=== block 1 ===
==> block_1/port_nets.png <==
Bar = 20 um.
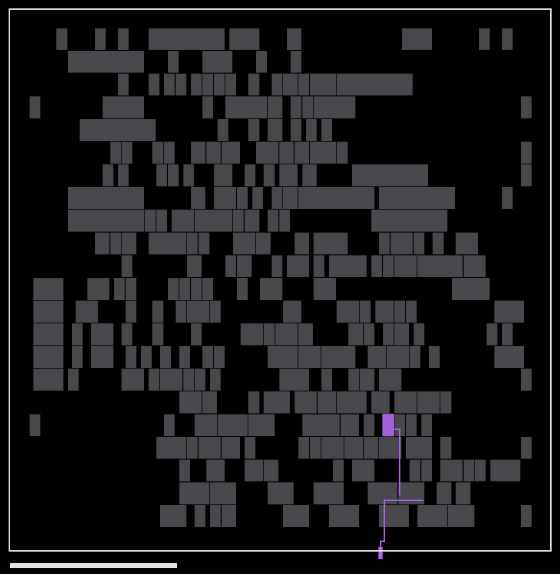

File: config.mk
export PLATFORM = sky130hd
export DESIGN_NAME = uc
export DESIGN_NICKNAME = d
export VERILOG_FILES = /design/src/rtl/uc.sv
export SDC_FILE = /design/constraint.sdc
export NUM_CORES = 1
export LEC_CHECK = 0
export ABC_AREA = 1
export CORE_MARGIN = 2
export CORE_UTILIZATION = 32
export DETAILED_ROUTE_END_ITERATION = 8
export SLEW_MARGIN = 25
export SYNTH_ARGS = -nofsm -noshare
export SYNTH_HDL_FRONTEND = slang
export SYNTH_SLANG_ARGS = --single-unit
File: constraint.sdc
create_clock -name clk -period 2 [get_ports clk]
set_input_delay 0.2 -clock clk [delete_from_list [all_inputs] [get_ports clk]]
set_output_delay 0.2 -clock clk [all_outputs]
set_load 0.02 [all_outputs]
File: src/rtl/uc.sv
// uc: control unit for the single-cycle microcontroller datapath.
//
// Decodes opcode/z into the microc control lines. A small sequencer adds a
// one-cycle BOOT period after reset, a WAIT stall instruction, HALT/wake and
// a PC load enable. Decode is combinational from opcode, z and the state
// register, so register writes land on the same edge (single-cycle execution).
//
// Optional feature macro: UC_ICOUNT_EN
//   defined   -> icount is a retired-instruction counter (+1 on every edge
//                with pc_en = 1, wraps at all-ones)
//   undefined -> icount is tied to 0 and no counter flops exist
//
// Ports:
//   clk          clock, all state updates on the rising edge
//   reset        asynchronous, active-low reset
//   opcode[5:0]  memdata[15:10] of the current instruction
//   z            ALU zero flag
//   imm          memdata[11:4], WAIT stall count
//   wake         leaves HALT (sampled only while halted)
//   s_*          datapath selects/enables, 1:1 to microc control inputs
//   s_op[2:0]    ALU operation
//   pc_en        PC register load enable
//   halted       high while in HALT
//   icount       retired-instruction count
module uc #(
  parameter int unsigned CNT_W = 8,
  parameter int unsigned IC_W  = 16
) (
  input  logic             clk,
  input  logic             reset,
  input  logic [5:0]       opcode,
  input  logic             z,
  input  logic [CNT_W-1:0] imm,
  input  logic             wake,
  output logic             s_inc,
  output logic             s_io_alu,
  output logic             s_inm_alu,
  output logic             s_rel,
  output logic             s_we3,
  output logic             s_WA3,
  output logic             s_PC,
  output logic             s_inm_rd,
  output logic             s_wePC2,
  output logic             s_io_enable,
  output logic             s_io,
  output logic [2:0]       s_op,
  output logic             pc_en,
  output logic             halted,
  output logic [IC_W-1:0]  icount
);

  localparam int unsigned OP_W = 6;

  localparam logic [OP_W-1:0] OP_NOP  = 6'b000000;
  localparam logic [OP_W-1:0] OP_HALT = 6'b000001;
  localparam logic [OP_W-1:0] OP_WAIT = 6'b000010;
  localparam logic [OP_W-1:0] OP_IN   = 6'b000100;
  localparam logic [OP_W-1:0] OP_OUT  = 6'b000101;
  localparam logic [OP_W-1:0] OP_OUTI = 6'b000110;
  localparam logic [OP_W-1:0] OP_LI   = 6'b001000;
  localparam logic [OP_W-1:0] OP_J    = 6'b010000;
  localparam logic [OP_W-1:0] OP_JZ   = 6'b010001;
  localparam logic [OP_W-1:0] OP_JNZ  = 6'b010010;
  localparam logic [OP_W-1:0] OP_MARK = 6'b010100;
  localparam logic [OP_W-1:0] OP_BACK = 6'b010101;

  typedef enum logic [1:0] {
    ST_BOOT = 2'd0,
    ST_RUN  = 2'd1,
    ST_WAIT = 2'd2,
    ST_HALT = 2'd3
  } state_t;

  state_t           state, state_next;
  logic [CNT_W-1:0] cnt, cnt_next;

  // State and stall counter registers.
  always_ff @(posedge clk or negedge reset) begin
    if (!reset) begin
      state <= ST_BOOT;
      cnt   <= '0;
    end else begin
      state <= state_next;
      cnt   <= cnt_next;
    end
  end

  // Next-state, counter and control decode.
  always_comb begin
    state_next  = state;
    cnt_next    = cnt;
    s_inc       = 1'b1;
    s_io_alu    = 1'b0;
    s_inm_alu   = 1'b0;
    s_rel       = 1'b0;
    s_we3       = 1'b0;
    s_WA3       = 1'b0;
    s_PC        = 1'b0;
    s_inm_rd    = 1'b0;
    s_wePC2     = 1'b0;
    s_io_enable = 1'b0;
    s_io        = 1'b0;
    s_op        = 3'b000;
    pc_en       = 1'b0;
    halted      = 1'b0;

    case (state)
      ST_BOOT: begin
        state_next = ST_RUN;
      end

      ST_RUN: begin
        pc_en = 1'b1;
        if (opcode[5]) begin
          // Any opcode with the top bit set is an ALU register op.
          s_op  = opcode[2:0];
          s_we3 = 1'b1;
          s_WA3 = 1'b1;
        end else begin
          case (opcode)
            OP_NOP: begin
            end
            OP_HALT: begin
              state_next = ST_HALT;
            end
            OP_WAIT: begin
              // WAIT 0 degenerates to a NOP; otherwise hold the PC and stall.
              if (imm != '0) begin
                pc_en      = 1'b0;
                cnt_next   = imm;
                state_next = ST_WAIT;
              end
            end
            OP_IN: begin
              s_io_enable = 1'b1;
              s_io_alu    = 1'b1;
              s_we3       = 1'b1;
            end
            OP_OUT: begin
              s_io_enable = 1'b1;
              s_io        = 1'b1;
              s_inm_rd    = 1'b1;
            end
            OP_OUTI: begin
              s_io_enable = 1'b1;
              s_io        = 1'b1;
            end
            OP_LI: begin
              s_inm_alu = 1'b1;
              s_we3     = 1'b1;
              s_WA3     = 1'b1;
            end
            OP_J: begin
              s_inc = 1'b0;
            end
            OP_JZ: begin
              s_rel = z;
            end
            OP_JNZ: begin
              s_rel = ~z;
            end
            OP_MARK: begin
              s_wePC2 = 1'b1;
            end
            OP_BACK: begin
              s_PC = 1'b1;
            end
            default: begin
            end
          endcase
        end
      end

      ST_WAIT: begin
        // Last stall cycle releases the PC so the next instruction follows.
        cnt_next = cnt - CNT_W'(1);
        if (cnt == CNT_W'(1)) begin
          pc_en      = 1'b1;
          state_next = ST_RUN;
        end
      end

      ST_HALT: begin
        halted = 1'b1;
        if (wake) begin
          state_next = ST_RUN;
        end
      end

      default: begin
        state_next = ST_BOOT;
      end
    endcase
  end

`ifdef UC_ICOUNT_EN
  logic [IC_W-1:0] icount_q;

  // Retired-instruction counter, wraps naturally.
  always_ff @(posedge clk or negedge reset) begin
    if (!reset) begin
      icount_q <= '0;
    end else if (pc_en) begin
      icount_q <= icount_q + IC_W'(1);
    end
  end

  assign icount = icount_q;
`else
  assign icount = '0;
`endif

endmodule

=== block 2 ===
$ cat src/rtl/card_pkg.sv
// Shared encodings and constants for the card dealer slice.
package card_pkg;

    typedef enum logic [2:0] {
        IDLE    = 3'd0,
        READY   = 3'd1,
        FETCH   = 3'd2,
        CAPTURE = 3'd3,
        DONE    = 3'd4,
        EMPTY   = 3'd5
    } state_t;

    localparam int DECK_SIZE = 52;
    localparam int DATA_W    = 4;
    localparam int ACE       = 1;
    localparam int JACK      = 11;
    localparam int KING      = 13;

endpackage

$ cat src/rtl/card_dealer_if.sv
// Game-FSM / deck-RAM side bus of the card dealer; slave is the dealer itself.
interface card_dealer_if #(
    parameter int ADDR_W = 6,
    parameter int DATA_W = card_pkg::DATA_W
);
    logic              deckLoad;
    logic              req;
    logic [DATA_W-1:0] memData;
    logic [ADDR_W-1:0] addr;
    logic              memClock;
    logic              ready;
    logic [DATA_W-1:0] cardValue;
    logic              cardValid;
    logic [ADDR_W-1:0] cardsLeft;
    logic              deckEmpty;
    logic [3:0]        cardPoints;

    modport master (
        output deckLoad, req, memData,
        input  addr, memClock, ready, cardValue, cardValid, cardsLeft, deckEmpty, cardPoints
    );

    modport slave (
        input  deckLoad, req, memData,
        output addr, memClock, ready, cardValue, cardValid, cardsLeft, deckEmpty, cardPoints
    );
endinterface

$ cat src/rtl/card_points.sv
// Combinational card-code to game-points map: face cards count 10, all else its own code.
module card_points
    import card_pkg::*;
#(
    parameter int CODE_W = card_pkg::DATA_W
) (
    input  logic [CODE_W-1:0] code,
    output logic [3:0]        points
);
    always_comb begin
        points = 4'(code);
        if (code >= CODE_W'(JACK) && code <= CODE_W'(KING))
            points = 4'd10;
    end
endmodule

$ cat src/rtl/card_dealer.sv
// Deals shuffled cards one per request from the deck RAM to the game FSM.
// Optional CARD_POINTS_EN adds a registered points value alongside each dealt card.
module card_dealer #(
    parameter int DECK_SIZE = card_pkg::DECK_SIZE,
    parameter int ADDR_W    = 6,
    parameter int DATA_W    = card_pkg::DATA_W,
    parameter int BASE_ADDR = 0
) (
    input  logic         clock,
    input  logic         reset,
    card_dealer_if.slave bus
);
    import card_pkg::*;

    state_t            state, state_nxt;
    logic [ADDR_W-1:0] ptr;
    logic [ADDR_W-1:0] left;
    logic [DATA_W-1:0] value;

    always_ff @(posedge clock) begin
        if (reset) begin
            state <= IDLE;
            ptr   <= ADDR_W'(BASE_ADDR);
            left  <= '0;
            value <= '0;
        end else begin
            state <= state_nxt;
            // A rewind aborts any fetch in flight, so the capture is skipped.
            if (bus.deckLoad) begin
                ptr  <= ADDR_W'(BASE_ADDR);
                left <= ADDR_W'(DECK_SIZE);
            end else if (state == CAPTURE) begin
                value <= bus.memData;
                ptr   <= ptr + ADDR_W'(1);
                left  <= left - ADDR_W'(1);
            end
        end
    end

    always_comb begin
        state_nxt = state;
        case (state)
            IDLE:    state_nxt = IDLE;
            READY:   if (bus.req) state_nxt = FETCH;
            FETCH:   state_nxt = CAPTURE;
            CAPTURE: state_nxt = DONE;
            DONE:    state_nxt = (left == '0) ? EMPTY : READY;
            EMPTY:   state_nxt = EMPTY;
            default: state_nxt = IDLE;
        endcase
        if (bus.deckLoad)
            state_nxt = READY;
    end

    assign bus.addr      = ptr;
    assign bus.memClock  = (state == FETCH);
    assign bus.ready     = (state == READY);
    assign bus.cardValid = (state == DONE);
    assign bus.cardValue = value;
    assign bus.cardsLeft = left;
    assign bus.deckEmpty = (left == '0);

`ifdef CARD_POINTS_EN
    logic [3:0] pts, pts_q;

    card_points #(.CODE_W(DATA_W)) u_points (
        .code   (bus.memData),
        .points (pts)
    );

    always_ff @(posedge clock) begin
        if (reset)
            pts_q <= '0;
        else if (!bus.deckLoad && state == CAPTURE)
            pts_q <= pts;
    end

    assign bus.cardPoints = pts_q;
`else
    assign bus.cardPoints = '0;
`endif

endmodule

$ cat src/flat_wrapper.sv
// flat-port wrapper written by rule: the top's interface ports become plain ports
module card_dealer_flat import card_pkg::*;
#(
    parameter int DECK_SIZE = card_pkg::DECK_SIZE,
    parameter int ADDR_W    = 6,
    parameter int DATA_W    = card_pkg::DATA_W,
    parameter int BASE_ADDR = 0
)
  (clock, reset, bus_deckLoad, bus_req, bus_memData, bus_addr, bus_memClock, bus_ready, bus_cardValue, bus_cardValid, bus_cardsLeft, bus_deckEmpty, bus_cardPoints);
  card_dealer_if #(.ADDR_W(ADDR_W), .DATA_W(DATA_W)) bus_i ();
  input  logic clock;
  input  logic reset;
  input wire logic [$bits(bus_i.deckLoad)-1:0] bus_deckLoad;
  input wire logic [$bits(bus_i.req)-1:0] bus_req;
  input wire logic [$bits(bus_i.memData)-1:0] bus_memData;
  output wire logic [$bits(bus_i.addr)-1:0] bus_addr;
  output wire logic [$bits(bus_i.memClock)-1:0] bus_memClock;
  output wire logic [$bits(bus_i.ready)-1:0] bus_ready;
  output wire logic [$bits(bus_i.cardValue)-1:0] bus_cardValue;
  output wire logic [$bits(bus_i.cardValid)-1:0] bus_cardValid;
  output wire logic [$bits(bus_i.cardsLeft)-1:0] bus_cardsLeft;
  output wire logic [$bits(bus_i.deckEmpty)-1:0] bus_deckEmpty;
  output wire logic [$bits(bus_i.cardPoints)-1:0] bus_cardPoints;
  assign bus_i.deckLoad = bus_deckLoad;
  assign bus_i.req = bus_req;
  assign bus_i.memData = bus_memData;
  assign bus_addr = bus_i.addr;
  assign bus_memClock = bus_i.memClock;
  assign bus_ready = bus_i.ready;
  assign bus_cardValue = bus_i.cardValue;
  assign bus_cardValid = bus_i.cardValid;
  assign bus_cardsLeft = bus_i.cardsLeft;
  assign bus_deckEmpty = bus_i.deckEmpty;
  assign bus_cardPoints = bus_i.cardPoints;
  card_dealer #(.DECK_SIZE(DECK_SIZE), .ADDR_W(ADDR_W), .DATA_W(DATA_W), .BASE_ADDR(BASE_ADDR)) u_core (.clock(clock), .reset(reset), .bus(bus_i));
endmodule
$ cat config.mk
export PLATFORM = sky130hd
export DESIGN_NAME = card_dealer_flat
export DESIGN_NICKNAME = d
export VERILOG_FILES = /design/src/rtl/card_pkg.sv /design/src/rtl/card_dealer_if.sv /design/src/rtl/card_points.sv /design/src/rtl/card_dealer.sv /design/src/flat_wrapper.sv
export SDC_FILE = /design/constraint.sdc
export NUM_CORES = 1
export LEC_CHECK = 0
export CORE_UTILIZATION = 40
export DETAILED_ROUTE_END_ITERATION = 7
export GPL_ROUTABILITY_DRIVEN = 0
export GPL_TIMING_DRIVEN = 0
export PLACE_DENSITY = 0.8
export SLEW_MARGIN = 30
export SYNTH_ARGS = -nofsm -noshare
export SYNTH_HDL_FRONTEND = slang
export SYNTH_SLANG_ARGS = --single-unit
$ cat constraint.sdc
create_clock -name clock -period 1.55 [get_ports clock]
set_input_delay 0.155 -clock clock [delete_from_list [all_inputs] [get_ports clock]]
set_output_delay 0.155 -clock clock [all_outputs]
set_load 0.05 [all_outputs]
==> block_1/final_clocks.png <==
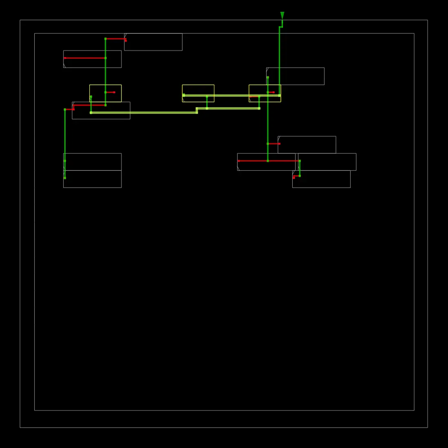
total clock buffers created by CTS: 3
number of clock sinks: 10
flop count: 10

## Picture notes: block_1/port_nets.png
| port | color | bits | direction | end cells | wire |
|---|---|---|---|---|---|
| `s_inc` | purple | 1 | output | 1 | 19.9 um |
# port buffers: 33
Boundary Pins: 50

==> changes_impl.md, block 1 <==
### Changed

- Synthesized area divided by synthesized cell count: ~6 um^2
- Clock network area share: between 2 and 2.5%
- Final hold viol count: 0
- H-tree Lvls: 1
- Final-layout clock buffer total: 3
- Stage-log warning count: 29
- Clock buffer depth: 2
- Setup slack after layout: approximately 0.10 ns
- Cell-internal power: just under 1000 uW
- Largest cell class by area: multi-input combinational cells
- Area of the synthesized netlist per yosys stat: around 0.0012 mm^2
- Detailed-route DRC error count: 0
- Logic inverters: 22
- Fraction of power spent switching nets: between 40% and 50%
- Portion of the clock cycle consumed by the worst path in the final layout: 94.78%
- Area after detailed placement: ~0.0017 mm^2
- Post-Synth Adder-Cell Area: between 5 and 6%
- Mux share: 0%
- Register area: 250.2 um^2
- Die height: between 60 and 70 um
- Synth Register Bits: 10
- Placeable core region: around 0.0036 mm^2
- FMAX: approximately 0.53 GHz
- Result of the run: finished, final reports clean
- Combined area of all synthesized cells: ~0.0012 mm^2
- Setup repair after global routing missed its margin: false
- Layout overhead on the synthesized area: 46.71%
- Post-cts hold-fix buffer tally: 0
- Final routed wire length divided by cell count: between 9 and 10 um
- Non-CTS buffers: ~63
- Antenna fix cells: 0
- Clock skew after layout: 0.002697 ns
- Worst setup path category: in2out
- Fraction of standard cell area that is sequential: roughly 14%
## block 1: final timing paths
check	slack (ns)	start	cells after the start	end
hold / removal	0.29	reset	1	cnt[5]$_DFFE_PN0P_
min in group clk	0.47	cnt[7]$_DFFE_PN0P_	2	cnt[7]$_DFFE_PN0P_
setup / recovery	0.10	opcode[2]	6	s_PC
hold reg to reg	0.47	cnt[7]$_DFFE_PN0P_	2	cnt[7]$_DFFE_PN0P_
setup reg to reg	0.37	state[1]$_DFFE_PN0P_	10	cnt[6]$_DFFE_PN0P_
max in group asynchronous	1.40	reset	1	cnt[2]$_DFFE_PN0P_
## block 1: layer usage
layer  routed length, um  track usage, %  vias up
met5                   0               0        -
met2                1343           26.43       30
li1                    -               -      710
met1                1408           20.19      544
met4                   0          0.7979        0
met3                  98           3.646        0
## block 1: repair_timing
action                                  4_1_cts  5_1_grt
endpoints found under the setup margin       15        6
gates resized                                17       11
endpoints found under the hold margin         0        0
## block 1: worst max-delay path: stages
cell and delay, ns:
clkdlybuf4s50_1 0.47, inv_1 0.05, or2_1 0.24, or2_2 0.31, nor2_1 0.08, dlygate4sd2_1 0.34
## block 1: registers in the layout, indices dropped and copies added (netlist names)
register,count
cnt,8
state,2
==> block_2/wire_density.png <==
10 x 10 tiles, from dark blue (low) to red (high), scaled to the fullest tile. Values are wire area over tile area, all layers added.
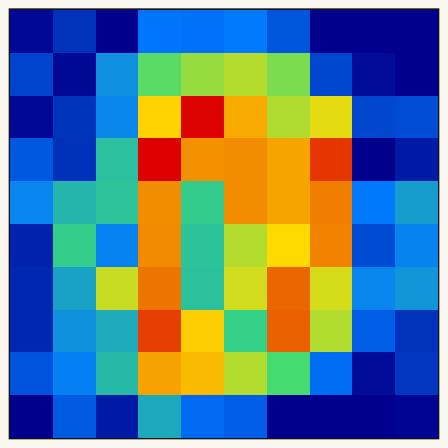
fullest tile: 0.35
densest ninth of the die: middle
nearly empty tiles: 14%
tiles over half the peak: 35%
emptiest ninth of the die: top left
mean over tiles: 0.14
all-layer global routing usage: 18.21%
count of vias placed by the detailed router: 897
final routed wire length divided by cell count: 12.39 um
Total Routed Length: 2.131 mm

==> changes_impl.md, block 2 <==
### Changed

- Result of the run: complete, but fails checks
- Violations in the final reports: negative setup slack
- 1st-iter DRT viols: 17
- Total negative slack: -0.02220 ns
- Final setup vio count: 1
- Kind of start point of the critical path: flip-flop
- Yosys warning total: 0
- Ao+oa area frac: between 15 and 20%
- CP Max Fanout: 7
- Filler cell count: just under 200
- WP buf/inv: 1
- Root buffer selected by CTS: clkbuf_4
- Post-Synth Adder-Cell Area: between 4 and 5%
- Worst setup slack for register-to-register paths: approximately 0.08 ns
- Mux share: 0%
- Count of instantiated cells in the yosys netlist: about 110
- Portion of the clock cycle consumed by the worst path in the final layout: 101.4%
- Setup slack after layout: -0.02220 ns
block 2: final cells by class:
| class | instances | share of cell area [%] |
|---|---|---|
| Multi-Input combinational cell | 78 | 39.19 |
| Inverter | 3 | 0.8499 |
| Clock buffer | 3 | 1.700 |
| Sequential cell | 19 | 29.93 |
| Buffer | 11 | 5.194 |
| Clock inverter | 1 | 0.3777 |
| Tap cell | 27 | 2.550 |
| Timing Repair Buffer | 30 | 20.21 |
block 2: routing by layer:
metal	part of all wire (%)	wire, um
met1	47	1005
met2	47	1008
met3	3.8	80
met4	1.7	37
met5	0	0
block 2: power groups by stage:
stage          clock [uW]  sequential, uW  combinational, uW
3_3_place_gp            0             517                159
2_1_floorplan           0             538               90.4
6_report              256             503                168
3_5_place_dp            0             518                161
4_1_cts               258             507                156
5_1_grt               290             505                179
block 2: registers in the layout (all words and copies together) (netlist names):
register	cells
u_core.bus.addr	6
u_core.bus.cardValue	4
u_core.state	3
u_core.bus.cardsLeft	6
block 2: timing repair:
action                                  4_1_cts  5_1_grt
pin swaps                                     0        4
resized                                      42       17
hold buffers                                  0        0
buffers inserted                              1        3
endpoints found under the setup margin       21       12

=== block 3 ===
==> block_3/final_clocks.png <==
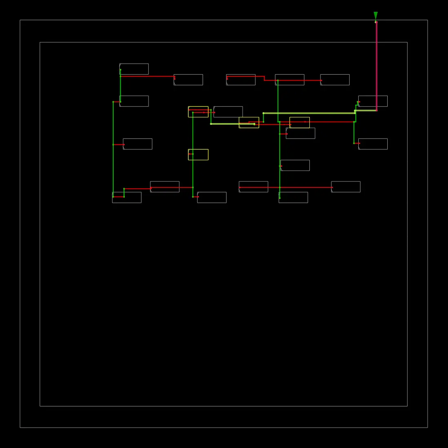

## src/rtl/hazard_pkg.sv

```systemverilog
// hazard_pkg: shared state encoding, forwarding constants and select-width helper for the hazard controller
package hazard_pkg;
  typedef enum logic [1:0] {RUN, MISS, DRAIN} state_t;
  localparam int FWD_RF = 0;
  function automatic int selw(input int nstage);
    return $clog2(nstage + 1);
  endfunction
endpackage

```

## src/rtl/fwd_select.sv

```systemverilog
// fwd_select: priority-encodes the nearest downstream stage that produces one ID source operand
module fwd_select
  import hazard_pkg::*;
#(
  parameter int NSTAGE = 4,
  parameter int REGW   = 5,
  parameter int SELW   = selw(NSTAGE)
) (
  input  logic [REGW-1:0]        src,
  input  logic                   vld,
  input  logic [NSTAGE*REGW-1:0] stg_rd,
  input  logic [NSTAGE-1:0]      stg_rfwr,
  input  logic [NSTAGE-1:0]      stg_late,
  output logic [SELW-1:0]        sel,
  output logic                   late
);
  // Scan farthest-first so the nearest matching stage is the one that sticks
  always_comb begin
    sel  = SELW'(FWD_RF);
    late = 1'b0;
    for (int k = NSTAGE; k >= 1; k--)
      if (vld && stg_rfwr[k-1] && src != '0 && stg_rd[(k-1)*REGW +: REGW] == src) begin
        sel  = SELW'(k);
        late = stg_late[k-1];
      end
  end
endmodule

```

## src/rtl/hazard_ctrl_param.sv

```systemverilog
// hazard_ctrl_param: forwarding selects, stall FSM, pipeline enables and stall counter for the in-order pipeline
module hazard_ctrl_param
  import hazard_pkg::*;
#(
  parameter int NSTAGE = 4,
  parameter int NSRC   = 2,
  parameter int REGW   = 5,
  parameter int CNTW   = 16,
  parameter int SELW   = selw(NSTAGE)
) (
  input  logic                   clk,
  input  logic                   resetn,
  input  logic [NSRC*REGW-1:0]   id_src,
  input  logic [NSRC-1:0]        id_src_vld,
  input  logic [NSTAGE*REGW-1:0] stg_rd,
  input  logic [NSTAGE-1:0]      stg_rfwr,
  input  logic [NSTAGE-1:0]      stg_late,
  input  logic                   flush,
  input  logic                   icache_data_ok,
  input  logic                   dcache_req,
  input  logic                   dcache_addr_ok,
  input  logic                   dcache_wait,
  input  logic                   dcache_data_ok,
  input  logic                   md_busy,
  input  logic                   md_visit,
  output logic [NSRC*SELW-1:0]   fwd_sel,
  output logic                   pc_we,
  output logic                   if_we,
  output logic                   id_we,
  output logic [NSTAGE:0]        stg_we,
  output logic                   id_bubble,
  output logic                   stall,
  output logic [CNTW-1:0]        stall_cnt
);
  state_t               state;
  logic [NSRC*SELW-1:0] sel_raw;
  logic [NSRC-1:0]      late_v;
  logic                 mem_miss, pend, hz, hold, lo, tl, fe;
  genvar i;
  generate
    for (i = 0; i < NSRC; i++) begin : g_fwd
      fwd_select #(.NSTAGE(NSTAGE), .REGW(REGW), .SELW(SELW)) u_fs (
        .src(id_src[i*REGW +: REGW]), .vld(id_src_vld[i]), .stg_rd(stg_rd),
        .stg_rfwr(stg_rfwr), .stg_late(stg_late),
        .sel(sel_raw[i*SELW +: SELW]), .late(late_v[i])
      );
    end
  endgenerate
  assign fwd_sel = resetn ? sel_raw : '0;
  // A flush from RUN overrides both the miss hold and the data/md stalls
  always_comb begin
    pend     = dcache_wait & ~dcache_data_ok;
    mem_miss = pend | (dcache_req & ~dcache_addr_ok) | ~icache_data_ok;
    hz       = ((md_busy & md_visit) | (|late_v)) & ~flush;
    hold     = state == MISS || (state == RUN && mem_miss && !flush);
    fe       = ~resetn | (~hold & ~hz);
    lo       = ~resetn | ~hold;
    tl       = ~resetn | (state == RUN && flush ? ~pend : state == DRAIN ? 1'b0 : ~hold);
  end
  assign pc_we     = fe;
  assign if_we     = fe;
  assign id_we     = fe;
  assign id_bubble = resetn & ~hold & hz;
  assign stg_we    = {{2{tl}}, {(NSTAGE-1){lo}}};
  assign stall     = ~(pc_we & if_we);
  always_ff @(posedge clk) begin
    if (!resetn) begin
      state     <= RUN;
      stall_cnt <= '0;
    end else begin
      if (stall && !(&stall_cnt)) stall_cnt <= stall_cnt + CNTW'(1);
      case (state)
        RUN:     state <= flush && pend ? DRAIN : mem_miss ? MISS : RUN;
        MISS:    state <= flush ? (pend ? DRAIN : RUN) : mem_miss ? MISS : RUN;
        DRAIN:   state <= dcache_data_ok ? RUN : DRAIN;
        default: state <= RUN;
      endcase
    end
  end
endmodule

```

## config.mk

```make
export PLATFORM = sky130hd
export DESIGN_NAME = hazard_ctrl_param
export DESIGN_NICKNAME = d
export VERILOG_FILES = /design/src/rtl/hazard_pkg.sv /design/src/rtl/fwd_select.sv /design/src/rtl/hazard_ctrl_param.sv
export SDC_FILE = /design/constraint.sdc
export NUM_CORES = 1
export LEC_CHECK = 0
export CAP_MARGIN = 25
export CELL_PAD_IN_SITES_DETAIL_PLACEMENT = 0
export CELL_PAD_IN_SITES_GLOBAL_PLACEMENT = 2
export CORE_MARGIN = 5
export CORE_UTILIZATION = 20
export DETAILED_ROUTE_END_ITERATION = 8
export GPL_TIMING_DRIVEN = 0
export PLACE_DENSITY_LB_ADDON = 0.1
export SYNTH_ARGS = -nofsm -noshare
export SYNTH_HDL_FRONTEND = slang
export SYNTH_SLANG_ARGS = --single-unit
export TNS_END_PERCENT = 50
```

## constraint.sdc

```tcl
create_clock -name clk -period 2.6 [get_ports clk]
set_input_delay 0.39 -clock clk [delete_from_list [all_inputs] [get_ports clk]]
set_output_delay 0.39 -clock clk [all_outputs]
set_load 0.005 [all_outputs]
```

=== block 4 ===
--- src/rtl/rr_pkg.sv ---
// ---------------------------------------------------------------------------
// rr_pkg
// Shared definitions for the request-side queue in front of the 3-way
// round-robin arbiter: requester count, index width, the one-hot grant
// vector type and a decoder that turns a grant vector into an index plus a
// "exactly one bit set" flag.
// ---------------------------------------------------------------------------
package rr_pkg;

  localparam int NREQ_C = 3;
  localparam int IDX_W  = 2;

  // One-hot grant vector as driven by the arbiter; all-zero means no grant.
  typedef logic [NREQ_C-1:0] gnt_vec_t;

  // Decoded grant: index of the set bit and whether exactly one bit is set.
  typedef struct packed {
    logic             legal;
    logic [IDX_W-1:0] idx;
  } gnt_dec_t;

  // Returns the index of the highest set bit and legal = 1 only when the
  // vector is exactly one-hot. idx is meaningless when legal = 0.
  function automatic gnt_dec_t onehot_to_idx(input gnt_vec_t gnt);
    gnt_dec_t res;
    int       ones;
    res.legal = 1'b0;
    res.idx   = '0;
    ones      = 0;
    for (int i = 0; i < NREQ_C; i++) begin
      if (gnt[i]) begin
        ones    = ones + 1;
        res.idx = IDX_W'(i);
      end
    end
    res.legal = (ones == 1);
    return res;
  endfunction

endpackage

--- src/rtl/rr_req_fifo.sv ---
// ---------------------------------------------------------------------------
// rr_req_fifo
// Single-requester FIFO. Pointers are log2(DEPTH) bits and wrap naturally;
// the occupancy counter is one bit wider so it can represent 0..DEPTH.
// A push while full and a pop while empty are both ignored.
//
// Ports:
//   clk        rising-edge clock
//   reset      asynchronous, active-high; empties the FIFO
//   push       write push_data (ignored when full)
//   push_data  payload to write
//   pop        discard the head entry (ignored when empty)
//   head_data  oldest entry, valid while !empty
//   full       count == DEPTH
//   empty      count == 0
//   count      current occupancy, 0..DEPTH
// ---------------------------------------------------------------------------
module rr_req_fifo #(
  parameter int DATA_W = 8,
  parameter int DEPTH  = 4
) (
  input  logic                     clk,
  input  logic                     reset,
  input  logic                     push,
  input  logic [DATA_W-1:0]        push_data,
  input  logic                     pop,
  output logic [DATA_W-1:0]        head_data,
  output logic                     full,
  output logic                     empty,
  output logic [$clog2(DEPTH):0]   count
);

  localparam int             PTR_W    = $clog2(DEPTH);
  localparam logic [PTR_W:0] FULL_CNT = (PTR_W + 1)'(DEPTH);

  logic [DATA_W-1:0] mem_q [DEPTH];
  logic [PTR_W-1:0]  wr_ptr_q, wr_ptr_d;
  logic [PTR_W-1:0]  rd_ptr_q, rd_ptr_d;
  logic [PTR_W:0]    count_q,  count_d;
  logic              push_en, pop_en;

  assign full      = (count_q == FULL_CNT);
  assign empty     = (count_q == '0);
  assign count     = count_q;
  assign head_data = mem_q[rd_ptr_q];

  assign push_en = push && !full;
  assign pop_en  = pop && !empty;

  // NOTE: every signal driven here gets a default first, so no path leaves
  // it unassigned and no latch is inferred.
  always_comb begin
    wr_ptr_d = wr_ptr_q;
    rd_ptr_d = rd_ptr_q;
    count_d  = count_q;
    if (push_en) wr_ptr_d = wr_ptr_q + PTR_W'(1);
    if (pop_en)  rd_ptr_d = rd_ptr_q + PTR_W'(1);
    unique case ({push_en, pop_en})
      2'b10:   count_d = count_q + (PTR_W + 1)'(1);
      2'b01:   count_d = count_q - (PTR_W + 1)'(1);
      default: count_d = count_q;  // idle, or push and pop together
    endcase
  end

  // NOTE: state registers use non-blocking assignments so every flop samples
  // the pre-edge values regardless of statement order.
  always_ff @(posedge clk or posedge reset) begin
    if (reset) begin
      wr_ptr_q <= '0;
      rd_ptr_q <= '0;
      count_q  <= '0;
    end else begin
      wr_ptr_q <= wr_ptr_d;
      rd_ptr_q <= rd_ptr_d;
      count_q  <= count_d;
    end
  end

  // NOTE: the storage array is deliberately not reset; an entry is only read
  // after it has been written, and leaving it out keeps it a plain RAM.
  always_ff @(posedge clk) begin
    if (push_en) mem_q[wr_ptr_q] <= push_data;
  end

endmodule

--- src/rtl/rr_req_queue.sv ---
// ---------------------------------------------------------------------------
// rr_req_queue
// Request-side buffering stage in front of the 3-way round-robin arbiter.
// One FIFO per requester; each FIFO's non-empty flag forms the request
// vector. A legal one-hot grant pops the granted FIFO into a single output
// register with a valid/ready handshake, tagged with the source index.
//
// Optional build macro: RR_REQ_QUEUE_GNT_CHECK_EN
//   defined   - gnt_err is set (sticky until reset) the edge after any
//               non-zero grant that is multi-hot or targets an empty FIFO.
//   undefined - gnt_err is tied to 0 and no checking logic exists.
// Illegal grants never pop in either build.
//
// Ports:
//   clk        rising-edge clock
//   reset      asynchronous, active-high; discards all buffered/output data
//   in_valid   per-requester push strobe
//   in_data    per-requester payload, slice i = in_data[i*DATA_W +: DATA_W]
//   in_ready   per-requester FIFO not full
//   req_out    per-requester FIFO non-empty (request vector to arbiter)
//   gnt_in     one-hot grant from arbiter, 0 = no grant
//   out_valid  output register holds a payload
//   out_ready  downstream accepts the payload
//   out_data   popped payload
//   out_src    requester index that supplied out_data
//   gnt_err    sticky illegal-grant flag
// ---------------------------------------------------------------------------
module rr_req_queue
  import rr_pkg::*;
#(
  parameter int NREQ   = NREQ_C,
  parameter int DATA_W = 8,
  parameter int DEPTH  = 4
) (
  input  logic                   clk,
  input  logic                   reset,
  input  logic [NREQ-1:0]        in_valid,
  input  logic [NREQ*DATA_W-1:0] in_data,
  output logic [NREQ-1:0]        in_ready,
  output logic [NREQ-1:0]        req_out,
  input  logic [NREQ-1:0]        gnt_in,
  output logic                   out_valid,
  input  logic                   out_ready,
  output logic [DATA_W-1:0]      out_data,
  output logic [IDX_W-1:0]       out_src,
  output logic                   gnt_err
);

  localparam int PTR_W = $clog2(DEPTH);

  logic [DATA_W-1:0] fifo_head  [NREQ];
  logic [PTR_W:0]    fifo_count [NREQ];
  logic [NREQ-1:0]   fifo_full;
  logic [NREQ-1:0]   fifo_empty;
  logic [NREQ-1:0]   fifo_pop;

  gnt_dec_t          gnt_dec;
  logic [NREQ-1:0]   gnt_hit;     // granted FIFOs that actually hold data
  logic              slot_free;
  logic              pop_ok;

  logic              out_valid_q, out_valid_d;
  logic [DATA_W-1:0] out_data_q,  out_data_d;
  logic [IDX_W-1:0]  out_src_q,   out_src_d;

  // ---------------------------------------------------------------------
  // Per-requester FIFOs
  // ---------------------------------------------------------------------
  for (genvar g = 0; g < NREQ; g++) begin : g_fifo
    rr_req_fifo #(
      .DATA_W (DATA_W),
      .DEPTH  (DEPTH)
    ) u_fifo (
      .clk       (clk),
      .reset     (reset),
      .push      (in_valid[g]),
      .push_data (in_data[g*DATA_W +: DATA_W]),
      .pop       (fifo_pop[g]),
      .head_data (fifo_head[g]),
      .full      (fifo_full[g]),
      .empty     (fifo_empty[g]),
      .count     (fifo_count[g])
    );

    // Both flags come straight from the registered count, so a FIFO that is
    // pushed for the first time requests only from the following cycle.
    assign in_ready[g] = !fifo_full[g];
    assign req_out[g]  = (fifo_count[g] != '0);
  end

  // ---------------------------------------------------------------------
  // Grant decode
  // ---------------------------------------------------------------------
  assign gnt_dec   = onehot_to_idx(gnt_vec_t'(gnt_in));
  assign gnt_hit   = gnt_in & ~fifo_empty;
  assign slot_free = !out_valid_q || out_ready;

  // A pop needs an exactly one-hot grant on a non-empty FIFO and room in the
  // output register. Under back-pressure a legal grant is simply dropped;
  // the arbiter keeps seeing the request and re-grants later.
  assign pop_ok   = gnt_dec.legal && (gnt_hit != '0) && slot_free;
  assign fifo_pop = gnt_hit & {NREQ{pop_ok}};

  // ---------------------------------------------------------------------
  // Output register
  // ---------------------------------------------------------------------
  always_comb begin
    out_valid_d = out_valid_q;
    out_data_d  = out_data_q;
    out_src_d   = out_src_q;
    if (pop_ok) begin
      out_valid_d = 1'b1;
      out_data_d  = fifo_head[gnt_dec.idx];
      out_src_d   = gnt_dec.idx;
    end else if (out_valid_q && out_ready) begin
      // Drained with nothing to replace it: payload and tag keep their value.
      out_valid_d = 1'b0;
    end
  end

  always_ff @(posedge clk or posedge reset) begin
    if (reset) begin
      out_valid_q <= 1'b0;
      out_data_q  <= '0;
      out_src_q   <= '0;
    end else begin
      out_valid_q <= out_valid_d;
      out_data_q  <= out_data_d;
      out_src_q   <= out_src_d;
    end
  end

  assign out_valid = out_valid_q;
  assign out_data  = out_data_q;
  assign out_src   = out_src_q;

  // ---------------------------------------------------------------------
  // Illegal-grant flag
  // ---------------------------------------------------------------------
`ifdef RR_REQ_QUEUE_GNT_CHECK_EN
  logic gnt_err_q, gnt_err_d;
  logic gnt_illegal;

  // Any non-zero grant that is multi-hot or lands on an empty FIFO. This is
  // independent of back-pressure: a legal grant that is merely ignored for
  // lack of output space is not an error.
  assign gnt_illegal = (gnt_in != '0) && !(gnt_dec.legal && (gnt_hit != '0));
  assign gnt_err_d   = gnt_err_q || gnt_illegal;

  always_ff @(posedge clk or posedge reset) begin
    if (reset) gnt_err_q <= 1'b0;
    else       gnt_err_q <= gnt_err_d;
  end

  assign gnt_err = gnt_err_q;
`else
  assign gnt_err = 1'b0;
`endif

endmodule

--- config.mk ---
export PLATFORM = sky130hd
export DESIGN_NAME = rr_req_queue
export DESIGN_NICKNAME = d
export VERILOG_FILES = /design/src/rtl/rr_pkg.sv /design/src/rtl/rr_req_fifo.sv /design/src/rtl/rr_req_queue.sv
export SDC_FILE = /design/constraint.sdc
export NUM_CORES = 1
export LEC_CHECK = 0
export ABC_AREA = 1
export CAP_MARGIN = 40
export CORE_MARGIN = 3
export CORE_UTILIZATION = 62
export CTS_CLUSTER_DIAMETER = 150
export CTS_CLUSTER_SIZE = 30
export DETAILED_ROUTE_END_ITERATION = 6
export GPL_ROUTABILITY_DRIVEN = 0
export PLACE_DENSITY = 0.93
export SLEW_MARGIN = 5
export SYNTH_ARGS = -nofsm -noshare
export SYNTH_HDL_FRONTEND = slang
export SYNTH_SLANG_ARGS = --single-unit
--- constraint.sdc ---
create_clock -name clk -period 3.87 [get_ports clk]
set_clock_uncertainty 0.1 [all_clocks]
set_input_delay 0.387 -clock clk [delete_from_list [all_inputs] [get_ports clk]]
set_output_delay 0.387 -clock clk [all_outputs]
set_load 0.05 [all_outputs]
=== block 5 ===
<file path="src/rtl/counter_seq_pkg.sv">
// rtl/counter_seq_pkg.sv - shared state type, defaults and quiescence window for the chain sequencer
package counter_seq_pkg;

  typedef enum logic [2:0] {S_IDLE, S_RISE, S_FALL, S_DONE, S_ERR} seq_state_t;

  localparam int DEF_CNT_W       = 16;
  localparam int DEF_SYNC_STAGES = 2;
  localparam int DEF_ACK_DLY     = 3;
  localparam int DEF_TIMEOUT     = 1024;

  // Cycles the output side must stay at rest before a command may report done.
  function automatic int quiet_window(input int ack_dly, input int sync_stages);
    return ack_dly + sync_stages + 1;
  endfunction

endpackage

</file>
<file path="src/rtl/hs_sync_responder.sv">
// rtl/hs_sync_responder.sv - synchronised 4-phase output-side responder with ack delay, event count and hold watchdog
module hs_sync_responder
  import counter_seq_pkg::*;
#(
  parameter int CNT_W       = DEF_CNT_W,
  parameter int SYNC_STAGES = DEF_SYNC_STAGES,
  parameter int ACK_DLY     = DEF_ACK_DLY,
  parameter int TIMEOUT     = DEF_TIMEOUT
) (
  input  logic             clk,
  input  logic             reset,
  input  logic             freeze,
  input  logic             clear_events,
  input  logic             ro,
  output logic             ao,
  output logic [CNT_W-1:0] out_events,
  output logic             quiet,
  output logic             stuck
);

  localparam int AW = $clog2(ACK_DLY + 1) + 1;
  localparam int LW = $clog2(TIMEOUT + 1) + 1;

  logic [SYNC_STAGES-1:0] ro_sync;
  logic                   ro_s;
  logic [AW-1:0]          ack_timer;
  logic [LW-1:0]          hold_cnt;
  logic                   ack_fire;

  assign ro_s     = ro_sync[SYNC_STAGES-1];
  assign ack_fire = (ACK_DLY == 0) || (ack_timer == AW'(ACK_DLY - 1));
  assign quiet    = !ro_s && !ao && (ack_timer == '0);

  always_ff @(posedge clk) begin
    if (reset) begin
      ro_sync    <= '0;
      ao         <= 1'b0;
      ack_timer  <= '0;
      hold_cnt   <= '0;
      out_events <= '0;
      stuck      <= 1'b0;
    end else begin
      ro_sync <= {ro_sync[SYNC_STAGES-2:0], ro};
      if (clear_events) out_events <= '0;
      if (!freeze) begin
        if (ro_s != ao) begin
          // A level must persist for the full delay; any reversion resets the timer.
          hold_cnt <= '0;
          if (ack_fire) begin
            ao        <= ro_s;
            ack_timer <= '0;
            if (ao && !clear_events && out_events != '1) out_events <= out_events + 1'b1;
          end else begin
            ack_timer <= ack_timer + 1'b1;
          end
        end else begin
          ack_timer <= '0;
          if (ro_s) begin
            if (hold_cnt == LW'(TIMEOUT)) stuck <= 1'b1;
            else hold_cnt <= hold_cnt + 1'b1;
          end else begin
            hold_cnt <= '0;
          end
        end
      end
    end
  end

endmodule

</file>
<file path="src/rtl/counter_handshake_sequencer.sv">
// rtl/counter_handshake_sequencer.sv - host-commanded 4-phase input sequencer with output responder and watchdog
module counter_handshake_sequencer
  import counter_seq_pkg::*;
#(
  parameter int CNT_W       = DEF_CNT_W,
  parameter int SYNC_STAGES = DEF_SYNC_STAGES,
  parameter int ACK_DLY     = DEF_ACK_DLY,
  parameter int TIMEOUT     = DEF_TIMEOUT
) (
  input  logic             clk,
  input  logic             reset,
  input  logic             cmd_valid,
  output logic             cmd_ready,
  input  logic [CNT_W-1:0] cmd_count,
  output logic             busy,
  output logic             done,
  output logic             err,
  output logic [CNT_W-1:0] in_events,
  output logic [CNT_W-1:0] out_events,
  output logic             ri,
  input  logic             ai,
  input  logic             ro,
  output logic             ao
);

  localparam int QWIN = quiet_window(ACK_DLY, SYNC_STAGES);
  localparam int TMAX = (TIMEOUT > QWIN) ? TIMEOUT : QWIN;
  localparam int TW   = $clog2(TMAX + 1) + 1;

  seq_state_t             state;
  logic [CNT_W-1:0]       target;
  logic [CNT_W-1:0]       in_next;
  logic [TW-1:0]          timer;
  logic [SYNC_STAGES-1:0] ai_sync;
  logic                   ai_s;
  logic                   accept;
  logic                   quiet;
  logic                   stuck;
  logic                   timed_out;

  assign ai_s      = ai_sync[SYNC_STAGES-1];
  assign cmd_ready = (state == S_IDLE);
  assign accept    = cmd_ready && cmd_valid;
  assign in_next   = (in_events == '1) ? in_events : in_events + 1'b1;
  assign timed_out = (timer == TW'(TIMEOUT - 1));

  hs_sync_responder #(
    .CNT_W(CNT_W), .SYNC_STAGES(SYNC_STAGES), .ACK_DLY(ACK_DLY), .TIMEOUT(TIMEOUT)
  ) u_resp (
    .clk(clk), .reset(reset), .freeze(state == S_ERR), .clear_events(accept),
    .ro(ro), .ao(ao), .out_events(out_events), .quiet(quiet), .stuck(stuck)
  );

  always_ff @(posedge clk) begin
    if (reset) begin
      state     <= S_IDLE;
      target    <= '0;
      in_events <= '0;
      ri        <= 1'b0;
      busy      <= 1'b0;
      done      <= 1'b0;
      err       <= 1'b0;
      timer     <= '0;
      ai_sync   <= '0;
    end else begin
      ai_sync <= {ai_sync[SYNC_STAGES-2:0], ai};
      done    <= 1'b0;
      timer   <= (timer == '1) ? timer : timer + 1'b1;
      if (stuck && state != S_ERR) begin
        state <= S_ERR;
        err   <= 1'b1;
        ri    <= 1'b0;
        busy  <= 1'b0;
        timer <= '0;
      end else begin
        case (state)
          S_IDLE: if (cmd_valid) begin
            target    <= cmd_count;
            in_events <= '0;
            busy      <= 1'b1;
            timer     <= '0;
            if (cmd_count == '0) state <= S_DONE;
            else begin
              state <= S_RISE;
              ri    <= 1'b1;
            end
          end
          S_RISE: if (ai_s) begin
            ri    <= 1'b0;
            state <= S_FALL;
            timer <= '0;
          end else if (timed_out) begin
            state <= S_ERR;
            err   <= 1'b1;
            ri    <= 1'b0;
            busy  <= 1'b0;
            timer <= '0;
          end
          S_FALL: if (!ai_s) begin
            in_events <= in_next;
            timer     <= '0;
            if (in_next == target) state <= S_DONE;
            else begin
              ri    <= 1'b1;
              state <= S_RISE;
            end
          end else if (timed_out) begin
            state <= S_ERR;
            err   <= 1'b1;
            busy  <= 1'b0;
            timer <= '0;
          end
          // The phase timer doubles as the quiescence run-length counter here.
          S_DONE: if (!quiet) timer <= '0;
          else if (timer == TW'(QWIN - 1)) begin
            done  <= 1'b1;
            busy  <= 1'b0;
            state <= S_IDLE;
            timer <= '0;
          end
          S_ERR: begin
            ri   <= 1'b0;
            busy <= 1'b0;
          end
          default: state <= S_IDLE;
        endcase
      end
    end
  end

endmodule

</file>
<file path="config.mk">
export PLATFORM = sky130hd
export DESIGN_NAME = counter_handshake_sequencer
export DESIGN_NICKNAME = d
export VERILOG_FILES = /design/src/rtl/counter_seq_pkg.sv /design/src/rtl/hs_sync_responder.sv /design/src/rtl/counter_handshake_sequencer.sv
export SDC_FILE = /design/constraint.sdc
export NUM_CORES = 1
export LEC_CHECK = 0
export CORE_MARGIN = 2
export CORE_UTILIZATION = 50
export DETAILED_ROUTE_END_ITERATION = 10
export PLACE_DENSITY = 0.72
export SKIP_CTS_REPAIR_TIMING = 1
export SYNTH_ARGS = -nofsm -noshare
export SYNTH_HDL_FRONTEND = slang
export SYNTH_HIERARCHICAL = 1
export SYNTH_SLANG_ARGS = --single-unit
</file>
<file path="constraint.sdc">
create_clock -name clk -period 3.31 [get_ports clk]
set_input_delay 0.4965 -clock clk [delete_from_list [all_inputs] [get_ports clk]]
set_output_delay 0.4965 -clock clk [all_outputs]
set_load 0.1 [all_outputs]
</file>
=== block 6 ===
$ cat src/rtl/os_cache_pkg.sv
// os_cache_pkg: shared FSM states, cache opcodes, default geometry and config check
package os_cache_pkg;
  localparam int WA_ROWS = 256;
  localparam int P_ROWS = 32;
  typedef enum logic [2:0] {IDLE, CLEAR, LOAD_W, LOAD_A, COMPUTE, LOAD_P, SEND_P, DONE} state_e;
  localparam logic [2:0] LD_W = 3'b000;
  localparam logic [2:0] LD_A = 3'b001;
  localparam logic [2:0] TX_W = 3'b010;
  localparam logic [2:0] TX_A = 3'b011;
  localparam logic [2:0] TX_WA = 3'b100;
  localparam logic [2:0] LD_P = 3'b101;
  localparam logic [2:0] TX_P = 3'b110;
  localparam logic [2:0] NOP = 3'b111;
  function automatic logic cfg_ok(input logic [8:0] k, input logic [5:0] n, input int wa, input int p);
    return k != '0 && int'(k) <= wa && n != '0 && int'(n) <= p && int'(k) * int'(n) <= wa;
  endfunction
endpackage

$ cat src/rtl/nested_counter.sv
// nested_counter: two-level o/k counter that wraps to zero after the last pair; n_lim_i=1 gives a flat count
module nested_counter #(
  parameter int W = 9
) (
  input  logic         clk,
  input  logic         rst,
  input  logic         en_i,
  input  logic         clr_i,
  input  logic [W-1:0] k_lim_i,
  input  logic [W-1:0] n_lim_i,
  output logic [W-1:0] k_o,
  output logic         last_inner_o,
  output logic         last_all_o
);
  logic [W-1:0] o_q, k_q;
  assign k_o = k_q;
  assign last_inner_o = k_q == k_lim_i - W'(1);
  assign last_all_o = last_inner_o && o_q == n_lim_i - W'(1);
  always_ff @(posedge clk) begin
    if (rst || clr_i || (en_i && last_all_o)) begin
      o_q <= '0;
      k_q <= '0;
    end else if (en_i) begin
      k_q <= last_inner_o ? '0 : k_q + W'(1);
      o_q <= o_q + W'(last_inner_o);
    end
  end
endmodule

$ cat src/rtl/os_cache_sequencer.sv
// os_cache_sequencer: walks the output-stationary cache through load, compute and psum drain of one tile
module os_cache_sequencer
  import os_cache_pkg::*;
#(
  parameter int wa_rows = WA_ROWS,
  parameter int p_rows = P_ROWS
) (
  input  logic       w_clk,
  input  logic       w_rst,
  input  logic       w_start,
  input  logic       w_clear,
  input  logic [8:0] w_k,
  input  logic [5:0] w_n_out,
  input  logic       w_bus_valid,
  input  logic       w_glb_valid,
  input  logic       w_pe_stall,
  input  logic       w_out_stall,
  output logic       r_cache_ready,
  output logic [2:0] r_cache_state,
  output logic [7:0] r_w_addr,
  output logic [7:0] r_a_addr,
  output logic       r_bus_ready,
  output logic       r_glb_ready,
  output logic       r_pair_valid,
  output logic       r_last_k,
  output logic       r_psum_valid,
  output logic       r_busy,
  output logic       r_done,
  output logic       r_err
);
  state_e state_q, state_d;
  logic [8:0] k_q, n_q, nk_q, in_lim, out_lim, cnt_k;
  logic [7:0] flat_q;
  logic [2:0] op;
  logic last_in, last_all, issue, ok;
  logic ready_q, pair_q, last_k_q, psum_q, done_q, err_q;
  assign ok = cfg_ok(w_k, w_n_out, wa_rows, p_rows);
  always_comb begin
    issue = (state_q == LOAD_W || state_q == LOAD_A) ? w_bus_valid :
            state_q == COMPUTE ? !w_pe_stall :
            state_q == LOAD_P ? w_glb_valid :
            state_q == SEND_P ? !w_out_stall : 1'b0;
    op = state_q == LOAD_W ? LD_W : state_q == LOAD_A ? LD_A :
         state_q == COMPUTE ? TX_WA : state_q == LOAD_P ? LD_P : TX_P;
    in_lim = state_q == LOAD_W ? nk_q : (state_q == LOAD_A || state_q == COMPUTE) ? k_q : n_q;
    out_lim = state_q == COMPUTE ? n_q : 9'd1;
    state_d = state_q;
    case (state_q)
      IDLE: if (w_start && ok) state_d = w_clear ? CLEAR : LOAD_W;
      CLEAR: state_d = LOAD_W;
      LOAD_W: if (issue && last_all) state_d = LOAD_A;
      LOAD_A: if (issue && last_all) state_d = COMPUTE;
      COMPUTE: if (issue && last_all) state_d = LOAD_P;
      LOAD_P: if (issue && last_all) state_d = SEND_P;
      SEND_P: if (issue && last_all) state_d = DONE;
      default: state_d = IDLE;
    endcase
  end
  nested_counter #(.W(9)) u_cnt (
    .clk(w_clk),
    .rst(w_rst),
    .en_i(issue),
    .clr_i(state_q == IDLE),
    .k_lim_i(in_lim),
    .n_lim_i(out_lim),
    .k_o(cnt_k),
    .last_inner_o(last_in),
    .last_all_o(last_all)
  );
  always_ff @(posedge w_clk) begin
    if (w_rst) begin
      state_q <= IDLE;
      ready_q <= 1'b0;
      flat_q <= '0;
      pair_q <= 1'b0;
      last_k_q <= 1'b0;
      psum_q <= 1'b0;
      done_q <= 1'b0;
      err_q <= 1'b0;
    end else begin
      state_q <= state_d;
      ready_q <= state_d != CLEAR;
      flat_q <= state_q != COMPUTE ? '0 : flat_q + 8'(issue);
      pair_q <= issue && state_q == COMPUTE;
      last_k_q <= issue && state_q == COMPUTE && last_in;
      psum_q <= issue && state_q == SEND_P;
      done_q <= state_q == DONE;
      err_q <= state_q == IDLE && w_start && !ok;
    end
  end
  always_ff @(posedge w_clk) begin
    if (w_rst) begin
      k_q <= '0;
      n_q <= '0;
      nk_q <= '0;
    end else if (state_q == IDLE && w_start) begin
      k_q <= w_k;
      n_q <= {3'b0, w_n_out};
      nk_q <= 9'(w_k * {3'b0, w_n_out});
    end
  end
  // o*K+k in COMPUTE is just the running pair index, so no multiplier is needed
  assign r_w_addr = state_q == COMPUTE ? flat_q :
                    (state_q == LOAD_W || state_q == LOAD_P || state_q == SEND_P) ? 8'(cnt_k) : '0;
  assign r_a_addr = (state_q == LOAD_A || state_q == COMPUTE) ? 8'(cnt_k) : '0;
  assign r_cache_ready = ready_q;
  assign r_cache_state = issue ? op : NOP;
  assign r_bus_ready = issue && (state_q == LOAD_W || state_q == LOAD_A);
  assign r_glb_ready = issue && state_q == LOAD_P;
  assign r_pair_valid = pair_q;
  assign r_last_k = last_k_q;
  assign r_psum_valid = psum_q;
  assign r_busy = state_q != IDLE;
  assign r_done = done_q;
  assign r_err = err_q;
endmodule

$ cat config.mk
export PLATFORM = sky130hd
export DESIGN_NAME = os_cache_sequencer
export DESIGN_NICKNAME = d
export VERILOG_FILES = /design/src/rtl/os_cache_pkg.sv /design/src/rtl/nested_counter.sv /design/src/rtl/os_cache_sequencer.sv
export SDC_FILE = /design/constraint.sdc
export NUM_CORES = 1
export LEC_CHECK = 0
export CAP_MARGIN = 15
export CORE_MARGIN = 3
export CORE_UTILIZATION = 45
export DETAILED_ROUTE_END_ITERATION = 6
export PLACE_DENSITY = 0.68
export SYNTH_ARGS = -nofsm -noshare
export SYNTH_HDL_FRONTEND = slang
export SYNTH_SLANG_ARGS = --single-unit
$ cat constraint.sdc
create_clock -name w_clk -period 4.2 [get_ports w_clk]
set_clock_uncertainty 0.2 [all_clocks]
set_input_delay 0.42 -clock w_clk [delete_from_list [all_inputs] [get_ports w_clk]]
set_output_delay 0.42 -clock w_clk [all_outputs]
set_load 0.005 [all_outputs]
==> block_5/port_nets.png <==
Bar = 20 um.
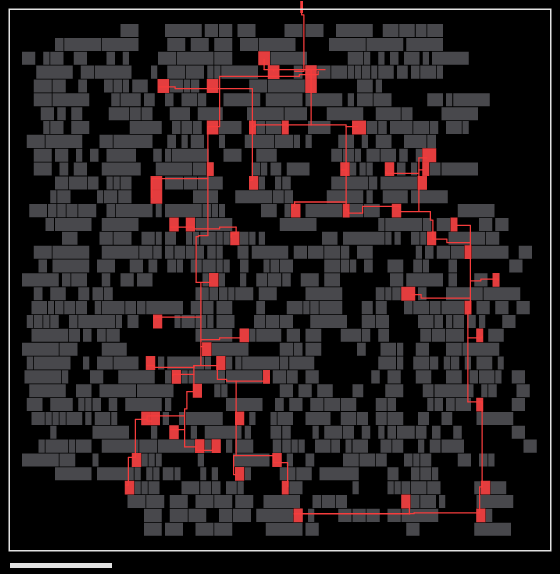
| port | color | bits | direction | end cells | wire |
|---|---|---|---|---|---|
| `reset` | red | 1 | input | 57 | 560 um |
# port buffers: 58
Boundary Pins: 59

==> changes_impl.md, block 5 <==
### Changed

- Result of the run: finished, final reports clean
- GPL Wtd Cong: ~0.97
- Final setup vio count: 0
- Placeable core region: between 0.01 and 0.015 mm^2
- Cell depth of the worst hold path: 1
- Largest net degree at the start of global routing: 31
- Clock transition at path regs: roughly 0.090 ns
- Non-clk buf share: about a tenth
- Metal3 WL: about 770 um
- Crit Reg-Reg Endpoint: ri$_SDFFE_PP0P_
- Count of instantiated cells in the yosys netlist: around 660
- Total power divided by cell area: between 300 and 400 mW/mm^2
- Non-CTS buffers: 69
- Fraction of the core area occupied by cells at floorplan: 50.89%
- Cell-internal power: approximately 1500 uW
- Fin. max-slew vios: 0
- Total Power Consumption: slightly above 2000 uW
- Non-filler instance count after layout: about 850
- Leftover overflow at the end of global routing: 0
- Setup repair after global routing missed its margin: false
- Overall chip area: around 0.011 mm^2
- Area of the synthesized netlist per yosys stat: 0.005206 mm^2
- Die height: 106.0 um
- Clock buffer depth: 2
- Clock network power share: 34.7%
- Tally of max-capacitance violations: 0
- Total net switching power: 564.8 uW
- Top cells by area in the synthesized netlist: dfxtp_1 34%, nand2_1 6.2%, a21oi_1 5.4%
- Cell class contributing the biggest share of worst-path delay: simple AND/OR/NAND/NOR gates
- Mux share: between 1.5 and 2%
- Portion of the clock cycle consumed by the worst path in the final layout: about four fifths
- Fraction of synthesis flops using an asynchronous set or reset pin: 0%
- Post-synth EDFFs: 0
- Total clock buffers created by CTS: 9
- Max-slew headroom at the worst pin: 34.66%
- Instance tally after logic synthesis: 661
- Stage-log warning count: 29
- Met3 track utilization from global routing: 3.924%
- Most common logic cells in the final layout: 88 x dfxtp_1, 86 x nand2_1, 64 x nor2_1
- Layout overhead on the synthesized area: 15.45%
- Met1 routing resource usage after global routing: between 30% and 40%
- Vias per std cell: around 6
- Total number of placement rows: 37
- Final hold viol count: 0
-- block 5: metrics by stage --
step	area [um^2]	setup WS [ns]	hold slack, ns	utilization, %
6_report	6011	0.6018	0.4644	58.75
5_1_grt	6011	0.3749	0.4737	58.75
4_1_cts	6011	0.6242	0.4650	58.75
3_5_place_dp	5831	0.6283	0.4340	56.99
3_3_place_gp	5831	0.6858	0.4358	56.99
2_1_floorplan	5211	0.08430	0.4138	-
-- block 5: power groups by stage --
| stage | clock (uW) | sequential (uW) | combinational (uW) |
|---|---|---|---|
| 3_3_place_gp | 0 | 1130 | 213 |
| 4_1_cts | 717 | 1100 | 216 |
| 6_report | 701 | 1110 | 216 |
| 3_5_place_dp | 0 | 1130 | 215 |
| 2_1_floorplan | 0 | 1140 | 126 |
| 5_1_grt | 752 | 1110 | 237 |
-- block 5: sequential cells by signal, summed over array words and instances (netlist names), 2 cells and up --
name / flops
timer: 12
in_events: 16
u_resp/out_events: 16
u_resp/ro_sync: 2
state: 3
u_resp/ack_timer: 3
ai_sync: 2
target: 16
u_resp/hold_cnt: 12
==> block_3/zoom.png <==
Window x 6 to 46, y 58 to 98 um. Cells in gray, sequential cells in the stronger gray; small squares are vias.
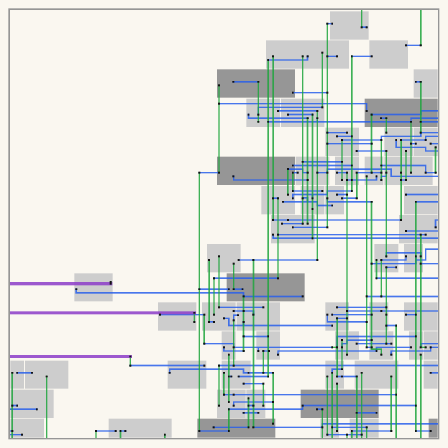
| layer | color |
|---|---|
| met1 | blue |
| met3 | purple |
| met2 | green |
netlist names of flops here include: `stall_cnt` (6)
most frequent: buf_6 (6), clkdlybuf4s50_1 (6), dfxtp_1 (6)
sequential cells in the window: 6
cells with their middle in the window: 54

Notes on block_3/final_clocks.png above:
total clock buffers created by CTS: 3
worst-skew pair later-pin latency: 0.25 ns

==> changes_impl.md, block 3 <==
### Changed

- 1st-iter DRT viols: roughly 42
- CP Max Fanout: 6
- Detailed-route DRC error count: 0
- Post-route antenna net violation count: 0
- Largest voltage drop on the vdd net: around 0.00019 V
- Final hold viol count: 0
- Total number of placement rows: 34
- Vias per std cell: 4.606
- Total Routed Length: approximately 6.9 mm
- Top cells by area in the synthesized netlist: dfxtp_1 21%, xnor2_1 14%, xor2_1 6.0%
- Portion of the clock cycle consumed by the worst path in the final layout: 107.1%
- Met3 track utilization from global routing: roughly 3.3%
- Depth of the critical timing path with buffers and inverters included: 10
- Register area: between 300 and 400 um^2
- Cell class contributing the biggest share of worst-path delay: simple AND/OR/NAND/NOR gates
- Leftover overflow at the end of global routing: 0
- Combined area of all synthesized cells: roughly 0.0018 mm^2
- Setup slack after layout: -0.1841 ns
- Nets in the synthesized netlist: ~280
- H-tree Lvls: 1
- Source of the worst hold timing path: stall_cnt[14]$_SDFFE_PN0P_
- Top-count cell post-synth: xnor2_1
- Clock network power share: between 20 and 30%
- Clock buffer depth: 2
- Worst reg2reg path depth: 10
- Number of global-route vias before repair: 2105
- Heaviest power group: combinational logic
- Cell depth of the worst hold path: 2
- Antenna fix cells: 0
- Hold path endpoint: stall_cnt[14]$_SDFFE_PN0P_
- Count of multi-input combinational gates: 188
- Count of vias placed by the detailed router: between 2000 and 2500
- Final setup vio count: 20
- Sequential power share: 31.9%
- Met1 routing resource usage after global routing: between 10% and 20%
- Clock skew after layout: approximately 0.0025 ns
- Post_cts resized: 149
- Logic inverters: 3
- Violations in the final reports: negative setup slack
- CTS tree: yes
- Fraction of standard cell area that is sequential: 11.52%
- Result of the run: complete, but fails checks
## block 3: metrics by stage
stage / total power, uW / cells / instance area [um^2] / hold slack (ns)
global placement: 591.0 / 410 / 2614 / 0.4874
CTS: 902.3 / 434 / 3038 / 0.4992
floorplan: 443.4 / 231 / 1768 / 0.4666
finish: 899.4 / 436 / 3128 / 0.5068
detailed placement: 587.8 / 410 / 2614 / 0.4860
global route: 951.7 / 436 / 3128 / 0.5511
## block 3: flip-flops by register name (all words and copies together) (netlist names)
signal,cells
stall_cnt,16
state,2
## block 3: placed cells by master (no fill, tap or decap), types with 4 or more instances in the layout
cell type,count
clkbuf_8,4
nor2_1,11
dfxtp_1,18
dlygate4sd2_1,15
xnor2_2,5
nor3_1,5
and2_1,5
nand4_1,15
xnor2_1,24
o21ai_0,4
o21ai_2,4
nand2_1,19
buf_6,26
clkdlybuf4s50_1,38
and3_1,5
nand3_1,7
o21a_1,5
o31ai_1,5
buf_8,4
xor2_1,12
or3_1,5
a21oi_1,7
o21ai_4,4
o211ai_1,4
clkbuf_2,4
buf_4,17
## block 3: tightest hold or removal path: cells and delay by family, from the launching register on
kind           cells  cell delay, ns
flip-flops         1            0.33
AND-OR/OR-AND      2            0.13
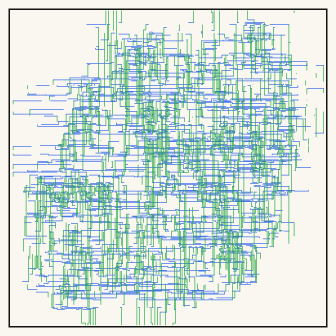
(block_6/metal_stack.png)
Only two layers are drawn.
| layer | color | wire length |
|---|---|---|
| met2 | green | 6390 um |
| met1 | blue | 6180 um |
all-layer global routing usage: 21.90%
Total Routed Length: 13.31 mm
count of vias placed by the detailed router: 4779
final routed wire length divided by cell count: 15.19 um

==> changes_impl.md, block 6 <==
### Changed

- Power of the combinational group: between 900 and 1000 uW
- H-tree Lvls: 3
- Post-route antenna net violation count: 0
- Sequential power share: 24.7%
- Total power divided by cell area: 371.6 mW/mm^2
- Final setup vio count: 0
- Post-cts hold-fix buffer tally: 0
- Post-CTS setup-driven buffer insertion count: 0
- Root buffer selected by CTS: clkbuf_16
- Xor and xnor area share after synthesis: under 10%
- Cell-internal power: approximately 1700 uW
- Total negative slack: 0 ns
- Count of instantiated cells in the yosys netlist: 638
- Overall chip area: 0.01273 mm^2
- Stage-log warning count: 28
- Well Taps: ~140
- # port buffers: around 50
- Non-CTS buffers: roughly 110
- Post-Place Cells: 861
- Worst-margin pin slew: 0.8738 ns
- Die height: 112.8 um
- Die X-Extent: roughly 110 um
- Final-layout clock buffer total: 12
- Antenna violations before repair: 0
- Top cell excl fill/tap: nand2_1
- Result of the run: finished, final reports clean
- Post-route minimum period: around 4.1 ns
- Flop count: a little under 60
- Worst Hold Slack: 0.2566 ns
- Portion of the clock cycle consumed by the worst path in the final layout: between 90% and 100%
- Heaviest power group: combinational logic
- Nets in the synthesized netlist: between 700 and 800
- Worst setup path category: in2reg
block 6: cell families (layout without fill, tap and decap cells):
logic type | Yosys count | after routing
flip-flops | 59 | 59
multiplexers | 6 | 6
AND/OR/NAND/NOR | 272 | 272
XOR/XNOR | 48 | 48
AND-OR/OR-AND | 111 | 111
adder cells (fa/ha/maj) | 59 | 59
buffers and inverters | 83 | 181
block 6: critical path: stages:
cell	delay (ns)
clkdlybuf4s15_2	0.21
buf_4	0.16
and2_1	0.16
fa_1	0.49
fa_1	0.49
inv_1	0.05
fa_1	0.49
inv_2	0.05
ha_4	0.26
o21a_1	0.14
o21a_2	0.21
o21ai_2	0.10
a221oi_2	0.28
xnor2_1	0.15
o2111a_2	0.25
nand3_1	0.08
a21oi_1	0.16
block 6: path summary, 6_finish.rpt:
kind,start,end,slack (ns),cells after the start
max reg2reg,state_q[0]$_SDFF_PP0_,u_cnt.o_q[2]$_SDFFE_PP0N_,0.25,16
max,w_n_out[2],state_q[0]$_SDFF_PP0_,0.13,17
min reg2reg,k_q[5]$_SDFFE_PP0P_,k_q[5]$_SDFFE_PP0P_,0.26,2
min,k_q[5]$_SDFFE_PP0P_,k_q[5]$_SDFFE_PP0P_,0.26,2
==> block_4/port_nets.png <==
Bar = 20 um.
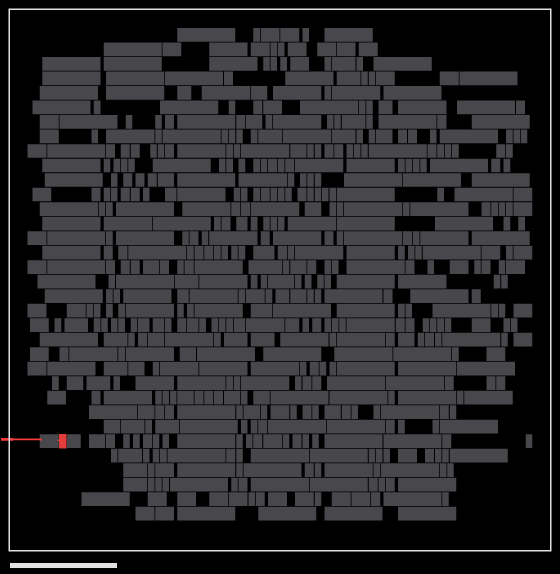
| port | color | bits | direction | end cells | wire |
|---|---|---|---|---|---|
| `reset` | red | 1 | input | 1 | 6.10 um |
Boundary Pins: 51
# port buffers: 49

==> changes_impl.md, block 4 <==
### Changed

- Result of the run: finished, final reports clean
- Share of cell area taken by multi-input logic gates: around a quarter
- Final hold viol count: 0
- Cell class contributing the biggest share of worst-path delay: adder cells
- Synthesized area divided by synthesized cell count: about 11 um^2
- Root buffer selected by CTS: clkbuf_8
- Distinct cell type count after synthesis: 29
- Non-clk buf share: 7.379%
- Worst-margin pin slew: slightly below 0.9 ns
- Total clock buffers created by CTS: 17
- Combined area of all synthesized cells: around 0.0056 mm^2
- Portion of synthesized cell area occupied by the leading cell type: about 50%
- Worst setup slack for register-to-register paths: ~1.2 ns
- 1st-iter DRT viols: roughly 440
- Critical path launch point: gnt_in[1]
[block 4: power groups by stage]
| stage | Sequential [uW] | Combinational, uW | Clock (uW) |
|---|---|---|---|
| after CTS | 2150 | 1770 | 1600 |
| after detailed placement | 2170 | 1710 | 0 |
| after global placement | 2150 | 1610 | 0 |
| after floorplan | 2170 | 1180 | 0 |
| final | 2160 | 1770 | 1590 |
| after global routing | 2200 | 1950 | 1670 |
[block 4: flip-flops by register name, summed over array words and instances (netlist names)]
name / flops
out_data: 8
out_valid: 1
g_fifo.u_fifo.mem_q: 96
g_fifo.u_fifo.rd_ptr_q: 6
g_fifo.u_fifo.wr_ptr_q: 6
out_src: 2
g_fifo.u_fifo.count: 9
[block 4: per-stage QoR]
stage | cells | hold WS [ns] | utilization (%)
final | 686 | 0.1480 | 77.01
after global routing | 686 | 0.2033 | 77.01
after CTS | 686 | 0.1544 | 77.01
after detailed placement | 654 | 0.3760 | 70.19
after global placement | 654 | 0.3616 | 70.19
after floorplan | 511 | 0.3465 | -
[block 4: routing by layer]
metal  wire length (um)  vias up  global-route usage [%]
met2               6459      205                   44.82
met5                  0        -                       0
li1                   -     1810                       -
met4                516        0                   13.39
met1               4762     1909                   33.14
met3               1105       49                   6.956

=== block 7 ===
==> block_7/registers.png <==
Bar = 20 um.
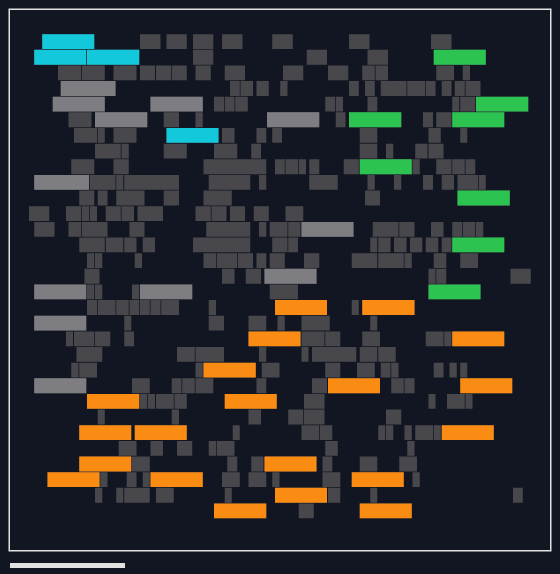

===== config.mk =====
export PLATFORM = sky130hd
export DESIGN_NAME = game_reaction_flat
export DESIGN_NICKNAME = d
export VERILOG_FILES = /design/src/rtl/game_reaction_if.sv /design/src/rtl/game_reaction.sv /design/src/flat_wrapper.sv
export SDC_FILE = /design/constraint.sdc
export NUM_CORES = 1
export LEC_CHECK = 0
export CAP_MARGIN = 5
export CELL_PAD_IN_SITES_DETAIL_PLACEMENT = 0
export CELL_PAD_IN_SITES_GLOBAL_PLACEMENT = 2
export CORE_MARGIN = 3
export CORE_UTILIZATION = 34
export CTS_CLUSTER_SIZE = 30
export DETAILED_ROUTE_END_ITERATION = 8
export MAX_ROUTING_LAYER = met4
export PLACE_DENSITY_LB_ADDON = 0.1
export SLEW_MARGIN = 20
export SYNTH_ARGS = -nofsm -noshare
export SYNTH_HDL_FRONTEND = slang
export SYNTH_SLANG_ARGS = --single-unit

===== constraint.sdc =====
create_clock -name clk -period 2.54 [get_ports clk]
set_input_delay 0.381 -clock clk [delete_from_list [all_inputs] [get_ports clk]]
set_output_delay 0.381 -clock clk [all_outputs]
set_load 0.01 [all_outputs]

===== src/rtl/game_reaction_if.sv =====
// Signal bundle between the game controller and the games top level.
// The top level (master) drives the controls; the game (slave) drives the display.
interface game_reaction_if;
   logic       ena;
   logic       btn_pulse;
   logic [3:0] rand_digit;
   logic [3:0] disp_val;
   logic       disp_blank;
   logic       disp_dp;
   logic       go_led;
   logic [2:0] state_o;

   modport master (
      output ena, btn_pulse, rand_digit,
      input  disp_val, disp_blank, disp_dp, go_led, state_o
   );

   modport slave (
      input  ena, btn_pulse, rand_digit,
      output disp_val, disp_blank, disp_dp, go_led, state_o
   );
endinterface


===== src/rtl/game_reaction.sv =====
// Reaction-time game: arm, random delay, GO, measure press latency in ticks,
// then show the result and keep the best score across rounds.
module game_reaction #(
   parameter int TICK_CYCLES     = 1000000,
   parameter int DELAY_MIN_TICKS = 10,
   parameter int TIMEOUT_TICKS   = 10
) (
   input logic            clk,
   input logic            rst_n,
   game_reaction_if.slave bus
);

   localparam int PW = (TICK_CYCLES > 1) ? $clog2(TICK_CYCLES) : 1;
   localparam logic [PW-1:0] TICK_LAST = PW'(TICK_CYCLES - 1);
   localparam logic [7:0]    DELAY_MIN = 8'(DELAY_MIN_TICKS);
   localparam logic [3:0]    TO_LAST   = 4'(TIMEOUT_TICKS - 1);

   typedef enum logic [2:0] {
      S_IDLE   = 3'd0,
      S_WAIT   = 3'd1,
      S_GO     = 3'd2,
      S_RESULT = 3'd3,
      S_FOUL   = 3'd4
   } state_t;

   state_t        r_state;
   state_t        w_state_nxt;
   logic [PW-1:0] r_presc;
   logic [7:0]    r_delay;
   logic [3:0]    r_react;
   logic [3:0]    r_result;
   logic [3:0]    r_best;
   logic          r_new_best;
   logic          w_tick;
   logic          w_trans;
   logic [3:0]    w_rand_clamp;
   logic [3:0]    w_result;

   assign w_tick       = (r_presc == TICK_LAST);
   assign w_trans      = (w_state_nxt != r_state);
   assign w_rand_clamp = (bus.rand_digit > 4'd9) ? 4'd9 : bus.rand_digit;
   // A press scores the pre-increment count; reaching the timeout scores 9.
   assign w_result     = bus.btn_pulse ? ((r_react > 4'd9) ? 4'd9 : r_react) : 4'd9;

   // State register
   always_ff @(posedge clk or negedge rst_n) begin
      if (!rst_n) begin
         r_state <= S_IDLE;
      end else begin
         r_state <= w_state_nxt;
      end
   end

   // Next-state decision; a press in WAIT beats the expiring tick
   always_comb begin
      w_state_nxt = r_state;
      if (!bus.ena) begin
         w_state_nxt = S_IDLE;
      end else begin
         case (r_state)
            S_IDLE: begin
               if (bus.btn_pulse) w_state_nxt = S_WAIT;
               else               w_state_nxt = S_IDLE;
            end
            S_WAIT: begin
               if (bus.btn_pulse)                     w_state_nxt = S_FOUL;
               else if (w_tick && r_delay == 8'd1)    w_state_nxt = S_GO;
               else                                   w_state_nxt = S_WAIT;
            end
            S_GO: begin
               if (bus.btn_pulse)                     w_state_nxt = S_RESULT;
               else if (w_tick && r_react == TO_LAST) w_state_nxt = S_RESULT;
               else                                   w_state_nxt = S_GO;
            end
            S_RESULT, S_FOUL: begin
               if (bus.btn_pulse) w_state_nxt = S_IDLE;
               else               w_state_nxt = r_state;
            end
            default: w_state_nxt = S_IDLE;
         endcase
      end
   end

   // Tick prescaler, delay and reaction counters, result and best score
   always_ff @(posedge clk or negedge rst_n) begin
      if (!rst_n) begin
         r_presc    <= '0;
         r_delay    <= 8'd0;
         r_react    <= 4'd0;
         r_result   <= 4'd0;
         r_best     <= 4'd9;
         r_new_best <= 1'b0;
      end else if (!bus.ena) begin
         r_presc <= '0;
         r_delay <= 8'd0;
         r_react <= 4'd0;
      end else begin
         if (w_trans || w_tick) r_presc <= '0;
         else                   r_presc <= r_presc + 1'b1;

         if (r_state == S_IDLE && w_state_nxt == S_WAIT)
            r_delay <= DELAY_MIN + {4'd0, w_rand_clamp};
         else if (r_state == S_WAIT && w_tick && r_delay != 8'd0)
            r_delay <= r_delay - 8'd1;

         if (r_state != S_GO && w_state_nxt == S_GO)
            r_react <= 4'd0;
         else if (r_state == S_GO && w_tick && r_react != 4'hF)
            r_react <= r_react + 4'd1;

         if (r_state == S_GO && w_state_nxt == S_RESULT) begin
            r_result <= w_result;
            if (w_result < r_best) begin
               r_best     <= w_result;
               r_new_best <= 1'b1;
            end else begin
               r_new_best <= 1'b0;
            end
         end
      end
   end

   // Display decode from registered state only
   always_comb begin
      bus.disp_val   = 4'd0;
      bus.disp_blank = 1'b1;
      bus.disp_dp    = 1'b0;
      bus.go_led     = 1'b0;
      case (r_state)
         S_IDLE: begin
            bus.disp_blank = 1'b1;
            bus.disp_dp    = 1'b1;
         end
         S_WAIT: begin
            bus.disp_blank = 1'b1;
         end
         S_GO: begin
            bus.disp_blank = 1'b0;
            bus.go_led     = 1'b1;
         end
         S_RESULT: begin
            bus.disp_val   = r_result;
            bus.disp_blank = 1'b0;
            bus.disp_dp    = r_new_best;
         end
         S_FOUL: begin
            bus.disp_val   = 4'hF;
            bus.disp_blank = 1'b0;
         end
         default: begin
            bus.disp_blank = 1'b1;
         end
      endcase
   end

   assign bus.state_o = r_state;

endmodule


===== src/flat_wrapper.sv =====
// flat-port wrapper written by rule: the top's interface ports become plain ports
module game_reaction_flat 
#(
   parameter int TICK_CYCLES     = 1000000,
   parameter int DELAY_MIN_TICKS = 10,
   parameter int TIMEOUT_TICKS   = 10
)
  (clk, rst_n, bus_ena, bus_btn_pulse, bus_rand_digit, bus_disp_val, bus_disp_blank, bus_disp_dp, bus_go_led, bus_state_o);
  game_reaction_if bus_i ();
  input logic clk;
  input logic rst_n;
  input wire logic [$bits(bus_i.ena)-1:0] bus_ena;
  input wire logic [$bits(bus_i.btn_pulse)-1:0] bus_btn_pulse;
  input wire logic [$bits(bus_i.rand_digit)-1:0] bus_rand_digit;
  output wire logic [$bits(bus_i.disp_val)-1:0] bus_disp_val;
  output wire logic [$bits(bus_i.disp_blank)-1:0] bus_disp_blank;
  output wire logic [$bits(bus_i.disp_dp)-1:0] bus_disp_dp;
  output wire logic [$bits(bus_i.go_led)-1:0] bus_go_led;
  output wire logic [$bits(bus_i.state_o)-1:0] bus_state_o;
  assign bus_i.ena = bus_ena;
  assign bus_i.btn_pulse = bus_btn_pulse;
  assign bus_i.rand_digit = bus_rand_digit;
  assign bus_disp_val = bus_i.disp_val;
  assign bus_disp_blank = bus_i.disp_blank;
  assign bus_disp_dp = bus_i.disp_dp;
  assign bus_go_led = bus_i.go_led;
  assign bus_state_o = bus_i.state_o;
  game_reaction #(.TICK_CYCLES(TICK_CYCLES), .DELAY_MIN_TICKS(DELAY_MIN_TICKS), .TIMEOUT_TICKS(TIMEOUT_TICKS)) u_core (.clk(clk), .rst_n(rst_n), .bus(bus_i));
endmodule

=== block 8 ===
## config.mk

```make
export PLATFORM = sky130hd
export DESIGN_NAME = maze_player_mover_flat
export DESIGN_NICKNAME = d
export VERILOG_FILES = /design/src/rtl/maze_player_mover_if.sv /design/src/rtl/maze_player_mover.sv /design/src/flat_wrapper.sv
export SDC_FILE = /design/constraint.sdc
export NUM_CORES = 1
export LEC_CHECK = 0
export ABC_CLOCK_PERIOD_IN_PS = 9890
export CORE_MARGIN = 2
export CORE_UTILIZATION = 42
export CTS_BUF_LIST = sky130_fd_sc_hd__clkbuf_4 sky130_fd_sc_hd__clkbuf_8
export CTS_CLUSTER_SIZE = 16
export DETAILED_ROUTE_END_ITERATION = 6
export GPL_ROUTABILITY_DRIVEN = 0
export PLACE_DENSITY_LB_ADDON = 0.3
export SKIP_CTS_REPAIR_TIMING = 1
export SYNTH_ARGS = -nofsm -noshare
export SYNTH_HDL_FRONTEND = slang
export SYNTH_SLANG_ARGS = --single-unit
```

## constraint.sdc

```tcl
create_clock -name clock -period 9.89 [get_ports clock]
set_input_delay 2.4725 -clock clock [delete_from_list [all_inputs] [get_ports clock]]
set_output_delay 2.4725 -clock clock [all_outputs]
set_load 0.03 [all_outputs]
```

## src/rtl/maze_player_mover_if.sv

```systemverilog
// Player-mover bus: generator status, move requests, maze RAM read port and player outputs.
// master = game controller / generator side, slave = maze_player_mover.
interface maze_player_mover_if;
  logic        gen_end;
  logic        move_up;
  logic        move_down;
  logic        move_left;
  logic        move_right;
  logic [10:0] maze_address;
  logic        maze_data;
  logic [5:0]  player_x;
  logic [5:0]  player_y;
  logic        busy;
  logic        bumped;
  logic        won;
  logic [15:0] move_count;

  modport master (
    output gen_end, move_up, move_down, move_left, move_right, maze_data,
    input  maze_address, player_x, player_y, busy, bumped, won, move_count
  );

  modport slave (
    input  gen_end, move_up, move_down, move_left, move_right, maze_data,
    output maze_address, player_x, player_y, busy, bumped, won, move_count
  );
endinterface

```

## src/rtl/maze_player_mover.sv

```systemverilog
// Player position tracker: resolves one-cycle move pulses against maze RAM after generation.
// Optional macro MAZE_MOVE_COUNTER_EN enables the saturating accepted-move counter.
//
// state  | meaning
// IDLE   | maze not valid, player held at start
// READY  | sampling move pulses
// FETCH  | target address on the RAM port, load latency counter
// WAIT   | waiting for RAM read latency
// DECIDE | maze_data valid: move or bump
// WON    | player on bottom row, moves ignored
module maze_player_mover #(
  parameter int WIDTH      = 30,
  parameter int HEIGHT     = 40,
  parameter int START_X    = 0,
  parameter int START_Y    = 0,
  parameter int RD_LATENCY = 2
) (
  input  logic              clock,
  input  logic              reset,
  maze_player_mover_if.slave bus
);

  typedef enum logic [2:0] {
    S_IDLE, S_READY, S_FETCH, S_WAIT, S_DECIDE, S_WON
  } state_t;

  localparam logic [5:0] X0       = 6'(START_X);
  localparam logic [5:0] Y0       = 6'(START_Y);
  localparam logic [5:0] X_LAST   = 6'(WIDTH - 1);
  localparam logic [5:0] Y_LAST   = 6'(HEIGHT - 1);
  localparam logic [2:0] LAT_INIT = 3'(RD_LATENCY - 1);

  function automatic logic [10:0] addr_of(input logic [5:0] x, input logic [5:0] y);
    return 11'(WIDTH) * 11'(y) + 11'(x);
  endfunction

  localparam logic [10:0] ADDR0 = 11'(WIDTH * START_Y + START_X);

  state_t      state_q, state_d;
  logic [5:0]  px_q, px_d, py_q, py_d, tx_q, tx_d, ty_q, ty_d;
  logic [10:0] addr_q, addr_d;
  logic [2:0]  lat_q, lat_d;
  logic        busy_q, busy_d, bumped_q, bumped_d, won_q, won_d;

  logic [3:0]  mv;
  logic        one_hot, oob;
  logic [5:0]  tx, ty;
  logic        accept;

  assign mv      = {bus.move_up, bus.move_down, bus.move_left, bus.move_right};
  assign one_hot = $onehot(mv);
  assign accept  = (state_q == S_DECIDE) && !bus.maze_data;

  // Bounds are checked before any subtraction so coordinates never wrap.
  always_comb begin
    tx  = px_q;
    ty  = py_q;
    oob = 1'b0;
    if (bus.move_up) begin
      oob = (py_q == 6'd0);
      ty  = oob ? py_q : py_q - 6'd1;
    end else if (bus.move_down) begin
      oob = (py_q == Y_LAST);
      ty  = oob ? py_q : py_q + 6'd1;
    end else if (bus.move_left) begin
      oob = (px_q == 6'd0);
      tx  = oob ? px_q : px_q - 6'd1;
    end else if (bus.move_right) begin
      oob = (px_q == X_LAST);
      tx  = oob ? px_q : px_q + 6'd1;
    end
  end

  always_ff @(posedge clock or posedge reset) begin
    if (reset) begin
      state_q  <= S_IDLE;
      px_q     <= X0;
      py_q     <= Y0;
      tx_q     <= X0;
      ty_q     <= Y0;
      addr_q   <= ADDR0;
      lat_q    <= 3'd0;
      busy_q   <= 1'b0;
      bumped_q <= 1'b0;
      won_q    <= 1'b0;
    end else begin
      state_q  <= state_d;
      px_q     <= px_d;
      py_q     <= py_d;
      tx_q     <= tx_d;
      ty_q     <= ty_d;
      addr_q   <= addr_d;
      lat_q    <= lat_d;
      busy_q   <= busy_d;
      bumped_q <= bumped_d;
      won_q    <= won_d;
    end
  end

  always_comb begin
    state_d = state_q;
    if (!bus.gen_end) begin
      state_d = S_IDLE;
    end else begin
      case (state_q)
        S_IDLE:   state_d = S_READY;
        S_READY:  if (one_hot && !oob) state_d = S_FETCH;
        S_FETCH:  state_d = (RD_LATENCY == 1) ? S_DECIDE : S_WAIT;
        S_WAIT:   if (lat_q <= 3'd1) state_d = S_DECIDE;
        S_DECIDE: state_d = (accept && ty_q == Y_LAST) ? S_WON : S_READY;
        S_WON:    state_d = S_WON;
        default:  state_d = S_IDLE;
      endcase
    end
  end

  always_comb begin
    px_d     = px_q;
    py_d     = py_q;
    tx_d     = tx_q;
    ty_d     = ty_q;
    addr_d   = addr_q;
    lat_d    = lat_q;
    busy_d   = busy_q;
    bumped_d = 1'b0;
    won_d    = won_q;
    if (!bus.gen_end) begin
      px_d   = X0;
      py_d   = Y0;
      tx_d   = X0;
      ty_d   = Y0;
      addr_d = ADDR0;
      lat_d  = 3'd0;
      busy_d = 1'b0;
      won_d  = 1'b0;
    end else begin
      case (state_q)
        S_READY: begin
          if (one_hot) begin
            if (oob) begin
              bumped_d = 1'b1;
            end else begin
              tx_d   = tx;
              ty_d   = ty;
              addr_d = addr_of(tx, ty);
              busy_d = 1'b1;
            end
          end
        end
        S_FETCH: lat_d = LAT_INIT;
        S_WAIT:  if (lat_q != 3'd0) lat_d = lat_q - 3'd1;
        S_DECIDE: begin
          busy_d = 1'b0;
          if (accept) begin
            px_d   = tx_q;
            py_d   = ty_q;
            addr_d = addr_of(tx_q, ty_q);
            won_d  = (ty_q == Y_LAST);
          end else begin
            bumped_d = 1'b1;
            addr_d   = addr_of(px_q, py_q);
          end
        end
        default: ;
      endcase
    end
  end

`ifdef MAZE_MOVE_COUNTER_EN
  logic [15:0] cnt_q, cnt_d;

  always_comb begin
    cnt_d = cnt_q;
    if (!bus.gen_end) cnt_d = 16'd0;
    else if (accept && cnt_q != 16'hFFFF) cnt_d = cnt_q + 16'd1;
  end

  always_ff @(posedge clock or posedge reset) begin
    if (reset) cnt_q <= 16'd0;
    else       cnt_q <= cnt_d;
  end

  assign bus.move_count = cnt_q;
`else
  assign bus.move_count = 16'd0;
`endif

  assign bus.maze_address = addr_q;
  assign bus.player_x     = px_q;
  assign bus.player_y     = py_q;
  assign bus.busy         = busy_q;
  assign bus.bumped       = bumped_q;
  assign bus.won          = won_q;

endmodule
```

## src/flat_wrapper.sv

```systemverilog
// flat-port wrapper written by rule: the top's interface ports become plain ports
module maze_player_mover_flat 
#(
  parameter int WIDTH      = 30,
  parameter int HEIGHT     = 40,
  parameter int START_X    = 0,
  parameter int START_Y    = 0,
  parameter int RD_LATENCY = 2
)
  (clock, reset, bus_gen_end, bus_move_up, bus_move_down, bus_move_left, bus_move_right, bus_maze_data, bus_maze_address, bus_player_x, bus_player_y, bus_busy, bus_bumped, bus_won, bus_move_count);
  maze_player_mover_if bus_i ();
  input  logic clock;
  input  logic reset;
  input wire logic [$bits(bus_i.gen_end)-1:0] bus_gen_end;
  input wire logic [$bits(bus_i.move_up)-1:0] bus_move_up;
  input wire logic [$bits(bus_i.move_down)-1:0] bus_move_down;
  input wire logic [$bits(bus_i.move_left)-1:0] bus_move_left;
  input wire logic [$bits(bus_i.move_right)-1:0] bus_move_right;
  input wire logic [$bits(bus_i.maze_data)-1:0] bus_maze_data;
  output wire logic [$bits(bus_i.maze_address)-1:0] bus_maze_address;
  output wire logic [$bits(bus_i.player_x)-1:0] bus_player_x;
  output wire logic [$bits(bus_i.player_y)-1:0] bus_player_y;
  output wire logic [$bits(bus_i.busy)-1:0] bus_busy;
  output wire logic [$bits(bus_i.bumped)-1:0] bus_bumped;
  output wire logic [$bits(bus_i.won)-1:0] bus_won;
  output wire logic [$bits(bus_i.move_count)-1:0] bus_move_count;
  assign bus_i.gen_end = bus_gen_end;
  assign bus_i.move_up = bus_move_up;
  assign bus_i.move_down = bus_move_down;
  assign bus_i.move_left = bus_move_left;
  assign bus_i.move_right = bus_move_right;
  assign bus_i.maze_data = bus_maze_data;
  assign bus_maze_address = bus_i.maze_address;
  assign bus_player_x = bus_i.player_x;
  assign bus_player_y = bus_i.player_y;
  assign bus_busy = bus_i.busy;
  assign bus_bumped = bus_i.bumped;
  assign bus_won = bus_i.won;
  assign bus_move_count = bus_i.move_count;
  maze_player_mover #(.WIDTH(WIDTH), .HEIGHT(HEIGHT), .START_X(START_X), .START_Y(START_Y), .RD_LATENCY(RD_LATENCY)) u_core (.clock(clock), .reset(reset), .bus(bus_i));
endmodule
```

==> block_7/zoom.png <==
Window x 3 to 43, y 50 to 90 um. Cells in gray, sequential cells in the stronger gray; small squares are vias.
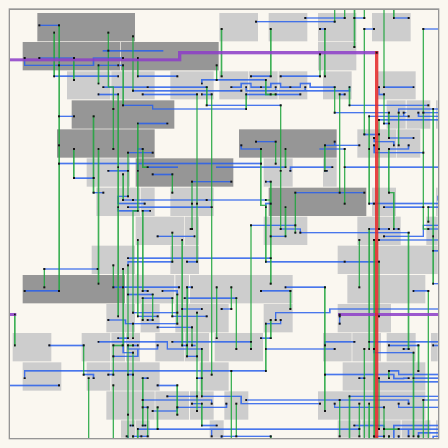
| layer | color |
|---|---|
| met3 | purple |
| met2 | green |
| met1 | blue |
| met4 | red |
sequential cells in the window: 9
most frequent: clkdlybuf4s50_1 (8)
netlist names of flops here include: `u_core.r_best` (4), `u_core.r_result` (4)
cells with their middle in the window: 77

==> block_7/port_nets.png <==
Bar = 20 um.
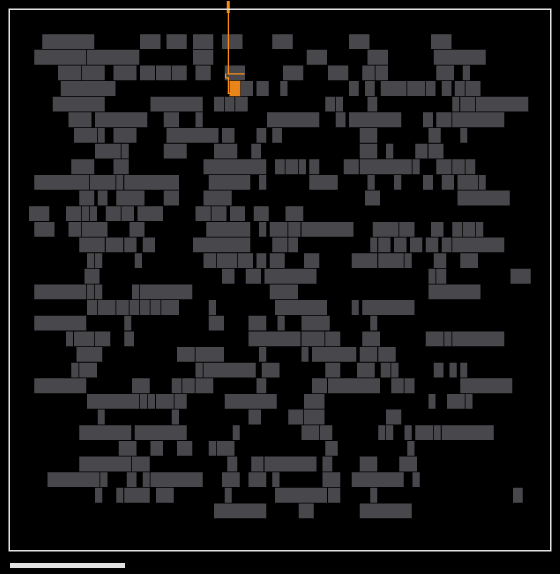
| port | color | bits | direction | end cells | wire |
|---|---|---|---|---|---|
| `bus_disp_blank` | orange | 1 | output | 1 | 17.8 um |
# port buffers: 17
Boundary Pins: 18

Notes on block_7/registers.png above:
| name in the netlist | color | sequential cells |
|---|---|---|
| `u_core.r_delay` | green | 8 |
| `u_core.r_result` | cyan | 4 |
| `u_core.r_presc` | orange | 20 |
fraction of standard cell area that is sequential: 34.99%
Layout Utilization: 42.80%
seq pwr: 728 uW
register area: 0.001104 mm^2

==> changes_impl.md, block 7 <==
### Changed

- Crit Reg-Reg Endpoint: u_core.r_best[1]$_DFFE_PN0P_
- Post-Synth Adder-Cell Area: 5.241%
- Vias per std cell: roughly 5.0
- FMAX: between 0.4 and 0.5 GHz
- Final hold viol count: 0
- Most instantiated flip-flop cell in the synthesis netlist: dfrtp_1
- Class of the worst hold path: in2async
- Met3 track utilization from global routing: just under 3%
- Dominant cell type by area after synthesis: dfrtp_1
- Fraction of the core area occupied by cells at floorplan: 35.64%
- Filler cell count: approximately 760
- Setup repair after global routing missed its margin: false
- Simple-gate share of the synthesized area: between 20% and 30%
- Worst Setup End Kind: flip-flop
- Mux share: about 3.8%
- Clock network area share: 3.411%
- Non-clk buf share: around 10%
- Leftover overflow at the end of global routing: 0
- Clock skew after layout: ~0.0085 ns
- WP buf/inv: 0
- Post-CTS setup-driven buffer insertion count: 0
- Xor and xnor area share after synthesis: 8.004%
- Data required time at the worst endpoint: about 2.7 ns
- H-tree Lvls: 2
- Non-CTS buffers: 37
- Result of the run: finished, final reports clean
- Clock buffer depth: 2
- Nets in the synthesized netlist: between 200 and 300
- Cells traversed along the worst timing path: or4_4 > nor4_4 > a41oi_4 > a311oi_4 > mux2_2
- Antenna fix cells: 0
- Largest cell class by area: multi-input combinational cells
- Count of instantiated cells in the yosys netlist: about 270
- Count of vias placed by the detailed router: roughly 2000
- Post-route antenna net violation count: 0
- Largest registers: u_core.r_presc (20), u_core.r_delay (8)
- Die height: 93.89 um
- Kind of start point of the critical path: flip-flop
- Placeable core region: approximately 0.0074 mm^2
- Capturing instance or port of the critical path: u_core.r_best[1]$_DFFE_PN0P_
- Portion of the clock cycle consumed by the worst path in the final layout: ~95%
## block 7: cell usage in the layout, fill, tap and decap left out, types with 3 or more instances in the layout
| master | n |
|---|---|
| a21o_1 | 5 |
| xor2_1 | 8 |
| o21ai_0 | 5 |
| nor3_1 | 8 |
| nor2b_1 | 5 |
| and3_1 | 6 |
| mux2_2 | 7 |
| nand2_1 | 10 |
| ha_1 | 11 |
| a21oi_1 | 10 |
| and4_1 | 3 |
| clkbuf_8 | 5 |
| inv_1 | 16 |
| clkdlybuf4s50_1 | 16 |
| nand2b_1 | 3 |
| xnor2_1 | 16 |
| nand3b_1 | 4 |
| nor2_1 | 37 |
| nand4_1 | 11 |
| buf_4 | 19 |
| nand3_1 | 14 |
| dfrtp_1 | 42 |
| nor4_1 | 4 |
## block 7: power breakdown
part	total [uW]	internal [uW]	leakage, uW	switching, uW
registers	728	711	0.000596	17.0
logic	157	67.4	0.000667	89.4
clock network	537	292	0.0000552	245
## block 7: worst register-to-register path: stages (launching register included)
cell	delay [ns]
dfrtp_1	0.44
or4_4	0.54
nor4_4	0.38
a41oi_4	0.20
a311oi_4	0.36
mux2_2	0.38
==> block_8/registers.png <==
Bar = 20 um.
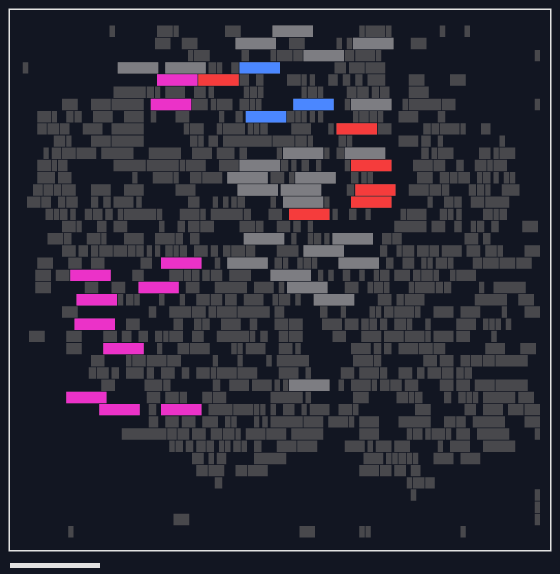
| name in the netlist | color | sequential cells |
|---|---|---|
| `u_core.bus.player_x` | red | 6 |
| `u_core.state_q` | blue | 3 |
| `u_core.bus.maze_address` | magenta | 11 |
seq pwr: 188 uW
fraction of standard cell area that is sequential: 17.74%
Layout Utilization: 46.87%
register area: 0.001101 mm^2

==> block_8/final_clocks.png <==
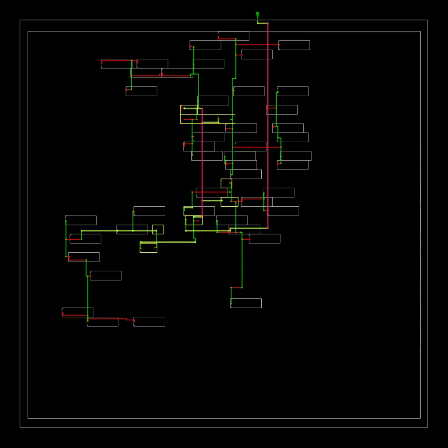
flop count: 44
clock group power: 143 uW

==> changes_impl.md, block 8 <==
### Changed

- Non-clk buf share: about 5.3%
- CP Max Fanout: 9
- Cell depth of the worst hold path: 1
- Data required time at the worst endpoint: 10.11 ns
- Total negative slack: 0 ns
- Largest register FFs: 11
- Distinct cell type count after synthesis: about 76
- Count of vias placed by the detailed router: between 4000 and 5000
- Ao+oa area frac: ~21%
- Comb area: 0.004210 mm^2
- Area of the synthesized netlist per yosys stat: approximately 0.0057 mm^2
- Antenna fix cells: 0
- Tally of max-capacitance violations: 0
- Worst-margin pin slew: 1.136 ns
- Fin. max-slew vios: 0
- Final-layout clock buffer total: 5
- Total power divided by cell area: 64.80 mW/mm^2
- Total Routed Length: ~14 mm
- Post-Synth Adder-Cell Area: between 20% and 30%
- Die X-Extent: between 100 and 150 um
- Result of the run: finished, final reports clean
- Global-route wire length before repair: around 24 mm
- Total clock buffers created by CTS: 5
- Post-Place Cells: approximately 860
- Final hold viol count: 0
- Fraction of the core area occupied by cells at floorplan: 42.92%
- Largest net degree at the start of global routing: roughly 45
- WP buf/inv: 4
- Count of instantiated cells in the yosys netlist: approximately 670
- Final routed wire length divided by cell count: around 17 um
- Yosys warning total: 0
- Worst setup path category: in2reg
- 1st-iter DRT viols: between 400 and 500
- Worst Setup End Kind: flip-flop
==> block 8: per-layer routing <==
layer | global-route usage, % | up-vias | routed length (um)
li1 | - | 2375 | -
met1 | 30.13 | 2375 | 6849
met2 | 33.84 | 178 | 6670
met3 | 1.792 | 18 | 717
met4 | 4.724 | 0 | 240
met5 | 0 | - | 0
==> block 8: final timing paths <==
| path | start | to | slack, ns |
|---|---|---|---|
| hold / removal | u_core.bus.maze_address[6]$_DFFE_PP0P_ | u_core.bus.maze_address[6]$_DFFE_PP0P_ | 0.51 |
| max in group asynchronous | reset | u_core.tx_q[4]$_DFFE_PP0P_ | 6.62 |
| setup reg to reg | u_core.bus.player_y[3]$_DFFE_PP0P_ | u_core.bus.maze_address[10]$_DFFE_PP0P_ | 4.39 |
| setup / recovery | bus_move_up | u_core.bus.maze_address[10]$_DFFE_PP0P_ | 2.77 |
| min in group asynchronous | reset | u_core.tx_q[0]$_DFFE_PP0P_ | 2.68 |
| hold reg to reg | u_core.bus.maze_address[6]$_DFFE_PP0P_ | u_core.bus.maze_address[6]$_DFFE_PP0P_ | 0.51 |
==> block 8: power breakdown <==
group          switching, uW  internal, uW
clock network           66.8          76.1
registers               4.35           184
logic                   50.2          21.2

=== block 9 ===
==> block_9/zoom.png <==
Window x 2 to 42, y 45 to 85 um. Cells in gray, sequential cells in the stronger gray; small squares are vias.
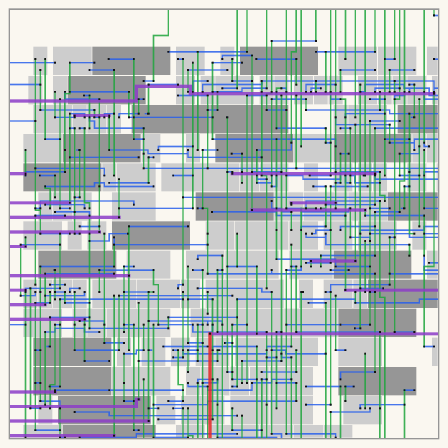

## config.mk

```make
export PLATFORM = sky130hd
export DESIGN_NAME = my_axi4_lite_mst_flat
export DESIGN_NICKNAME = d
export VERILOG_FILES = /design/src/rtl/my_axi4_lite_pkg.sv /design/src/rtl/axi4_lite_if.sv /design/src/rtl/my_axi4_lite_mst_wdt.sv /design/src/rtl/my_axi4_lite_mst.sv /design/src/flat_wrapper.sv
export SDC_FILE = /design/constraint.sdc
export NUM_CORES = 1
export LEC_CHECK = 0
export CORE_MARGIN = 3
export CORE_UTILIZATION = 55
export DETAILED_ROUTE_END_ITERATION = 16
export DONT_BUFFER_PORTS = 1
export PLACE_DENSITY = 0.73
export SETUP_SLACK_MARGIN = 0.3
export SLEW_MARGIN = 20
export SYNTH_ARGS = -nofsm -noshare
export SYNTH_HDL_FRONTEND = slang
export SYNTH_SLANG_ARGS = --single-unit
```

## constraint.sdc

```tcl
create_clock -name i_clk -period 1.5 [get_ports i_clk]
set_input_delay 0.225 -clock i_clk [delete_from_list [all_inputs] [get_ports i_clk]]
set_output_delay 0.225 -clock i_clk [all_outputs]
set_load 0.02 [all_outputs]
```

## src/rtl/my_axi4_lite_pkg.sv

```systemverilog
// Shared AXI4-Lite types: response codes, master FSM states and the command record.
package my_axi4_lite_pkg;

  typedef enum logic [1:0] {
    RESP_OKAY   = 2'b00,
    RESP_EXOKAY = 2'b01,
    RESP_SLVERR = 2'b10,
    RESP_DECERR = 2'b11
  } axi4_resp_t;

  typedef enum logic [2:0] {
    IDLE,
    WR_REQ,
    WR_RESP,
    RD_REQ,
    RD_DATA,
    RSP
  } mst_state_t;

  // Sized for the widest supported bus; narrower users take the low bits.
  localparam int CMD_ADDR_MAX = 32;
  localparam int CMD_DATA_MAX = 64;

  typedef struct packed {
    logic                      is_wr;
    logic [CMD_ADDR_MAX-1:0]   addr;
    logic [CMD_DATA_MAX-1:0]   wdata;
    logic [CMD_DATA_MAX/8-1:0] wstrb;
  } cmd_t;

  localparam logic [2:0] AXI_PROT_DEFAULT = 3'b000;

endpackage

```

## src/rtl/axi4_lite_if.sv

```systemverilog
// AXI4-Lite bus bundle with master and slave views.
interface axi4_lite_if #(
  parameter int ADDR_BIT_WIDTH = 4,
  parameter int DATA_BIT_WIDTH = 32
);
  logic                        awvalid;
  logic                        awready;
  logic [ADDR_BIT_WIDTH-1:0]   awaddr;
  logic [2:0]                  awprot;
  logic                        wvalid;
  logic                        wready;
  logic [DATA_BIT_WIDTH-1:0]   wdata;
  logic [DATA_BIT_WIDTH/8-1:0] wstrb;
  logic                        bvalid;
  logic                        bready;
  logic [1:0]                  bresp;
  logic                        arvalid;
  logic                        arready;
  logic [ADDR_BIT_WIDTH-1:0]   araddr;
  logic [2:0]                  arprot;
  logic                        rvalid;
  logic                        rready;
  logic [DATA_BIT_WIDTH-1:0]   rdata;
  logic [1:0]                  rresp;

  modport mst_port (
    output awvalid, awaddr, awprot, wvalid, wdata, wstrb, bready,
           arvalid, araddr, arprot, rready,
    input  awready, wready, bvalid, bresp, arready, rvalid, rdata, rresp
  );

  modport slv_port (
    input  awvalid, awaddr, awprot, wvalid, wdata, wstrb, bready,
           arvalid, araddr, arprot, rready,
    output awready, wready, bvalid, bresp, arready, rvalid, rdata, rresp
  );
endinterface

```

## src/rtl/my_axi4_lite_mst_wdt.sv

```systemverilog
// Saturating watchdog for the AXI4-Lite master; built only with MY_AXI4_LITE_MST_TIMEOUT_EN.
`ifdef MY_AXI4_LITE_MST_TIMEOUT_EN
module my_axi4_lite_mst_wdt #(
  parameter int LIMIT = 256
) (
  input  logic clk,
  input  logic rst_n,
  input  logic clear,
  input  logic enable,
  output logic expired
);
  localparam int CNT_W = $clog2(LIMIT + 1);

  logic [CNT_W-1:0] count;

  always_ff @(posedge clk) begin
    if (!rst_n || clear) begin
      count <= '0;
    end else if (enable && count != CNT_W'(LIMIT)) begin
      count <= count + 1'b1;
    end
  end

  // Fires on the edge that brings the count to LIMIT.
  assign expired = enable && (count == CNT_W'(LIMIT - 1));
endmodule
`endif

```

## src/rtl/my_axi4_lite_mst.sv

```systemverilog
// Single-outstanding AXI4-Lite master: one command in, one AXI transaction, one response out.
// Optional watchdog abort enabled by defining MY_AXI4_LITE_MST_TIMEOUT_EN.
module my_axi4_lite_mst
  import my_axi4_lite_pkg::*;
#(
  parameter int ADDR_BIT_WIDTH = 4,
  parameter int DATA_BIT_WIDTH = 32,
  parameter int TIMEOUT_CYCLES = 256
) (
  input  logic                        i_clk,
  input  logic                        i_sync_rst_n,
  input  logic                        i_cmd_valid,
  output logic                        o_cmd_ready,
  input  logic                        i_cmd_is_wr,
  input  logic [ADDR_BIT_WIDTH-1:0]   i_cmd_addr,
  input  logic [DATA_BIT_WIDTH-1:0]   i_cmd_wdata,
  input  logic [DATA_BIT_WIDTH/8-1:0] i_cmd_wstrb,
  output logic                        o_rsp_valid,
  input  logic                        i_rsp_ready,
  output logic [DATA_BIT_WIDTH-1:0]   o_rsp_rdata,
  output logic [1:0]                  o_rsp_resp,
  output logic                        o_rsp_timeout,
  axi4_lite_if.mst_port               if_m_axi4_lite
);

  if ($bits(if_m_axi4_lite.awaddr) != ADDR_BIT_WIDTH) begin : g_bad_addr_w
    $error("my_axi4_lite_mst: ADDR_BIT_WIDTH differs from the interface");
  end
  if ($bits(if_m_axi4_lite.wdata) != DATA_BIT_WIDTH) begin : g_bad_data_w
    $error("my_axi4_lite_mst: DATA_BIT_WIDTH differs from the interface");
  end
  if (DATA_BIT_WIDTH != 32 && DATA_BIT_WIDTH != 64) begin : g_bad_data_sz
    $error("my_axi4_lite_mst: DATA_BIT_WIDTH must be 32 or 64");
  end
  if (TIMEOUT_CYCLES < 2) begin : g_bad_timeout
    $error("my_axi4_lite_mst: TIMEOUT_CYCLES must be at least 2");
  end

  mst_state_t state;
  logic       aw_pend;
  logic       w_pend;

  assign o_cmd_ready            = (state == IDLE);
  assign if_m_axi4_lite.awprot  = AXI_PROT_DEFAULT;
  assign if_m_axi4_lite.arprot  = AXI_PROT_DEFAULT;
  assign aw_pend = if_m_axi4_lite.awvalid && !if_m_axi4_lite.awready;
  assign w_pend  = if_m_axi4_lite.wvalid  && !if_m_axi4_lite.wready;

`ifdef MY_AXI4_LITE_MST_TIMEOUT_EN
  logic wdt_expired;
  logic hs_done;
  logic busy;
  logic rsp_timeout_q;

  assign busy = (state == WR_REQ) || (state == WR_RESP) ||
                (state == RD_REQ) || (state == RD_DATA);

  my_axi4_lite_mst_wdt #(.LIMIT(TIMEOUT_CYCLES)) u_wdt (
    .clk     (i_clk),
    .rst_n   (i_sync_rst_n),
    .clear   (state == IDLE),
    .enable  (busy),
    .expired (wdt_expired)
  );

  // Completion of the current phase overrides an expiry on the same edge.
  always_comb begin
    // NOTE: default first so no path leaves hs_done unassigned (no latch).
    hs_done = 1'b0;
    unique case (state)
      WR_REQ:  hs_done = !aw_pend && !w_pend;
      WR_RESP: hs_done = if_m_axi4_lite.bvalid;
      RD_REQ:  hs_done = if_m_axi4_lite.arready;
      RD_DATA: hs_done = if_m_axi4_lite.rvalid;
      default: hs_done = 1'b0;
    endcase
  end

  always_ff @(posedge i_clk) begin
    if (!i_sync_rst_n) begin
      rsp_timeout_q <= 1'b0;
    end else if (wdt_expired && !hs_done) begin
      rsp_timeout_q <= 1'b1;
    end else if (state == RSP && i_rsp_ready) begin
      rsp_timeout_q <= 1'b0;
    end
  end

  assign o_rsp_timeout = rsp_timeout_q;
`else
  assign o_rsp_timeout = 1'b0;
`endif

  // NOTE: state and registered outputs use non-blocking assignments only.
  always_ff @(posedge i_clk) begin
    if (!i_sync_rst_n) begin
      state                  <= IDLE;
      if_m_axi4_lite.awvalid <= 1'b0;
      if_m_axi4_lite.wvalid  <= 1'b0;
      if_m_axi4_lite.bready  <= 1'b0;
      if_m_axi4_lite.arvalid <= 1'b0;
      if_m_axi4_lite.rready  <= 1'b0;
      if_m_axi4_lite.awaddr  <= '0;
      if_m_axi4_lite.wdata   <= '0;
      if_m_axi4_lite.wstrb   <= '0;
      if_m_axi4_lite.araddr  <= '0;
      o_rsp_valid            <= 1'b0;
      o_rsp_rdata            <= '0;
      o_rsp_resp             <= RESP_OKAY;
    end
`ifdef MY_AXI4_LITE_MST_TIMEOUT_EN
    else if (wdt_expired && !hs_done) begin
      if_m_axi4_lite.awvalid <= 1'b0;
      if_m_axi4_lite.wvalid  <= 1'b0;
      if_m_axi4_lite.bready  <= 1'b0;
      if_m_axi4_lite.arvalid <= 1'b0;
      if_m_axi4_lite.rready  <= 1'b0;
      o_rsp_valid            <= 1'b1;
      o_rsp_rdata            <= '0;
      o_rsp_resp             <= RESP_DECERR;
      state                  <= RSP;
    end
`endif
    else begin
      unique case (state)
        IDLE: begin
          if (i_cmd_valid) begin
            if (i_cmd_is_wr) begin
              if_m_axi4_lite.awvalid <= 1'b1;
              if_m_axi4_lite.wvalid  <= 1'b1;
              if_m_axi4_lite.awaddr  <= i_cmd_addr;
              if_m_axi4_lite.wdata   <= i_cmd_wdata;
              if_m_axi4_lite.wstrb   <= i_cmd_wstrb;
              state                  <= WR_REQ;
            end else begin
              if_m_axi4_lite.arvalid <= 1'b1;
              if_m_axi4_lite.araddr  <= i_cmd_addr;
              state                  <= RD_REQ;
            end
          end
        end
        WR_REQ: begin
          // AW and W retire independently, in either order.
          if (if_m_axi4_lite.awvalid && if_m_axi4_lite.awready) if_m_axi4_lite.awvalid <= 1'b0;
          if (if_m_axi4_lite.wvalid && if_m_axi4_lite.wready)   if_m_axi4_lite.wvalid  <= 1'b0;
          if (!aw_pend && !w_pend) begin
            if_m_axi4_lite.bready <= 1'b1;
            state                 <= WR_RESP;
          end
        end
        WR_RESP: begin
          if (if_m_axi4_lite.bvalid) begin
            if_m_axi4_lite.bready <= 1'b0;
            o_rsp_resp            <= if_m_axi4_lite.bresp;
            o_rsp_rdata           <= '0;
            o_rsp_valid           <= 1'b1;
            state                 <= RSP;
          end
        end
        RD_REQ: begin
          if (if_m_axi4_lite.arready) begin
            if_m_axi4_lite.arvalid <= 1'b0;
            if_m_axi4_lite.rready  <= 1'b1;
            state                  <= RD_DATA;
          end
        end
        RD_DATA: begin
          if (if_m_axi4_lite.rvalid) begin
            if_m_axi4_lite.rready <= 1'b0;
            o_rsp_resp            <= if_m_axi4_lite.rresp;
            o_rsp_rdata           <= if_m_axi4_lite.rdata;
            o_rsp_valid           <= 1'b1;
            state                 <= RSP;
          end
        end
        RSP: begin
          if (i_rsp_ready) begin
            o_rsp_valid <= 1'b0;
            state       <= IDLE;
          end
        end
        default: state <= IDLE;
      endcase
    end
  end

endmodule

```

## src/flat_wrapper.sv

```systemverilog
// flat-port wrapper written by rule: the top's interface ports become plain ports
module my_axi4_lite_mst_flat import my_axi4_lite_pkg::*;
#(
  parameter int ADDR_BIT_WIDTH = 4,
  parameter int DATA_BIT_WIDTH = 32,
  parameter int TIMEOUT_CYCLES = 256
)
  (i_clk, i_sync_rst_n, i_cmd_valid, o_cmd_ready, i_cmd_is_wr, i_cmd_addr, i_cmd_wdata, i_cmd_wstrb, o_rsp_valid, i_rsp_ready, o_rsp_rdata, o_rsp_resp, o_rsp_timeout, if_m_axi4_lite_awvalid, if_m_axi4_lite_awaddr, if_m_axi4_lite_awprot, if_m_axi4_lite_wvalid, if_m_axi4_lite_wdata, if_m_axi4_lite_wstrb, if_m_axi4_lite_bready, if_m_axi4_lite_arvalid, if_m_axi4_lite_araddr, if_m_axi4_lite_arprot, if_m_axi4_lite_rready, if_m_axi4_lite_awready, if_m_axi4_lite_wready, if_m_axi4_lite_bvalid, if_m_axi4_lite_bresp, if_m_axi4_lite_arready, if_m_axi4_lite_rvalid, if_m_axi4_lite_rdata, if_m_axi4_lite_rresp);
  axi4_lite_if #(.ADDR_BIT_WIDTH(ADDR_BIT_WIDTH), .DATA_BIT_WIDTH(DATA_BIT_WIDTH)) if_m_axi4_lite_i ();
  input  logic i_clk;
  input  logic i_sync_rst_n;
  input  logic i_cmd_valid;
  output logic o_cmd_ready;
  input  logic i_cmd_is_wr;
  input  logic [ADDR_BIT_WIDTH-1:0] i_cmd_addr;
  input  logic [DATA_BIT_WIDTH-1:0] i_cmd_wdata;
  input  logic [DATA_BIT_WIDTH/8-1:0] i_cmd_wstrb;
  output logic o_rsp_valid;
  input  logic i_rsp_ready;
  output logic [DATA_BIT_WIDTH-1:0] o_rsp_rdata;
  output logic [1:0] o_rsp_resp;
  output logic o_rsp_timeout;
  output wire logic [$bits(if_m_axi4_lite_i.awvalid)-1:0] if_m_axi4_lite_awvalid;
  output wire logic [$bits(if_m_axi4_lite_i.awaddr)-1:0] if_m_axi4_lite_awaddr;
  output wire logic [$bits(if_m_axi4_lite_i.awprot)-1:0] if_m_axi4_lite_awprot;
  output wire logic [$bits(if_m_axi4_lite_i.wvalid)-1:0] if_m_axi4_lite_wvalid;
  output wire logic [$bits(if_m_axi4_lite_i.wdata)-1:0] if_m_axi4_lite_wdata;
  output wire logic [$bits(if_m_axi4_lite_i.wstrb)-1:0] if_m_axi4_lite_wstrb;
  output wire logic [$bits(if_m_axi4_lite_i.bready)-1:0] if_m_axi4_lite_bready;
  output wire logic [$bits(if_m_axi4_lite_i.arvalid)-1:0] if_m_axi4_lite_arvalid;
  output wire logic [$bits(if_m_axi4_lite_i.araddr)-1:0] if_m_axi4_lite_araddr;
  output wire logic [$bits(if_m_axi4_lite_i.arprot)-1:0] if_m_axi4_lite_arprot;
  output wire logic [$bits(if_m_axi4_lite_i.rready)-1:0] if_m_axi4_lite_rready;
  input wire logic [$bits(if_m_axi4_lite_i.awready)-1:0] if_m_axi4_lite_awready;
  input wire logic [$bits(if_m_axi4_lite_i.wready)-1:0] if_m_axi4_lite_wready;
  input wire logic [$bits(if_m_axi4_lite_i.bvalid)-1:0] if_m_axi4_lite_bvalid;
  input wire logic [$bits(if_m_axi4_lite_i.bresp)-1:0] if_m_axi4_lite_bresp;
  input wire logic [$bits(if_m_axi4_lite_i.arready)-1:0] if_m_axi4_lite_arready;
  input wire logic [$bits(if_m_axi4_lite_i.rvalid)-1:0] if_m_axi4_lite_rvalid;
  input wire logic [$bits(if_m_axi4_lite_i.rdata)-1:0] if_m_axi4_lite_rdata;
  input wire logic [$bits(if_m_axi4_lite_i.rresp)-1:0] if_m_axi4_lite_rresp;
  assign if_m_axi4_lite_awvalid = if_m_axi4_lite_i.awvalid;
  assign if_m_axi4_lite_awaddr = if_m_axi4_lite_i.awaddr;
  assign if_m_axi4_lite_awprot = if_m_axi4_lite_i.awprot;
  assign if_m_axi4_lite_wvalid = if_m_axi4_lite_i.wvalid;
  assign if_m_axi4_lite_wdata = if_m_axi4_lite_i.wdata;
  assign if_m_axi4_lite_wstrb = if_m_axi4_lite_i.wstrb;
  assign if_m_axi4_lite_bready = if_m_axi4_lite_i.bready;
  assign if_m_axi4_lite_arvalid = if_m_axi4_lite_i.arvalid;
  assign if_m_axi4_lite_araddr = if_m_axi4_lite_i.araddr;
  assign if_m_axi4_lite_arprot = if_m_axi4_lite_i.arprot;
  assign if_m_axi4_lite_rready = if_m_axi4_lite_i.rready;
  assign if_m_axi4_lite_i.awready = if_m_axi4_lite_awready;
  assign if_m_axi4_lite_i.wready = if_m_axi4_lite_wready;
  assign if_m_axi4_lite_i.bvalid = if_m_axi4_lite_bvalid;
  assign if_m_axi4_lite_i.bresp = if_m_axi4_lite_bresp;
  assign if_m_axi4_lite_i.arready = if_m_axi4_lite_arready;
  assign if_m_axi4_lite_i.rvalid = if_m_axi4_lite_rvalid;
  assign if_m_axi4_lite_i.rdata = if_m_axi4_lite_rdata;
  assign if_m_axi4_lite_i.rresp = if_m_axi4_lite_rresp;
  my_axi4_lite_mst #(.ADDR_BIT_WIDTH(ADDR_BIT_WIDTH), .DATA_BIT_WIDTH(DATA_BIT_WIDTH), .TIMEOUT_CYCLES(TIMEOUT_CYCLES)) u_core (.i_clk(i_clk), .i_sync_rst_n(i_sync_rst_n), .i_cmd_valid(i_cmd_valid), .o_cmd_ready(o_cmd_ready), .i_cmd_is_wr(i_cmd_is_wr), .i_cmd_addr(i_cmd_addr), .i_cmd_wdata(i_cmd_wdata), .i_cmd_wstrb(i_cmd_wstrb), .o_rsp_valid(o_rsp_valid), .i_rsp_ready(i_rsp_ready), .o_rsp_rdata(o_rsp_rdata), .o_rsp_resp(o_rsp_resp), .o_rsp_timeout(o_rsp_timeout), .if_m_axi4_lite(if_m_axi4_lite_i));
endmodule
```

=== block 10 ===
`config.mk`:
```
export PLATFORM = sky130hd
export DESIGN_NAME = ifid_skid_reg
export DESIGN_NICKNAME = d
export VERILOG_FILES = /design/src/rtl/ifid_skid_reg.sv
export SDC_FILE = /design/constraint.sdc
export NUM_CORES = 1
export LEC_CHECK = 0
export CORE_MARGIN = 10
export CORE_UTILIZATION = 51
export DETAILED_ROUTE_END_ITERATION = 10
export GPL_ROUTABILITY_DRIVEN = 0
export PLACE_DENSITY = 0.93
export SLEW_MARGIN = 40
export SYNTH_ARGS = -nofsm -noshare
export SYNTH_HDL_FRONTEND = slang
export SYNTH_SLANG_ARGS = --single-unit
```
`constraint.sdc`:
```
create_clock -name Clk -period 2 [get_ports Clk]
set_input_delay 0.2 -clock Clk [delete_from_list [all_inputs] [get_ports Clk]]
set_output_delay 0.2 -clock Clk [all_outputs]
set_load 0.05 [all_outputs]
```
`src/rtl/ifid_skid_reg.sv`:
```
// IF/ID pipeline register with a valid/ready handshake and a two-entry skid buffer.
// The main entry drives decode; the skid entry absorbs one extra fetch while decode stalls.
module ifid_skid_reg #(
   parameter int               PC_W          = 32,
   parameter int               INSTR_W       = 32,
   parameter logic [INSTR_W-1:0] NOP_INSTR   = {INSTR_W{1'b0}},
   parameter bit               FLUSH_KEEP_PC = 1'b1,
   parameter int               CNT_W         = 8
) (
   input  logic               Clk,
   input  logic               Rst,
   input  logic               IFID_flush,
   input  logic               In_valid,
   output logic               In_ready,
   input  logic [PC_W-1:0]    PCAdder_in,
   input  logic [INSTR_W-1:0] Instruction_in,
   output logic               Out_valid,
   input  logic               Out_ready,
   output logic [PC_W-1:0]    PCAdder_out,
   output logic [INSTR_W-1:0] Instruction_out,
   output logic [1:0]         Occupancy,
   output logic [CNT_W-1:0]   Flush_count
);

   typedef enum logic [1:0] {
      EMPTY = 2'd0,
      ONE   = 2'd1,
      TWO   = 2'd2
   } state_t;

   localparam logic [CNT_W-1:0] CNT_MAX = {CNT_W{1'b1}};
   localparam logic [CNT_W-1:0] CNT_ONE = {{(CNT_W-1){1'b0}}, 1'b1};

   state_t               state_q, state_d;
   logic [PC_W-1:0]      mainPc_q, mainPc_d;
   logic [INSTR_W-1:0]   mainInstr_q, mainInstr_d;
   logic [PC_W-1:0]      skidPc_q, skidPc_d;
   logic [INSTR_W-1:0]   skidInstr_q, skidInstr_d;
   logic [CNT_W-1:0]     flushCnt_q, flushCnt_d;
   logic                 inFire, outFire;

   // Ready comes straight from the state register, so there is no path from Out_ready.
   assign In_ready        = (state_q != TWO);
   assign Out_valid       = (state_q != EMPTY);
   assign inFire          = In_valid & In_ready;
   assign outFire         = Out_valid & Out_ready;
   assign Occupancy       = state_q;
   assign PCAdder_out     = mainPc_q;
   assign Instruction_out = Out_valid ? mainInstr_q : NOP_INSTR;
   assign Flush_count     = flushCnt_q;

   always_comb begin
      state_d     = state_q;
      mainPc_d    = mainPc_q;
      mainInstr_d = mainInstr_q;
      skidPc_d    = skidPc_q;
      skidInstr_d = skidInstr_q;
      flushCnt_d  = flushCnt_q;
      if (IFID_flush) begin
         state_d     = EMPTY;
         mainPc_d    = FLUSH_KEEP_PC ? PCAdder_in : '0;
         mainInstr_d = NOP_INSTR;
         flushCnt_d  = (flushCnt_q == CNT_MAX) ? CNT_MAX : flushCnt_q + CNT_ONE;
      end else begin
         case (state_q)
            EMPTY: begin
               if (inFire) begin
                  mainPc_d    = PCAdder_in;
                  mainInstr_d = Instruction_in;
                  state_d     = ONE;
               end
            end
            ONE: begin
               if (inFire && outFire) begin
                  mainPc_d    = PCAdder_in;
                  mainInstr_d = Instruction_in;
               end else if (inFire) begin
                  skidPc_d    = PCAdder_in;
                  skidInstr_d = Instruction_in;
                  state_d     = TWO;
               end else if (outFire) begin
                  state_d     = EMPTY;
               end
            end
            TWO: begin
               if (outFire) begin
                  mainPc_d    = skidPc_q;
                  mainInstr_d = skidInstr_q;
                  state_d     = ONE;
               end
            end
            default: state_d = EMPTY;
         endcase
      end
   end

   always_ff @(posedge Clk) begin
      if (Rst) begin
         state_q     <= EMPTY;
         mainPc_q    <= '0;
         mainInstr_q <= NOP_INSTR;
         skidPc_q    <= '0;
         skidInstr_q <= NOP_INSTR;
         flushCnt_q  <= '0;
      end else begin
         state_q     <= state_d;
         mainPc_q    <= mainPc_d;
         mainInstr_q <= mainInstr_d;
         skidPc_q    <= skidPc_d;
         skidInstr_q <= skidInstr_d;
         flushCnt_q  <= flushCnt_d;
      end
   end

endmodule

```

## Gallery

Routed metal, one color a layer.
Only two layers are drawn.
(a)
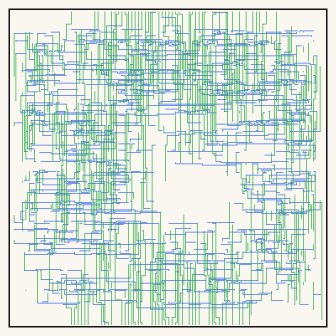
(b)
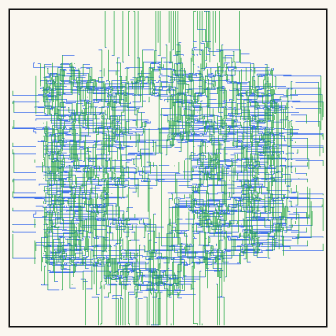
- most wire: (b)
(b) is block 10.
(a) is block 9.

==> block_9/registers.png <==
Bar = 20 um.
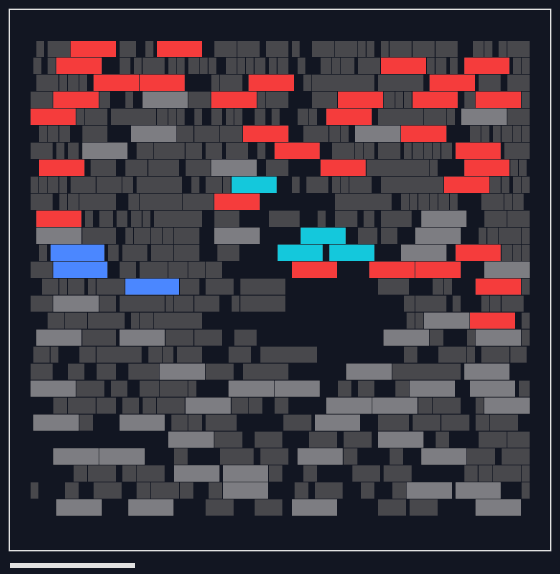
| name in the netlist | color | sequential cells |
|---|---|---|
| `u_core.state` | blue | 3 |
| `u_core.if_m_axi4_lite.wdata` | red | 32 |
| `u_core.if_m_axi4_lite.araddr` | cyan | 4 |
not colored: 48
fraction of standard cell area that is sequential: 37.80%
Layout Utilization: 76.07%
seq pwr: 3170 uW
register area: 0.001753 mm^2

## Picture notes: block_9/zoom.png
| layer | color |
|---|---|
| met3 | purple |
| met2 | green |
| met4 | red |
| met1 | blue |
netlist names of flops here include: `u_core.if_m_axi4_lite.wdata` (13)
cells with their middle in the window: 120
sequential cells in the window: 21
most frequent: nand2_1 (28), dfxtp_1 (20), a21oi_1 (17)

==> changes_impl.md, block 9 <==
### Changed

- Leftover overflow at the end of global routing: 0
- Uppermost signal routing layer after detailed routing: met4
- Total Power Consumption: 7178 uW
- Antenna violations before repair: 0
- Synthesized area divided by synthesized cell count: 9.706 um^2
- GRT busiest layer: met2
- Non-filler instance count after layout: 508
- Clock network power share: between 20% and 30%
- Worst-skew pair later-pin latency: 0.35 ns
- Crit Reg-Reg Endpoint: u_core.if_m_axi4_lite.wdata[23]$_SDFFE_PN0P_
- CTS tree: yes
- Cell class contributing the biggest share of worst-path delay: simple AND/OR/NAND/NOR gates
- Final non-filler cell area: 0.004637 mm^2
- Combined area of all synthesized cells: between 0.003 and 0.004 mm^2
- Portion of synthesized cell area occupied by the leading cell type: 48.89%
- Number of clock sinks: slightly below 90
- H-tree Lvls: 3
- Crit-path max cell delay: about 0.37 ns
- Global-route met2 utilization: between 40% and 50%
- Clock skew after layout: 0.009979 ns
- Total negative slack: 0 ns
- All-layer global routing usage: 24.15%
- Dominant cell type by area after synthesis: dfxtp_1
- Result of the run: finished, final reports clean
- Hpwl dp: around 5.5 mm
- Layout overhead on the synthesized area: 30.17%
- Portion of the clock cycle consumed by the worst path in the final layout: between 90% and 100%
==> block 9: power groups by stage <==
stage                     clock, uW  combinational (uW)  sequential [uW]
after floorplan                   0                1320             3150
after detailed placement          0                1520             3210
after CTS                      1690                1950             3160
after global placement            0                1480             3200
final                          1660                2340             3170
after global routing           1810                2510             3210
==> block 9: cells in the final DEF (no fill, tap or decap), types with 3 or more instances in the layout <==
cell / count
dfxtp_1: 84
nand2_1: 80
a21oi_1: 41
dlygate4sd3_1: 38
a22oi_2: 31
nor2_2: 29
buf_4: 15
nor2_1: 11
buf_6: 11
clkbuf_8: 10
mux2i_1: 8
buf_12: 8
conb_1: 7
inv_1: 5
clkinvlp_4: 4
nand3_1: 3
buf_16: 3
dfxtp_4: 3
==> block 9: kinds of logic (layout without fill, tap and decap cells) <==
family                 after synthesis  in the layout
DFF                                 87             87
AOI/OAI and AO/OA                   90             90
and+or+nand+nor                    140            140
other                                1              7
muxes                                8              8
buffers and inverters               41            101
==> block 9: area by class of cell <==
class	count	share of cell area, %
Timing Repair Buffer	79	20.26
Inverter	6	0.4857
Multi-Input combinational cell	245	34.97
Tap cell	75	2.024
Sequential cell	87	37.80
Clock buffer	10	2.968
Clock inverter	6	1.484
==> block_10/registers.png <==
Bar = 50 um.
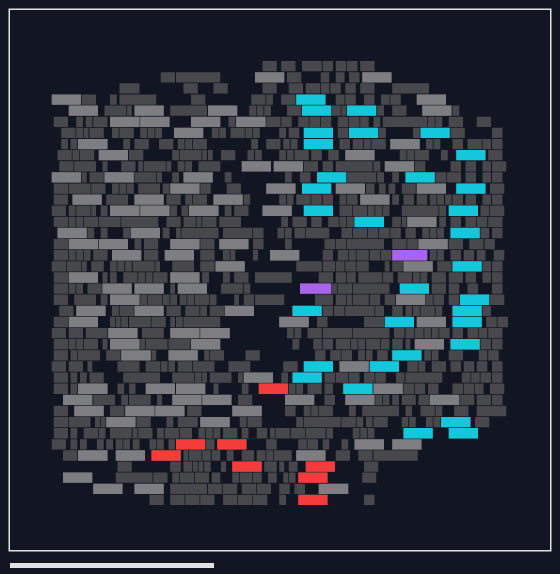
| name in the netlist | color | sequential cells |
|---|---|---|
| `Flush_count` | red | 8 |
| `Occupancy` | purple | 2 |
| `mainInstr_q` | cyan | 32 |
not colored: 96
fraction of standard cell area that is sequential: 32.53%
seq pwr: 2910 uW

==> block_10/zoom.png <==
Window x 13 to 53, y 79 to 119 um. Cells in gray, sequential cells in the stronger gray; small squares are vias.
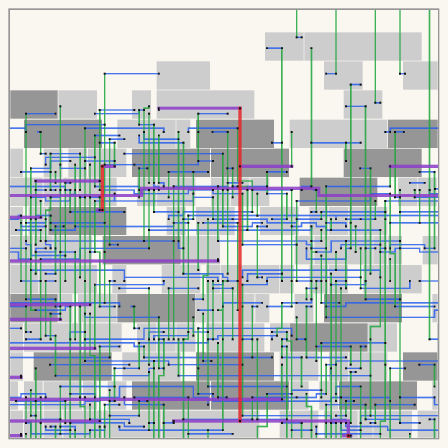
| layer | color |
|---|---|
| met4 | red |
| met3 | purple |
| met2 | green |
| met1 | blue |
sequential cells in the window: 19
cells with their middle in the window: 103
most frequent: dfxtp_1 (19), clkdlybuf4s50_1 (15), a21oi_1 (12)
netlist names of flops here include: `PCAdder_out` (11), `skidPc_q` (8)

==> changes_impl.md, block 10 <==
### Changed

- Source of the worst hold timing path: Rst
- Crit-path max cell delay: around 0.86 ns
- Largest net degree at the start of global routing: ~83
- Class of the worst hold path: in2reg
- Most instantiated flip-flop cell in the synthesis netlist: dfxtp_1
- Dominant cell type by area after synthesis: dfxtp_1
- Yosys warning total: 0
- Synth Register Bits: around 140
- Non-filler instance count after layout: 981
- Worst Setup End Kind: output port
- Total net switching power: 1825 uW
- Worst setup slack for register-to-register paths: 0.30 ns
- Most instantiated cells after synthesis: 138 x dfxtp_1, 69 x a211oi_1, 69 x a21oi_1
- Top-count cell post-synth: dfxtp_1
- Total number of placement rows: approximately 40
- Clock network area share: 7.132%
- Root buffer selected by CTS: clkbuf_16
- Logic inverters: 4
- Met1 routing resource usage after global routing: between 20% and 30%
- Post-cts hold-fix buffer tally: 0
- Clock transition at path regs: roughly 0.050 ns
- Post_cts resized: 3
- Final setup vio count: 0
- CP Max Fanout: 8
- Placeable core region: roughly 0.012 mm^2
- Synthesized area divided by synthesized cell count: about 9.3 um^2
- Nets in the synthesized netlist: ~760
- Global-route wire length before repair: roughly 30 mm
- Non-CTS buffers: 171
- Capturing instance or port of the critical path: Flush_count[2]
- Fraction of synthesis flops using an asynchronous set or reset pin: 0%
- Startpoint of the most critical register-to-register path: Occupancy[0]$_SDFFE_PP0P_
- Fraction of power spent switching nets: 25.45%
- Number of clock sinks: 138
- Result of the run: finished, final reports clean
- Part of the Yosys area used for sequential elements: a little over two fifths
-- block 10: cells in the final DEF, fill, tap and decap left out, drive strengths merged, types with 2 or more instances in the layout --
master and n:
clkinv 5, nor2b 33, nor2 36, o21ai 65, clkbuf 24, nand2b 2
clkdlybuf4s50 107, and4 2, mux2i 65, a21oi 69, a31oi 3, dfxtp 138
inv 4, a211oi 69, a221oi 32, nand4 3, buf 64, bufinv 3
nand3 65, nand2 5, and3 2
-- block 10: power by group through the flow --
stage	Sequential [uW]	Combinational (uW)	Clock (uW)
global placement	2960	1030	0
global route	2920	1120	3370
CTS	2910	1050	3240
detailed placement	2970	1040	0
floorplan	3150	456	0
finish	2910	1050	3210
-- block 10: metrics by stage --
step	hold WS (ns)	worst slack, ns	area [um^2]	utilization (%)
2_1_floorplan	0.2728	-0.05274	6405	-
5_1_grt	0.1681	0.03248	8508	69.96
6_report	0.1564	0.08112	8508	69.96
3_5_place_dp	0.4657	0.1320	7883	64.81
4_1_cts	0.1420	0.03633	8498	69.88
3_3_place_gp	0.4584	0.1846	7883	64.81
-- block 10: sequential cells by signal (all words and copies together) (netlist names) --
name         count
PCAdder_out     32
mainInstr_q     32
skidInstr_q     32
skidPc_q        32
Flush_count      8
Occupancy        2

=== block 11 ===
==> block_11/zoom.png <==
Window x 0 to 40, y 41 to 81 um. Cells in gray, sequential cells in the stronger gray; small squares are vias.
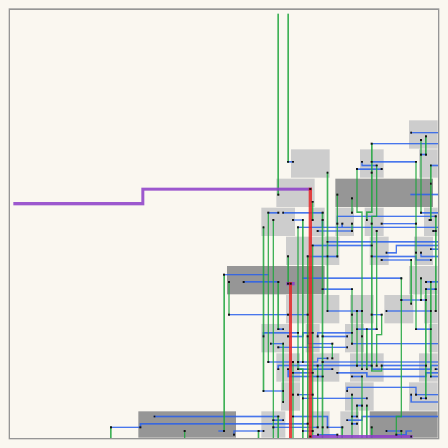

$ cat src/rtl/multiplier_datapath_pkg.sv
// Shared constants and command encoding for the shift-add multiplier datapath.
package mult_pkg;

    localparam int WIDTH  = 4;
    localparam int CNT_W  = $clog2(WIDTH + 1);
    localparam int PROD_W = 2 * WIDTH;

    typedef enum logic [1:0] {
        CMD_NONE      = 2'b00,
        CMD_ADD       = 2'b01,
        CMD_SHIFT     = 2'b10,
        CMD_ADD_SHIFT = 2'b11
    } cmd_t;

    function automatic cmd_t decode_cmd(input logic add_cmd, input logic shift_cmd);
        return cmd_t'({shift_cmd, add_cmd});
    endfunction

endpackage

$ cat src/rtl/multiplier_datapath_if.sv
// Product output handshake between the datapath (master) and its consumer (slave).
interface multiplier_datapath_if #(
    parameter int WIDTH = mult_pkg::WIDTH
);
    logic [2*WIDTH-1:0] product;
    logic               product_valid;
    logic               product_ready;

    modport master (output product, output product_valid, input product_ready);
    modport slave  (input product, input product_valid, output product_ready);
endinterface

$ cat src/rtl/mult_result_buffer.sv
// One-entry valid/ready holding register; flags a sticky overrun when a capture
// arrives while the entry is full and not being drained.
module mult_result_buffer #(
    parameter int DATA_W = mult_pkg::PROD_W
) (
    input  logic              Clk,
    input  logic              reset,
    input  logic              capture,
    input  logic [DATA_W-1:0] data,
    input  logic              ready,
    output logic [DATA_W-1:0] product,
    output logic              valid,
    output logic              overrun
);

    logic space_ok;
    assign space_ok = ~valid | ready;

    always_ff @(posedge Clk or negedge reset) begin
        if (!reset) begin
            product <= '0;
            valid   <= 1'b0;
            overrun <= 1'b0;
        end else if (capture) begin
            if (space_ok) begin
                product <= data;
                valid   <= 1'b1;
            end else begin
                overrun <= 1'b1;
            end
        end else if (valid && ready) begin
            valid <= 1'b0;
        end
    end

endmodule

$ cat src/rtl/multiplier_datapath.sv
// Shift-add multiplier datapath: C/A/Q/M registers driven by controller commands,
// with the finished product captured into a one-entry handshake buffer.
module multiplier_datapath
    import mult_pkg::*;
#(
    parameter int WIDTH = mult_pkg::WIDTH
) (
    input  logic                 Clk,
    input  logic                 reset,
    input  logic [WIDTH-1:0]     multiplicand,
    input  logic [WIDTH-1:0]     multiplier,
    input  logic                 Load_cmd,
    input  logic                 Add_cmd,
    input  logic                 Shift_cmd,
    input  logic                 STOP,
    output logic                 lsb,
    output logic                 busy,
    output logic                 overrun,
    output logic                 shift_err,
    multiplier_datapath_if.master result
);

    localparam int CntW = $clog2(WIDTH + 1);
    localparam logic [CntW-1:0] CntMax = CntW'(WIDTH);

    logic [WIDTH-1:0] m_reg;
    logic [WIDTH-1:0] a_reg;
    logic [WIDTH-1:0] q_reg;
    logic             c_reg;
    logic [CntW-1:0]  shift_cnt;
    logic             stop_d;
    logic [WIDTH:0]   sum;
    logic             stop_rise;
    logic             capture;
    logic             cnt_full;
    cmd_t             cmd;

    assign sum       = {1'b0, a_reg} + {1'b0, m_reg};
    assign cmd       = decode_cmd(Add_cmd, Shift_cmd);
    assign cnt_full  = (shift_cnt == CntMax);
    assign stop_rise = STOP & ~stop_d;
    assign capture   = stop_rise & busy & cnt_full;
    assign lsb       = q_reg[0];

    // Once the counter saturates, shifts (with or without an add) leave the registers alone.
    always_ff @(posedge Clk or negedge reset) begin
        if (!reset) begin
            m_reg     <= '0;
            a_reg     <= '0;
            q_reg     <= '0;
            c_reg     <= 1'b0;
            shift_cnt <= '0;
            stop_d    <= 1'b0;
            busy      <= 1'b0;
            shift_err <= 1'b0;
        end else begin
            stop_d <= STOP;
            if (Load_cmd) begin
                m_reg     <= multiplicand;
                q_reg     <= multiplier;
                a_reg     <= '0;
                c_reg     <= 1'b0;
                shift_cnt <= '0;
                busy      <= 1'b1;
            end else begin
                if (capture) begin
                    busy <= 1'b0;
                end
                case (cmd)
                    CMD_ADD: begin
                        {c_reg, a_reg} <= sum;
                    end
                    CMD_SHIFT: begin
                        if (cnt_full) begin
                            shift_err <= 1'b1;
                        end else begin
                            {c_reg, a_reg, q_reg} <= {1'b0, c_reg, a_reg, q_reg[WIDTH-1:1]};
                            shift_cnt             <= shift_cnt + CntW'(1);
                        end
                    end
                    CMD_ADD_SHIFT: begin
                        if (cnt_full) begin
                            shift_err <= 1'b1;
                        end else begin
                            {c_reg, a_reg, q_reg} <= {1'b0, sum, q_reg[WIDTH-1:1]};
                            shift_cnt             <= shift_cnt + CntW'(1);
                        end
                    end
                    default: ;
                endcase
            end
        end
    end

    mult_result_buffer #(
        .DATA_W (2*WIDTH)
    ) u_result_buffer (
        .Clk     (Clk),
        .reset   (reset),
        .capture (capture),
        .data    ({a_reg, q_reg}),
        .ready   (result.product_ready),
        .product (result.product),
        .valid   (result.product_valid),
        .overrun (overrun)
    );

endmodule

$ cat src/flat_wrapper.sv
// flat-port wrapper written by rule: the top's interface ports become plain ports
module multiplier_datapath_flat import mult_pkg::*;
#(
    parameter int WIDTH = mult_pkg::WIDTH
)
  (Clk, reset, multiplicand, multiplier, Load_cmd, Add_cmd, Shift_cmd, STOP, lsb, busy, overrun, shift_err, result_product, result_product_valid, result_product_ready);
  multiplier_datapath_if #(.WIDTH(WIDTH)) result_i ();
  input  logic Clk;
  input  logic reset;
  input  logic [WIDTH-1:0] multiplicand;
  input  logic [WIDTH-1:0] multiplier;
  input  logic Load_cmd;
  input  logic Add_cmd;
  input  logic Shift_cmd;
  input  logic STOP;
  output logic lsb;
  output logic busy;
  output logic overrun;
  output logic shift_err;
  output wire logic [$bits(result_i.product)-1:0] result_product;
  output wire logic [$bits(result_i.product_valid)-1:0] result_product_valid;
  input wire logic [$bits(result_i.product_ready)-1:0] result_product_ready;
  assign result_product = result_i.product;
  assign result_product_valid = result_i.product_valid;
  assign result_i.product_ready = result_product_ready;
  multiplier_datapath #(.WIDTH(WIDTH)) u_core (.Clk(Clk), .reset(reset), .multiplicand(multiplicand), .multiplier(multiplier), .Load_cmd(Load_cmd), .Add_cmd(Add_cmd), .Shift_cmd(Shift_cmd), .STOP(STOP), .lsb(lsb), .busy(busy), .overrun(overrun), .shift_err(shift_err), .result(result_i));
endmodule
$ cat config.mk
export PLATFORM = sky130hd
export DESIGN_NAME = multiplier_datapath_flat
export DESIGN_NICKNAME = d
export VERILOG_FILES = /design/src/rtl/multiplier_datapath_pkg.sv /design/src/rtl/multiplier_datapath_if.sv /design/src/rtl/mult_result_buffer.sv /design/src/rtl/multiplier_datapath.sv /design/src/flat_wrapper.sv
export SDC_FILE = /design/constraint.sdc
export NUM_CORES = 1
export LEC_CHECK = 0
export CAP_MARGIN = 20
export CELL_PAD_IN_SITES_DETAIL_PLACEMENT = 1
export CELL_PAD_IN_SITES_GLOBAL_PLACEMENT = 1
export CORE_MARGIN = 8
export CORE_UTILIZATION = 35
export CTS_CLUSTER_DIAMETER = 120
export DETAILED_ROUTE_END_ITERATION = 12
export GPL_ROUTABILITY_DRIVEN = 0
export HOLD_SLACK_MARGIN = 0.02
export PLACE_DENSITY = 0.75
export SYNTH_ARGS = -nofsm -noshare
export SYNTH_HDL_FRONTEND = slang
export SYNTH_HIERARCHICAL = 1
export SYNTH_SLANG_ARGS = --single-unit
$ cat constraint.sdc
create_clock -name Clk -period 5 [get_ports Clk]
set_input_delay 1.5 -clock Clk [delete_from_list [all_inputs] [get_ports Clk]]
set_output_delay 1.5 -clock Clk [all_outputs]
set_load 0.05 [all_outputs]
=== block 12 ===
[src/rtl/sc_statemachine_result_unloader_if.sv]
// ----------------------------------------------------------------------------
// sc_statemachine_result_unloader_if
//
// Purpose:
//   Bundles the command/handshake, row-buffer and serial-output signals of the
//   result unloader so the design and its host side connect through one port.
//
// Parameters:
//   N_ROWS  rows in the result buffer (width of the read strobe vector)
//   DATA_W  bits per row
//
// Signals (direction as seen from the unloader, modport slave):
//   i_CMD        in   2       host command
//   i_START      in   1       1-cycle start request
//   i_BIT_TICK   in   1       1-cycle pulse, advance one serial bit
//   i_ROW_DATA   in   DATA_W  row contents from the result buffer
//   o_RD_n       out  N_ROWS  active-low one-hot row read strobes
//   o_ROW        out  4       current row index
//   o_BIT_COUNT  out  7       bits sent in the current row
//   o_SDATA      out  1       serial data, MSB first
//   o_SVALID     out  1       serial data valid
//   o_BUSY       out  1       transfer in progress
//   o_DONE       out  1       1-cycle completion pulse
//
// Modports:
//   slave   the unloader itself
//   master  the host / row buffer side that drives commands and row data
// ----------------------------------------------------------------------------
interface sc_statemachine_result_unloader_if #(
    parameter int N_ROWS = 8,
    parameter int DATA_W = 8
);
    logic [1:0]        i_CMD;
    logic              i_START;
    logic              i_BIT_TICK;
    logic [DATA_W-1:0] i_ROW_DATA;
    logic [N_ROWS-1:0] o_RD_n;
    logic [3:0]        o_ROW;
    logic [6:0]        o_BIT_COUNT;
    logic              o_SDATA;
    logic              o_SVALID;
    logic              o_BUSY;
    logic              o_DONE;

    modport slave (
        input  i_CMD, i_START, i_BIT_TICK, i_ROW_DATA,
        output o_RD_n, o_ROW, o_BIT_COUNT, o_SDATA, o_SVALID, o_BUSY, o_DONE
    );

    modport master (
        output i_CMD, i_START, i_BIT_TICK, i_ROW_DATA,
        input  o_RD_n, o_ROW, o_BIT_COUNT, o_SDATA, o_SVALID, o_BUSY, o_DONE
    );
endinterface

[src/rtl/sc_statemachine_result_unloader.sv]
// ----------------------------------------------------------------------------
// sc_statemachine_result_unloader
//
// Purpose:
//   Reads the CNN result buffer one row at a time and streams each row out
//   bit-serially, MSB first, one bit per i_BIT_TICK. Each row is fetched by
//   pulsing its active-low read strobe for one cycle, capturing the row one
//   cycle later, then shifting it out. After the last row a one-cycle o_DONE
//   pulse is produced.
//
// Parameters:
//   N_ROWS    rows in the result buffer (2..15)
//   DATA_W    bits per row
//   CMD_READ  i_CMD code that enables the transfer
//
// Ports:
//   i_CLOCK   in  system clock, rising edge
//   i_RESET   in  asynchronous reset, active-high
//   bus       sc_statemachine_result_unloader_if.slave (command, row data,
//             read strobes, row/bit counters, serial data, status)
//
// Configuration:
//   UNLOADER_PARITY_EN  when defined, an even-parity bit (XOR of the captured
//                       row) is sent after the data bits of every row.
// ----------------------------------------------------------------------------
module sc_statemachine_result_unloader #(
    parameter int         N_ROWS   = 8,
    parameter int         DATA_W   = 8,
    parameter logic [1:0] CMD_READ = 2'b01
) (
    input  logic i_CLOCK,
    input  logic i_RESET,
    sc_statemachine_result_unloader_if.slave bus
);

`ifdef UNLOADER_PARITY_EN
    // The parity bit rides in the LSB of the shift register so it simply
    // falls out after the data bits.
    localparam int SH_W = DATA_W + 1;
`else
    localparam int SH_W = DATA_W;
`endif

    localparam logic [6:0]        LAST_CNT = 7'(SH_W);
    localparam logic [3:0]        LAST_ROW = 4'(N_ROWS - 1);
    localparam logic [N_ROWS-1:0] ONE_HOT  = {{(N_ROWS-1){1'b0}}, 1'b1};
    localparam logic [N_ROWS-1:0] ALL_OFF  = {N_ROWS{1'b1}};

    typedef enum logic [2:0] {
        S_IDLE,
        S_SELECT,
        S_LATCH,
        S_SHIFT,
        S_NEXT,
        S_DONE
    } state_t;

    state_t            r_state;
    logic [N_ROWS-1:0] r_rdN;
    logic [3:0]        r_row;
    logic [6:0]        r_bitCount;
    logic [SH_W-1:0]   r_shift;
    logic              r_sdata;
    logic              r_svalid;
    logic              r_busy;
    logic              r_done;

    logic              w_cmdOk;
    logic              w_lastBit;
    logic [3:0]        w_nextRow;
    logic [N_ROWS-1:0] w_strobeNext;
    logic [SH_W-1:0]   w_shiftNext;
    logic [SH_W-1:0]   w_loadWord;

    // Next-value helpers used by the state machine below.
    assign w_cmdOk      = (bus.i_CMD == CMD_READ);
    assign w_lastBit    = (r_bitCount == (LAST_CNT - 7'd1));
    assign w_nextRow    = r_row + 4'd1;
    assign w_strobeNext = ~(ONE_HOT << w_nextRow);
    assign w_shiftNext  = r_shift << 1;

`ifdef UNLOADER_PARITY_EN
    assign w_loadWord = {bus.i_ROW_DATA, ^bus.i_ROW_DATA};
`else
    assign w_loadWord = bus.i_ROW_DATA;
`endif

    // Single registered state machine. All outputs are registers that are
    // given their value on the transition into the state that owns them, so
    // each output is valid for exactly the cycles the state is occupied.
    // Strobes and the done pulse default to inactive every cycle. Leaving
    // the read command aborts from any active state and takes priority over
    // ticks and normal state advance.
    always_ff @(posedge i_CLOCK or posedge i_RESET) begin
        if (i_RESET) begin
            r_state    <= S_IDLE;
            r_rdN      <= ALL_OFF;
            r_row      <= 4'd0;
            r_bitCount <= 7'd0;
            r_shift    <= '0;
            r_sdata    <= 1'b0;
            r_svalid   <= 1'b0;
            r_busy     <= 1'b0;
            r_done     <= 1'b0;
        end else begin
            r_rdN  <= ALL_OFF;
            r_done <= 1'b0;
            if (r_state != S_IDLE && !w_cmdOk) begin
                r_state    <= S_IDLE;
                r_row      <= 4'd0;
                r_bitCount <= 7'd0;
                r_shift    <= '0;
                r_sdata    <= 1'b0;
                r_svalid   <= 1'b0;
                r_busy     <= 1'b0;
            end else begin
                case (r_state)
                    S_IDLE: begin
                        if (bus.i_START && w_cmdOk) begin
                            r_state    <= S_SELECT;
                            r_row      <= 4'd0;
                            r_bitCount <= 7'd0;
                            r_rdN      <= ~ONE_HOT;
                            r_busy     <= 1'b1;
                        end
                    end
                    S_SELECT: begin
                        r_state <= S_LATCH;
                    end
                    S_LATCH: begin
                        r_shift    <= w_loadWord;
                        r_sdata    <= w_loadWord[SH_W-1];
                        r_svalid   <= 1'b1;
                        r_bitCount <= 7'd0;
                        r_state    <= S_SHIFT;
                    end
                    S_SHIFT: begin
                        if (bus.i_BIT_TICK) begin
                            r_shift    <= w_shiftNext;
                            r_bitCount <= r_bitCount + 7'd1;
                            if (w_lastBit) begin
                                r_sdata  <= 1'b0;
                                r_svalid <= 1'b0;
                                r_state  <= S_NEXT;
                            end else begin
                                r_sdata <= w_shiftNext[SH_W-1];
                            end
                        end
                    end
                    S_NEXT: begin
                        if (r_row == LAST_ROW) begin
                            r_done  <= 1'b1;
                            r_state <= S_DONE;
                        end else begin
                            r_row   <= w_nextRow;
                            r_rdN   <= w_strobeNext;
                            r_state <= S_SELECT;
                        end
                    end
                    S_DONE: begin
                        r_row   <= 4'd0;
                        r_busy  <= 1'b0;
                        r_state <= S_IDLE;
                    end
                    default: begin
                        r_state <= S_IDLE;
                        r_busy  <= 1'b0;
                    end
                endcase
            end
        end
    end

    assign bus.o_RD_n      = r_rdN;
    assign bus.o_ROW       = r_row;
    assign bus.o_BIT_COUNT = r_bitCount;
    assign bus.o_SDATA     = r_sdata;
    assign bus.o_SVALID    = r_svalid;
    assign bus.o_BUSY      = r_busy;
    assign bus.o_DONE      = r_done;

endmodule

[src/flat_wrapper.sv]
// flat-port wrapper written by rule: the top's interface ports become plain ports
module sc_statemachine_result_unloader_flat 
#(
    parameter int         N_ROWS   = 8,
    parameter int         DATA_W   = 8,
    parameter logic [1:0] CMD_READ = 2'b01
)
  (i_CLOCK, i_RESET, bus_i_CMD, bus_i_START, bus_i_BIT_TICK, bus_i_ROW_DATA, bus_o_RD_n, bus_o_ROW, bus_o_BIT_COUNT, bus_o_SDATA, bus_o_SVALID, bus_o_BUSY, bus_o_DONE);
  sc_statemachine_result_unloader_if #(.N_ROWS(N_ROWS), .DATA_W(DATA_W)) bus_i ();
  input  logic i_CLOCK;
  input  logic i_RESET;
  input wire logic [$bits(bus_i.i_CMD)-1:0] bus_i_CMD;
  input wire logic [$bits(bus_i.i_START)-1:0] bus_i_START;
  input wire logic [$bits(bus_i.i_BIT_TICK)-1:0] bus_i_BIT_TICK;
  input wire logic [$bits(bus_i.i_ROW_DATA)-1:0] bus_i_ROW_DATA;
  output wire logic [$bits(bus_i.o_RD_n)-1:0] bus_o_RD_n;
  output wire logic [$bits(bus_i.o_ROW)-1:0] bus_o_ROW;
  output wire logic [$bits(bus_i.o_BIT_COUNT)-1:0] bus_o_BIT_COUNT;
  output wire logic [$bits(bus_i.o_SDATA)-1:0] bus_o_SDATA;
  output wire logic [$bits(bus_i.o_SVALID)-1:0] bus_o_SVALID;
  output wire logic [$bits(bus_i.o_BUSY)-1:0] bus_o_BUSY;
  output wire logic [$bits(bus_i.o_DONE)-1:0] bus_o_DONE;
  assign bus_i.i_CMD = bus_i_CMD;
  assign bus_i.i_START = bus_i_START;
  assign bus_i.i_BIT_TICK = bus_i_BIT_TICK;
  assign bus_i.i_ROW_DATA = bus_i_ROW_DATA;
  assign bus_o_RD_n = bus_i.o_RD_n;
  assign bus_o_ROW = bus_i.o_ROW;
  assign bus_o_BIT_COUNT = bus_i.o_BIT_COUNT;
  assign bus_o_SDATA = bus_i.o_SDATA;
  assign bus_o_SVALID = bus_i.o_SVALID;
  assign bus_o_BUSY = bus_i.o_BUSY;
  assign bus_o_DONE = bus_i.o_DONE;
  sc_statemachine_result_unloader #(.N_ROWS(N_ROWS), .DATA_W(DATA_W), .CMD_READ(CMD_READ)) u_core (.i_CLOCK(i_CLOCK), .i_RESET(i_RESET), .bus(bus_i));
endmodule
[config.mk]
export PLATFORM = sky130hd
export DESIGN_NAME = sc_statemachine_result_unloader_flat
export DESIGN_NICKNAME = d
export VERILOG_FILES = /design/src/rtl/sc_statemachine_result_unloader_if.sv /design/src/rtl/sc_statemachine_result_unloader.sv /design/src/flat_wrapper.sv
export SDC_FILE = /design/constraint.sdc
export NUM_CORES = 1
export LEC_CHECK = 0
export CORE_MARGIN = 10
export CORE_UTILIZATION = 45
export CTS_CLUSTER_DIAMETER = 100
export CTS_CLUSTER_SIZE = 10
export DETAILED_ROUTE_END_ITERATION = 7
export HOLD_SLACK_MARGIN = 0.03
export PLACE_DENSITY = 0.75
export SYNTH_ARGS = -nofsm -noshare
export SYNTH_HDL_FRONTEND = slang
export SYNTH_SLANG_ARGS = --single-unit
[constraint.sdc]
create_clock -name i_CLOCK -period 2.2 [get_ports i_CLOCK]
set_clock_uncertainty 0.2 [all_clocks]
set_input_delay 0.33 -clock i_CLOCK [delete_from_list [all_inputs] [get_ports i_CLOCK]]
set_output_delay 0.33 -clock i_CLOCK [all_outputs]
set_load 0.03 [all_outputs]
==> block_12/zoom.png <==
Window x 1 to 41, y 42 to 82 um. Cells in gray, sequential cells in the stronger gray; small squares are vias.
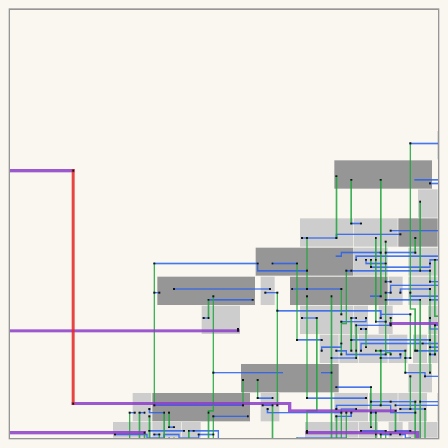
| layer | color |
|---|---|
| met2 | green |
| met1 | blue |
| met3 | purple |
| met4 | red |
most frequent: dfrtp_1 (6), nand3_1 (4), clkbuf_8 (4)
netlist names of flops here include: `u_core.bus.o_ROW` (2), `u_core.r_state` (2)
cells with their middle in the window: 37
sequential cells in the window: 6

==> block_12/metal_stack.png <==
Only two layers are drawn.
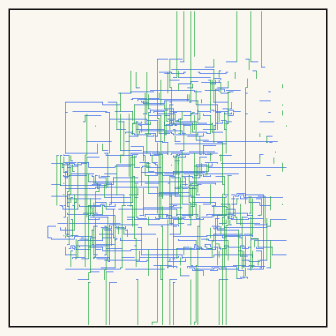
| layer | color | wire length |
|---|---|---|
| met2 | green | 1810 um |
| met1 | blue | 1710 um |
all-layer global routing usage: 11.84%
final routed wire length divided by cell count: 14.00 um
Total Routed Length: 3.863 mm

==> changes_impl.md, block 12 <==
### Changed

- Result of the run: finished, final reports clean
- Largest net degree at the start of global routing: 34
- Worst reg2reg path depth: 3
- Worst slack at placement: -0.01735 ns
- Crit Reg-Reg Endpoint: u_core.bus.o_BIT_COUNT[3]$_DFFE_PP0P_
- Count of instantiated cells in the yosys netlist: between 150 and 200
- Worst Hold Slack: about 0.24 ns
- Max-slew headroom at the worst pin: approximately three fifths
- GRT busiest layer: met2
- Non-clk buf share: 18.91%
- Nets in the synthesized netlist: around 200
- Data required time at the worst endpoint: around 1.7 ns
- Fraction of standard cell area that is sequential: roughly 36%
- Combined area of all synthesized cells: 0.001749 mm^2
- Antenna fix cells: 0
- Dominant cell type by area after synthesis: dfrtp_1
- Top cells by area in the synthesized netlist: dfrtp_1 36%, dfstp_2 12%, nand2_1 5.4%
- Synthesized area divided by synthesized cell count: between 9 and 10 um^2
- Part of the Yosys area used for sequential elements: a little under half
- Post-synth EDFFs: 0
- Leakage power summed over all cells: roughly 0.00093 uW
- Placeable core region: around 0.0037 mm^2
- Clock group power: 455 uW
-- block 12: cells in the final DEF (no fill, tap or decap), types with 3 or more instances in the layout --
master           synthesis  routed
clkdlybuf4s50_1          0      36
nand2_1                 25      25
dfrtp_1                 25      25
nor2_1                  13      13
o21ai_0                 12      12
a31oi_1                 12      12
inv_1                   11      11
buf_4                    1      10
nand3_1                  8       8
dfstp_2                  8       8
a21oi_1                  7       7
ha_1                     6       6
clkbuf_8                 0       6
or3_1                    4       4
o211ai_1                 4       4
nand2b_1                 3       3
-- block 12: how the worst min path moves through the flow --
stage | start | cells after the start | to
5_1_grt | i_RESET | 3 | u_core.bus.o_BIT_COUNT[5]$_DFFE_PP0P_
4_1_cts | i_RESET | 3 | u_core.r_state[1]$_DFFE_PP0P_
2_1_floorplan | i_RESET | 1 | u_core.bus.o_BIT_COUNT[0]$_DFFE_PP0P_
3_5_place_dp | u_core.bus.o_BUSY$_DFFE_PP0P_ | 2 | u_core.bus.o_BUSY$_DFFE_PP0P_
3_3_place_gp | u_core.bus.o_SVALID$_DFFE_PP0P_ | 1 | u_core.bus.o_SVALID$_DFFE_PP0P_
6_report | i_RESET | 3 | u_core.bus.o_SDATA$_DFFE_PP0P_
==> block_11/final_clocks.png <==
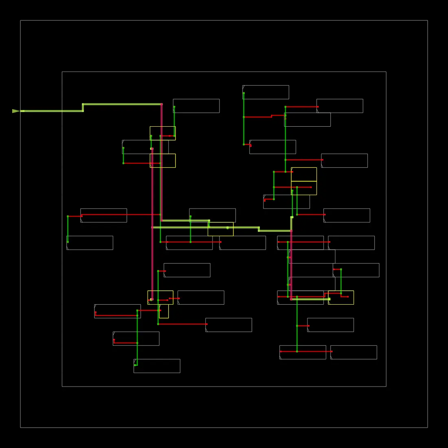
final-layout clock buffer total: 7
clock skew after layout: 0.006255 ns
total clock buffers created by CTS: 5

==> block_11/port_nets.png <==
Bar = 20 um.
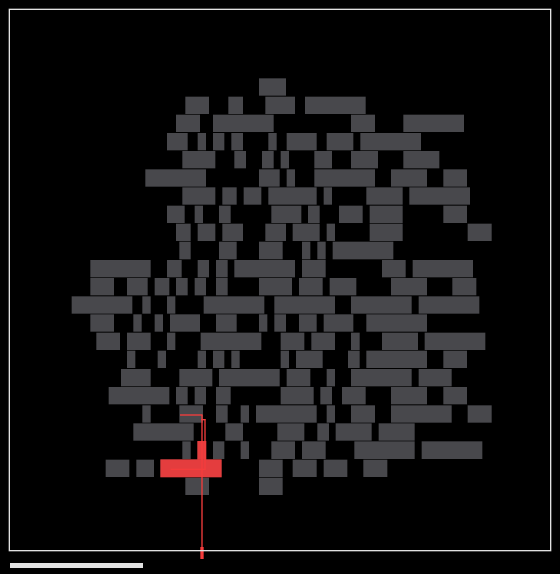
| port | color | bits | direction | end cells | wire |
|---|---|---|---|---|---|
| `STOP` | red | 1 | input | 2 | 36.1 um |
Boundary Pins: 28
# port buffers: 27

About block_11/zoom.png:
| layer | color |
|---|---|
| met3 | purple |
| met2 | green |
| met4 | red |
| met1 | blue |
cells with their middle in the window: 33
most frequent: a21oi_1 (4), dfrtp_1 (4)
netlist names of flops here include: `u_core/a_reg` (2)
sequential cells in the window: 4

==> changes_impl.md, block 11 <==
### Changed

- Sequential power share: between 40% and 50%
- Fraction of synthesis flops using an asynchronous set or reset pin: 100.0%
- All-layer global routing usage: 12.12%
- Stage-log warning count: 27
- Root buffer selected by CTS: clkbuf_8
- Total number of nets in the final design: approximately 180
- Worst-skew pair later-pin latency: between 0.2 and 0.3 ns
- Largest reg by FF count: u_core/u_result_buffer/product
- Worst setup path category: in2reg
- Cell-internal power: 481.2 uW
- Seq pwr: 291 uW
- Final routed wire length divided by cell count: ~17 um
- Vias per std cell: around 5
- Total Power Consumption: between 700 and 800 uW
- Setup slack after layout: around 1.6 ns
- Comb area leader: multiplexers
- Leakage power summed over all cells: just under 0.0009 uW
- Simple-gate share of the synthesized area: around 11%
- Share of cell area taken by multi-input logic gates: ~36%
- Detailed-route DRC error count: 0
- Result of the run: finished, final reports clean
- Tally of max-capacitance violations: 0
- Final setup vio count: 0
## block 11: synthesized netlist by cell type (4+ instances only)
master    n  area, um^2
a21oi_1   6       30.03
buf_2     4       20.02
dfrtp_1  29       725.7
ha_1      6       75.07
inv_1    10       37.54
mux2_2    5       56.30
mux2_4    8       120.1
mux2i_1   6       60.06
nand2_1  15       56.30
nor3_1    4       20.02
o21ai_0  10       50.05
## block 11: path summary, 6_finish.rpt
check	start	to	slack, ns	cells after the start
worst max register to register	u_core/shift_cnt[0]$_DFFE_PN0P_	u_core/u_result_buffer/product[5]$_DFFE_PN0P_	2.91	6
min in group asynchronous	reset	u_core/stop_d$_DFF_PN0_	1.60	2
worst max-delay path	Load_cmd	u_core/q_reg[3]$_DFFE_PN0P_	1.59	3
max in group asynchronous	reset	u_core/u_result_buffer/product[4]$_DFFE_PN0P_	3.11	2
worst min register to register	u_core/shift_err$_DFFE_PN0N_	u_core/shift_err$_DFFE_PN0N_	0.47	1
worst min-delay path	u_core/shift_err$_DFFE_PN0N_	u_core/shift_err$_DFFE_PN0N_	0.47	1
## block 11: worst max-delay path: cells and delay by family
kind,cells,cell delay [ns]
buffers and inverters,1,0.84
muxes,1,0.41
AOI/OAI and AO/OA,1,0.82

==> screenshots <==
Sequential cells grouped by signal name.
Bar = 20 um.
panel A
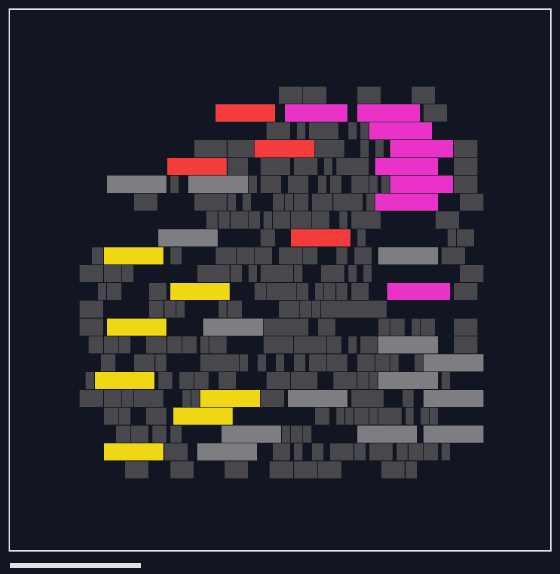
panel B
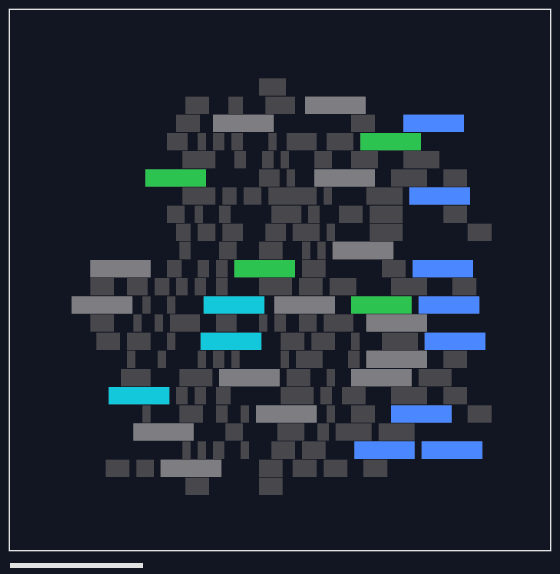
Panel A is block 12.
Panel B is block 11.
- most cells: panel A


=== block 13 ===
`src/rtl/sprite_motion_ctrl.sv`:
```
// Sprite position controller: synchronizes/debounces four direction keys and
// steps a clamped sprite position once per frame on the rising edge of vsync.

module key_debounce #(
  parameter logic [15:0] DB_COUNT = 16'd50000,
  parameter int          CW       = 16
) (
  input  logic clk,
  input  logic reset,
  input  logic raw,
  output logic db
);
  localparam logic [CW-1:0] LAST = CW'(DB_COUNT - 16'd1);

  logic [1:0]    sync;  // [0]=s1, [1]=s2
  logic [CW-1:0] cnt;

  always_ff @(posedge clk) begin
    if (reset) begin
      sync <= '0;
      cnt  <= '0;
      db   <= 1'b0;
    end else begin
      sync <= {sync[0], raw};
      if (sync[1] == db)
        cnt <= '0;
      else if (cnt == LAST) begin
        db  <= sync[1];
        cnt <= '0;
      end else
        cnt <= cnt + CW'(1);
    end
  end
endmodule

module sprite_motion_ctrl #(
  parameter logic [15:0] DB_COUNT = 16'd50000,
  parameter int          POS_W    = 9,
  parameter int          X_MIN    = 0,
  parameter int          X_MAX    = 240,
  parameter int          Y_MIN    = 0,
  parameter int          Y_MAX    = 224,
  parameter int          X_INIT   = 120,
  parameter int          Y_INIT   = 112,
  parameter int          STEP     = 1
) (
  input  logic             clk,
  input  logic             reset,
  input  logic [3:0]       keys,
  input  logic             vsync,
  output logic [POS_W-1:0] sprite_x,
  output logic [POS_W-1:0] sprite_y,
  output logic [3:0]       keys_db,
  output logic             frame_tick
);
  localparam int CW = $clog2(int'(DB_COUNT) + 1);
  localparam logic [POS_W:0] XLO = (POS_W+1)'(X_MIN);
  localparam logic [POS_W:0] XHI = (POS_W+1)'(X_MAX);
  localparam logic [POS_W:0] YLO = (POS_W+1)'(Y_MIN);
  localparam logic [POS_W:0] YHI = (POS_W+1)'(Y_MAX);
  localparam logic [POS_W:0] STP = (POS_W+1)'(STEP);

  for (genvar i = 0; i < 4; i++) begin : g_key
    key_debounce #(.DB_COUNT(DB_COUNT), .CW(CW)) u_db (
      .clk   (clk),
      .reset (reset),
      .raw   (keys[i]),
      .db    (keys_db[i])
    );
  end

  // [0]=s1, [1]=s2, [2]=previous s2 for rising-edge detect
  logic [2:0]       vs_pipe;
  logic [POS_W:0]   x_e, y_e;
  logic [POS_W-1:0] x_nxt, y_nxt;

  // One extra bit keeps the bound tests free of wrap-around at either end.
  always_comb begin
    x_e   = {1'b0, sprite_x};
    y_e   = {1'b0, sprite_y};
    x_nxt = sprite_x;
    y_nxt = sprite_y;
    if (keys_db[0] && !keys_db[1])
      x_nxt = (x_e >= XLO + STP) ? POS_W'(x_e - STP) : POS_W'(XLO);
    else if (keys_db[1] && !keys_db[0])
      x_nxt = (x_e + STP <= XHI) ? POS_W'(x_e + STP) : POS_W'(XHI);
    if (keys_db[2] && !keys_db[3])
      y_nxt = (y_e >= YLO + STP) ? POS_W'(y_e - STP) : POS_W'(YLO);
    else if (keys_db[3] && !keys_db[2])
      y_nxt = (y_e + STP <= YHI) ? POS_W'(y_e + STP) : POS_W'(YHI);
  end

  always_ff @(posedge clk) begin
    if (reset) begin
      vs_pipe    <= '0;
      frame_tick <= 1'b0;
      sprite_x   <= POS_W'(X_INIT);
      sprite_y   <= POS_W'(Y_INIT);
    end else begin
      vs_pipe    <= {vs_pipe[1:0], vsync};
      frame_tick <= vs_pipe[1] & ~vs_pipe[2];
      if (frame_tick) begin
        sprite_x <= x_nxt;
        sprite_y <= y_nxt;
      end
    end
  end
endmodule

```
`config.mk`:
```
export PLATFORM = sky130hd
export DESIGN_NAME = sprite_motion_ctrl
export DESIGN_NICKNAME = d
export VERILOG_FILES = /design/src/rtl/sprite_motion_ctrl.sv
export SDC_FILE = /design/constraint.sdc
export NUM_CORES = 1
export LEC_CHECK = 0
export CAP_MARGIN = 20
export CORE_MARGIN = 5
export CORE_UTILIZATION = 40
export CTS_CLUSTER_SIZE = 30
export DETAILED_ROUTE_END_ITERATION = 8
export GPL_ROUTABILITY_DRIVEN = 0
export GPL_TIMING_DRIVEN = 0
export PLACE_DENSITY = 0.58
export SETUP_SLACK_MARGIN = 0.15
export SLEW_MARGIN = 20
export SYNTH_ARGS = -nofsm -noshare
export SYNTH_HDL_FRONTEND = slang
export SYNTH_SLANG_ARGS = --single-unit
export TNS_END_PERCENT = 5
```
`constraint.sdc`:
```
create_clock -name clk -period 5.7 [get_ports clk]
set_input_delay 1.14 -clock clk [delete_from_list [all_inputs] [get_ports clk]]
set_output_delay 1.14 -clock clk [all_outputs]
set_load 0.01 [all_outputs]
```
=== block 14 ===
$ cat config.mk
export PLATFORM = sky130hd
export DESIGN_NAME = mult_share_arbiter
export DESIGN_NICKNAME = d
export VERILOG_FILES = /design/src/rtl/mult_share_arbiter.sv
export SDC_FILE = /design/constraint.sdc
export NUM_CORES = 1
export LEC_CHECK = 0
export ABC_AREA = 1
export ABC_CLOCK_PERIOD_IN_PS = 10100
export CAP_MARGIN = 5
export CORE_MARGIN = 2
export CORE_UTILIZATION = 58
export CTS_BUF_LIST = sky130_fd_sc_hd__clkbuf_2
export DETAILED_ROUTE_END_ITERATION = 7
export PLACE_DENSITY_LB_ADDON = 0.05
export SKIP_CTS_REPAIR_TIMING = 1
export SYNTH_ARGS = -nofsm -noshare
export SYNTH_HDL_FRONTEND = slang
export SYNTH_SLANG_ARGS = --single-unit
$ cat constraint.sdc
create_clock -name sys_clk -period 10.1 [get_ports sys_clk]
set_input_delay 2.02 -clock sys_clk [delete_from_list [all_inputs] [get_ports sys_clk]]
set_output_delay 2.02 -clock sys_clk [all_outputs]
set_load 0.03 [all_outputs]
$ cat src/rtl/mult_share_arbiter.sv
// Shares one combinational 16x16 signed multiplier between N_REQ requesters.
// Round-robin grant into an operand stage, then a registered result stage; valid/ready both sides.

module mult_16_16_top (
  input  logic [15:0] a,
  input  logic [15:0] b,
  output logic [31:0] p
);

  localparam int unsigned PROD_W = 32;
  localparam int unsigned N_PP   = 8;

  logic [PROD_W-1:0] a_ext;
  logic [16:0]       b_ext;
  logic [2:0]        grp;
  logic [PROD_W-1:0] pp;
  logic [PROD_W-1:0] acc;

  // Radix-4 Booth recoding: eight partial products in {0, +-A, +-2A}, summed mod 2^32
  always_comb begin
    a_ext = {{16{a[15]}}, a};
    b_ext = {b, 1'b0};
    grp   = '0;
    pp    = '0;
    acc   = '0;
    for (int i = 0; i < int'(N_PP); i++) begin
      grp = b_ext[2*i +: 3];
      case (grp)
        3'b001, 3'b010: pp = a_ext;
        3'b011:         pp = a_ext << 1;
        3'b100:         pp = -(a_ext << 1);
        3'b101, 3'b110: pp = -a_ext;
        default:        pp = '0;
      endcase
      acc = acc + (pp << (2*i));
    end
    p = acc;
  end

endmodule

module mult_share_arbiter #(
  parameter int unsigned N_REQ = 4,
  parameter int unsigned ID_W  = 2,
  parameter int unsigned CNT_W = 16
) (
  input  logic                  sys_clk,
  input  logic                  sys_rst,
  input  logic [N_REQ-1:0]      REQ_VALID,
  output logic [N_REQ-1:0]      REQ_READY,
  input  logic [N_REQ*16-1:0]   REQ_A,
  input  logic [N_REQ*16-1:0]   REQ_B,
  output logic                  RES_VALID,
  input  logic                  RES_READY,
  output logic [31:0]           RES_DATA,
  output logic [ID_W-1:0]       RES_ID,
  output logic                  BUSY,
  output logic [CNT_W-1:0]      OP_CNT
);

  localparam int unsigned OP_W   = 16;
  localparam int unsigned PROD_W = 32;

  logic              s1_valid;
  logic [OP_W-1:0]   s1_a;
  logic [OP_W-1:0]   s1_b;
  logic [ID_W-1:0]   s1_id;
  logic [ID_W-1:0]   rr_ptr;

  logic              s2_adv;
  logic              s1_adv;
  logic              s1_free;
  logic              found;
  logic              grant;
  logic [ID_W-1:0]   scan_idx;
  logic [ID_W-1:0]   gnt_id;
  logic [ID_W-1:0]   rr_ptr_nxt;
  logic [PROD_W-1:0] prod;

  always_comb begin
    s2_adv  = !RES_VALID || RES_READY;
    s1_adv  = s1_valid && s2_adv;
    s1_free = !s1_valid || s1_adv;
    BUSY    = s1_valid || RES_VALID;
  end

  // First valid requester at or after rr_ptr; grant is suppressed during reset
  always_comb begin
    found    = 1'b0;
    gnt_id   = '0;
    scan_idx = '0;
    for (int k = 0; k < int'(N_REQ); k++) begin
      scan_idx = ID_W'((int'(rr_ptr) + k) % int'(N_REQ));
      if (!found && REQ_VALID[scan_idx]) begin
        found  = 1'b1;
        gnt_id = scan_idx;
      end
    end
    grant      = found && s1_free && !sys_rst;
    rr_ptr_nxt = ID_W'((int'(gnt_id) + 1) % int'(N_REQ));
    REQ_READY  = '0;
    if (grant) begin
      REQ_READY[gnt_id] = 1'b1;
    end
  end

  mult_16_16_top u_mult (
    .a (s1_a),
    .b (s1_b),
    .p (prod)
  );

  // Operand stage and round-robin pointer
  always_ff @(posedge sys_clk or posedge sys_rst) begin
    if (sys_rst) begin
      s1_valid <= 1'b0;
      s1_a     <= '0;
      s1_b     <= '0;
      s1_id    <= '0;
      rr_ptr   <= '0;
    end else if (grant) begin
      s1_valid <= 1'b1;
      s1_a     <= REQ_A[OP_W*gnt_id +: OP_W];
      s1_b     <= REQ_B[OP_W*gnt_id +: OP_W];
      s1_id    <= gnt_id;
      rr_ptr   <= rr_ptr_nxt;
    end else if (s1_adv) begin
      s1_valid <= 1'b0;
    end
  end

  // Result stage; data and id only load on advance so they hold under backpressure
  always_ff @(posedge sys_clk or posedge sys_rst) begin
    if (sys_rst) begin
      RES_VALID <= 1'b0;
      RES_DATA  <= '0;
      RES_ID    <= '0;
    end else if (s1_adv) begin
      RES_VALID <= 1'b1;
      RES_DATA  <= prod;
      RES_ID    <= s1_id;
    end else if (RES_VALID && RES_READY) begin
      RES_VALID <= 1'b0;
    end
  end

  always_ff @(posedge sys_clk or posedge sys_rst) begin
    if (sys_rst) begin
      OP_CNT <= '0;
    end else if (RES_VALID && RES_READY) begin
      OP_CNT <= OP_CNT + CNT_W'(1);
    end
  end

endmodule
=== block 15 ===
File: src/rtl/data_shifter_right_pkg.sv
// Shared audio sample widths and types for the codec <-> DSP shifters.
// Feeds parameter defaults of data_shifter_right and data_shifter_left.
package data_shifter_right_pkg;

   localparam int AUDIO_CODEC_W    = 24;
   localparam int AUDIO_DSP_W      = 16;
   localparam int AUDIO_SHIFT      = 8;
   localparam int AUDIO_CLIP_CNT_W = 8;

   typedef logic signed [AUDIO_CODEC_W-1:0] codec_sample_t;
   typedef logic signed [AUDIO_DSP_W-1:0]   dsp_sample_t;

endpackage

File: src/rtl/data_shifter_right_sat_round_narrow.sv
// Combinational shift-and-saturate of a pre-rounded sum down to OUT_W bits; zero latency, no backpressure.
// The round-half-up offset is already folded into sum_in so callers can register it separately.
module data_shifter_right_sat_round_narrow #(
   parameter int IN_W  = 24,
   parameter int OUT_W = 16,
   parameter int SHIFT = 8
) (
   input  logic signed [IN_W:0]    sum_in,
   output logic                    clip,
   output logic signed [OUT_W-1:0] value
);

   localparam logic signed [IN_W:0] Q_MAX = (IN_W+1)'(2 ** (OUT_W-1) - 1);
   localparam logic signed [IN_W:0] Q_MIN = (IN_W+1)'(-(2 ** (OUT_W-1)));

   logic signed [IN_W:0] shifted;

   always_comb begin
      shifted = sum_in >>> SHIFT;
      clip    = 1'b0;
      value   = shifted[OUT_W-1:0];
      if (shifted > Q_MAX) begin
         clip  = 1'b1;
         value = {1'b0, {(OUT_W-1){1'b1}}};
      end else if (shifted < Q_MIN) begin
         clip  = 1'b1;
         value = {1'b1, {(OUT_W-1){1'b0}}};
      end
   end

endmodule

File: src/rtl/data_shifter_right.sv
// Narrows signed codec samples to DSP width (round-half-up, saturate); 2-clk latency, 1 sample/clk.
// Full valid/ready backpressure: holds output while stalled, absorbs 2 samples before in_ready drops.
module data_shifter_right
   import data_shifter_right_pkg::*;
#(
   parameter int IN_W  = AUDIO_CODEC_W,
   parameter int OUT_W = AUDIO_DSP_W,
   parameter int SHIFT = AUDIO_SHIFT,
   parameter int CNT_W = AUDIO_CLIP_CNT_W
) (
   input  logic                    clk,
   input  logic                    rst_n,
   input  logic                    enn,
   input  logic                    in_valid,
   input  logic signed [IN_W-1:0]  in_data,
   output logic                    in_ready,
   output logic                    out_valid,
   output logic signed [OUT_W-1:0] out_data,
   input  logic                    out_ready,
   input  logic                    clip_clr,
   output logic [CNT_W-1:0]        clip_count
);

   // One guard bit above IN_W so adding the half-LSB can never wrap.
   localparam logic signed [IN_W:0] ROUND_OFS = (IN_W+1)'(2 ** (SHIFT-1));
   localparam logic [CNT_W-1:0]     CNT_MAX   = '1;

   logic                    s1_valid_q, s1_valid_d;
   logic signed [IN_W:0]    s1_sum_q, s1_sum_d;
   logic                    out_valid_q, out_valid_d;
   logic signed [OUT_W-1:0] out_data_q, out_data_d;
   logic [CNT_W-1:0]        clip_count_q, clip_count_d;

   logic                    s2_ready, s1_ready, in_xfer, s2_load;
   logic                    nar_clip;
   logic signed [OUT_W-1:0] nar_value;

   data_shifter_right_sat_round_narrow #(
      .IN_W  (IN_W),
      .OUT_W (OUT_W),
      .SHIFT (SHIFT)
   ) u_narrow (
      .sum_in (s1_sum_q),
      .clip   (nar_clip),
      .value  (nar_value)
   );

   always_comb begin
      s2_ready = !out_valid_q || out_ready;
      s1_ready = !s1_valid_q || s2_ready;
      in_ready = enn && rst_n && s1_ready;
      in_xfer  = in_valid && in_ready;
      s2_load  = enn && s1_valid_q && s2_ready;
   end

   always_comb begin
      s1_valid_d   = s1_valid_q;
      s1_sum_d     = s1_sum_q;
      out_valid_d  = out_valid_q;
      out_data_d   = out_data_q;
      clip_count_d = clip_count_q;

      if (in_xfer) begin
         s1_sum_d   = {in_data[IN_W-1], in_data} + ROUND_OFS;
         s1_valid_d = 1'b1;
      end else if (s2_load) begin
         s1_valid_d = 1'b0;
      end

      if (s2_load) begin
         out_valid_d = 1'b1;
         out_data_d  = nar_value;
      end else if (out_valid_q && out_ready) begin
         out_valid_d = 1'b0;
      end

      // Disabling drops in-flight samples but keeps the level history.
      if (!enn) begin
         s1_valid_d  = 1'b0;
         out_valid_d = 1'b0;
         out_data_d  = '0;
      end

      if (clip_clr) begin
         clip_count_d = '0;
      end else if (s2_load && nar_clip && (clip_count_q != CNT_MAX)) begin
         clip_count_d = clip_count_q + 1'b1;
      end
   end

   always_ff @(posedge clk) begin
      if (!rst_n) begin
         s1_valid_q   <= 1'b0;
         s1_sum_q     <= '0;
         out_valid_q  <= 1'b0;
         out_data_q   <= '0;
         clip_count_q <= '0;
      end else begin
         s1_valid_q   <= s1_valid_d;
         s1_sum_q     <= s1_sum_d;
         out_valid_q  <= out_valid_d;
         out_data_q   <= out_data_d;
         clip_count_q <= clip_count_d;
      end
   end

   assign out_valid  = out_valid_q;
   assign out_data   = out_data_q;
   assign clip_count = clip_count_q;

endmodule
File: config.mk
export PLATFORM = sky130hd
export DESIGN_NAME = data_shifter_right
export DESIGN_NICKNAME = d
export VERILOG_FILES = /design/src/rtl/data_shifter_right_pkg.sv /design/src/rtl/data_shifter_right_sat_round_narrow.sv /design/src/rtl/data_shifter_right.sv
export SDC_FILE = /design/constraint.sdc
export NUM_CORES = 1
export LEC_CHECK = 0
export CORE_AREA = 2 2 71 73
export CTS_CLUSTER_DIAMETER = 50
export DETAILED_ROUTE_END_ITERATION = 10
export DIE_AREA = 0 0 73 75
export GPL_ROUTABILITY_DRIVEN = 0
export GPL_TIMING_DRIVEN = 1
export PLACE_DENSITY = 0.7
export RECOVER_POWER = 50
export SYNTH_ARGS = -nofsm -noshare
export SYNTH_HDL_FRONTEND = slang
export SYNTH_SLANG_ARGS = --single-unit
File: constraint.sdc
create_clock -name clk -period 2.8 [get_ports clk]
set_clock_uncertainty 0.2 [all_clocks]
set_input_delay 0.56 -clock clk [delete_from_list [all_inputs] [get_ports clk]]
set_output_delay 0.56 -clock clk [all_outputs]
set_load 0.05 [all_outputs]
=== block 16 ===
### src/rtl/nibble_serial_adder.sv
// Serial adder: streams W-bit operands one nibble per cycle through an external
// 4-bit ripple-carry adder and assembles the sum plus final carry-out.
module nibble_serial_adder #(
  parameter int NIBBLES = 4
) (
  input  logic                 clk,
  input  logic                 rst,
  input  logic                 start,
  input  logic [4*NIBBLES-1:0] a_in,
  input  logic [4*NIBBLES-1:0] b_in,
  input  logic                 cin_in,
  output logic [3:0]           rca_a,
  output logic [3:0]           rca_b,
  output logic                 rca_cin,
  input  logic [3:0]           rca_sum,
  input  logic                 rca_cout,
  output logic                 busy,
  output logic                 done,
  output logic [4*NIBBLES-1:0] result,
  output logic                 cout
);

  localparam int W  = 4 * NIBBLES;
  localparam int IW = (NIBBLES > 1) ? $clog2(NIBBLES) : 1;
  localparam logic [IW-1:0] LAST_IDX = IW'(NIBBLES - 1);

  typedef enum logic [1:0] {
    IDLE = 2'd0,
    RUN  = 2'd1,
    DONE = 2'd2
  } state_t;

  state_t          state_q;
  logic [W-1:0]    a_q;
  logic [W-1:0]    b_q;
  logic [W-1:0]    result_q;
  logic [IW-1:0]   idx_q;
  logic            carry_q;
  logic            cout_q;
  logic            busy_q;
  logic            done_q;

  // The adder sees only latched operands, so a changing a_in/b_in or a
  // start pulse mid-operation cannot disturb the sum in flight.
  always_comb begin
    // NOTE: every output gets a default first so no path infers a latch.
    rca_a   = '0;
    rca_b   = '0;
    rca_cin = 1'b0;
    if (state_q == RUN) begin
      rca_a   = a_q[{idx_q, 2'b00} +: 4];
      rca_b   = b_q[{idx_q, 2'b00} +: 4];
      rca_cin = carry_q;
    end
  end

  // NOTE: all state updates use non-blocking assignments so every register
  // samples values from before the edge, independent of statement order.
  always_ff @(posedge clk or posedge rst) begin
    if (rst) begin
      state_q  <= IDLE;
      a_q      <= '0;
      b_q      <= '0;
      result_q <= '0;
      idx_q    <= '0;
      carry_q  <= 1'b0;
      cout_q   <= 1'b0;
      busy_q   <= 1'b0;
      done_q   <= 1'b0;
    end else begin
      case (state_q)
        IDLE: begin
          if (start) begin
            a_q      <= a_in;
            b_q      <= b_in;
            carry_q  <= cin_in;
            idx_q    <= '0;
            result_q <= '0;
            cout_q   <= 1'b0;
            busy_q   <= 1'b1;
            state_q  <= RUN;
          end
        end
        RUN: begin
          result_q[{idx_q, 2'b00} +: 4] <= rca_sum;
          carry_q <= rca_cout;
          idx_q   <= idx_q + 1'b1;
          if (idx_q == LAST_IDX) begin
            cout_q  <= rca_cout;
            done_q  <= 1'b1;
            state_q <= DONE;
          end
        end
        DONE: begin
          done_q  <= 1'b0;
          busy_q  <= 1'b0;
          state_q <= IDLE;
        end
        default: begin
          done_q  <= 1'b0;
          busy_q  <= 1'b0;
          state_q <= IDLE;
        end
      endcase
    end
  end

  assign busy   = busy_q;
  assign done   = done_q;
  assign result = result_q;
  assign cout   = cout_q;

endmodule

### config.mk
export PLATFORM = sky130hd
export DESIGN_NAME = nibble_serial_adder
export DESIGN_NICKNAME = d
export VERILOG_FILES = /design/src/rtl/nibble_serial_adder.sv
export SDC_FILE = /design/constraint.sdc
export NUM_CORES = 1
export LEC_CHECK = 0
export CAP_MARGIN = 15
export CORE_ASPECT_RATIO = 1.75
export CORE_UTILIZATION = 52
export DETAILED_ROUTE_END_ITERATION = 10
export GPL_ROUTABILITY_DRIVEN = 0
export PLACE_DENSITY = 0.85
export SLEW_MARGIN = 15
export SYNTH_ARGS = -nofsm -noshare
export SYNTH_HDL_FRONTEND = slang
export SYNTH_SLANG_ARGS = --single-unit
export TNS_END_PERCENT = 30
### constraint.sdc
create_clock -name clk -period 4.2 [get_ports clk]
set_input_delay 0.63 -clock clk [delete_from_list [all_inputs] [get_ports clk]]
set_output_delay 0.63 -clock clk [all_outputs]
set_load 0.01 [all_outputs]
=== block 17 ===
[config.mk]
export PLATFORM = sky130hd
export DESIGN_NAME = block_tile_feeder_flat
export DESIGN_NICKNAME = d
export VERILOG_FILES = /design/src/rtl/block_tile_feeder_pkg.sv /design/src/rtl/block_tile_feeder_if.sv /design/src/rtl/block_tile_feeder_tile_fill_buffer.sv /design/src/rtl/block_tile_feeder.sv /design/src/flat_wrapper.sv
export SDC_FILE = /design/constraint.sdc
export NUM_CORES = 1
export LEC_CHECK = 0
export ABC_AREA = 1
export CAP_MARGIN = 10
export CORE_MARGIN = 2
export CORE_UTILIZATION = 32
export DETAILED_ROUTE_END_ITERATION = 6
export MAX_ROUTING_LAYER = met4
export PLACE_DENSITY = 0.47
export SLEW_MARGIN = 20
export SYNTH_ARGS = -nofsm -noshare
export SYNTH_HDL_FRONTEND = slang
export SYNTH_SLANG_ARGS = --single-unit
[constraint.sdc]
create_clock -name clock -period 3.69 [get_ports clock]
set_input_delay 0.369 -clock clock [delete_from_list [all_inputs] [get_ports clock]]
set_output_delay 0.369 -clock clock [all_outputs]
set_load 0.01 [all_outputs]
[src/rtl/block_tile_feeder_pkg.sv]
// Shared defaults, output-FSM encoding and the tile packing helper for the
// block tile feeder and its fill buffer.
package block_tile_feeder_pkg;

  localparam int DEF_DATA_W  = 16;
  localparam int DEF_DIM     = 4;
  localparam int DEF_K_TILES = 4;

  typedef logic [1:0] fsm_state_t;

  localparam logic [1:0] ST_IDLE = 2'd0;
  localparam logic [1:0] ST_LOAD = 2'd1;
  localparam logic [1:0] ST_BUSY = 2'd2;

  // Element 0 lands in the MSBs of a packed tile.
  function automatic int elem_msb(input int tile_w, input int data_w, input int n);
    return tile_w - 1 - data_w * n;
  endfunction

endpackage

[src/rtl/block_tile_feeder_if.sv]
// Bundle of the upstream element stream and the systolic-stage tile handshake.
interface block_tile_feeder_if
  import block_tile_feeder_pkg::*;
#(
  parameter int DATA_W = DEF_DATA_W,
  parameter int DIM    = DEF_DIM
);

  localparam int TILE_W = DIM * DIM * DATA_W;

  logic              in_valid;
  logic [DATA_W-1:0] in_data;
  logic              in_ready;
  logic [TILE_W-1:0] tile_a;
  logic [TILE_W-1:0] tile_b;
  logic              tile_start;
  logic              accum_clear;
  logic              tile_done;
  logic              block_done;

  modport master (
    output in_valid, in_data, tile_done,
    input  in_ready, tile_a, tile_b, tile_start, accum_clear, block_done
  );

  modport slave (
    input  in_valid, in_data, tile_done,
    output in_ready, tile_a, tile_b, tile_start, accum_clear, block_done
  );

endinterface

[src/rtl/block_tile_feeder_tile_fill_buffer.sv]
// Fill side of the feeder: collects one A tile then one B tile from the
// element stream and holds them until the output side takes the pair.
module tile_fill_buffer
  import block_tile_feeder_pkg::*;
#(
  parameter int DATA_W = DEF_DATA_W,
  parameter int DIM    = DEF_DIM,
  localparam int TILE_W = DIM * DIM * DATA_W
) (
  input  logic              clock,
  input  logic              reset,
  input  logic              in_valid,
  input  logic [DATA_W-1:0] in_data,
  input  logic              fill_clear,
  output logic              in_ready,
  output logic [TILE_W-1:0] fill_a,
  output logic [TILE_W-1:0] fill_b,
  output logic              fill_full
);

  localparam int ELEMS = DIM * DIM;
  localparam int WORDS = 2 * ELEMS;
  localparam int CNT_W = $clog2(WORDS);

  logic [CNT_W-1:0] word_cnt;
  logic             accept;
  int               word_idx;

  assign in_ready = !fill_full;
  assign accept   = in_valid && !fill_full;
  assign word_idx = int'(word_cnt);

  // A full pair blocks further input until the output side copies it out.
  always_ff @(posedge clock or negedge reset) begin
    if (!reset) begin
      word_cnt  <= '0;
      fill_full <= 1'b0;
      fill_a    <= '0;
      fill_b    <= '0;
    end else begin
      if (fill_clear)
        fill_full <= 1'b0;
      if (accept) begin
        if (word_idx < ELEMS)
          fill_a[elem_msb(TILE_W, DATA_W, word_idx) -: DATA_W] <= in_data;
        else
          fill_b[elem_msb(TILE_W, DATA_W, word_idx - ELEMS) -: DATA_W] <= in_data;
        if (word_idx == WORDS - 1) begin
          word_cnt  <= '0;
          fill_full <= 1'b1;
        end else begin
          word_cnt <= word_cnt + 1'b1;
        end
      end
    end
  end

endmodule

[src/rtl/block_tile_feeder.sv]
// Double-buffered tile feeder: hands completed A/B tile pairs to the systolic
// stage and tracks accumulation progress across K_TILES pairs per block.
module block_tile_feeder
  import block_tile_feeder_pkg::*;
#(
  parameter int DATA_W  = DEF_DATA_W,
  parameter int DIM     = DEF_DIM,
  parameter int K_TILES = DEF_K_TILES
) (
  input  logic               clock,
  input  logic               reset,
  block_tile_feeder_if.slave bus
);

  localparam int TILE_W = DIM * DIM * DATA_W;
  localparam int TC_W   = (K_TILES > 1) ? $clog2(K_TILES) : 1;

  fsm_state_t        state;
  logic [TC_W-1:0]   tile_cnt;
  logic              fill_full;
  logic              fill_clear;
  logic [TILE_W-1:0] fill_a;
  logic [TILE_W-1:0] fill_b;
  logic [TILE_W-1:0] tile_a_q;
  logic [TILE_W-1:0] tile_b_q;
  logic              tile_start_q;
  logic              accum_clear_q;
  logic              block_done_q;
  logic              last_tile;

  assign fill_clear = (state == ST_LOAD);
  assign last_tile  = (int'(tile_cnt) == K_TILES - 1);

  tile_fill_buffer #(
    .DATA_W (DATA_W),
    .DIM    (DIM)
  ) u_fill (
    .clock      (clock),
    .reset      (reset),
    .in_valid   (bus.in_valid),
    .in_data    (bus.in_data),
    .fill_clear (fill_clear),
    .in_ready   (bus.in_ready),
    .fill_a     (fill_a),
    .fill_b     (fill_b),
    .fill_full  (fill_full)
  );

  // The pair is copied on the edge entering LOAD so the tiles are already
  // stable while tile_start is high; the fill buffer is released on LOAD exit.
  always_ff @(posedge clock or negedge reset) begin
    if (!reset) begin
      state         <= ST_IDLE;
      tile_cnt      <= '0;
      tile_a_q      <= '0;
      tile_b_q      <= '0;
      tile_start_q  <= 1'b0;
      accum_clear_q <= 1'b0;
      block_done_q  <= 1'b0;
    end else begin
      tile_start_q  <= 1'b0;
      accum_clear_q <= 1'b0;
      block_done_q  <= 1'b0;
      case (state)
        ST_IDLE: begin
          if (fill_full) begin
            state         <= ST_LOAD;
            tile_a_q      <= fill_a;
            tile_b_q      <= fill_b;
            tile_start_q  <= 1'b1;
            accum_clear_q <= (tile_cnt == '0);
          end
        end
        ST_LOAD: begin
          state <= ST_BUSY;
        end
        ST_BUSY: begin
          if (bus.tile_done) begin
            state        <= ST_IDLE;
            block_done_q <= last_tile;
            tile_cnt     <= last_tile ? '0 : tile_cnt + 1'b1;
          end
        end
        default: begin
          state <= ST_IDLE;
        end
      endcase
    end
  end

  assign bus.tile_a      = tile_a_q;
  assign bus.tile_b      = tile_b_q;
  assign bus.tile_start  = tile_start_q;
  assign bus.accum_clear = accum_clear_q;
  assign bus.block_done  = block_done_q;

endmodule

[src/flat_wrapper.sv]
// flat-port wrapper written by rule: the top's interface ports become plain ports
module block_tile_feeder_flat import block_tile_feeder_pkg::*;
#(
  parameter int DATA_W  = DEF_DATA_W,
  parameter int DIM     = DEF_DIM,
  parameter int K_TILES = DEF_K_TILES
)
  (clock, reset, bus_in_valid, bus_in_data, bus_tile_done, bus_in_ready, bus_tile_a, bus_tile_b, bus_tile_start, bus_accum_clear, bus_block_done);
  block_tile_feeder_if #(.DATA_W(DATA_W), .DIM(DIM)) bus_i ();
  input  logic clock;
  input  logic reset;
  input wire logic [$bits(bus_i.in_valid)-1:0] bus_in_valid;
  input wire logic [$bits(bus_i.in_data)-1:0] bus_in_data;
  input wire logic [$bits(bus_i.tile_done)-1:0] bus_tile_done;
  output wire logic [$bits(bus_i.in_ready)-1:0] bus_in_ready;
  output wire logic [$bits(bus_i.tile_a)-1:0] bus_tile_a;
  output wire logic [$bits(bus_i.tile_b)-1:0] bus_tile_b;
  output wire logic [$bits(bus_i.tile_start)-1:0] bus_tile_start;
  output wire logic [$bits(bus_i.accum_clear)-1:0] bus_accum_clear;
  output wire logic [$bits(bus_i.block_done)-1:0] bus_block_done;
  assign bus_i.in_valid = bus_in_valid;
  assign bus_i.in_data = bus_in_data;
  assign bus_i.tile_done = bus_tile_done;
  assign bus_in_ready = bus_i.in_ready;
  assign bus_tile_a = bus_i.tile_a;
  assign bus_tile_b = bus_i.tile_b;
  assign bus_tile_start = bus_i.tile_start;
  assign bus_accum_clear = bus_i.accum_clear;
  assign bus_block_done = bus_i.block_done;
  block_tile_feeder #(.DATA_W(DATA_W), .DIM(DIM), .K_TILES(K_TILES)) u_core (.clock(clock), .reset(reset), .bus(bus_i));
endmodule
==> block_15/port_nets.png <==
Bar = 20 um.
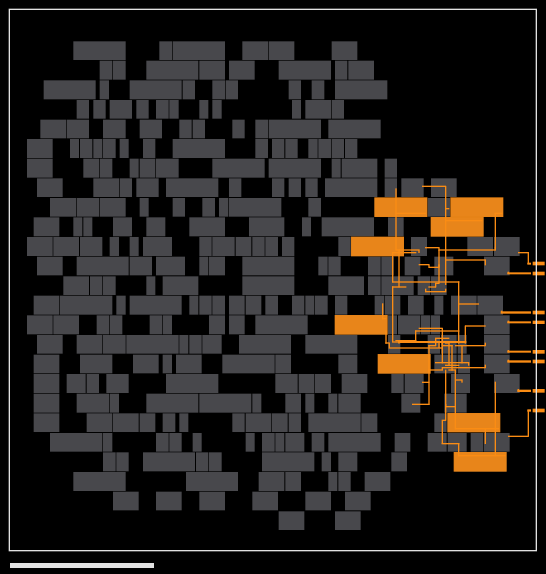
| port | color | bits | direction | end cells | wire |
|---|---|---|---|---|---|
| `clip_count` | orange | 8 | output | 8 | 289 um |
# port buffers: 48
Boundary Pins: 56

==> changes_impl.md, block 15 <==
### Changed

- Placeable core region: between 0.004 and 0.005 mm^2
- Kind of start point of the critical path: input pin
- Yosys warning total: 0
- Result of the run: finished, final reports clean
- Area after detailed placement: approximately 0.0025 mm^2
- Arrival time at the worst endpoint: between 2 and 2.5 ns
- Cell class contributing the biggest share of worst-path delay: buffers and inverters
- Comb area leader: AND-OR/OR-AND gates
- Count of vias placed by the detailed router: about 1900
- Critical path launch point: rst_n
- Post-Place Cells: ~340
- Source of the worst hold timing path: s1_sum_q[15]$_SDFFE_PN0P_
- Ao+oa area frac: 22.39%
[block 15: cells in the mapped netlist (3+ instances only)]
master and n:
dfxtp_1 43, o21ai_0 33, a21oi_1 31, nand2_1 27
clkbuf_1 13, xnor2_1 11, nand3_1 8, nor2_1 8
inv_1 5, a31oi_1 4, nand4_1 4, nor2b_1 4
nor3_1 4, or3_1 4, nand2b_1 3, o211a_1 3
or4_1 3
[block 15: kinds of logic after synthesis]
kind of cell,count (synthesis)
AND/OR/NAND/NOR,80
AND-OR/OR-AND,79
flip-flops,43
buffers and inverters,19
XOR/XNOR,13
multiplexers,2
adder cells (fa/ha/maj),2
[block 15: flip-flops by register name (all words and copies together), names as in the netlist]
register,count
clip_count,8
out_valid,1
out_data,16
s1_valid_q,1
s1_sum_q,17
[block 15: layout make-up]
class,count,area share [%]
multi-input cells,176,39.66
flip-flops and latches,43,33.00
repair buffers,57,20.91
clock buffers,7,2.926
well taps,54,2.590
inverters,5,0.7194
clock inverters,1,0.1918
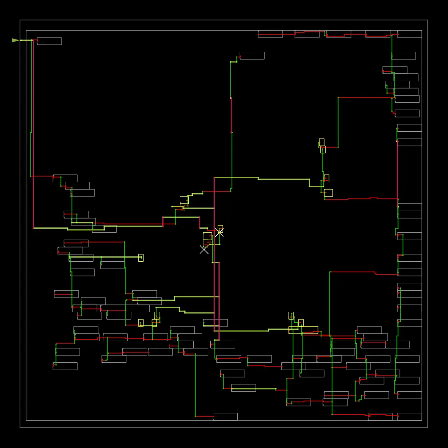
(block_14/final_clocks.png)
flop count: 88
total clock buffers created by CTS: 9
final-layout clock buffer total: 10

==> changes_impl.md, block 14 <==
### Changed

- Yosys warning total: 0
- Total number of nets in the final design: between 2000 and 2500
- Share of cell area taken by multi-input logic gates: between 60% and 70%
- Final hold viol count: 0
- Dominant cell type by area after synthesis: fa_1
- Clock network area share: 0.7731%
- Nets in the synthesized netlist: between 2000 and 2500
- Clock buffer depth: 2
- Uppermost signal routing layer after detailed routing: met5
- Filler cell count: 1833
- Post-route minimum period: 7.563 ns
- Arrival time at the worst endpoint: approximately 5.5 ns
- Detailed-route DRC error count: 6
- Violations in the final reports: design-rule violations
- Count of multi-input combinational gates: 1328
- All-layer global routing usage: between 40 and 50%
- Result of the run: complete, but fails checks
- H-tree Lvls: 3
-- block 14: placed cells by master (no fill, tap or decap), drive strengths merged, types with 2 or more instances in the layout --
cell             n
a21o             2
a21oi           84
a221o            9
a221oi          39
a22oi            7
a31oi            7
buf             19
clkbuf          10
clkdlybuf4s50  190
clkinv          19
dfrtp           88
fa             131
ha              54
inv            300
nand2          305
nand3           70
nand4           13
nor2           220
nor3            11
nor4             2
o2111ai         11
o211ai          14
o21a             4
o21ai          182
o21bai           3
o221ai          34
o22ai           78
o31ai            2
or2             10
xnor2           18
xor2            14
-- block 14: cell families (layout without fill, tap and decap cells) --
logic type | count (synthesis) | in the layout | synth area share [%]
simple gates | 633 | 633 | 20.22
compound gates | 478 | 478 | 22.74
buf+inv | 402 | 539 | 12.39
fa+ha+maj | 185 | 185 | 25.44
flops | 88 | 88 | 16.99
xor+xnor | 32 | 32 | 2.220
other cells | 0 | 1 | 0
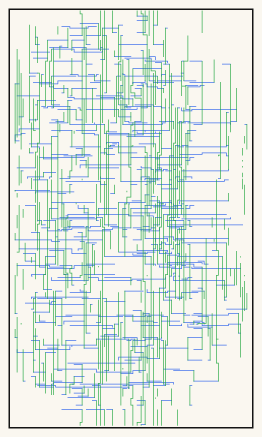
(block_16/metal_stack.png)
Only two layers are drawn.
| layer | color | wire length |
|---|---|---|
| met1 | blue | 1780 um |
| met2 | green | 2720 um |
count of vias placed by the detailed router: 1652
all-layer global routing usage: 21.62%
Total Routed Length: 4.833 mm
final routed wire length divided by cell count: 16.38 um

==> changes_impl.md, block 16 <==
### Changed

- Fraction of the core area occupied by cells at floorplan: ~54%
- Die X-Extent: between 50 and 60 um
- Non-filler instance count after layout: ~300
- Post-route antenna net violation count: 0
- Detailed-route DRC error count: 0
- Stage-log warning count: 31
- Post_cts resized: 0
- Hold path endpoint: carry_q$_DFFE_PP0P_
- Most instantiated flip-flop cell in the synthesis netlist: dfrtp_1
- Combined area of all synthesized cells: 0.002536 mm^2
- Cell class contributing the biggest share of worst-path delay: flip-flops
- Slowest cell on the critical path: dfrtp_1
- 1st-iter DRT viols: 16
- Source of the worst hold timing path: carry_q$_DFFE_PP0P_
- Root buffer selected by CTS: clkbuf_8
- Worst Setup End Kind: output port
- Synthesized area divided by synthesized cell count: between 10 and 15 um^2
- Crit-path max cell delay: slightly below 0.9 ns
- Vias per std cell: 5.600
- Leftover overflow at the end of global routing: 0
- Worst setup slack for register-to-register paths: about 2.0 ns
- Final hold viol count: 0
- Die height: approximately 94 um
- Count of instantiated cells in the yosys netlist: between 150 and 200
- Met3 track utilization from global routing: between 5 and 6%
- Yosys warning total: 0
- Result of the run: finished, final reports clean
- Post-route minimum period: slightly above 3 ns
- Number of clock sinks: ~56
- Cell depth of the worst hold path: 2
- Post-synth EDFFs: 0
- Nets in the synthesized netlist: around 220
## block 16: cells in the mapped netlist, types with 3 or more instances
master | number | area [um^2]
a21o_1 | 4 | 30.03
a21oi_1 | 4 | 20.02
a22o_1 | 18 | 157.7
and2_1 | 10 | 62.56
buf_4 | 4 | 30.03
dfrtp_1 | 56 | 1401
ha_1 | 6 | 75.07
inv_1 | 4 | 15.01
mux2_2 | 32 | 360.4
mux4_2 | 8 | 180.2
nand2_1 | 6 | 22.52
nand2b_1 | 3 | 18.77
## block 16: sequential cells by signal, indices dropped and copies added, names as in the netlist
name and flops:
idx_q 2, done 1, result 16, cout 1
a_q 16, state_q 2, busy 1, b_q 16
carry_q 1
## block 16: area by class of cell
cell class / instances / area [um^2]
sequential: 56 / 1401
fill: 340 / 1340
multi-input combinational: 105 / 1055
timing repair buffer: 70 / 695.7
clock buffer: 7 / 86.33
tap: 52 / 65.06
inverter: 4 / 15.01
clock inverter: 1 / 7.507
## block 16: cell families after synthesis
family | after synthesis | synth area share [%]
compound gates | 30 | 9.127
fa+ha+maj | 6 | 2.960
buf+inv | 13 | 3.157
flops | 56 | 55.25
mux | 40 | 21.31
simple gates | 29 | 8.190
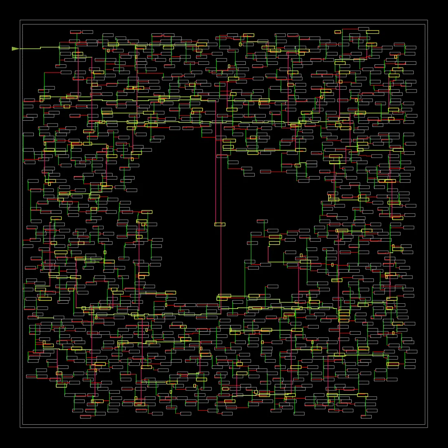
(block_17/final_clocks.png)
number of clock sinks: 1037
worst-skew pair later-pin latency: 0.70 ns
clock skew after layout: 0.02496 ns

==> changes_impl.md, block 17 <==
### Changed

- Slowest cell on the critical path: nand2_1
- Total clock buffers created by CTS: about 110
- Result of the run: finished, final reports clean
- Uppermost signal routing layer after detailed routing: met4
- Total number of placement rows: between 100 and 150
- Non-filler instance count after layout: about 6700
- Most instantiated flip-flop cell in the synthesis netlist: dfrtp_1
- Largest cell class by area: sequential cells
- CTS tree: yes
- Data required time at the worst endpoint: roughly 4.3 ns
- Count of vias placed by the detailed router: a little over 30000
- Synth Register Bits: between 1000 and 1500
- Detailed-route DRC error count: 0
- Tally of max-capacitance violations: 0
- Class of the worst hold path: in2reg
- Crit-path max cell delay: 0.52 ns
- Comb area: 0.01238 mm^2
- Post-Synth Adder-Cell Area: less than 1%
- Portion of synthesized cell area occupied by the leading cell type: about two thirds
- Hpwl dp: ~92 mm
- Non-CTS buffers: 624
- Final-layout clock buffer total: 171
- Flop count: just over 1000
- Worst setup slack for register-to-register paths: slightly above 1 ns
- Post-Route M1 WL: between 60 and 70 mm
- Layout Utilization: just over 40%
- Well Taps: approximately 1600
- Area after detailed placement: around 0.047 mm^2
- Amount of wire on met2 after detailed routing: 64.10 mm
- Total negative slack: 0 ns
- Worst setup path category: reg2reg
- FMAX: approximately 0.37 GHz
- Overall chip area: about 0.13 mm^2
- 1st-iter DRT viols: roughly 2600
- Mux share: 0%
- Top cell excl fill/tap: nand2_1
[block 17: how the worst max path moves through the flow]
stage	to	cells after the start	slack, ns	start
floorplan	u_core.u_fill.fill_b[70]$_DFFE_PN0P_	9	1.62	u_core.u_fill.word_cnt[2]$_DFFE_PN0N_
global placement	u_core.u_fill.fill_b[164]$_DFFE_PN0P_	5	0.95	bus_in_valid
detailed placement	u_core.u_fill.fill_b[164]$_DFFE_PN0P_	5	0.93	bus_in_valid
CTS	u_core.u_fill.fill_a[205]$_DFFE_PN0P_	6	0.99	u_core.u_fill.word_cnt[4]$_DFFE_PN0N_
global route	u_core.u_fill.fill_a[198]$_DFFE_PN0P_	6	0.71	u_core.u_fill.word_cnt[4]$_DFFE_PN0N_
finish	u_core.u_fill.fill_a[205]$_DFFE_PN0P_	6	1.01	u_core.u_fill.word_cnt[4]$_DFFE_PN0N_
==> block_13/registers.png <==
Bar = 20 um.
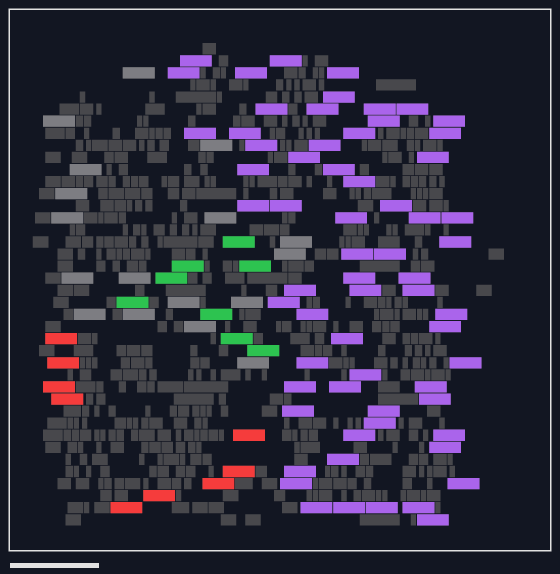
| name in the netlist | color | sequential cells |
|---|---|---|
| `g_key.u_db.cnt` | purple | 64 |
| `g_key.u_db.sync` | green | 8 |
| `sprite_y` | red | 9 |
not colored: 17
fraction of standard cell area that is sequential: 34.04%
register area: 0.001962 mm^2

==> changes_impl.md, block 13 <==
### Changed

- Worst slack at placement: roughly 2.9 ns
- Metal3 WL: 479 um
- Comb area: approximately 0.0028 mm^2
- Result of the run: finished, final reports clean
- Final setup vio count: 0
- 1st-iter DRT viols: about 220
- Number of clock sinks: approximately 98
- Overall chip area: around 0.015 mm^2
- Die height: around 120 um
- Die X-Extent: about 120 um
- Antenna violations before repair: 0
- Share of cell area taken by multi-input logic gates: roughly 49%
- Hpwl dp: 7.594 mm
- Layout Utilization: between 40% and 50%
- Post-Route M1 WL: around 5.3 mm
- Total clock buffers created by CTS: 9
- Clock network area share: between 5 and 6%
- Total number of nets in the final design: ~660
- Final hold viol count: 0
- Clock transition at path regs: 0.06 ns
- Combined area of all synthesized cells: between 0.004 and 0.005 mm^2
- Kind of start point of the critical path: flip-flop
- Final non-filler cell area: ~0.0058 mm^2
- Largest net degree at the start of global routing: 16
- Top-count cell post-synth: nor2_1
- Most instantiated cells after synthesis: 107 x nor2_1, 98 x dfxtp_1, 38 x nand2_1
- Mux share: approximately 2.2%
- Layout overhead on the synthesized area: 15.67%
- Worst setup path category: reg2reg
- Setup repair after global routing missed its margin: false
- Post-CTS setup-driven buffer insertion count: 0
- Max-slew headroom at the worst pin: between 60% and 70%
- H-tree Lvls: 3
- Total Routed Length: around 11 mm
- Post-route minimum period: roughly 2.7 ns
- Met1 routing resource usage after global routing: 21.36%
- Post-cts hold-fix buffer tally: 0
- Class of the worst hold path: reg2reg
- Global-route met2 utilization: 22.90%
- Arrival time at the worst endpoint: around 2.9 ns
- Count of vias placed by the detailed router: 4186
- Logic inverters: 17
[block 13: critical path: stages (launching register included)]
cell and delay [ns]:
dfxtp_1 0.55, ha_1 0.35, and4_1 0.21, clkbuf_1 0.23, o2111ai_1 0.23, a21oi_1 0.40, o21ai_0 0.23, o41ai_1 0.37
[block 13: registers in the layout, indices dropped and copies added, names as in the netlist]
register and cells:
frame_tick 1, g_key.u_db.cnt 64, g_key.u_db.db 4, g_key.u_db.sync 8
sprite_x 9, sprite_y 9, vs_pipe 3
[block 13: path summary, 6_finish.rpt]
| kind | startpoint | to | slack, ns | cells after the start |
|---|---|---|---|---|
| worst max-delay path | sprite_y[1]$_SDFFE_PP0P_ | sprite_y[0]$_SDFFE_PP0P_ | 3.00 | 7 |
| worst min-delay path | vs_pipe[2]$_SDFF_PP0_ | frame_tick$_SDFF_PP0_ | 0.39 | 1 |
| worst max register to register | sprite_y[1]$_SDFFE_PP0P_ | sprite_y[0]$_SDFFE_PP0P_ | 3.00 | 7 |
| worst min register to register | vs_pipe[2]$_SDFF_PP0_ | frame_tick$_SDFF_PP0_ | 0.39 | 1 |

=== block 18 ===
==> block_18/zoom.png <==
Window x 0 to 40, y 30 to 70 um. Cells in gray, sequential cells in the stronger gray; small squares are vias.
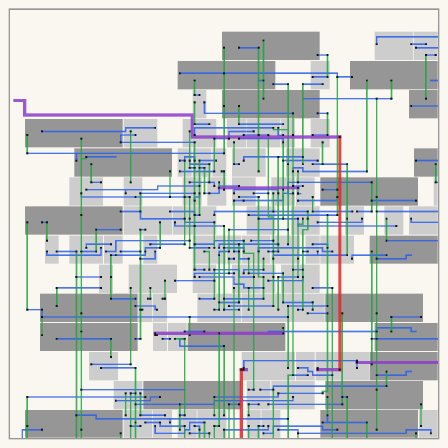

**config.mk**
```make
export PLATFORM = sky130hd
export DESIGN_NAME = vga_rfifo_display
export DESIGN_NICKNAME = d
export VERILOG_FILES = /design/src/rtl/vga_timing_pkg.sv /design/src/rtl/vga_timing_gen.sv /design/src/rtl/vga_rfifo_display.sv
export SDC_FILE = /design/constraint.sdc
export NUM_CORES = 1
export LEC_CHECK = 0
export CAP_MARGIN = 10
export CORE_UTILIZATION = 50
export DETAILED_ROUTE_END_ITERATION = 8
export GPL_TIMING_DRIVEN = 0
export PLACE_DENSITY_LB_ADDON = 0.08
export SYNTH_ARGS = -nofsm -noshare
export SYNTH_HDL_FRONTEND = slang
export SYNTH_HIERARCHICAL = 1
export SYNTH_SLANG_ARGS = --single-unit
```
**constraint.sdc**
```tcl
create_clock -name sclk -period 3.8 [get_ports sclk]
set_clock_uncertainty 0.15 [all_clocks]
set_input_delay 1.14 -clock sclk [delete_from_list [all_inputs] [get_ports sclk]]
set_output_delay 1.14 -clock sclk [all_outputs]
set_load 0.1 [all_outputs]
```
**src/rtl/vga_timing_pkg.sv**
```systemverilog
// Shared VGA timing constants and display FSM encoding.
// Default 640x480@60 raster, 24-bit RGB.
package vga_timing_pkg;

   localparam int DEF_H_SYNC  = 96;
   localparam int DEF_H_BACK  = 48;
   localparam int DEF_H_ACT   = 640;
   localparam int DEF_H_FRONT = 16;
   localparam int DEF_V_SYNC  = 2;
   localparam int DEF_V_BACK  = 33;
   localparam int DEF_V_ACT   = 480;
   localparam int DEF_V_FRONT = 10;
   localparam int DEF_DW      = 24;

   typedef enum logic [1:0] {
      IDLE     = 2'd0,
      WAIT_FRM = 2'd1,
      RUN      = 2'd2
   } state_t;

endpackage

```
**src/rtl/vga_timing_gen.sv**
```systemverilog
// Free-running raster counters with sync, active-region
// and frame-boundary decodes.
module vga_timing_gen
   import vga_timing_pkg::*;
#(
   parameter int H_SYNC  = DEF_H_SYNC,
   parameter int H_BACK  = DEF_H_BACK,
   parameter int H_ACT   = DEF_H_ACT,
   parameter int H_FRONT = DEF_H_FRONT,
   parameter int V_SYNC  = DEF_V_SYNC,
   parameter int V_BACK  = DEF_V_BACK,
   parameter int V_ACT   = DEF_V_ACT,
   parameter int V_FRONT = DEF_V_FRONT
)(
   input  logic sclk,
   input  logic s_rst_n,
   output logic hs_c,
   output logic vs_c,
   output logic h_act,
   output logic v_act,
   output logic h_first,
   output logic v_first,
   output logic frame_end
);

   localparam int H_TOTAL = H_SYNC + H_BACK + H_ACT + H_FRONT;
   localparam int V_TOTAL = V_SYNC + V_BACK + V_ACT + V_FRONT;
   localparam int HW = $clog2(H_TOTAL);
   localparam int VW = $clog2(V_TOTAL);

   localparam logic [HW-1:0] H_SE  = HW'(H_SYNC);
   localparam logic [HW-1:0] H_A0  = HW'(H_SYNC + H_BACK);
   localparam logic [HW-1:0] H_A1  = HW'(H_SYNC + H_BACK + H_ACT);
   localparam logic [HW-1:0] H_END = HW'(H_TOTAL - 1);
   localparam logic [VW-1:0] V_SE  = VW'(V_SYNC);
   localparam logic [VW-1:0] V_A0  = VW'(V_SYNC + V_BACK);
   localparam logic [VW-1:0] V_A1  = VW'(V_SYNC + V_BACK + V_ACT);
   localparam logic [VW-1:0] V_END = VW'(V_TOTAL - 1);

   logic [HW-1:0] h_cnt;
   logic [VW-1:0] v_cnt;
   logic          h_end;
   logic          v_end;

   assign h_end = (h_cnt == H_END);
   assign v_end = (v_cnt == V_END);

   always_ff @(posedge sclk or negedge s_rst_n) begin
      if (!s_rst_n) begin
         h_cnt <= '0;
         v_cnt <= '0;
      end else if (h_end) begin
         h_cnt <= '0;
         v_cnt <= v_end ? '0 : v_cnt + VW'(1);
      end else begin
         h_cnt <= h_cnt + HW'(1);
      end
   end

   assign hs_c      = (h_cnt < H_SE);
   assign vs_c      = (v_cnt < V_SE);
   assign h_act     = (h_cnt >= H_A0) && (h_cnt < H_A1);
   assign v_act     = (v_cnt >= V_A0) && (v_cnt < V_A1);
   assign h_first   = (h_cnt == H_A0);
   assign v_first   = (v_cnt == V_A0);
   assign frame_end = h_end && v_end;

endmodule

```
**src/rtl/vga_rfifo_display.sv**
```systemverilog
// VGA display stage: waits for a filled read FIFO, then streams
// one pixel per active cycle starting on a frame boundary.
module vga_rfifo_display
   import vga_timing_pkg::*;
#(
   parameter int H_SYNC  = DEF_H_SYNC,
   parameter int H_BACK  = DEF_H_BACK,
   parameter int H_ACT   = DEF_H_ACT,
   parameter int H_FRONT = DEF_H_FRONT,
   parameter int V_SYNC  = DEF_V_SYNC,
   parameter int V_BACK  = DEF_V_BACK,
   parameter int V_ACT   = DEF_V_ACT,
   parameter int V_FRONT = DEF_V_FRONT,
   parameter int DW      = DEF_DW
)(
   input  logic          sclk,
   input  logic          s_rst_n,
   input  logic          rfifo_rd_ready,
   input  logic [DW-1:0] rfifo_rd_data,
   output logic          rfifo_rd_en,
   output logic          vga_hsync,
   output logic          vga_vsync,
   output logic          vga_de,
   output logic [DW-1:0] vga_rgb,
   output logic          frame_start
);

   state_t state;
   logic   hs_c, vs_c, h_act, v_act;
   logic   h_first, v_first, frame_end;
   logic   de_d1, hs_d1, vs_d1, fs_d1;

   vga_timing_gen #(
      .H_SYNC  (H_SYNC),
      .H_BACK  (H_BACK),
      .H_ACT   (H_ACT),
      .H_FRONT (H_FRONT),
      .V_SYNC  (V_SYNC),
      .V_BACK  (V_BACK),
      .V_ACT   (V_ACT),
      .V_FRONT (V_FRONT)
   ) u_timing (
      .sclk      (sclk),
      .s_rst_n   (s_rst_n),
      .hs_c      (hs_c),
      .vs_c      (vs_c),
      .h_act     (h_act),
      .v_act     (v_act),
      .h_first   (h_first),
      .v_first   (v_first),
      .frame_end (frame_end)
   );

   // RUN is sticky so a draining FIFO never tears a frame
   always_ff @(posedge sclk or negedge s_rst_n) begin
      if (!s_rst_n) begin
         state <= IDLE;
      end else begin
         unique case (state)
            IDLE:     if (rfifo_rd_ready) state <= WAIT_FRM;
            WAIT_FRM: if (frame_end)      state <= RUN;
            RUN:      state <= RUN;
            default:  state <= IDLE;
         endcase
      end
   end

   assign rfifo_rd_en = (state == RUN) && h_act && v_act;

   always_ff @(posedge sclk or negedge s_rst_n) begin
      if (!s_rst_n) begin
         de_d1 <= 1'b0;
         hs_d1 <= 1'b0;
         vs_d1 <= 1'b0;
         fs_d1 <= 1'b0;
      end else begin
         de_d1 <= rfifo_rd_en;
         hs_d1 <= hs_c;
         vs_d1 <= vs_c;
         fs_d1 <= rfifo_rd_en && h_first && v_first;
      end
   end

   // FIFO data for a stage-1 pixel is valid in this cycle
   always_ff @(posedge sclk or negedge s_rst_n) begin
      if (!s_rst_n) begin
         vga_de      <= 1'b0;
         vga_hsync   <= 1'b1;
         vga_vsync   <= 1'b1;
         vga_rgb     <= '0;
         frame_start <= 1'b0;
      end else begin
         vga_de      <= de_d1;
         vga_hsync   <= ~hs_d1;
         vga_vsync   <= ~vs_d1;
         vga_rgb     <= de_d1 ? rfifo_rd_data : '0;
         frame_start <= fs_d1;
      end
   end

endmodule
```
=== block 19 ===
<file path="src/rtl/mipi_csi_tx_packet_scheduler.sv">
// ----------------------------------------------------------------------------
// mipi_csi_tx_packet_scheduler
//
// Transmit-side CSI-2 packet scheduler. It watches frame_valid/line_valid from
// the pixel source and turns their edges into sync events. Each event is queued
// in a small FIFO so that header back-pressure never loses an edge. The events
// are then issued as packet headers over a valid/ready handshake, in this order:
//   FS -> LS -> long-packet header (LPH) -> LE -> FE
// The block also owns frame and line numbering.
//
// Ports
//   clk_i, reset_n_i        clock, asynchronous active-low reset
//   enable_i                1 = detect new edges; 0 = ignore them, drain FIFO
//   frame_valid_i           frame valid from the pixel source
//   line_valid_i            line valid from the pixel source
//   vc_id_i, data_type_i,
//   word_count_i            frame parameters, latched when FS is processed
//   line_sync_en_i          1 = emit LS/LE short packets around each line
//   clear_err_i             pulse: clear the sticky error flags
//   header_valid_o          header fields valid (held until header_ready_i)
//   header_ready_i          downstream accepts the header
//   header_vc_id_o, header_data_type_o, header_data_o, header_long_o
//                           header fields
//   frame_num_o             frame number of the current/last frame
//   err_fifo_overflow_o     sticky: an event was lost because the FIFO was full
//   err_protocol_o          sticky: line edge seen while frame_valid was low
// ----------------------------------------------------------------------------
module mipi_csi_tx_packet_scheduler #(
    parameter int unsigned FIFO_DEPTH    = 4,
    parameter logic [15:0] FRAME_NUM_MAX = 16'hFFFF
) (
    input  logic        clk_i,
    input  logic        reset_n_i,
    input  logic        enable_i,
    input  logic        frame_valid_i,
    input  logic        line_valid_i,
    input  logic [1:0]  vc_id_i,
    input  logic [5:0]  data_type_i,
    input  logic [15:0] word_count_i,
    input  logic        line_sync_en_i,
    input  logic        clear_err_i,
    output logic        header_valid_o,
    input  logic        header_ready_i,
    output logic [1:0]  header_vc_id_o,
    output logic [5:0]  header_data_type_o,
    output logic [15:0] header_data_o,
    output logic        header_long_o,
    output logic [15:0] frame_num_o,
    output logic        err_fifo_overflow_o,
    output logic        err_protocol_o
);

    localparam int unsigned PW = $clog2(FIFO_DEPTH);
    localparam int unsigned CW = PW + 1;

    // The state encoding follows header order, so "next present header after
    // state X" is just "the lowest present header ranked above X".
    localparam logic [2:0] ST_IDLE = 3'd0;
    localparam logic [2:0] ST_FS   = 3'd1;
    localparam logic [2:0] ST_LS   = 3'd2;
    localparam logic [2:0] ST_LPH  = 3'd3;
    localparam logic [2:0] ST_LE   = 3'd4;
    localparam logic [2:0] ST_FE   = 3'd5;

    localparam logic [5:0] DT_FSC = 6'h00;
    localparam logic [5:0] DT_FEC = 6'h01;
    localparam logic [5:0] DT_LSC = 6'h02;
    localparam logic [5:0] DT_LEC = 6'h03;

    // Event entry layout: {FE, LE, LS, FS}
    function automatic logic [2:0] next_hdr(input logic [2:0] cur_st,
                                            input logic [3:0] ev,
                                            input logic       sync_en);
        next_hdr = ST_IDLE;
        if (cur_st < ST_FE  && ev[3])            next_hdr = ST_FE;
        if (cur_st < ST_LE  && ev[2] && sync_en) next_hdr = ST_LE;
        if (cur_st < ST_LPH && ev[1])            next_hdr = ST_LPH;
        if (cur_st < ST_LS  && ev[1] && sync_en) next_hdr = ST_LS;
        if (cur_st < ST_FS  && ev[0])            next_hdr = ST_FS;
    endfunction

    // ------------------------------------------------------------------
    // Edge detection
    // ------------------------------------------------------------------
    logic       fv_r_q, lv_r_q;
    logic       fs_flag, fe_flag, ls_flag, le_flag;
    logic       proto_err_set;
    logic [3:0] new_flags;
    logic       push_req;

    assign fs_flag = frame_valid_i & ~fv_r_q;
    assign fe_flag = ~frame_valid_i & fv_r_q;
    assign ls_flag = line_valid_i & ~lv_r_q & frame_valid_i;
    // A falling line edge counts only if the frame is (or just was) open.
    // This keeps LE+FE on the same cycle as one legal entry.
    assign le_flag = ~line_valid_i & lv_r_q & (frame_valid_i | fv_r_q);
    assign proto_err_set = enable_i & (line_valid_i ^ lv_r_q)
                         & ~frame_valid_i & ~fv_r_q;

    assign new_flags = {fe_flag, le_flag, ls_flag, fs_flag};
    assign push_req  = enable_i & (|new_flags);

    // ------------------------------------------------------------------
    // Event FIFO
    // ------------------------------------------------------------------
    logic [3:0]    fifo_mem [FIFO_DEPTH];
    logic [PW-1:0] wr_ptr_q, rd_ptr_q, rd_ptr_nx;
    logic [CW-1:0] count_q;
    logic          fifo_full, fifo_empty;
    logic          pop, push_ok, overflow_set;
    logic [3:0]    head_entry, second_entry;

    assign fifo_full    = (count_q == CW'(FIFO_DEPTH));
    assign fifo_empty   = (count_q == '0);
    assign rd_ptr_nx    = rd_ptr_q + 1'b1;
    assign head_entry   = fifo_mem[rd_ptr_q];
    assign second_entry = fifo_mem[rd_ptr_nx];
    // A pop in the same cycle frees the slot, so a push into a full FIFO is legal then.
    assign push_ok      = push_req & (~fifo_full | pop);
    assign overflow_set = push_req & fifo_full & ~pop;

    always_ff @(posedge clk_i) begin
        if (push_ok) begin
            fifo_mem[wr_ptr_q] <= new_flags;
        end
    end

    // ------------------------------------------------------------------
    // Header FSM
    // ------------------------------------------------------------------
    logic [2:0]  state_q, state_d;
    logic [3:0]  cur_q, cur_d;
    logic        load;
    logic [3:0]  load_entry;
    logic        line_inc;
    logic [2:0]  nxt_st;
    logic [15:0] frame_num_q, line_num_q;
    logic [1:0]  vc_q;
    logic [5:0]  dt_q;
    logic [15:0] wc_q;
    logic        err_ovf_q, err_proto_q;

    always_comb begin
        state_d    = state_q;
        cur_d      = cur_q;
        pop        = 1'b0;
        load       = 1'b0;
        load_entry = head_entry;
        line_inc   = 1'b0;
        nxt_st     = ST_IDLE;
        if (state_q == ST_IDLE) begin
            if (!fifo_empty) begin
                if (next_hdr(ST_IDLE, head_entry, line_sync_en_i) == ST_IDLE) begin
                    // An LE-only entry with line sync disabled emits nothing.
                    // It still advances the line number.
                    pop      = 1'b1;
                    line_inc = head_entry[2];
                end else begin
                    load = 1'b1;
                end
            end
        end else if (header_ready_i) begin
            nxt_st = next_hdr(state_q, cur_q, line_sync_en_i);
            if (nxt_st != ST_IDLE) begin
                state_d = nxt_st;
            end else begin
                // Last header of this entry: retire it. If another entry is
                // already queued, start on it directly with no idle cycle.
                pop      = 1'b1;
                line_inc = cur_q[2];
                state_d  = ST_IDLE;
                if (count_q > CW'(1)) begin
                    load_entry = second_entry;
                    load       = next_hdr(ST_IDLE, second_entry, line_sync_en_i) != ST_IDLE;
                end
            end
        end
        if (load) begin
            state_d = next_hdr(ST_IDLE, load_entry, line_sync_en_i);
            cur_d   = load_entry;
        end
    end

    always_ff @(posedge clk_i or negedge reset_n_i) begin
        if (!reset_n_i) begin
            fv_r_q      <= 1'b0;
            lv_r_q      <= 1'b0;
            wr_ptr_q    <= '0;
            rd_ptr_q    <= '0;
            count_q     <= '0;
            state_q     <= ST_IDLE;
            cur_q       <= '0;
            frame_num_q <= '0;
            line_num_q  <= '0;
            vc_q        <= '0;
            dt_q        <= '0;
            wc_q        <= '0;
            err_ovf_q   <= 1'b0;
            err_proto_q <= 1'b0;
        end else begin
            fv_r_q  <= frame_valid_i;
            lv_r_q  <= line_valid_i;
            state_q <= state_d;
            cur_q   <= cur_d;

            if (push_ok) wr_ptr_q <= wr_ptr_q + 1'b1;
            if (pop)     rd_ptr_q <= rd_ptr_nx;
            if (push_ok && !pop)      count_q <= count_q + 1'b1;
            else if (!push_ok && pop) count_q <= count_q - 1'b1;

            // FS is processed when its entry is loaded. The FS header then
            // carries the new frame number, and every later header of the
            // frame uses the latched parameters.
            if (load && load_entry[0]) begin
                frame_num_q <= (frame_num_q == FRAME_NUM_MAX) ? 16'd1 : frame_num_q + 16'd1;
                line_num_q  <= 16'd1;
                vc_q        <= vc_id_i;
                dt_q        <= data_type_i;
                wc_q        <= word_count_i;
            end else if (line_inc) begin
                line_num_q <= (line_num_q == 16'hFFFF) ? 16'd1 : line_num_q + 16'd1;
            end

            // Clear first, set after: a new error in the clear cycle survives.
            if (clear_err_i) begin
                err_ovf_q   <= 1'b0;
                err_proto_q <= 1'b0;
            end
            if (overflow_set)  err_ovf_q   <= 1'b1;
            if (proto_err_set) err_proto_q <= 1'b1;
        end
    end

    // ------------------------------------------------------------------
    // Header outputs (decoded from state, so reset drops valid at once)
    // ------------------------------------------------------------------
    always_comb begin
        header_valid_o     = (state_q != ST_IDLE);
        header_vc_id_o     = '0;
        header_data_type_o = '0;
        header_data_o      = '0;
        header_long_o      = 1'b0;
        case (state_q)
            ST_FS: begin
                header_vc_id_o     = vc_q;
                header_data_type_o = DT_FSC;
                header_data_o      = frame_num_q;
            end
            ST_LS: begin
                header_vc_id_o     = vc_q;
                header_data_type_o = DT_LSC;
                header_data_o      = line_num_q;
            end
            ST_LPH: begin
                header_vc_id_o     = vc_q;
                header_data_type_o = dt_q;
                header_data_o      = wc_q;
                header_long_o      = 1'b1;
            end
            ST_LE: begin
                header_vc_id_o     = vc_q;
                header_data_type_o = DT_LEC;
                header_data_o      = line_num_q;
            end
            ST_FE: begin
                header_vc_id_o     = vc_q;
                header_data_type_o = DT_FEC;
                header_data_o      = frame_num_q;
            end
            default: ;
        endcase
    end

    assign frame_num_o         = frame_num_q;
    assign err_fifo_overflow_o = err_ovf_q;
    assign err_protocol_o      = err_proto_q;

endmodule

</file>
<file path="config.mk">
export PLATFORM = sky130hd
export DESIGN_NAME = mipi_csi_tx_packet_scheduler
export DESIGN_NICKNAME = d
export VERILOG_FILES = /design/src/rtl/mipi_csi_tx_packet_scheduler.sv
export SDC_FILE = /design/constraint.sdc
export NUM_CORES = 1
export LEC_CHECK = 0
export ABC_AREA = 1
export CAP_MARGIN = 5
export CORE_ASPECT_RATIO = 0.6
export CORE_MARGIN = 3
export CORE_UTILIZATION = 45
export CTS_CLUSTER_DIAMETER = 150
export CTS_CLUSTER_SIZE = 24
export DETAILED_ROUTE_END_ITERATION = 6
export GPL_ROUTABILITY_DRIVEN = 0
export GPL_TIMING_DRIVEN = 0
export PLACE_DENSITY_LB_ADDON = 0.3
export SLEW_MARGIN = 40
export SYNTH_ARGS = -nofsm -noshare
export SYNTH_HDL_FRONTEND = slang
export SYNTH_SLANG_ARGS = --single-unit
export TNS_END_PERCENT = 1
</file>
<file path="constraint.sdc">
create_clock -name clk_i -period 2.6 [get_ports clk_i]
set_input_delay 0.26 -clock clk_i [delete_from_list [all_inputs] [get_ports clk_i]]
set_output_delay 0.26 -clock clk_i [all_outputs]
set_load 0.01 [all_outputs]
</file>

## Gallery

I/O nets highlighted.
image #1
Bar = 50 um.
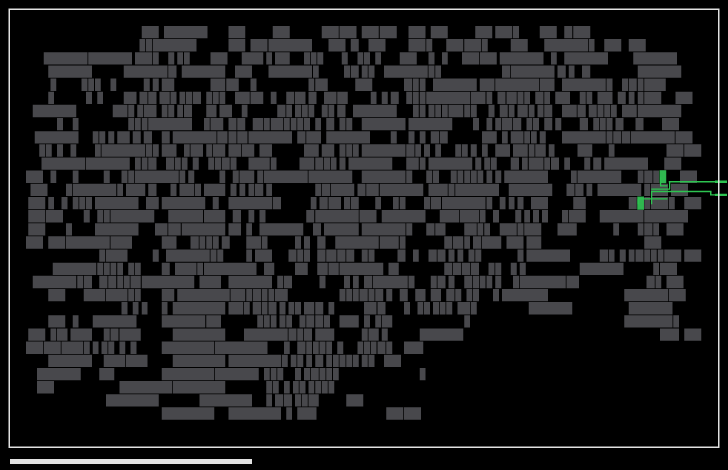
image #2
Bar = 20 um.
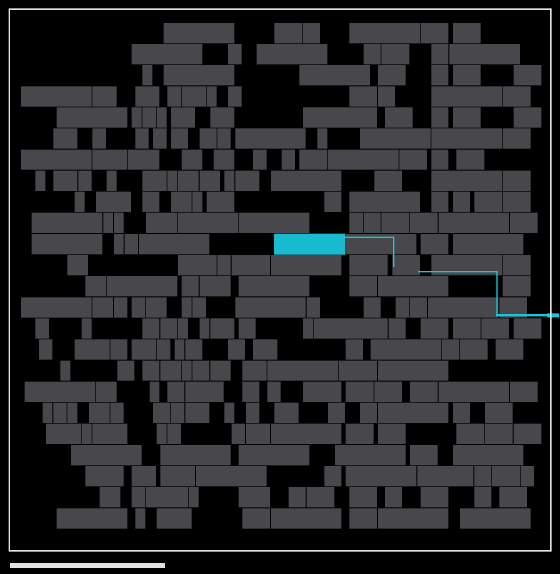
- most cells: image #1
| from | picture |
|---|---|
| block 18 | image #2 |
| block 19 | image #1 |

==> block_19/metal_stack.png <==
Only two layers are drawn.
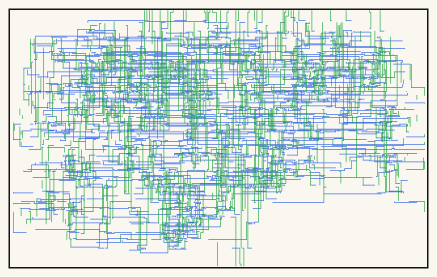
| layer | color | wire length |
|---|---|---|
| met2 | green | 6040 um |
| met1 | blue | 7120 um |
count of vias placed by the detailed router: 5067
Total Routed Length: 14.74 mm

==> block_19/registers.png <==
Bar = 50 um.
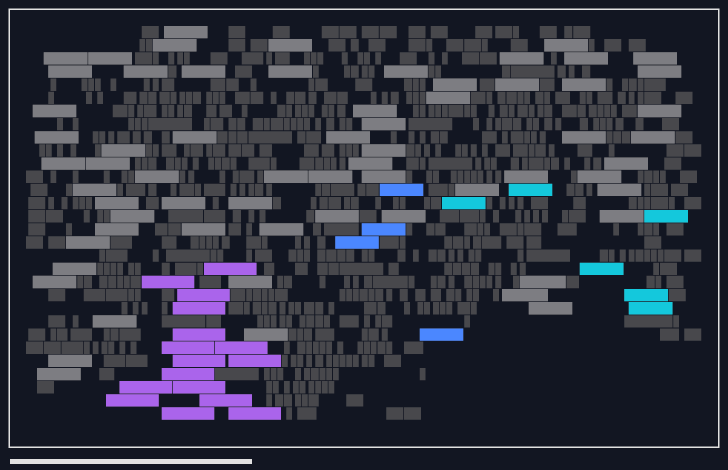
| name in the netlist | color | sequential cells | where |
|---|---|---|---|
| `cur_q` | blue | 4 | middle |
| `dt_q` | cyan | 6 | right middle |
| `fifo_mem` | purple | 16 | bottom left |
not colored: 64
fraction of standard cell area that is sequential: 34.81%
Layout Utilization: 58.78%
seq pwr: 2200 uW

==> changes_impl.md, block 19 <==
### Changed

- Clock network area share: under 10%
- # port buffers: roughly 75
- Kind of start point of the critical path: flip-flop
- Final routed wire length divided by cell count: 15.22 um
- Total power divided by cell area: around 1100 mW/mm^2
- Cell class contributing the biggest share of worst-path delay: buffers and inverters
- Fraction of power spent switching nets: between 40% and 50%
- Nets in the synthesized netlist: 758
- Fraction of the core area occupied by cells at floorplan: 46.66%
- Post_cts resized: 11
- Result of the run: finished, final reports clean
- Largest cell class by area: multi-input combinational cells
- Combined area of all synthesized cells: around 0.0053 mm^2
- Synthesized area divided by synthesized cell count: 7.498 um^2
- Slowest cell on the critical path: clkdlybuf4s50_1
- Distinct cell type count after synthesis: 34
- Crit-path max cell delay: around 0.58 ns
- Leakage power summed over all cells: around 0.0032 uW
block 19: cells by family after synthesis:
logic type	synth area share, %
AND/OR/NAND/NOR	35.14
flip-flops	43.81
buffers and inverters	7.239
AND-OR/OR-AND	5.946
XOR/XNOR	4.113
adder cells (fa/ha/maj)	3.760
block 19: worst paths after layout:
kind | start | end | slack [ns] | cells past startpoint
worst max-delay path | state_q[1]$_DFFE_PN0P_ | header_data_o[4] | 0.12 | 8
worst min-delay path | reset_n_i | frame_num_o[2]$_DFFE_PN0N_ | 0.31 | 2
worst max register to register | rd_ptr_q[0]$_DFFE_PN0N_ | fifo_mem[3][3]$_DFFE_PP_ | 0.19 | 11
worst min register to register | wc_q[7]$_DFFE_PN0N_ | wc_q[7]$_DFFE_PN0N_ | 0.49 | 2
max in group asynchronous | reset_n_i | wc_q[0]$_DFFE_PN0N_ | 1.76 | 3
min in group clk_i | line_valid_i | lv_r_q$_DFF_PN0_ | 0.42 | 1
block 19: layer usage:
layer / track usage, % / routed length [um] / up-vias
met1: 34.73 / 7118 / 2326
met5: 0 / 0 / -
li1: - / - / 2457
met3: 5.667 / 1392 / 21
met4: 5.947 / 191 / 0
met2: 32.09 / 6035 / 263
==> block_18/final_clocks.png <==
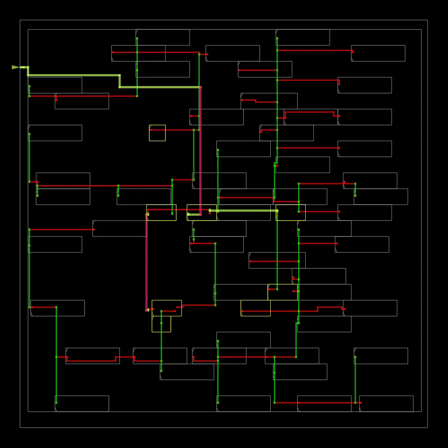
final-layout clock buffer total: 6
total clock buffers created by CTS: 5
clock group power: 339 uW
worst-skew pair later-pin latency: 0.30 ns

About block_18/zoom.png:
| layer | color |
|---|---|
| met4 | red |
| met3 | purple |
| met2 | green |
| met1 | blue |
sequential cells in the window: 19
most frequent: dfrtp_1 (19), nor2_1 (8)
netlist names of flops here include: `u_timing/h_cnt` (10), `u_timing/v_cnt` (4)
cells with their middle in the window: 84

==> changes_impl.md, block 18 <==
### Changed

- Result of the run: finished, final reports clean
- Fraction of synthesis flops using an asynchronous set or reset pin: 100.0%
- Final non-filler cell area: approximately 0.003 mm^2
- Post-CTS setup-driven buffer insertion count: 0
- Post-Route M1 WL: approximately 2.1 mm
- Setup repair after global routing missed its margin: false
- Capturing instance or port of the critical path: rfifo_rd_en
- Leakage power summed over all cells: 0.001428 uW
- Portion of synthesized cell area occupied by the leading cell type: 56.92%
- Count of vias placed by the detailed router: about 1600
- Logic inverters: 11
- Amount of wire on met2 after detailed routing: around 1.7 mm
- Depth of the critical timing path with buffers and inverters included: 6
- Hpwl dp: between 2 and 3 mm
- Total Power Consumption: 1038 uW
- Well Taps: 52
- Stage-log warning count: 30
- Crit-path max cell delay: roughly 0.48 ns
- Share of cell area taken by multi-input logic gates: between 20% and 30%
- Most instantiated flip-flop cell in the synthesis netlist: dfrtp_1
- Non-filler instance count after layout: about 310
- Source of the worst hold timing path: vs_d1$_DFF_PN0_
- Largest registers: vga_rgb (24), u_timing/h_cnt (10), u_timing/v_cnt (10)
- Vias per std cell: 5.073
- Die X-Extent: 69.62 um
- Metal3 WL: 253 um
- Final routed wire length divided by cell count: between 10 and 15 um
- Area of the synthesized netlist per yosys stat: around 0.0023 mm^2
- Antenna fix cells: 0
- Met3 track utilization from global routing: under 10%
[block 18: stage by stage]
step / hold slack, ns / TNS [ns]
3_3_place_gp: 0.1844 / -8.101
3_5_place_dp: 0.1905 / -0.07343
2_1_floorplan: 0.1812 / 0
5_1_grt: 0.2105 / 0
4_1_cts: 0.2040 / 0
6_report: 0.2017 / 0
[block 18: repair_timing]
action                                  in CTS  in global routing
hold endpoints to repair                     0                  0
gates resized                                3                  0
endpoints found under the setup margin       1                  0
hold buffers                                 0                  0
[block 18: cells in the final DEF, fill, tap and decap left out, types with 2 or more instances in the layout]
cell             count
nand2_1             10
nand3_1              5
a21o_1               2
and4_1               2
nor2_1               9
and2_1              25
a21oi_1              2
o21ai_0              7
nand4_1              6
inv_1               11
and3_1               4
dfrtp_1             52
ha_1                 7
buf_2                8
xor2_1               4
clkdlybuf4s50_1     53
nor3_1               8
dfstp_2              2
xnor2_1              7
nor3b_1              2
or4_1                2
clkbuf_8             6
[block 18: cell families after synthesis]
logic type                 share of synthesized area (%)
and+or+nand+nor                                    22.28
DFF                                                59.22
AOI/OAI and AO/OA                                  5.966
buffers and inverters                              3.831
xor gates and xnor gates                           4.214
adders and majority gates                          3.831
muxes                                             0.6566

=== block 20 ===
File: src/rtl/mem_bus_arbiter.sv
// Memory bus arbiter: CPU is default owner, one secondary master may take the bus on CPU read cycles.
// Optional burst limit with a CPU gap after a forced release is enabled by defining ARB_BURST_LIMIT_EN.
module mem_bus_arbiter #(
  parameter int MAX_BURST = 16,
  parameter int CPU_GAP   = 4,
  parameter int CNT_W     = 8
) (
  input  logic        clk,
  input  logic        n_reset,
  input  logic [15:0] cpu_adr,
  input  logic [7:0]  cpu_dout,
  input  logic        cpu_rw,
  output logic        cpu_en,
  output logic [7:0]  cpu_din,
  input  logic        dma_req,
  output logic        dma_gnt,
  input  logic [15:0] dma_adr,
  input  logic [7:0]  dma_dout,
  input  logic        dma_rw,
  output logic [7:0]  dma_din,
  output logic [15:0] mem_adr,
  output logic [7:0]  mem_dout,
  output logic        mem_rw,
  input  logic [7:0]  mem_din,
  output logic [1:0]  arb_state
);

  // Handshake: dma_req is a level held while the bus is wanted; dma_gnt high means the DMA bus
  // inputs drive memory this cycle. Ownership changes only through HALT and RETURN.
  typedef enum logic [1:0] {CPU_OWN, HALT, DMA_OWN, RETURN} state_t;

  localparam bit CFG_OK = (MAX_BURST >= 1) && (MAX_BURST < 2**CNT_W) && (CPU_GAP < 2**CNT_W);
  generate
    if (!CFG_OK) begin : g_cfg_check
      $error("mem_bus_arbiter: CNT_W too small for MAX_BURST/CPU_GAP");
    end
  endgenerate

  state_t           state, state_nxt;
  logic [CNT_W-1:0] cnt, cnt_nxt;
  logic             gap_pend, gap_pend_nxt;
  logic             gap_done;
  logic             sel_dma, force_rd;

  always_comb begin
    state_nxt    = state;
    cnt_nxt      = cnt;
    gap_pend_nxt = gap_pend;
    gap_done     = 1'b1;
    case (state)
      CPU_OWN: begin
`ifdef ARB_BURST_LIMIT_EN
        // The gap counts CPU_OWN cycles after a forced release; the last one may already start HALT.
        if (gap_pend) begin
          gap_done = (int'(cnt) + 1 >= CPU_GAP);
          if (cnt != '1) cnt_nxt = cnt + CNT_W'(1);
          if (gap_done) gap_pend_nxt = 1'b0;
        end
`endif
        if (dma_req && cpu_rw && gap_done) state_nxt = HALT;
      end
      HALT: begin
        if (dma_req) begin
          state_nxt = DMA_OWN;
          cnt_nxt   = '0;
        end else begin
          state_nxt = RETURN;
        end
      end
      DMA_OWN: begin
        if (cnt != '1) cnt_nxt = cnt + CNT_W'(1);
        if (!dma_req) begin
          state_nxt = RETURN;
        end
`ifdef ARB_BURST_LIMIT_EN
        else if (int'(cnt) == MAX_BURST - 1) begin
          state_nxt    = RETURN;
          cnt_nxt      = '0;
          gap_pend_nxt = 1'b1;
        end
`endif
      end
      RETURN:  state_nxt = CPU_OWN;
      default: state_nxt = CPU_OWN;
    endcase
  end

  // All bus-facing controls are registered from the next state, so nothing combinational
  // runs from dma_req to dma_gnt or cpu_en.
  always_ff @(posedge clk) begin
    if (!n_reset) begin
      state    <= CPU_OWN;
      cnt      <= '0;
      gap_pend <= 1'b0;
      cpu_en   <= 1'b1;
      dma_gnt  <= 1'b0;
      sel_dma  <= 1'b0;
      force_rd <= 1'b0;
    end else begin
      state    <= state_nxt;
      cnt      <= cnt_nxt;
      gap_pend <= gap_pend_nxt;
      cpu_en   <= (state_nxt == CPU_OWN);
      dma_gnt  <= (state_nxt == DMA_OWN);
      sel_dma  <= (state_nxt == DMA_OWN);
      force_rd <= (state_nxt == HALT) || (state_nxt == RETURN);
    end
  end

  assign mem_adr   = sel_dma ? dma_adr  : cpu_adr;
  assign mem_dout  = sel_dma ? dma_dout : cpu_dout;
  assign mem_rw    = sel_dma ? dma_rw   : (cpu_rw | force_rd);
  assign cpu_din   = mem_din;
  assign dma_din   = mem_din;
  assign arb_state = state;

endmodule

File: config.mk
export PLATFORM = sky130hd
export DESIGN_NAME = mem_bus_arbiter
export DESIGN_NICKNAME = d
export VERILOG_FILES = /design/src/rtl/mem_bus_arbiter.sv
export SDC_FILE = /design/constraint.sdc
export NUM_CORES = 1
export LEC_CHECK = 0
export ABC_AREA = 0
export CAP_MARGIN = 20
export CORE_MARGIN = 5
export CORE_UTILIZATION = 25
export CTS_CLUSTER_SIZE = 40
export DETAILED_ROUTE_END_ITERATION = 16
export GPL_TIMING_DRIVEN = 0
export PLACE_DENSITY_LB_ADDON = 0.2
export SYNTH_ARGS = -nofsm -noshare
export SYNTH_HDL_FRONTEND = slang
export SYNTH_SLANG_ARGS = --single-unit
File: constraint.sdc
create_clock -name clk -period 2.45 [get_ports clk]
set_input_delay 0.3675 -clock clk [delete_from_list [all_inputs] [get_ports clk]]
set_output_delay 0.3675 -clock clk [all_outputs]
set_load 0.05 [all_outputs]
=== block 21 ===
--- src/rtl/mem_port_arbiter.sv ---
// -----------------------------------------------------------------------------
// mem_port_arbiter
//   Shares one single-port unified memory between the pipeline's IF stage
//   (instruction fetch) and MEM stage (load/store). Requests are served one at
//   a time by a 3-state FSM (IDLE, BUSY_IF, BUSY_MEM). There is always one IDLE
//   cycle between memory transactions. A wait counter aborts a transaction that
//   the memory never acknowledges and raises a sticky error flag.
//
//   Optional feature macro: ARB_FAIRNESS_EN
//     defined   : after MAX_MEM_WINS consecutive MEM grants made while IF was
//                 waiting, the next grant goes to IF.
//     undefined : fixed MEM priority; IF may starve.
//
// Ports
//   clk, reset        clock (rising edge), synchronous active-high reset
//   if_req_in         IF read request, held until if_ack_out
//   if_addr_in        IF fetch address
//   if_rdata_out      fetched instruction, valid with if_ack_out
//   if_ack_out        IF completion pulse (combinational)
//   if_stall_out      if_req_in & ~if_ack_out
//   mem_req_in        MEM request, held until mem_ack_out
//   mem_we_in         1 = store, 0 = load
//   mem_addr_in       MEM address
//   mem_wdata_in      store data
//   mem_rdata_out     load data, valid with mem_ack_out (0 for stores)
//   mem_ack_out       MEM completion pulse (combinational)
//   mem_stall_out     mem_req_in & ~mem_ack_out
//   ram_req_out       registered memory request
//   ram_we_out        registered memory write enable
//   ram_addr_out      registered memory address
//   ram_wdata_out     registered memory write data
//   ram_rdata_in      memory read data, valid with ram_ack_in
//   ram_ack_in        memory completion
//   err_out           sticky timeout flag, cleared only by reset
// -----------------------------------------------------------------------------
module mem_port_arbiter #(
  parameter int unsigned ADDR_W       = 32,
  parameter int unsigned DATA_W       = 32,
  parameter int unsigned TIMEOUT      = 16,
  parameter int unsigned MAX_MEM_WINS = 4
) (
  input  logic              clk,
  input  logic              reset,
  input  logic              if_req_in,
  input  logic [ADDR_W-1:0] if_addr_in,
  output logic [DATA_W-1:0] if_rdata_out,
  output logic              if_ack_out,
  output logic              if_stall_out,
  input  logic              mem_req_in,
  input  logic              mem_we_in,
  input  logic [ADDR_W-1:0] mem_addr_in,
  input  logic [DATA_W-1:0] mem_wdata_in,
  output logic [DATA_W-1:0] mem_rdata_out,
  output logic              mem_ack_out,
  output logic              mem_stall_out,
  output logic              ram_req_out,
  output logic              ram_we_out,
  output logic [ADDR_W-1:0] ram_addr_out,
  output logic [DATA_W-1:0] ram_wdata_out,
  input  logic [DATA_W-1:0] ram_rdata_in,
  input  logic              ram_ack_in,
  output logic              err_out
);

  localparam int unsigned CNT_W = $clog2(TIMEOUT);

  localparam logic [1:0] S_IDLE     = 2'd0;
  localparam logic [1:0] S_BUSY_IF  = 2'd1;
  localparam logic [1:0] S_BUSY_MEM = 2'd2;

  // Reject configurations the wait counter and fairness logic cannot honour.
  if (TIMEOUT < 2 || MAX_MEM_WINS < 1) begin : g_bad_param
    $error("mem_port_arbiter: TIMEOUT must be >= 2 and MAX_MEM_WINS >= 1");
  end

  logic [1:0]        r_state;
  logic [1:0]        w_state_nxt;
  logic [CNT_W-1:0]  r_wait_cnt;
  logic              r_ram_req;
  logic              r_ram_we;
  logic [ADDR_W-1:0] r_ram_addr;
  logic [DATA_W-1:0] r_ram_wdata;
  logic              r_err;

  logic w_busy;
  logic w_timeout;
  logic w_done;
  logic w_grant_if;
  logic w_grant_mem;
  logic w_force_if;

  // Transaction completion: memory ack, or the wait counter running out.
  assign w_busy    = (r_state == S_BUSY_IF) || (r_state == S_BUSY_MEM);
  assign w_timeout = w_busy && !ram_ack_in && (r_wait_cnt == CNT_W'(TIMEOUT - 1));
  assign w_done    = w_busy && (ram_ack_in || w_timeout);

  // Next-state and grant decode.
  always_comb begin
    w_state_nxt = r_state;
    w_grant_if  = 1'b0;
    w_grant_mem = 1'b0;
    case (r_state)
      S_IDLE: begin
        // MEM holds the older instruction, so it wins unless fairness forces IF.
        if (mem_req_in && !w_force_if) begin
          w_grant_mem = 1'b1;
          w_state_nxt = S_BUSY_MEM;
        end else if (if_req_in) begin
          w_grant_if  = 1'b1;
          w_state_nxt = S_BUSY_IF;
        end
      end
      S_BUSY_IF, S_BUSY_MEM: begin
        if (w_done) begin
          w_state_nxt = S_IDLE;
        end
      end
      default: begin
        w_state_nxt = S_IDLE;
      end
    endcase
  end

  // State register.
  always_ff @(posedge clk) begin
    if (reset) begin
      r_state <= S_IDLE;
    end else begin
      r_state <= w_state_nxt;
    end
  end

  // Memory-side request registers, wait counter and sticky error.
  always_ff @(posedge clk) begin
    if (reset) begin
      r_ram_req   <= 1'b0;
      r_ram_we    <= 1'b0;
      r_ram_addr  <= '0;
      r_ram_wdata <= '0;
      r_wait_cnt  <= '0;
      r_err       <= 1'b0;
    end else begin
      if (w_grant_mem) begin
        r_ram_req   <= 1'b1;
        r_ram_we    <= mem_we_in;
        r_ram_addr  <= mem_addr_in;
        r_ram_wdata <= mem_wdata_in;
        r_wait_cnt  <= '0;
      end else if (w_grant_if) begin
        r_ram_req   <= 1'b1;
        r_ram_we    <= 1'b0;
        r_ram_addr  <= if_addr_in;
        r_ram_wdata <= '0;
        r_wait_cnt  <= '0;
      end else if (w_done) begin
        r_ram_req   <= 1'b0;
        r_ram_we    <= 1'b0;
        r_wait_cnt  <= '0;
      end else if (w_busy) begin
        r_wait_cnt  <= r_wait_cnt + CNT_W'(1);
      end
      if (w_timeout) begin
        r_err <= 1'b1;
      end
    end
  end

`ifdef ARB_FAIRNESS_EN
  localparam int unsigned WIN_W = $clog2(MAX_MEM_WINS + 1);

  logic [WIN_W-1:0] r_win_cnt;

  assign w_force_if = if_req_in && (r_win_cnt >= WIN_W'(MAX_MEM_WINS));

  // Counts consecutive MEM grants that left IF waiting; cannot exceed
  // MAX_MEM_WINS because reaching it forces the next grant to IF.
  always_ff @(posedge clk) begin
    if (reset) begin
      r_win_cnt <= '0;
    end else if (w_grant_if) begin
      r_win_cnt <= '0;
    end else if (w_grant_mem) begin
      r_win_cnt <= if_req_in ? (r_win_cnt + WIN_W'(1)) : '0;
    end
  end
`else
  assign w_force_if = 1'b0;
`endif

  // Completion pulses and read-data pass-through; timed-out or store
  // transactions return zero data.
  assign if_ack_out    = (r_state == S_BUSY_IF)  && w_done;
  assign mem_ack_out   = (r_state == S_BUSY_MEM) && w_done;
  assign if_rdata_out  = (if_ack_out && ram_ack_in) ? ram_rdata_in : '0;
  assign mem_rdata_out = (mem_ack_out && ram_ack_in && !r_ram_we) ? ram_rdata_in : '0;

  assign if_stall_out  = if_req_in  && !if_ack_out;
  assign mem_stall_out = mem_req_in && !mem_ack_out;

  assign ram_req_out   = r_ram_req;
  assign ram_we_out    = r_ram_we;
  assign ram_addr_out  = r_ram_addr;
  assign ram_wdata_out = r_ram_wdata;
  assign err_out       = r_err;

endmodule
--- config.mk ---
export PLATFORM = sky130hd
export DESIGN_NAME = mem_port_arbiter
export DESIGN_NICKNAME = d
export VERILOG_FILES = /design/src/rtl/mem_port_arbiter.sv
export SDC_FILE = /design/constraint.sdc
export NUM_CORES = 1
export LEC_CHECK = 0
export ABC_AREA = 1
export CORE_UTILIZATION = 30
export DETAILED_ROUTE_END_ITERATION = 8
export PLACE_DENSITY = 0.76
export SETUP_SLACK_MARGIN = 0.02
export SYNTH_ARGS = -nofsm -noshare
export SYNTH_HDL_FRONTEND = slang
export SYNTH_SLANG_ARGS = --single-unit
--- constraint.sdc ---
create_clock -name clk -period 1.8 [get_ports clk]
set_input_delay 0.54 -clock clk [delete_from_list [all_inputs] [get_ports clk]]
set_output_delay 0.54 -clock clk [all_outputs]
set_load 0.01 [all_outputs]
=== block 22 ===
`src/rtl/comparison_unit_pkg.sv`:
```
// Shared ALU definitions: relational opcodes and the decode helper used by the comparison unit.
// Decoding is pure combinational logic with no flow control of its own.
package comparison_unit_pkg;

    localparam int OPCODE_WIDTH = 4;

    localparam logic [OPCODE_WIDTH-1:0] IS_EQ  = 4'b0000;
    localparam logic [OPCODE_WIDTH-1:0] IS_NE  = 4'b0001;
    localparam logic [OPCODE_WIDTH-1:0] IS_GE  = 4'b0010;
    localparam logic [OPCODE_WIDTH-1:0] IS_LT  = 4'b0011;
    localparam logic [OPCODE_WIDTH-1:0] IS_GEU = 4'b0110;
    localparam logic [OPCODE_WIDTH-1:0] IS_LTU = 4'b0111;

    typedef enum logic [1:0] {
        SRC_EQ  = 2'd0,
        SRC_LTU = 2'd1,
        SRC_LT  = 2'd2
    } cmp_src_t;

    typedef struct packed {
        logic     legal;
        cmp_src_t src;
        logic     invert;
    } op_dec_t;

    // Every opcode is one of three core outputs, optionally complemented.
    function automatic op_dec_t decode_op(input logic [OPCODE_WIDTH-1:0] op);
        op_dec_t d;
        d.legal  = 1'b1;
        d.src    = SRC_EQ;
        d.invert = 1'b0;
        case (op)
            IS_EQ:   begin d.src = SRC_EQ;  d.invert = 1'b0; end
            IS_NE:   begin d.src = SRC_EQ;  d.invert = 1'b1; end
            IS_GE:   begin d.src = SRC_LT;  d.invert = 1'b1; end
            IS_LT:   begin d.src = SRC_LT;  d.invert = 1'b0; end
            IS_GEU:  begin d.src = SRC_LTU; d.invert = 1'b1; end
            IS_LTU:  begin d.src = SRC_LTU; d.invert = 1'b0; end
            default: d.legal = 1'b0;
        endcase
        return d;
    endfunction

endpackage

```
`src/rtl/comparison_unit_core.sv`:
```
// Purpose: equality, unsigned less-than and signed less-than of two operands.
// Latency: combinational, zero cycles.
// Backpressure: none; pure function of its inputs.
module comparison_core #(
    parameter int OPD_LENGTH = 8
) (
    input  logic [OPD_LENGTH-1:0] opd1,
    input  logic [OPD_LENGTH-1:0] opd2,
    output logic                  eq,
    output logic                  ltu,
    output logic                  lt
);

    logic sign_differs;

    always_comb begin
        eq           = (opd1 == opd2);
        ltu          = (opd1 < opd2);
        sign_differs = opd1[OPD_LENGTH-1] ^ opd2[OPD_LENGTH-1];
        // With differing signs the negative operand is smaller; otherwise the
        // unsigned order matches the two's-complement order, so no overflow.
        lt           = sign_differs ? opd1[OPD_LENGTH-1] : ltu;
    end

endmodule

```
`src/rtl/comparison_unit.sv`:
```
// Purpose: ALU relational subunit (EQ/NE/GE/GEU/LT/LTU) with illegal-opcode flag.
// Latency: one cycle, registered outputs, one request per cycle.
// Backpressure: none; outputs hold when in_valid is low.
module comparison_unit
    import comparison_unit_pkg::*;
#(
    parameter int OPD_LENGTH = 8
) (
    input  logic                    clk,
    input  logic                    rst,
    input  logic                    in_valid,
    input  logic [OPD_LENGTH-1:0]   opd1,
    input  logic [OPD_LENGTH-1:0]   opd2,
    input  logic [OPCODE_WIDTH-1:0] alu_op_select,
    output logic [OPD_LENGTH-1:0]   comp_result,
    output logic                    out_valid,
    output logic                    op_illegal
);

    logic    eq;
    logic    ltu;
    logic    lt;
    op_dec_t dec;
    logic    raw_bit;
    logic    result_bit;

    comparison_core #(
        .OPD_LENGTH(OPD_LENGTH)
    ) u_core (
        .opd1(opd1),
        .opd2(opd2),
        .eq  (eq),
        .ltu (ltu),
        .lt  (lt)
    );

    always_comb begin
        dec = decode_op(alu_op_select);
        case (dec.src)
            SRC_EQ:  raw_bit = eq;
            SRC_LTU: raw_bit = ltu;
            SRC_LT:  raw_bit = lt;
            default: raw_bit = 1'b0;
        endcase
        result_bit = dec.legal & (raw_bit ^ dec.invert);
    end

    always_ff @(posedge clk) begin
        if (rst) begin
            comp_result <= '0;
            out_valid   <= 1'b0;
            op_illegal  <= 1'b0;
        end else begin
            out_valid <= in_valid;
            if (in_valid) begin
                comp_result <= {{(OPD_LENGTH-1){1'b0}}, result_bit};
                op_illegal  <= ~dec.legal;
            end
        end
    end

endmodule

```
`config.mk`:
```
export PLATFORM = sky130hd
export DESIGN_NAME = comparison_unit
export DESIGN_NICKNAME = d
export VERILOG_FILES = /design/src/rtl/comparison_unit_pkg.sv /design/src/rtl/comparison_unit_core.sv /design/src/rtl/comparison_unit.sv
export SDC_FILE = /design/constraint.sdc
export NUM_CORES = 1
export LEC_CHECK = 0
export CAP_MARGIN = 20
export CORE_UTILIZATION = 31
export CTS_BUF_LIST = sky130_fd_sc_hd__clkbuf_16
export CTS_CLUSTER_SIZE = 24
export DETAILED_ROUTE_END_ITERATION = 12
export PLACE_DENSITY = 0.83
export SLEW_MARGIN = 20
export SYNTH_ARGS = -nofsm -noshare
export SYNTH_HDL_FRONTEND = slang
export SYNTH_SLANG_ARGS = --single-unit
```
`constraint.sdc`:
```
create_clock -name clk -period 1.9 [get_ports clk]
set_input_delay 0.285 -clock clk [delete_from_list [all_inputs] [get_ports clk]]
set_output_delay 0.285 -clock clk [all_outputs]
set_load 0.005 [all_outputs]
```

==> notes/layouts.md <==
Pictures saved along the way, in no particular order.

Routed metal, one color a layer.
Only two layers are drawn.
picture 1
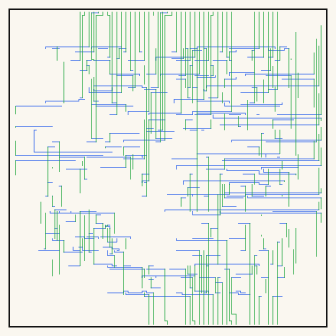
picture 2
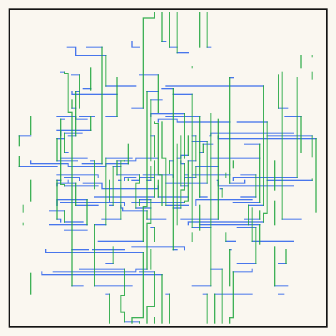
picture 3
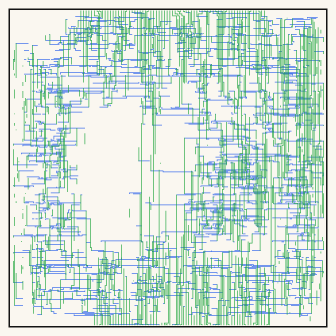
- picture 1 = block 20
- picture 2 = block 22
- picture 3 = block 21

==> block_21/final_clocks.png <==
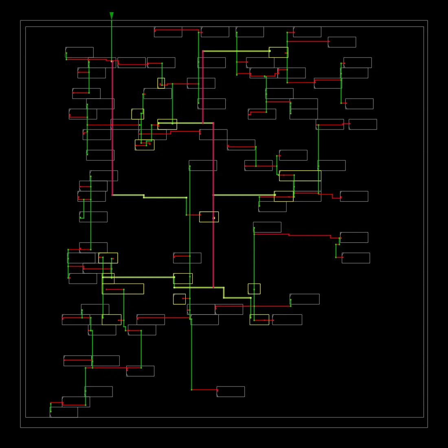
worst-skew pair later-pin latency: 0.35 ns
clock skew after layout: 0.006992 ns
final-layout clock buffer total: 9
number of clock sinks: 73
total clock buffers created by CTS: 9

==> changes_impl.md, block 21 <==
### Changed

- Total power divided by cell area: approximately 740 mW/mm^2
- Final setup vio count: 68
- Violations in the final reports: negative setup slack
- Worst setup path category: reg2out
- Worst reg2reg path depth: 11
- Largest net degree at the start of global routing: 51
- Setup slack after layout: -0.3868 ns
- Xor and xnor area share after synthesis: less than 1%
- Die height: around 110 um
- Tally of max-capacitance violations: 0
- Portion of synthesized cell area occupied by the leading cell type: between 40% and 50%
- Worst Hold Slack: 0.4456 ns
- Result of the run: complete, but fails checks
- Clock group power: ~1500 uW
- Heaviest power group: registers
-- block 21: cell type report --
type / count / area [um^2]
clock buffers: 9 / 123.9
clock inverters: 7 / 100.1
fillers: 918 / 3735
inverters: 80 / 300.3
multi-input cells: 336 / 1834
flip-flops and latches: 73 / 1464
well taps: 140 / 175.2
repair buffers: 320 / 3156
-- block 21: worst min-delay path by stage --
stage,startpoint,end,slack [ns],cells past startpoint
6_report,ram_wdata_out[2]$_SDFFE_PP0P_,ram_wdata_out[2]$_SDFFE_PP0P_,0.45,2
3_5_place_dp,ram_wdata_out[23]$_SDFFE_PP0P_,ram_wdata_out[23]$_SDFFE_PP0P_,0.43,2
5_1_grt,ram_wdata_out[1]$_SDFFE_PP0P_,ram_wdata_out[1]$_SDFFE_PP0P_,0.47,2
2_1_floorplan,r_wait_cnt[0]$_SDFFE_PP0N_,r_wait_cnt[0]$_SDFFE_PP0N_,0.45,2
4_1_cts,ram_wdata_out[2]$_SDFFE_PP0P_,ram_wdata_out[2]$_SDFFE_PP0P_,0.45,2
3_3_place_gp,ram_wdata_out[25]$_SDFFE_PP0P_,ram_wdata_out[25]$_SDFFE_PP0P_,0.43,2
==> block_20/final_clocks.png <==
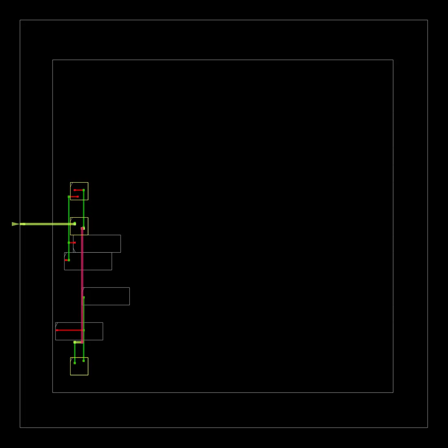
worst-skew pair later-pin latency: 0.23 ns
number of clock sinks: 4

==> block_20/port_nets.png <==
Bar = 20 um.
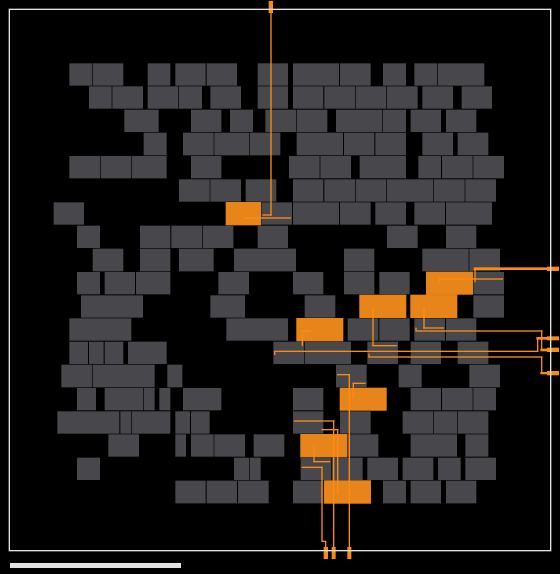
| port | color | bits | direction | end cells | wire |
|---|---|---|---|---|---|
| `cpu_dout` | orange | 8 | input | 8 | 206 um |
# port buffers: 97
Boundary Pins: 106

==> changes_impl.md, block 20 <==
### Changed

- Worst setup slack for register-to-register paths: 1.18 ns
- Leftover overflow at the end of global routing: 0
- Area after detailed placement: between 0.0015 and 0.002 mm^2
- Most instantiated cells after synthesis: 18 x mux2_4, 17 x buf_4, 6 x mux2_2
- Final-layout clock buffer total: 3
- Layout cell share with drive strength beyond 1: between 20 and 30%
- Most instantiated flip-flop cell in the synthesis netlist: dfxtp_1
- Clock network area share: 1.292%
- Tally of max-capacitance violations: 0
- Arrival time at the worst endpoint: between 1.5 and 2 ns
- Count of multi-input combinational gates: 39
- Clock transition at path regs: about 0.040 ns
- H-tree Lvls: 1
- Cell depth of the worst hold path: 2
- Worst reg2reg path depth: 5
- Dominant cell type by area after synthesis: mux2_4
- Filler cell count: between 200 and 250
- Crit Reg-Reg Endpoint: force_rd$_SDFF_PN0_
- Antenna violations before repair: 0
- Comb area: between 400 and 500 um^2
- Top-count cell post-synth: mux2_4
- Vias per std cell: around 4.2
- Part of the Yosys area used for sequential elements: a little under an eighth
- Fraction of standard cell area that is sequential: about 4.6%
- Setup repair after global routing missed its margin: false
- Fin. max-slew vios: 0
- Well Taps: 31
- Share of cell area taken by multi-input logic gates: about a quarter
- Result of the run: finished, final reports clean
- Post-cts hold-fix buffer tally: 0
- Post_cts resized: 0
- Largest cell class by area: buffers
- Non-filler instance count after layout: 196
- 1st-iter DRT viols: 12
- Simple-gate share of the synthesized area: roughly 5.8%
- All-layer global routing usage: between 10% and 20%
- Clock skew after layout: 0.0002755 ns
- Yosys warning total: 0
- Total Routed Length: 2.952 mm
- Number of global-route vias before repair: roughly 870
- Class of the worst hold path: in2reg
- FMAX: between 0.4 and 0.5 GHz
- Portion of the clock cycle consumed by the worst path in the final layout: 92.41%
- Fraction of synthesis flops using an asynchronous set or reset pin: 0%
[block 20: where the power goes]
group          switching, uW  internal (uW)  leakage (uW)
sequential              7.54           77.3     0.0000330
clock                   25.3           54.7     0.0000138
combinational            390            329      0.000679
[block 20: cells in the final DEF (no fill, tap or decap)]
master,instances
nor2_1,2
or2_0,1
o211ai_2,1
and2_1,2
clkbuf_4,3
buf_4,17
buf_12,2
mux2_2,6
clkdlybuf4s50_1,97
nor2b_1,1
nand2_1,1
dfxtp_1,4
buf_6,1
ha_1,3
o21ai_0,3
mux2_4,18
nand3_1,1
inv_1,2
[block 20: critical path, stage by stage, from the launching register on]
cell,delay (ns)
dfxtp_1,0.33
buf_6,0.16
buf_12,0.15
mux2_4,0.30
clkdlybuf4s50_1,0.72
[block 20: routing by layer]
metal	global-route usage [%]	routed length, um	vias up	share of wire [%]
li1	-	-	404	-
met1	15.76	1120	358	38
met2	26.03	1522	49	52
met3	4.085	263	4	8.9
met4	4.156	45	0	1.5
met5	0	0	-	0
[block 20: flip-flops by register name, summed over array words and instances (netlist names)]
signal / count
cpu_en: 1
force_rd: 1
sel_dma: 1
arb_state: 1
==> block_22/port_nets.png <==
Bar = 10 um.
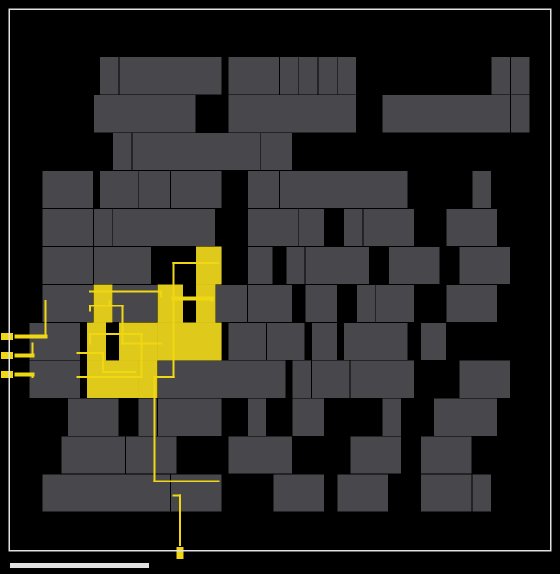
| port | color | bits | direction | end cells | wire |
|---|---|---|---|---|---|
| `alu_op_select` | yellow | 4 | input | 9 | 71.1 um |
Boundary Pins: 33
# port buffers: 25

==> changes_impl.md, block 22 <==
### Changed

- Count of instantiated cells in the yosys netlist: 55
- Critical path launch point: opd2[1]
- Class of the worst hold path: reg2reg
- Leakage power summed over all cells: 0.0003888 uW
- Detailed-route DRC error count: 0
- Logic inverters: 9
- Clock skew after layout: 0 ns
- FMAX: approximately 0.55 GHz
- Startpoint of the most critical register-to-register path: comp_result[0]$_SDFFE_PP0P_
- Top cells by area in the synthesized netlist: ha_1 24%, dfxtp_1 14%, buf_4 13%
- All-layer global routing usage: between 10% and 20%
- Total number of nets in the final design: between 100 and 150
- Total Routed Length: 1.173 mm
- Met1 routing resource usage after global routing: between 15 and 20%
- Worst setup slack for register-to-register paths: between 1 and 1.5 ns
- Slowest cell on the critical path: clkdlybuf4s50_1
- Synth Register Bits: 3
- H-tree Lvls: 1
- Setup slack after layout: between 0.08 and 0.09 ns
- Number of global-route vias before repair: approximately 430
- Total negative slack: 0 ns
- Clock network area share: under 10%
- Result of the run: finished, final reports clean
- Instance tally after logic synthesis: 55
- CP Max Fanout: 2
- GRT busiest layer: met2
- Post-Synth Adder-Cell Area: a little under a quarter
- Combined area of all synthesized cells: approximately 420 um^2
- Overall chip area: roughly 0.0015 mm^2
- Arrival time at the worst endpoint: between 1.5 and 2 ns
- Leftover overflow at the end of global routing: 0
- Top cell excl fill/tap: clkdlybuf4s50_1
- Final routed wire length divided by cell count: between 10 and 15 um
- Total clock buffers created by CTS: 3
- Largest voltage drop on the vdd net: between 0.0005 and 0.0006 V
- Antenna violations before repair: 0
- Portion of synthesized cell area occupied by the leading cell type: about a quarter
- Worst reg2reg path depth: 1
- Simple-gate share of the synthesized area: a little over a fifth
==> block 22: stage by stage <==
stage,util [%],hold slack [ns]
finish,67.95,0.4818
floorplan,-,0.3578
detailed placement,57.27,0.4673
global route,67.95,0.5263
global placement,57.27,0.4647
CTS,64.00,0.4795
==> block 22: sequential cells by signal, summed over array words and instances, names as in the netlist <==
signal       count
comp_result      1
op_illegal       1
out_valid        1
==> block 22: power by group through the flow <==
| stage | Combinational, uW | Sequential (uW) | Clock, uW |
|---|---|---|---|
| 2_1_floorplan | 57.9 | 69.5 | 0 |
| 3_3_place_gp | 115 | 69.2 | 0 |
| 3_5_place_dp | 117 | 69.1 | 0 |
| 4_1_cts | 118 | 68.3 | 342 |
| 5_1_grt | 149 | 68.7 | 347 |
| 6_report | 133 | 68.3 | 334 |
==> block 22: routing by layer <==
| metal | vias up | wire (um) |
|---|---|---|
| met5 | - | 0 |
| met4 | 0 | 42 |
| met3 | 4 | 86 |
| met2 | 26 | 586 |
| met1 | 204 | 458 |
| li1 | 235 | - |
==> block 22: what timing repair did <==
action / in CTS / in global routing
gates resized: 0 / 8
endpoints found under the setup margin: 0 / 1
setup buffers: 0 / 0


==> gallery <==
Routed metal, one color a layer.
Only two layers are drawn.
Plate I
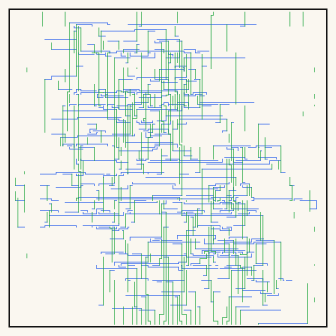
Plate II
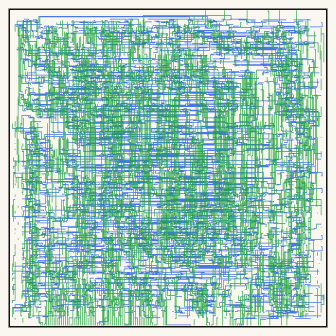
Plate III
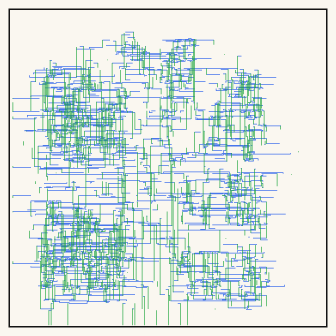
Plate IV
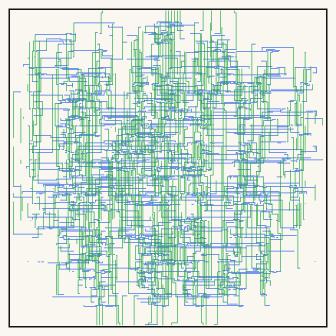
Plate V
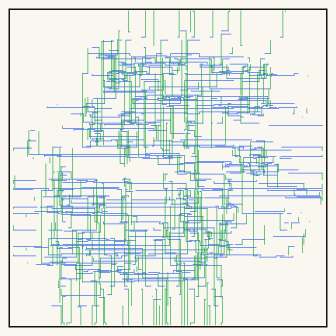
Plate VI
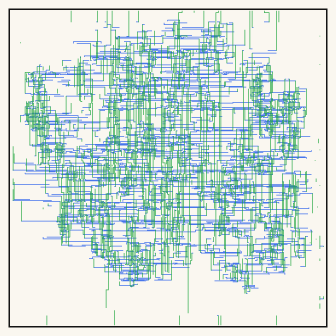
block 14 -> Plate II
block 3 -> Plate V
block 4 -> Plate IV
block 8 -> Plate VI
block 1 -> Plate I
block 13 -> Plate III

Key to Plate VI:
| layer | color | wire length |
|---|---|---|
| met1 | blue | 6850 um |
| met2 | green | 6670 um |


==> layout pictures side by side <==
A small window of the routed layout.
shot_01.png
Window x 0 to 40, y 35 to 75 um. Cells in gray, sequential cells in the stronger gray; small squares are vias.
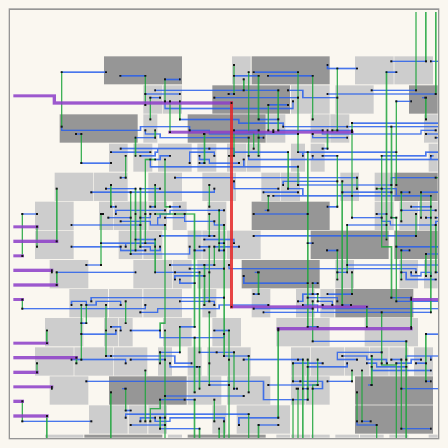
shot_02.png
Window x 18 to 58, y 95 to 135 um. Cells in gray, sequential cells in the stronger gray; small squares are vias.
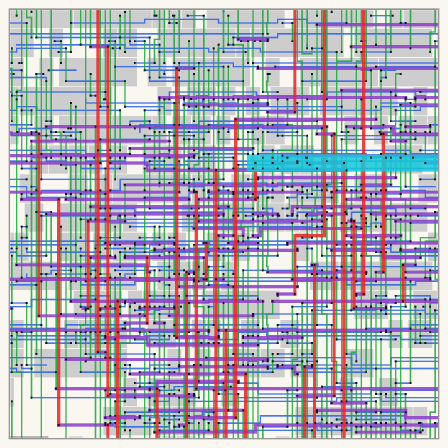
shot_03.png
Window x 7 to 47, y 61 to 101 um. Cells in gray, sequential cells in the stronger gray; small squares are vias.
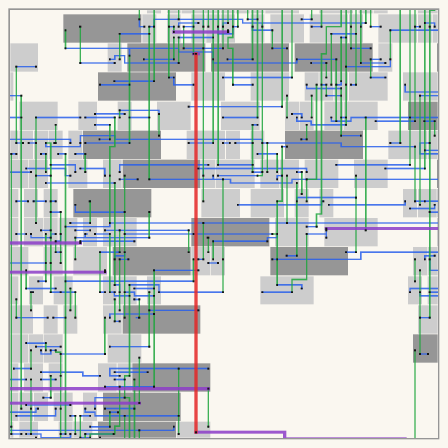
shot_04.png
Window x 10 to 50, y 70 to 110 um. Cells in gray, sequential cells in the stronger gray; small squares are vias.
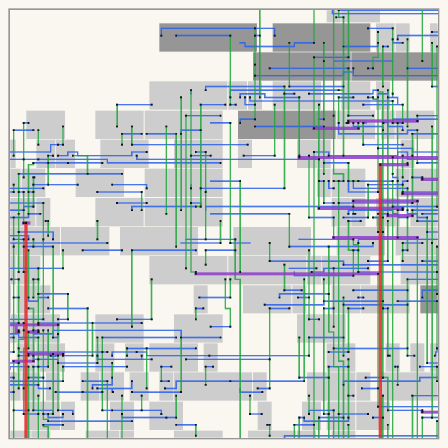
shot_05.png
Window x 17 to 57, y 48 to 88 um. Cells in gray, sequential cells in the stronger gray; small squares are vias.
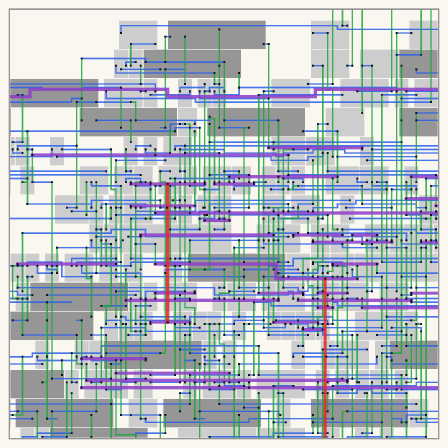
shot_06.png
Window x 5 to 45, y 56 to 96 um. Cells in gray, sequential cells in the stronger gray; small squares are vias.
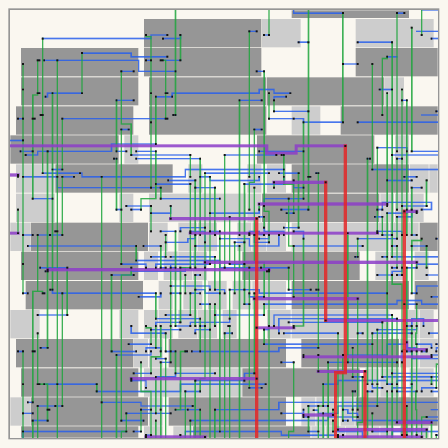
shot_05.png comes from block 19.
shot_06.png comes from block 4.
shot_04.png comes from block 8.
shot_01.png comes from block 15.
shot_03.png comes from block 21.
shot_02.png comes from block 14.

Power figures rest on the tool's default switching activity, not on a simulated workload.
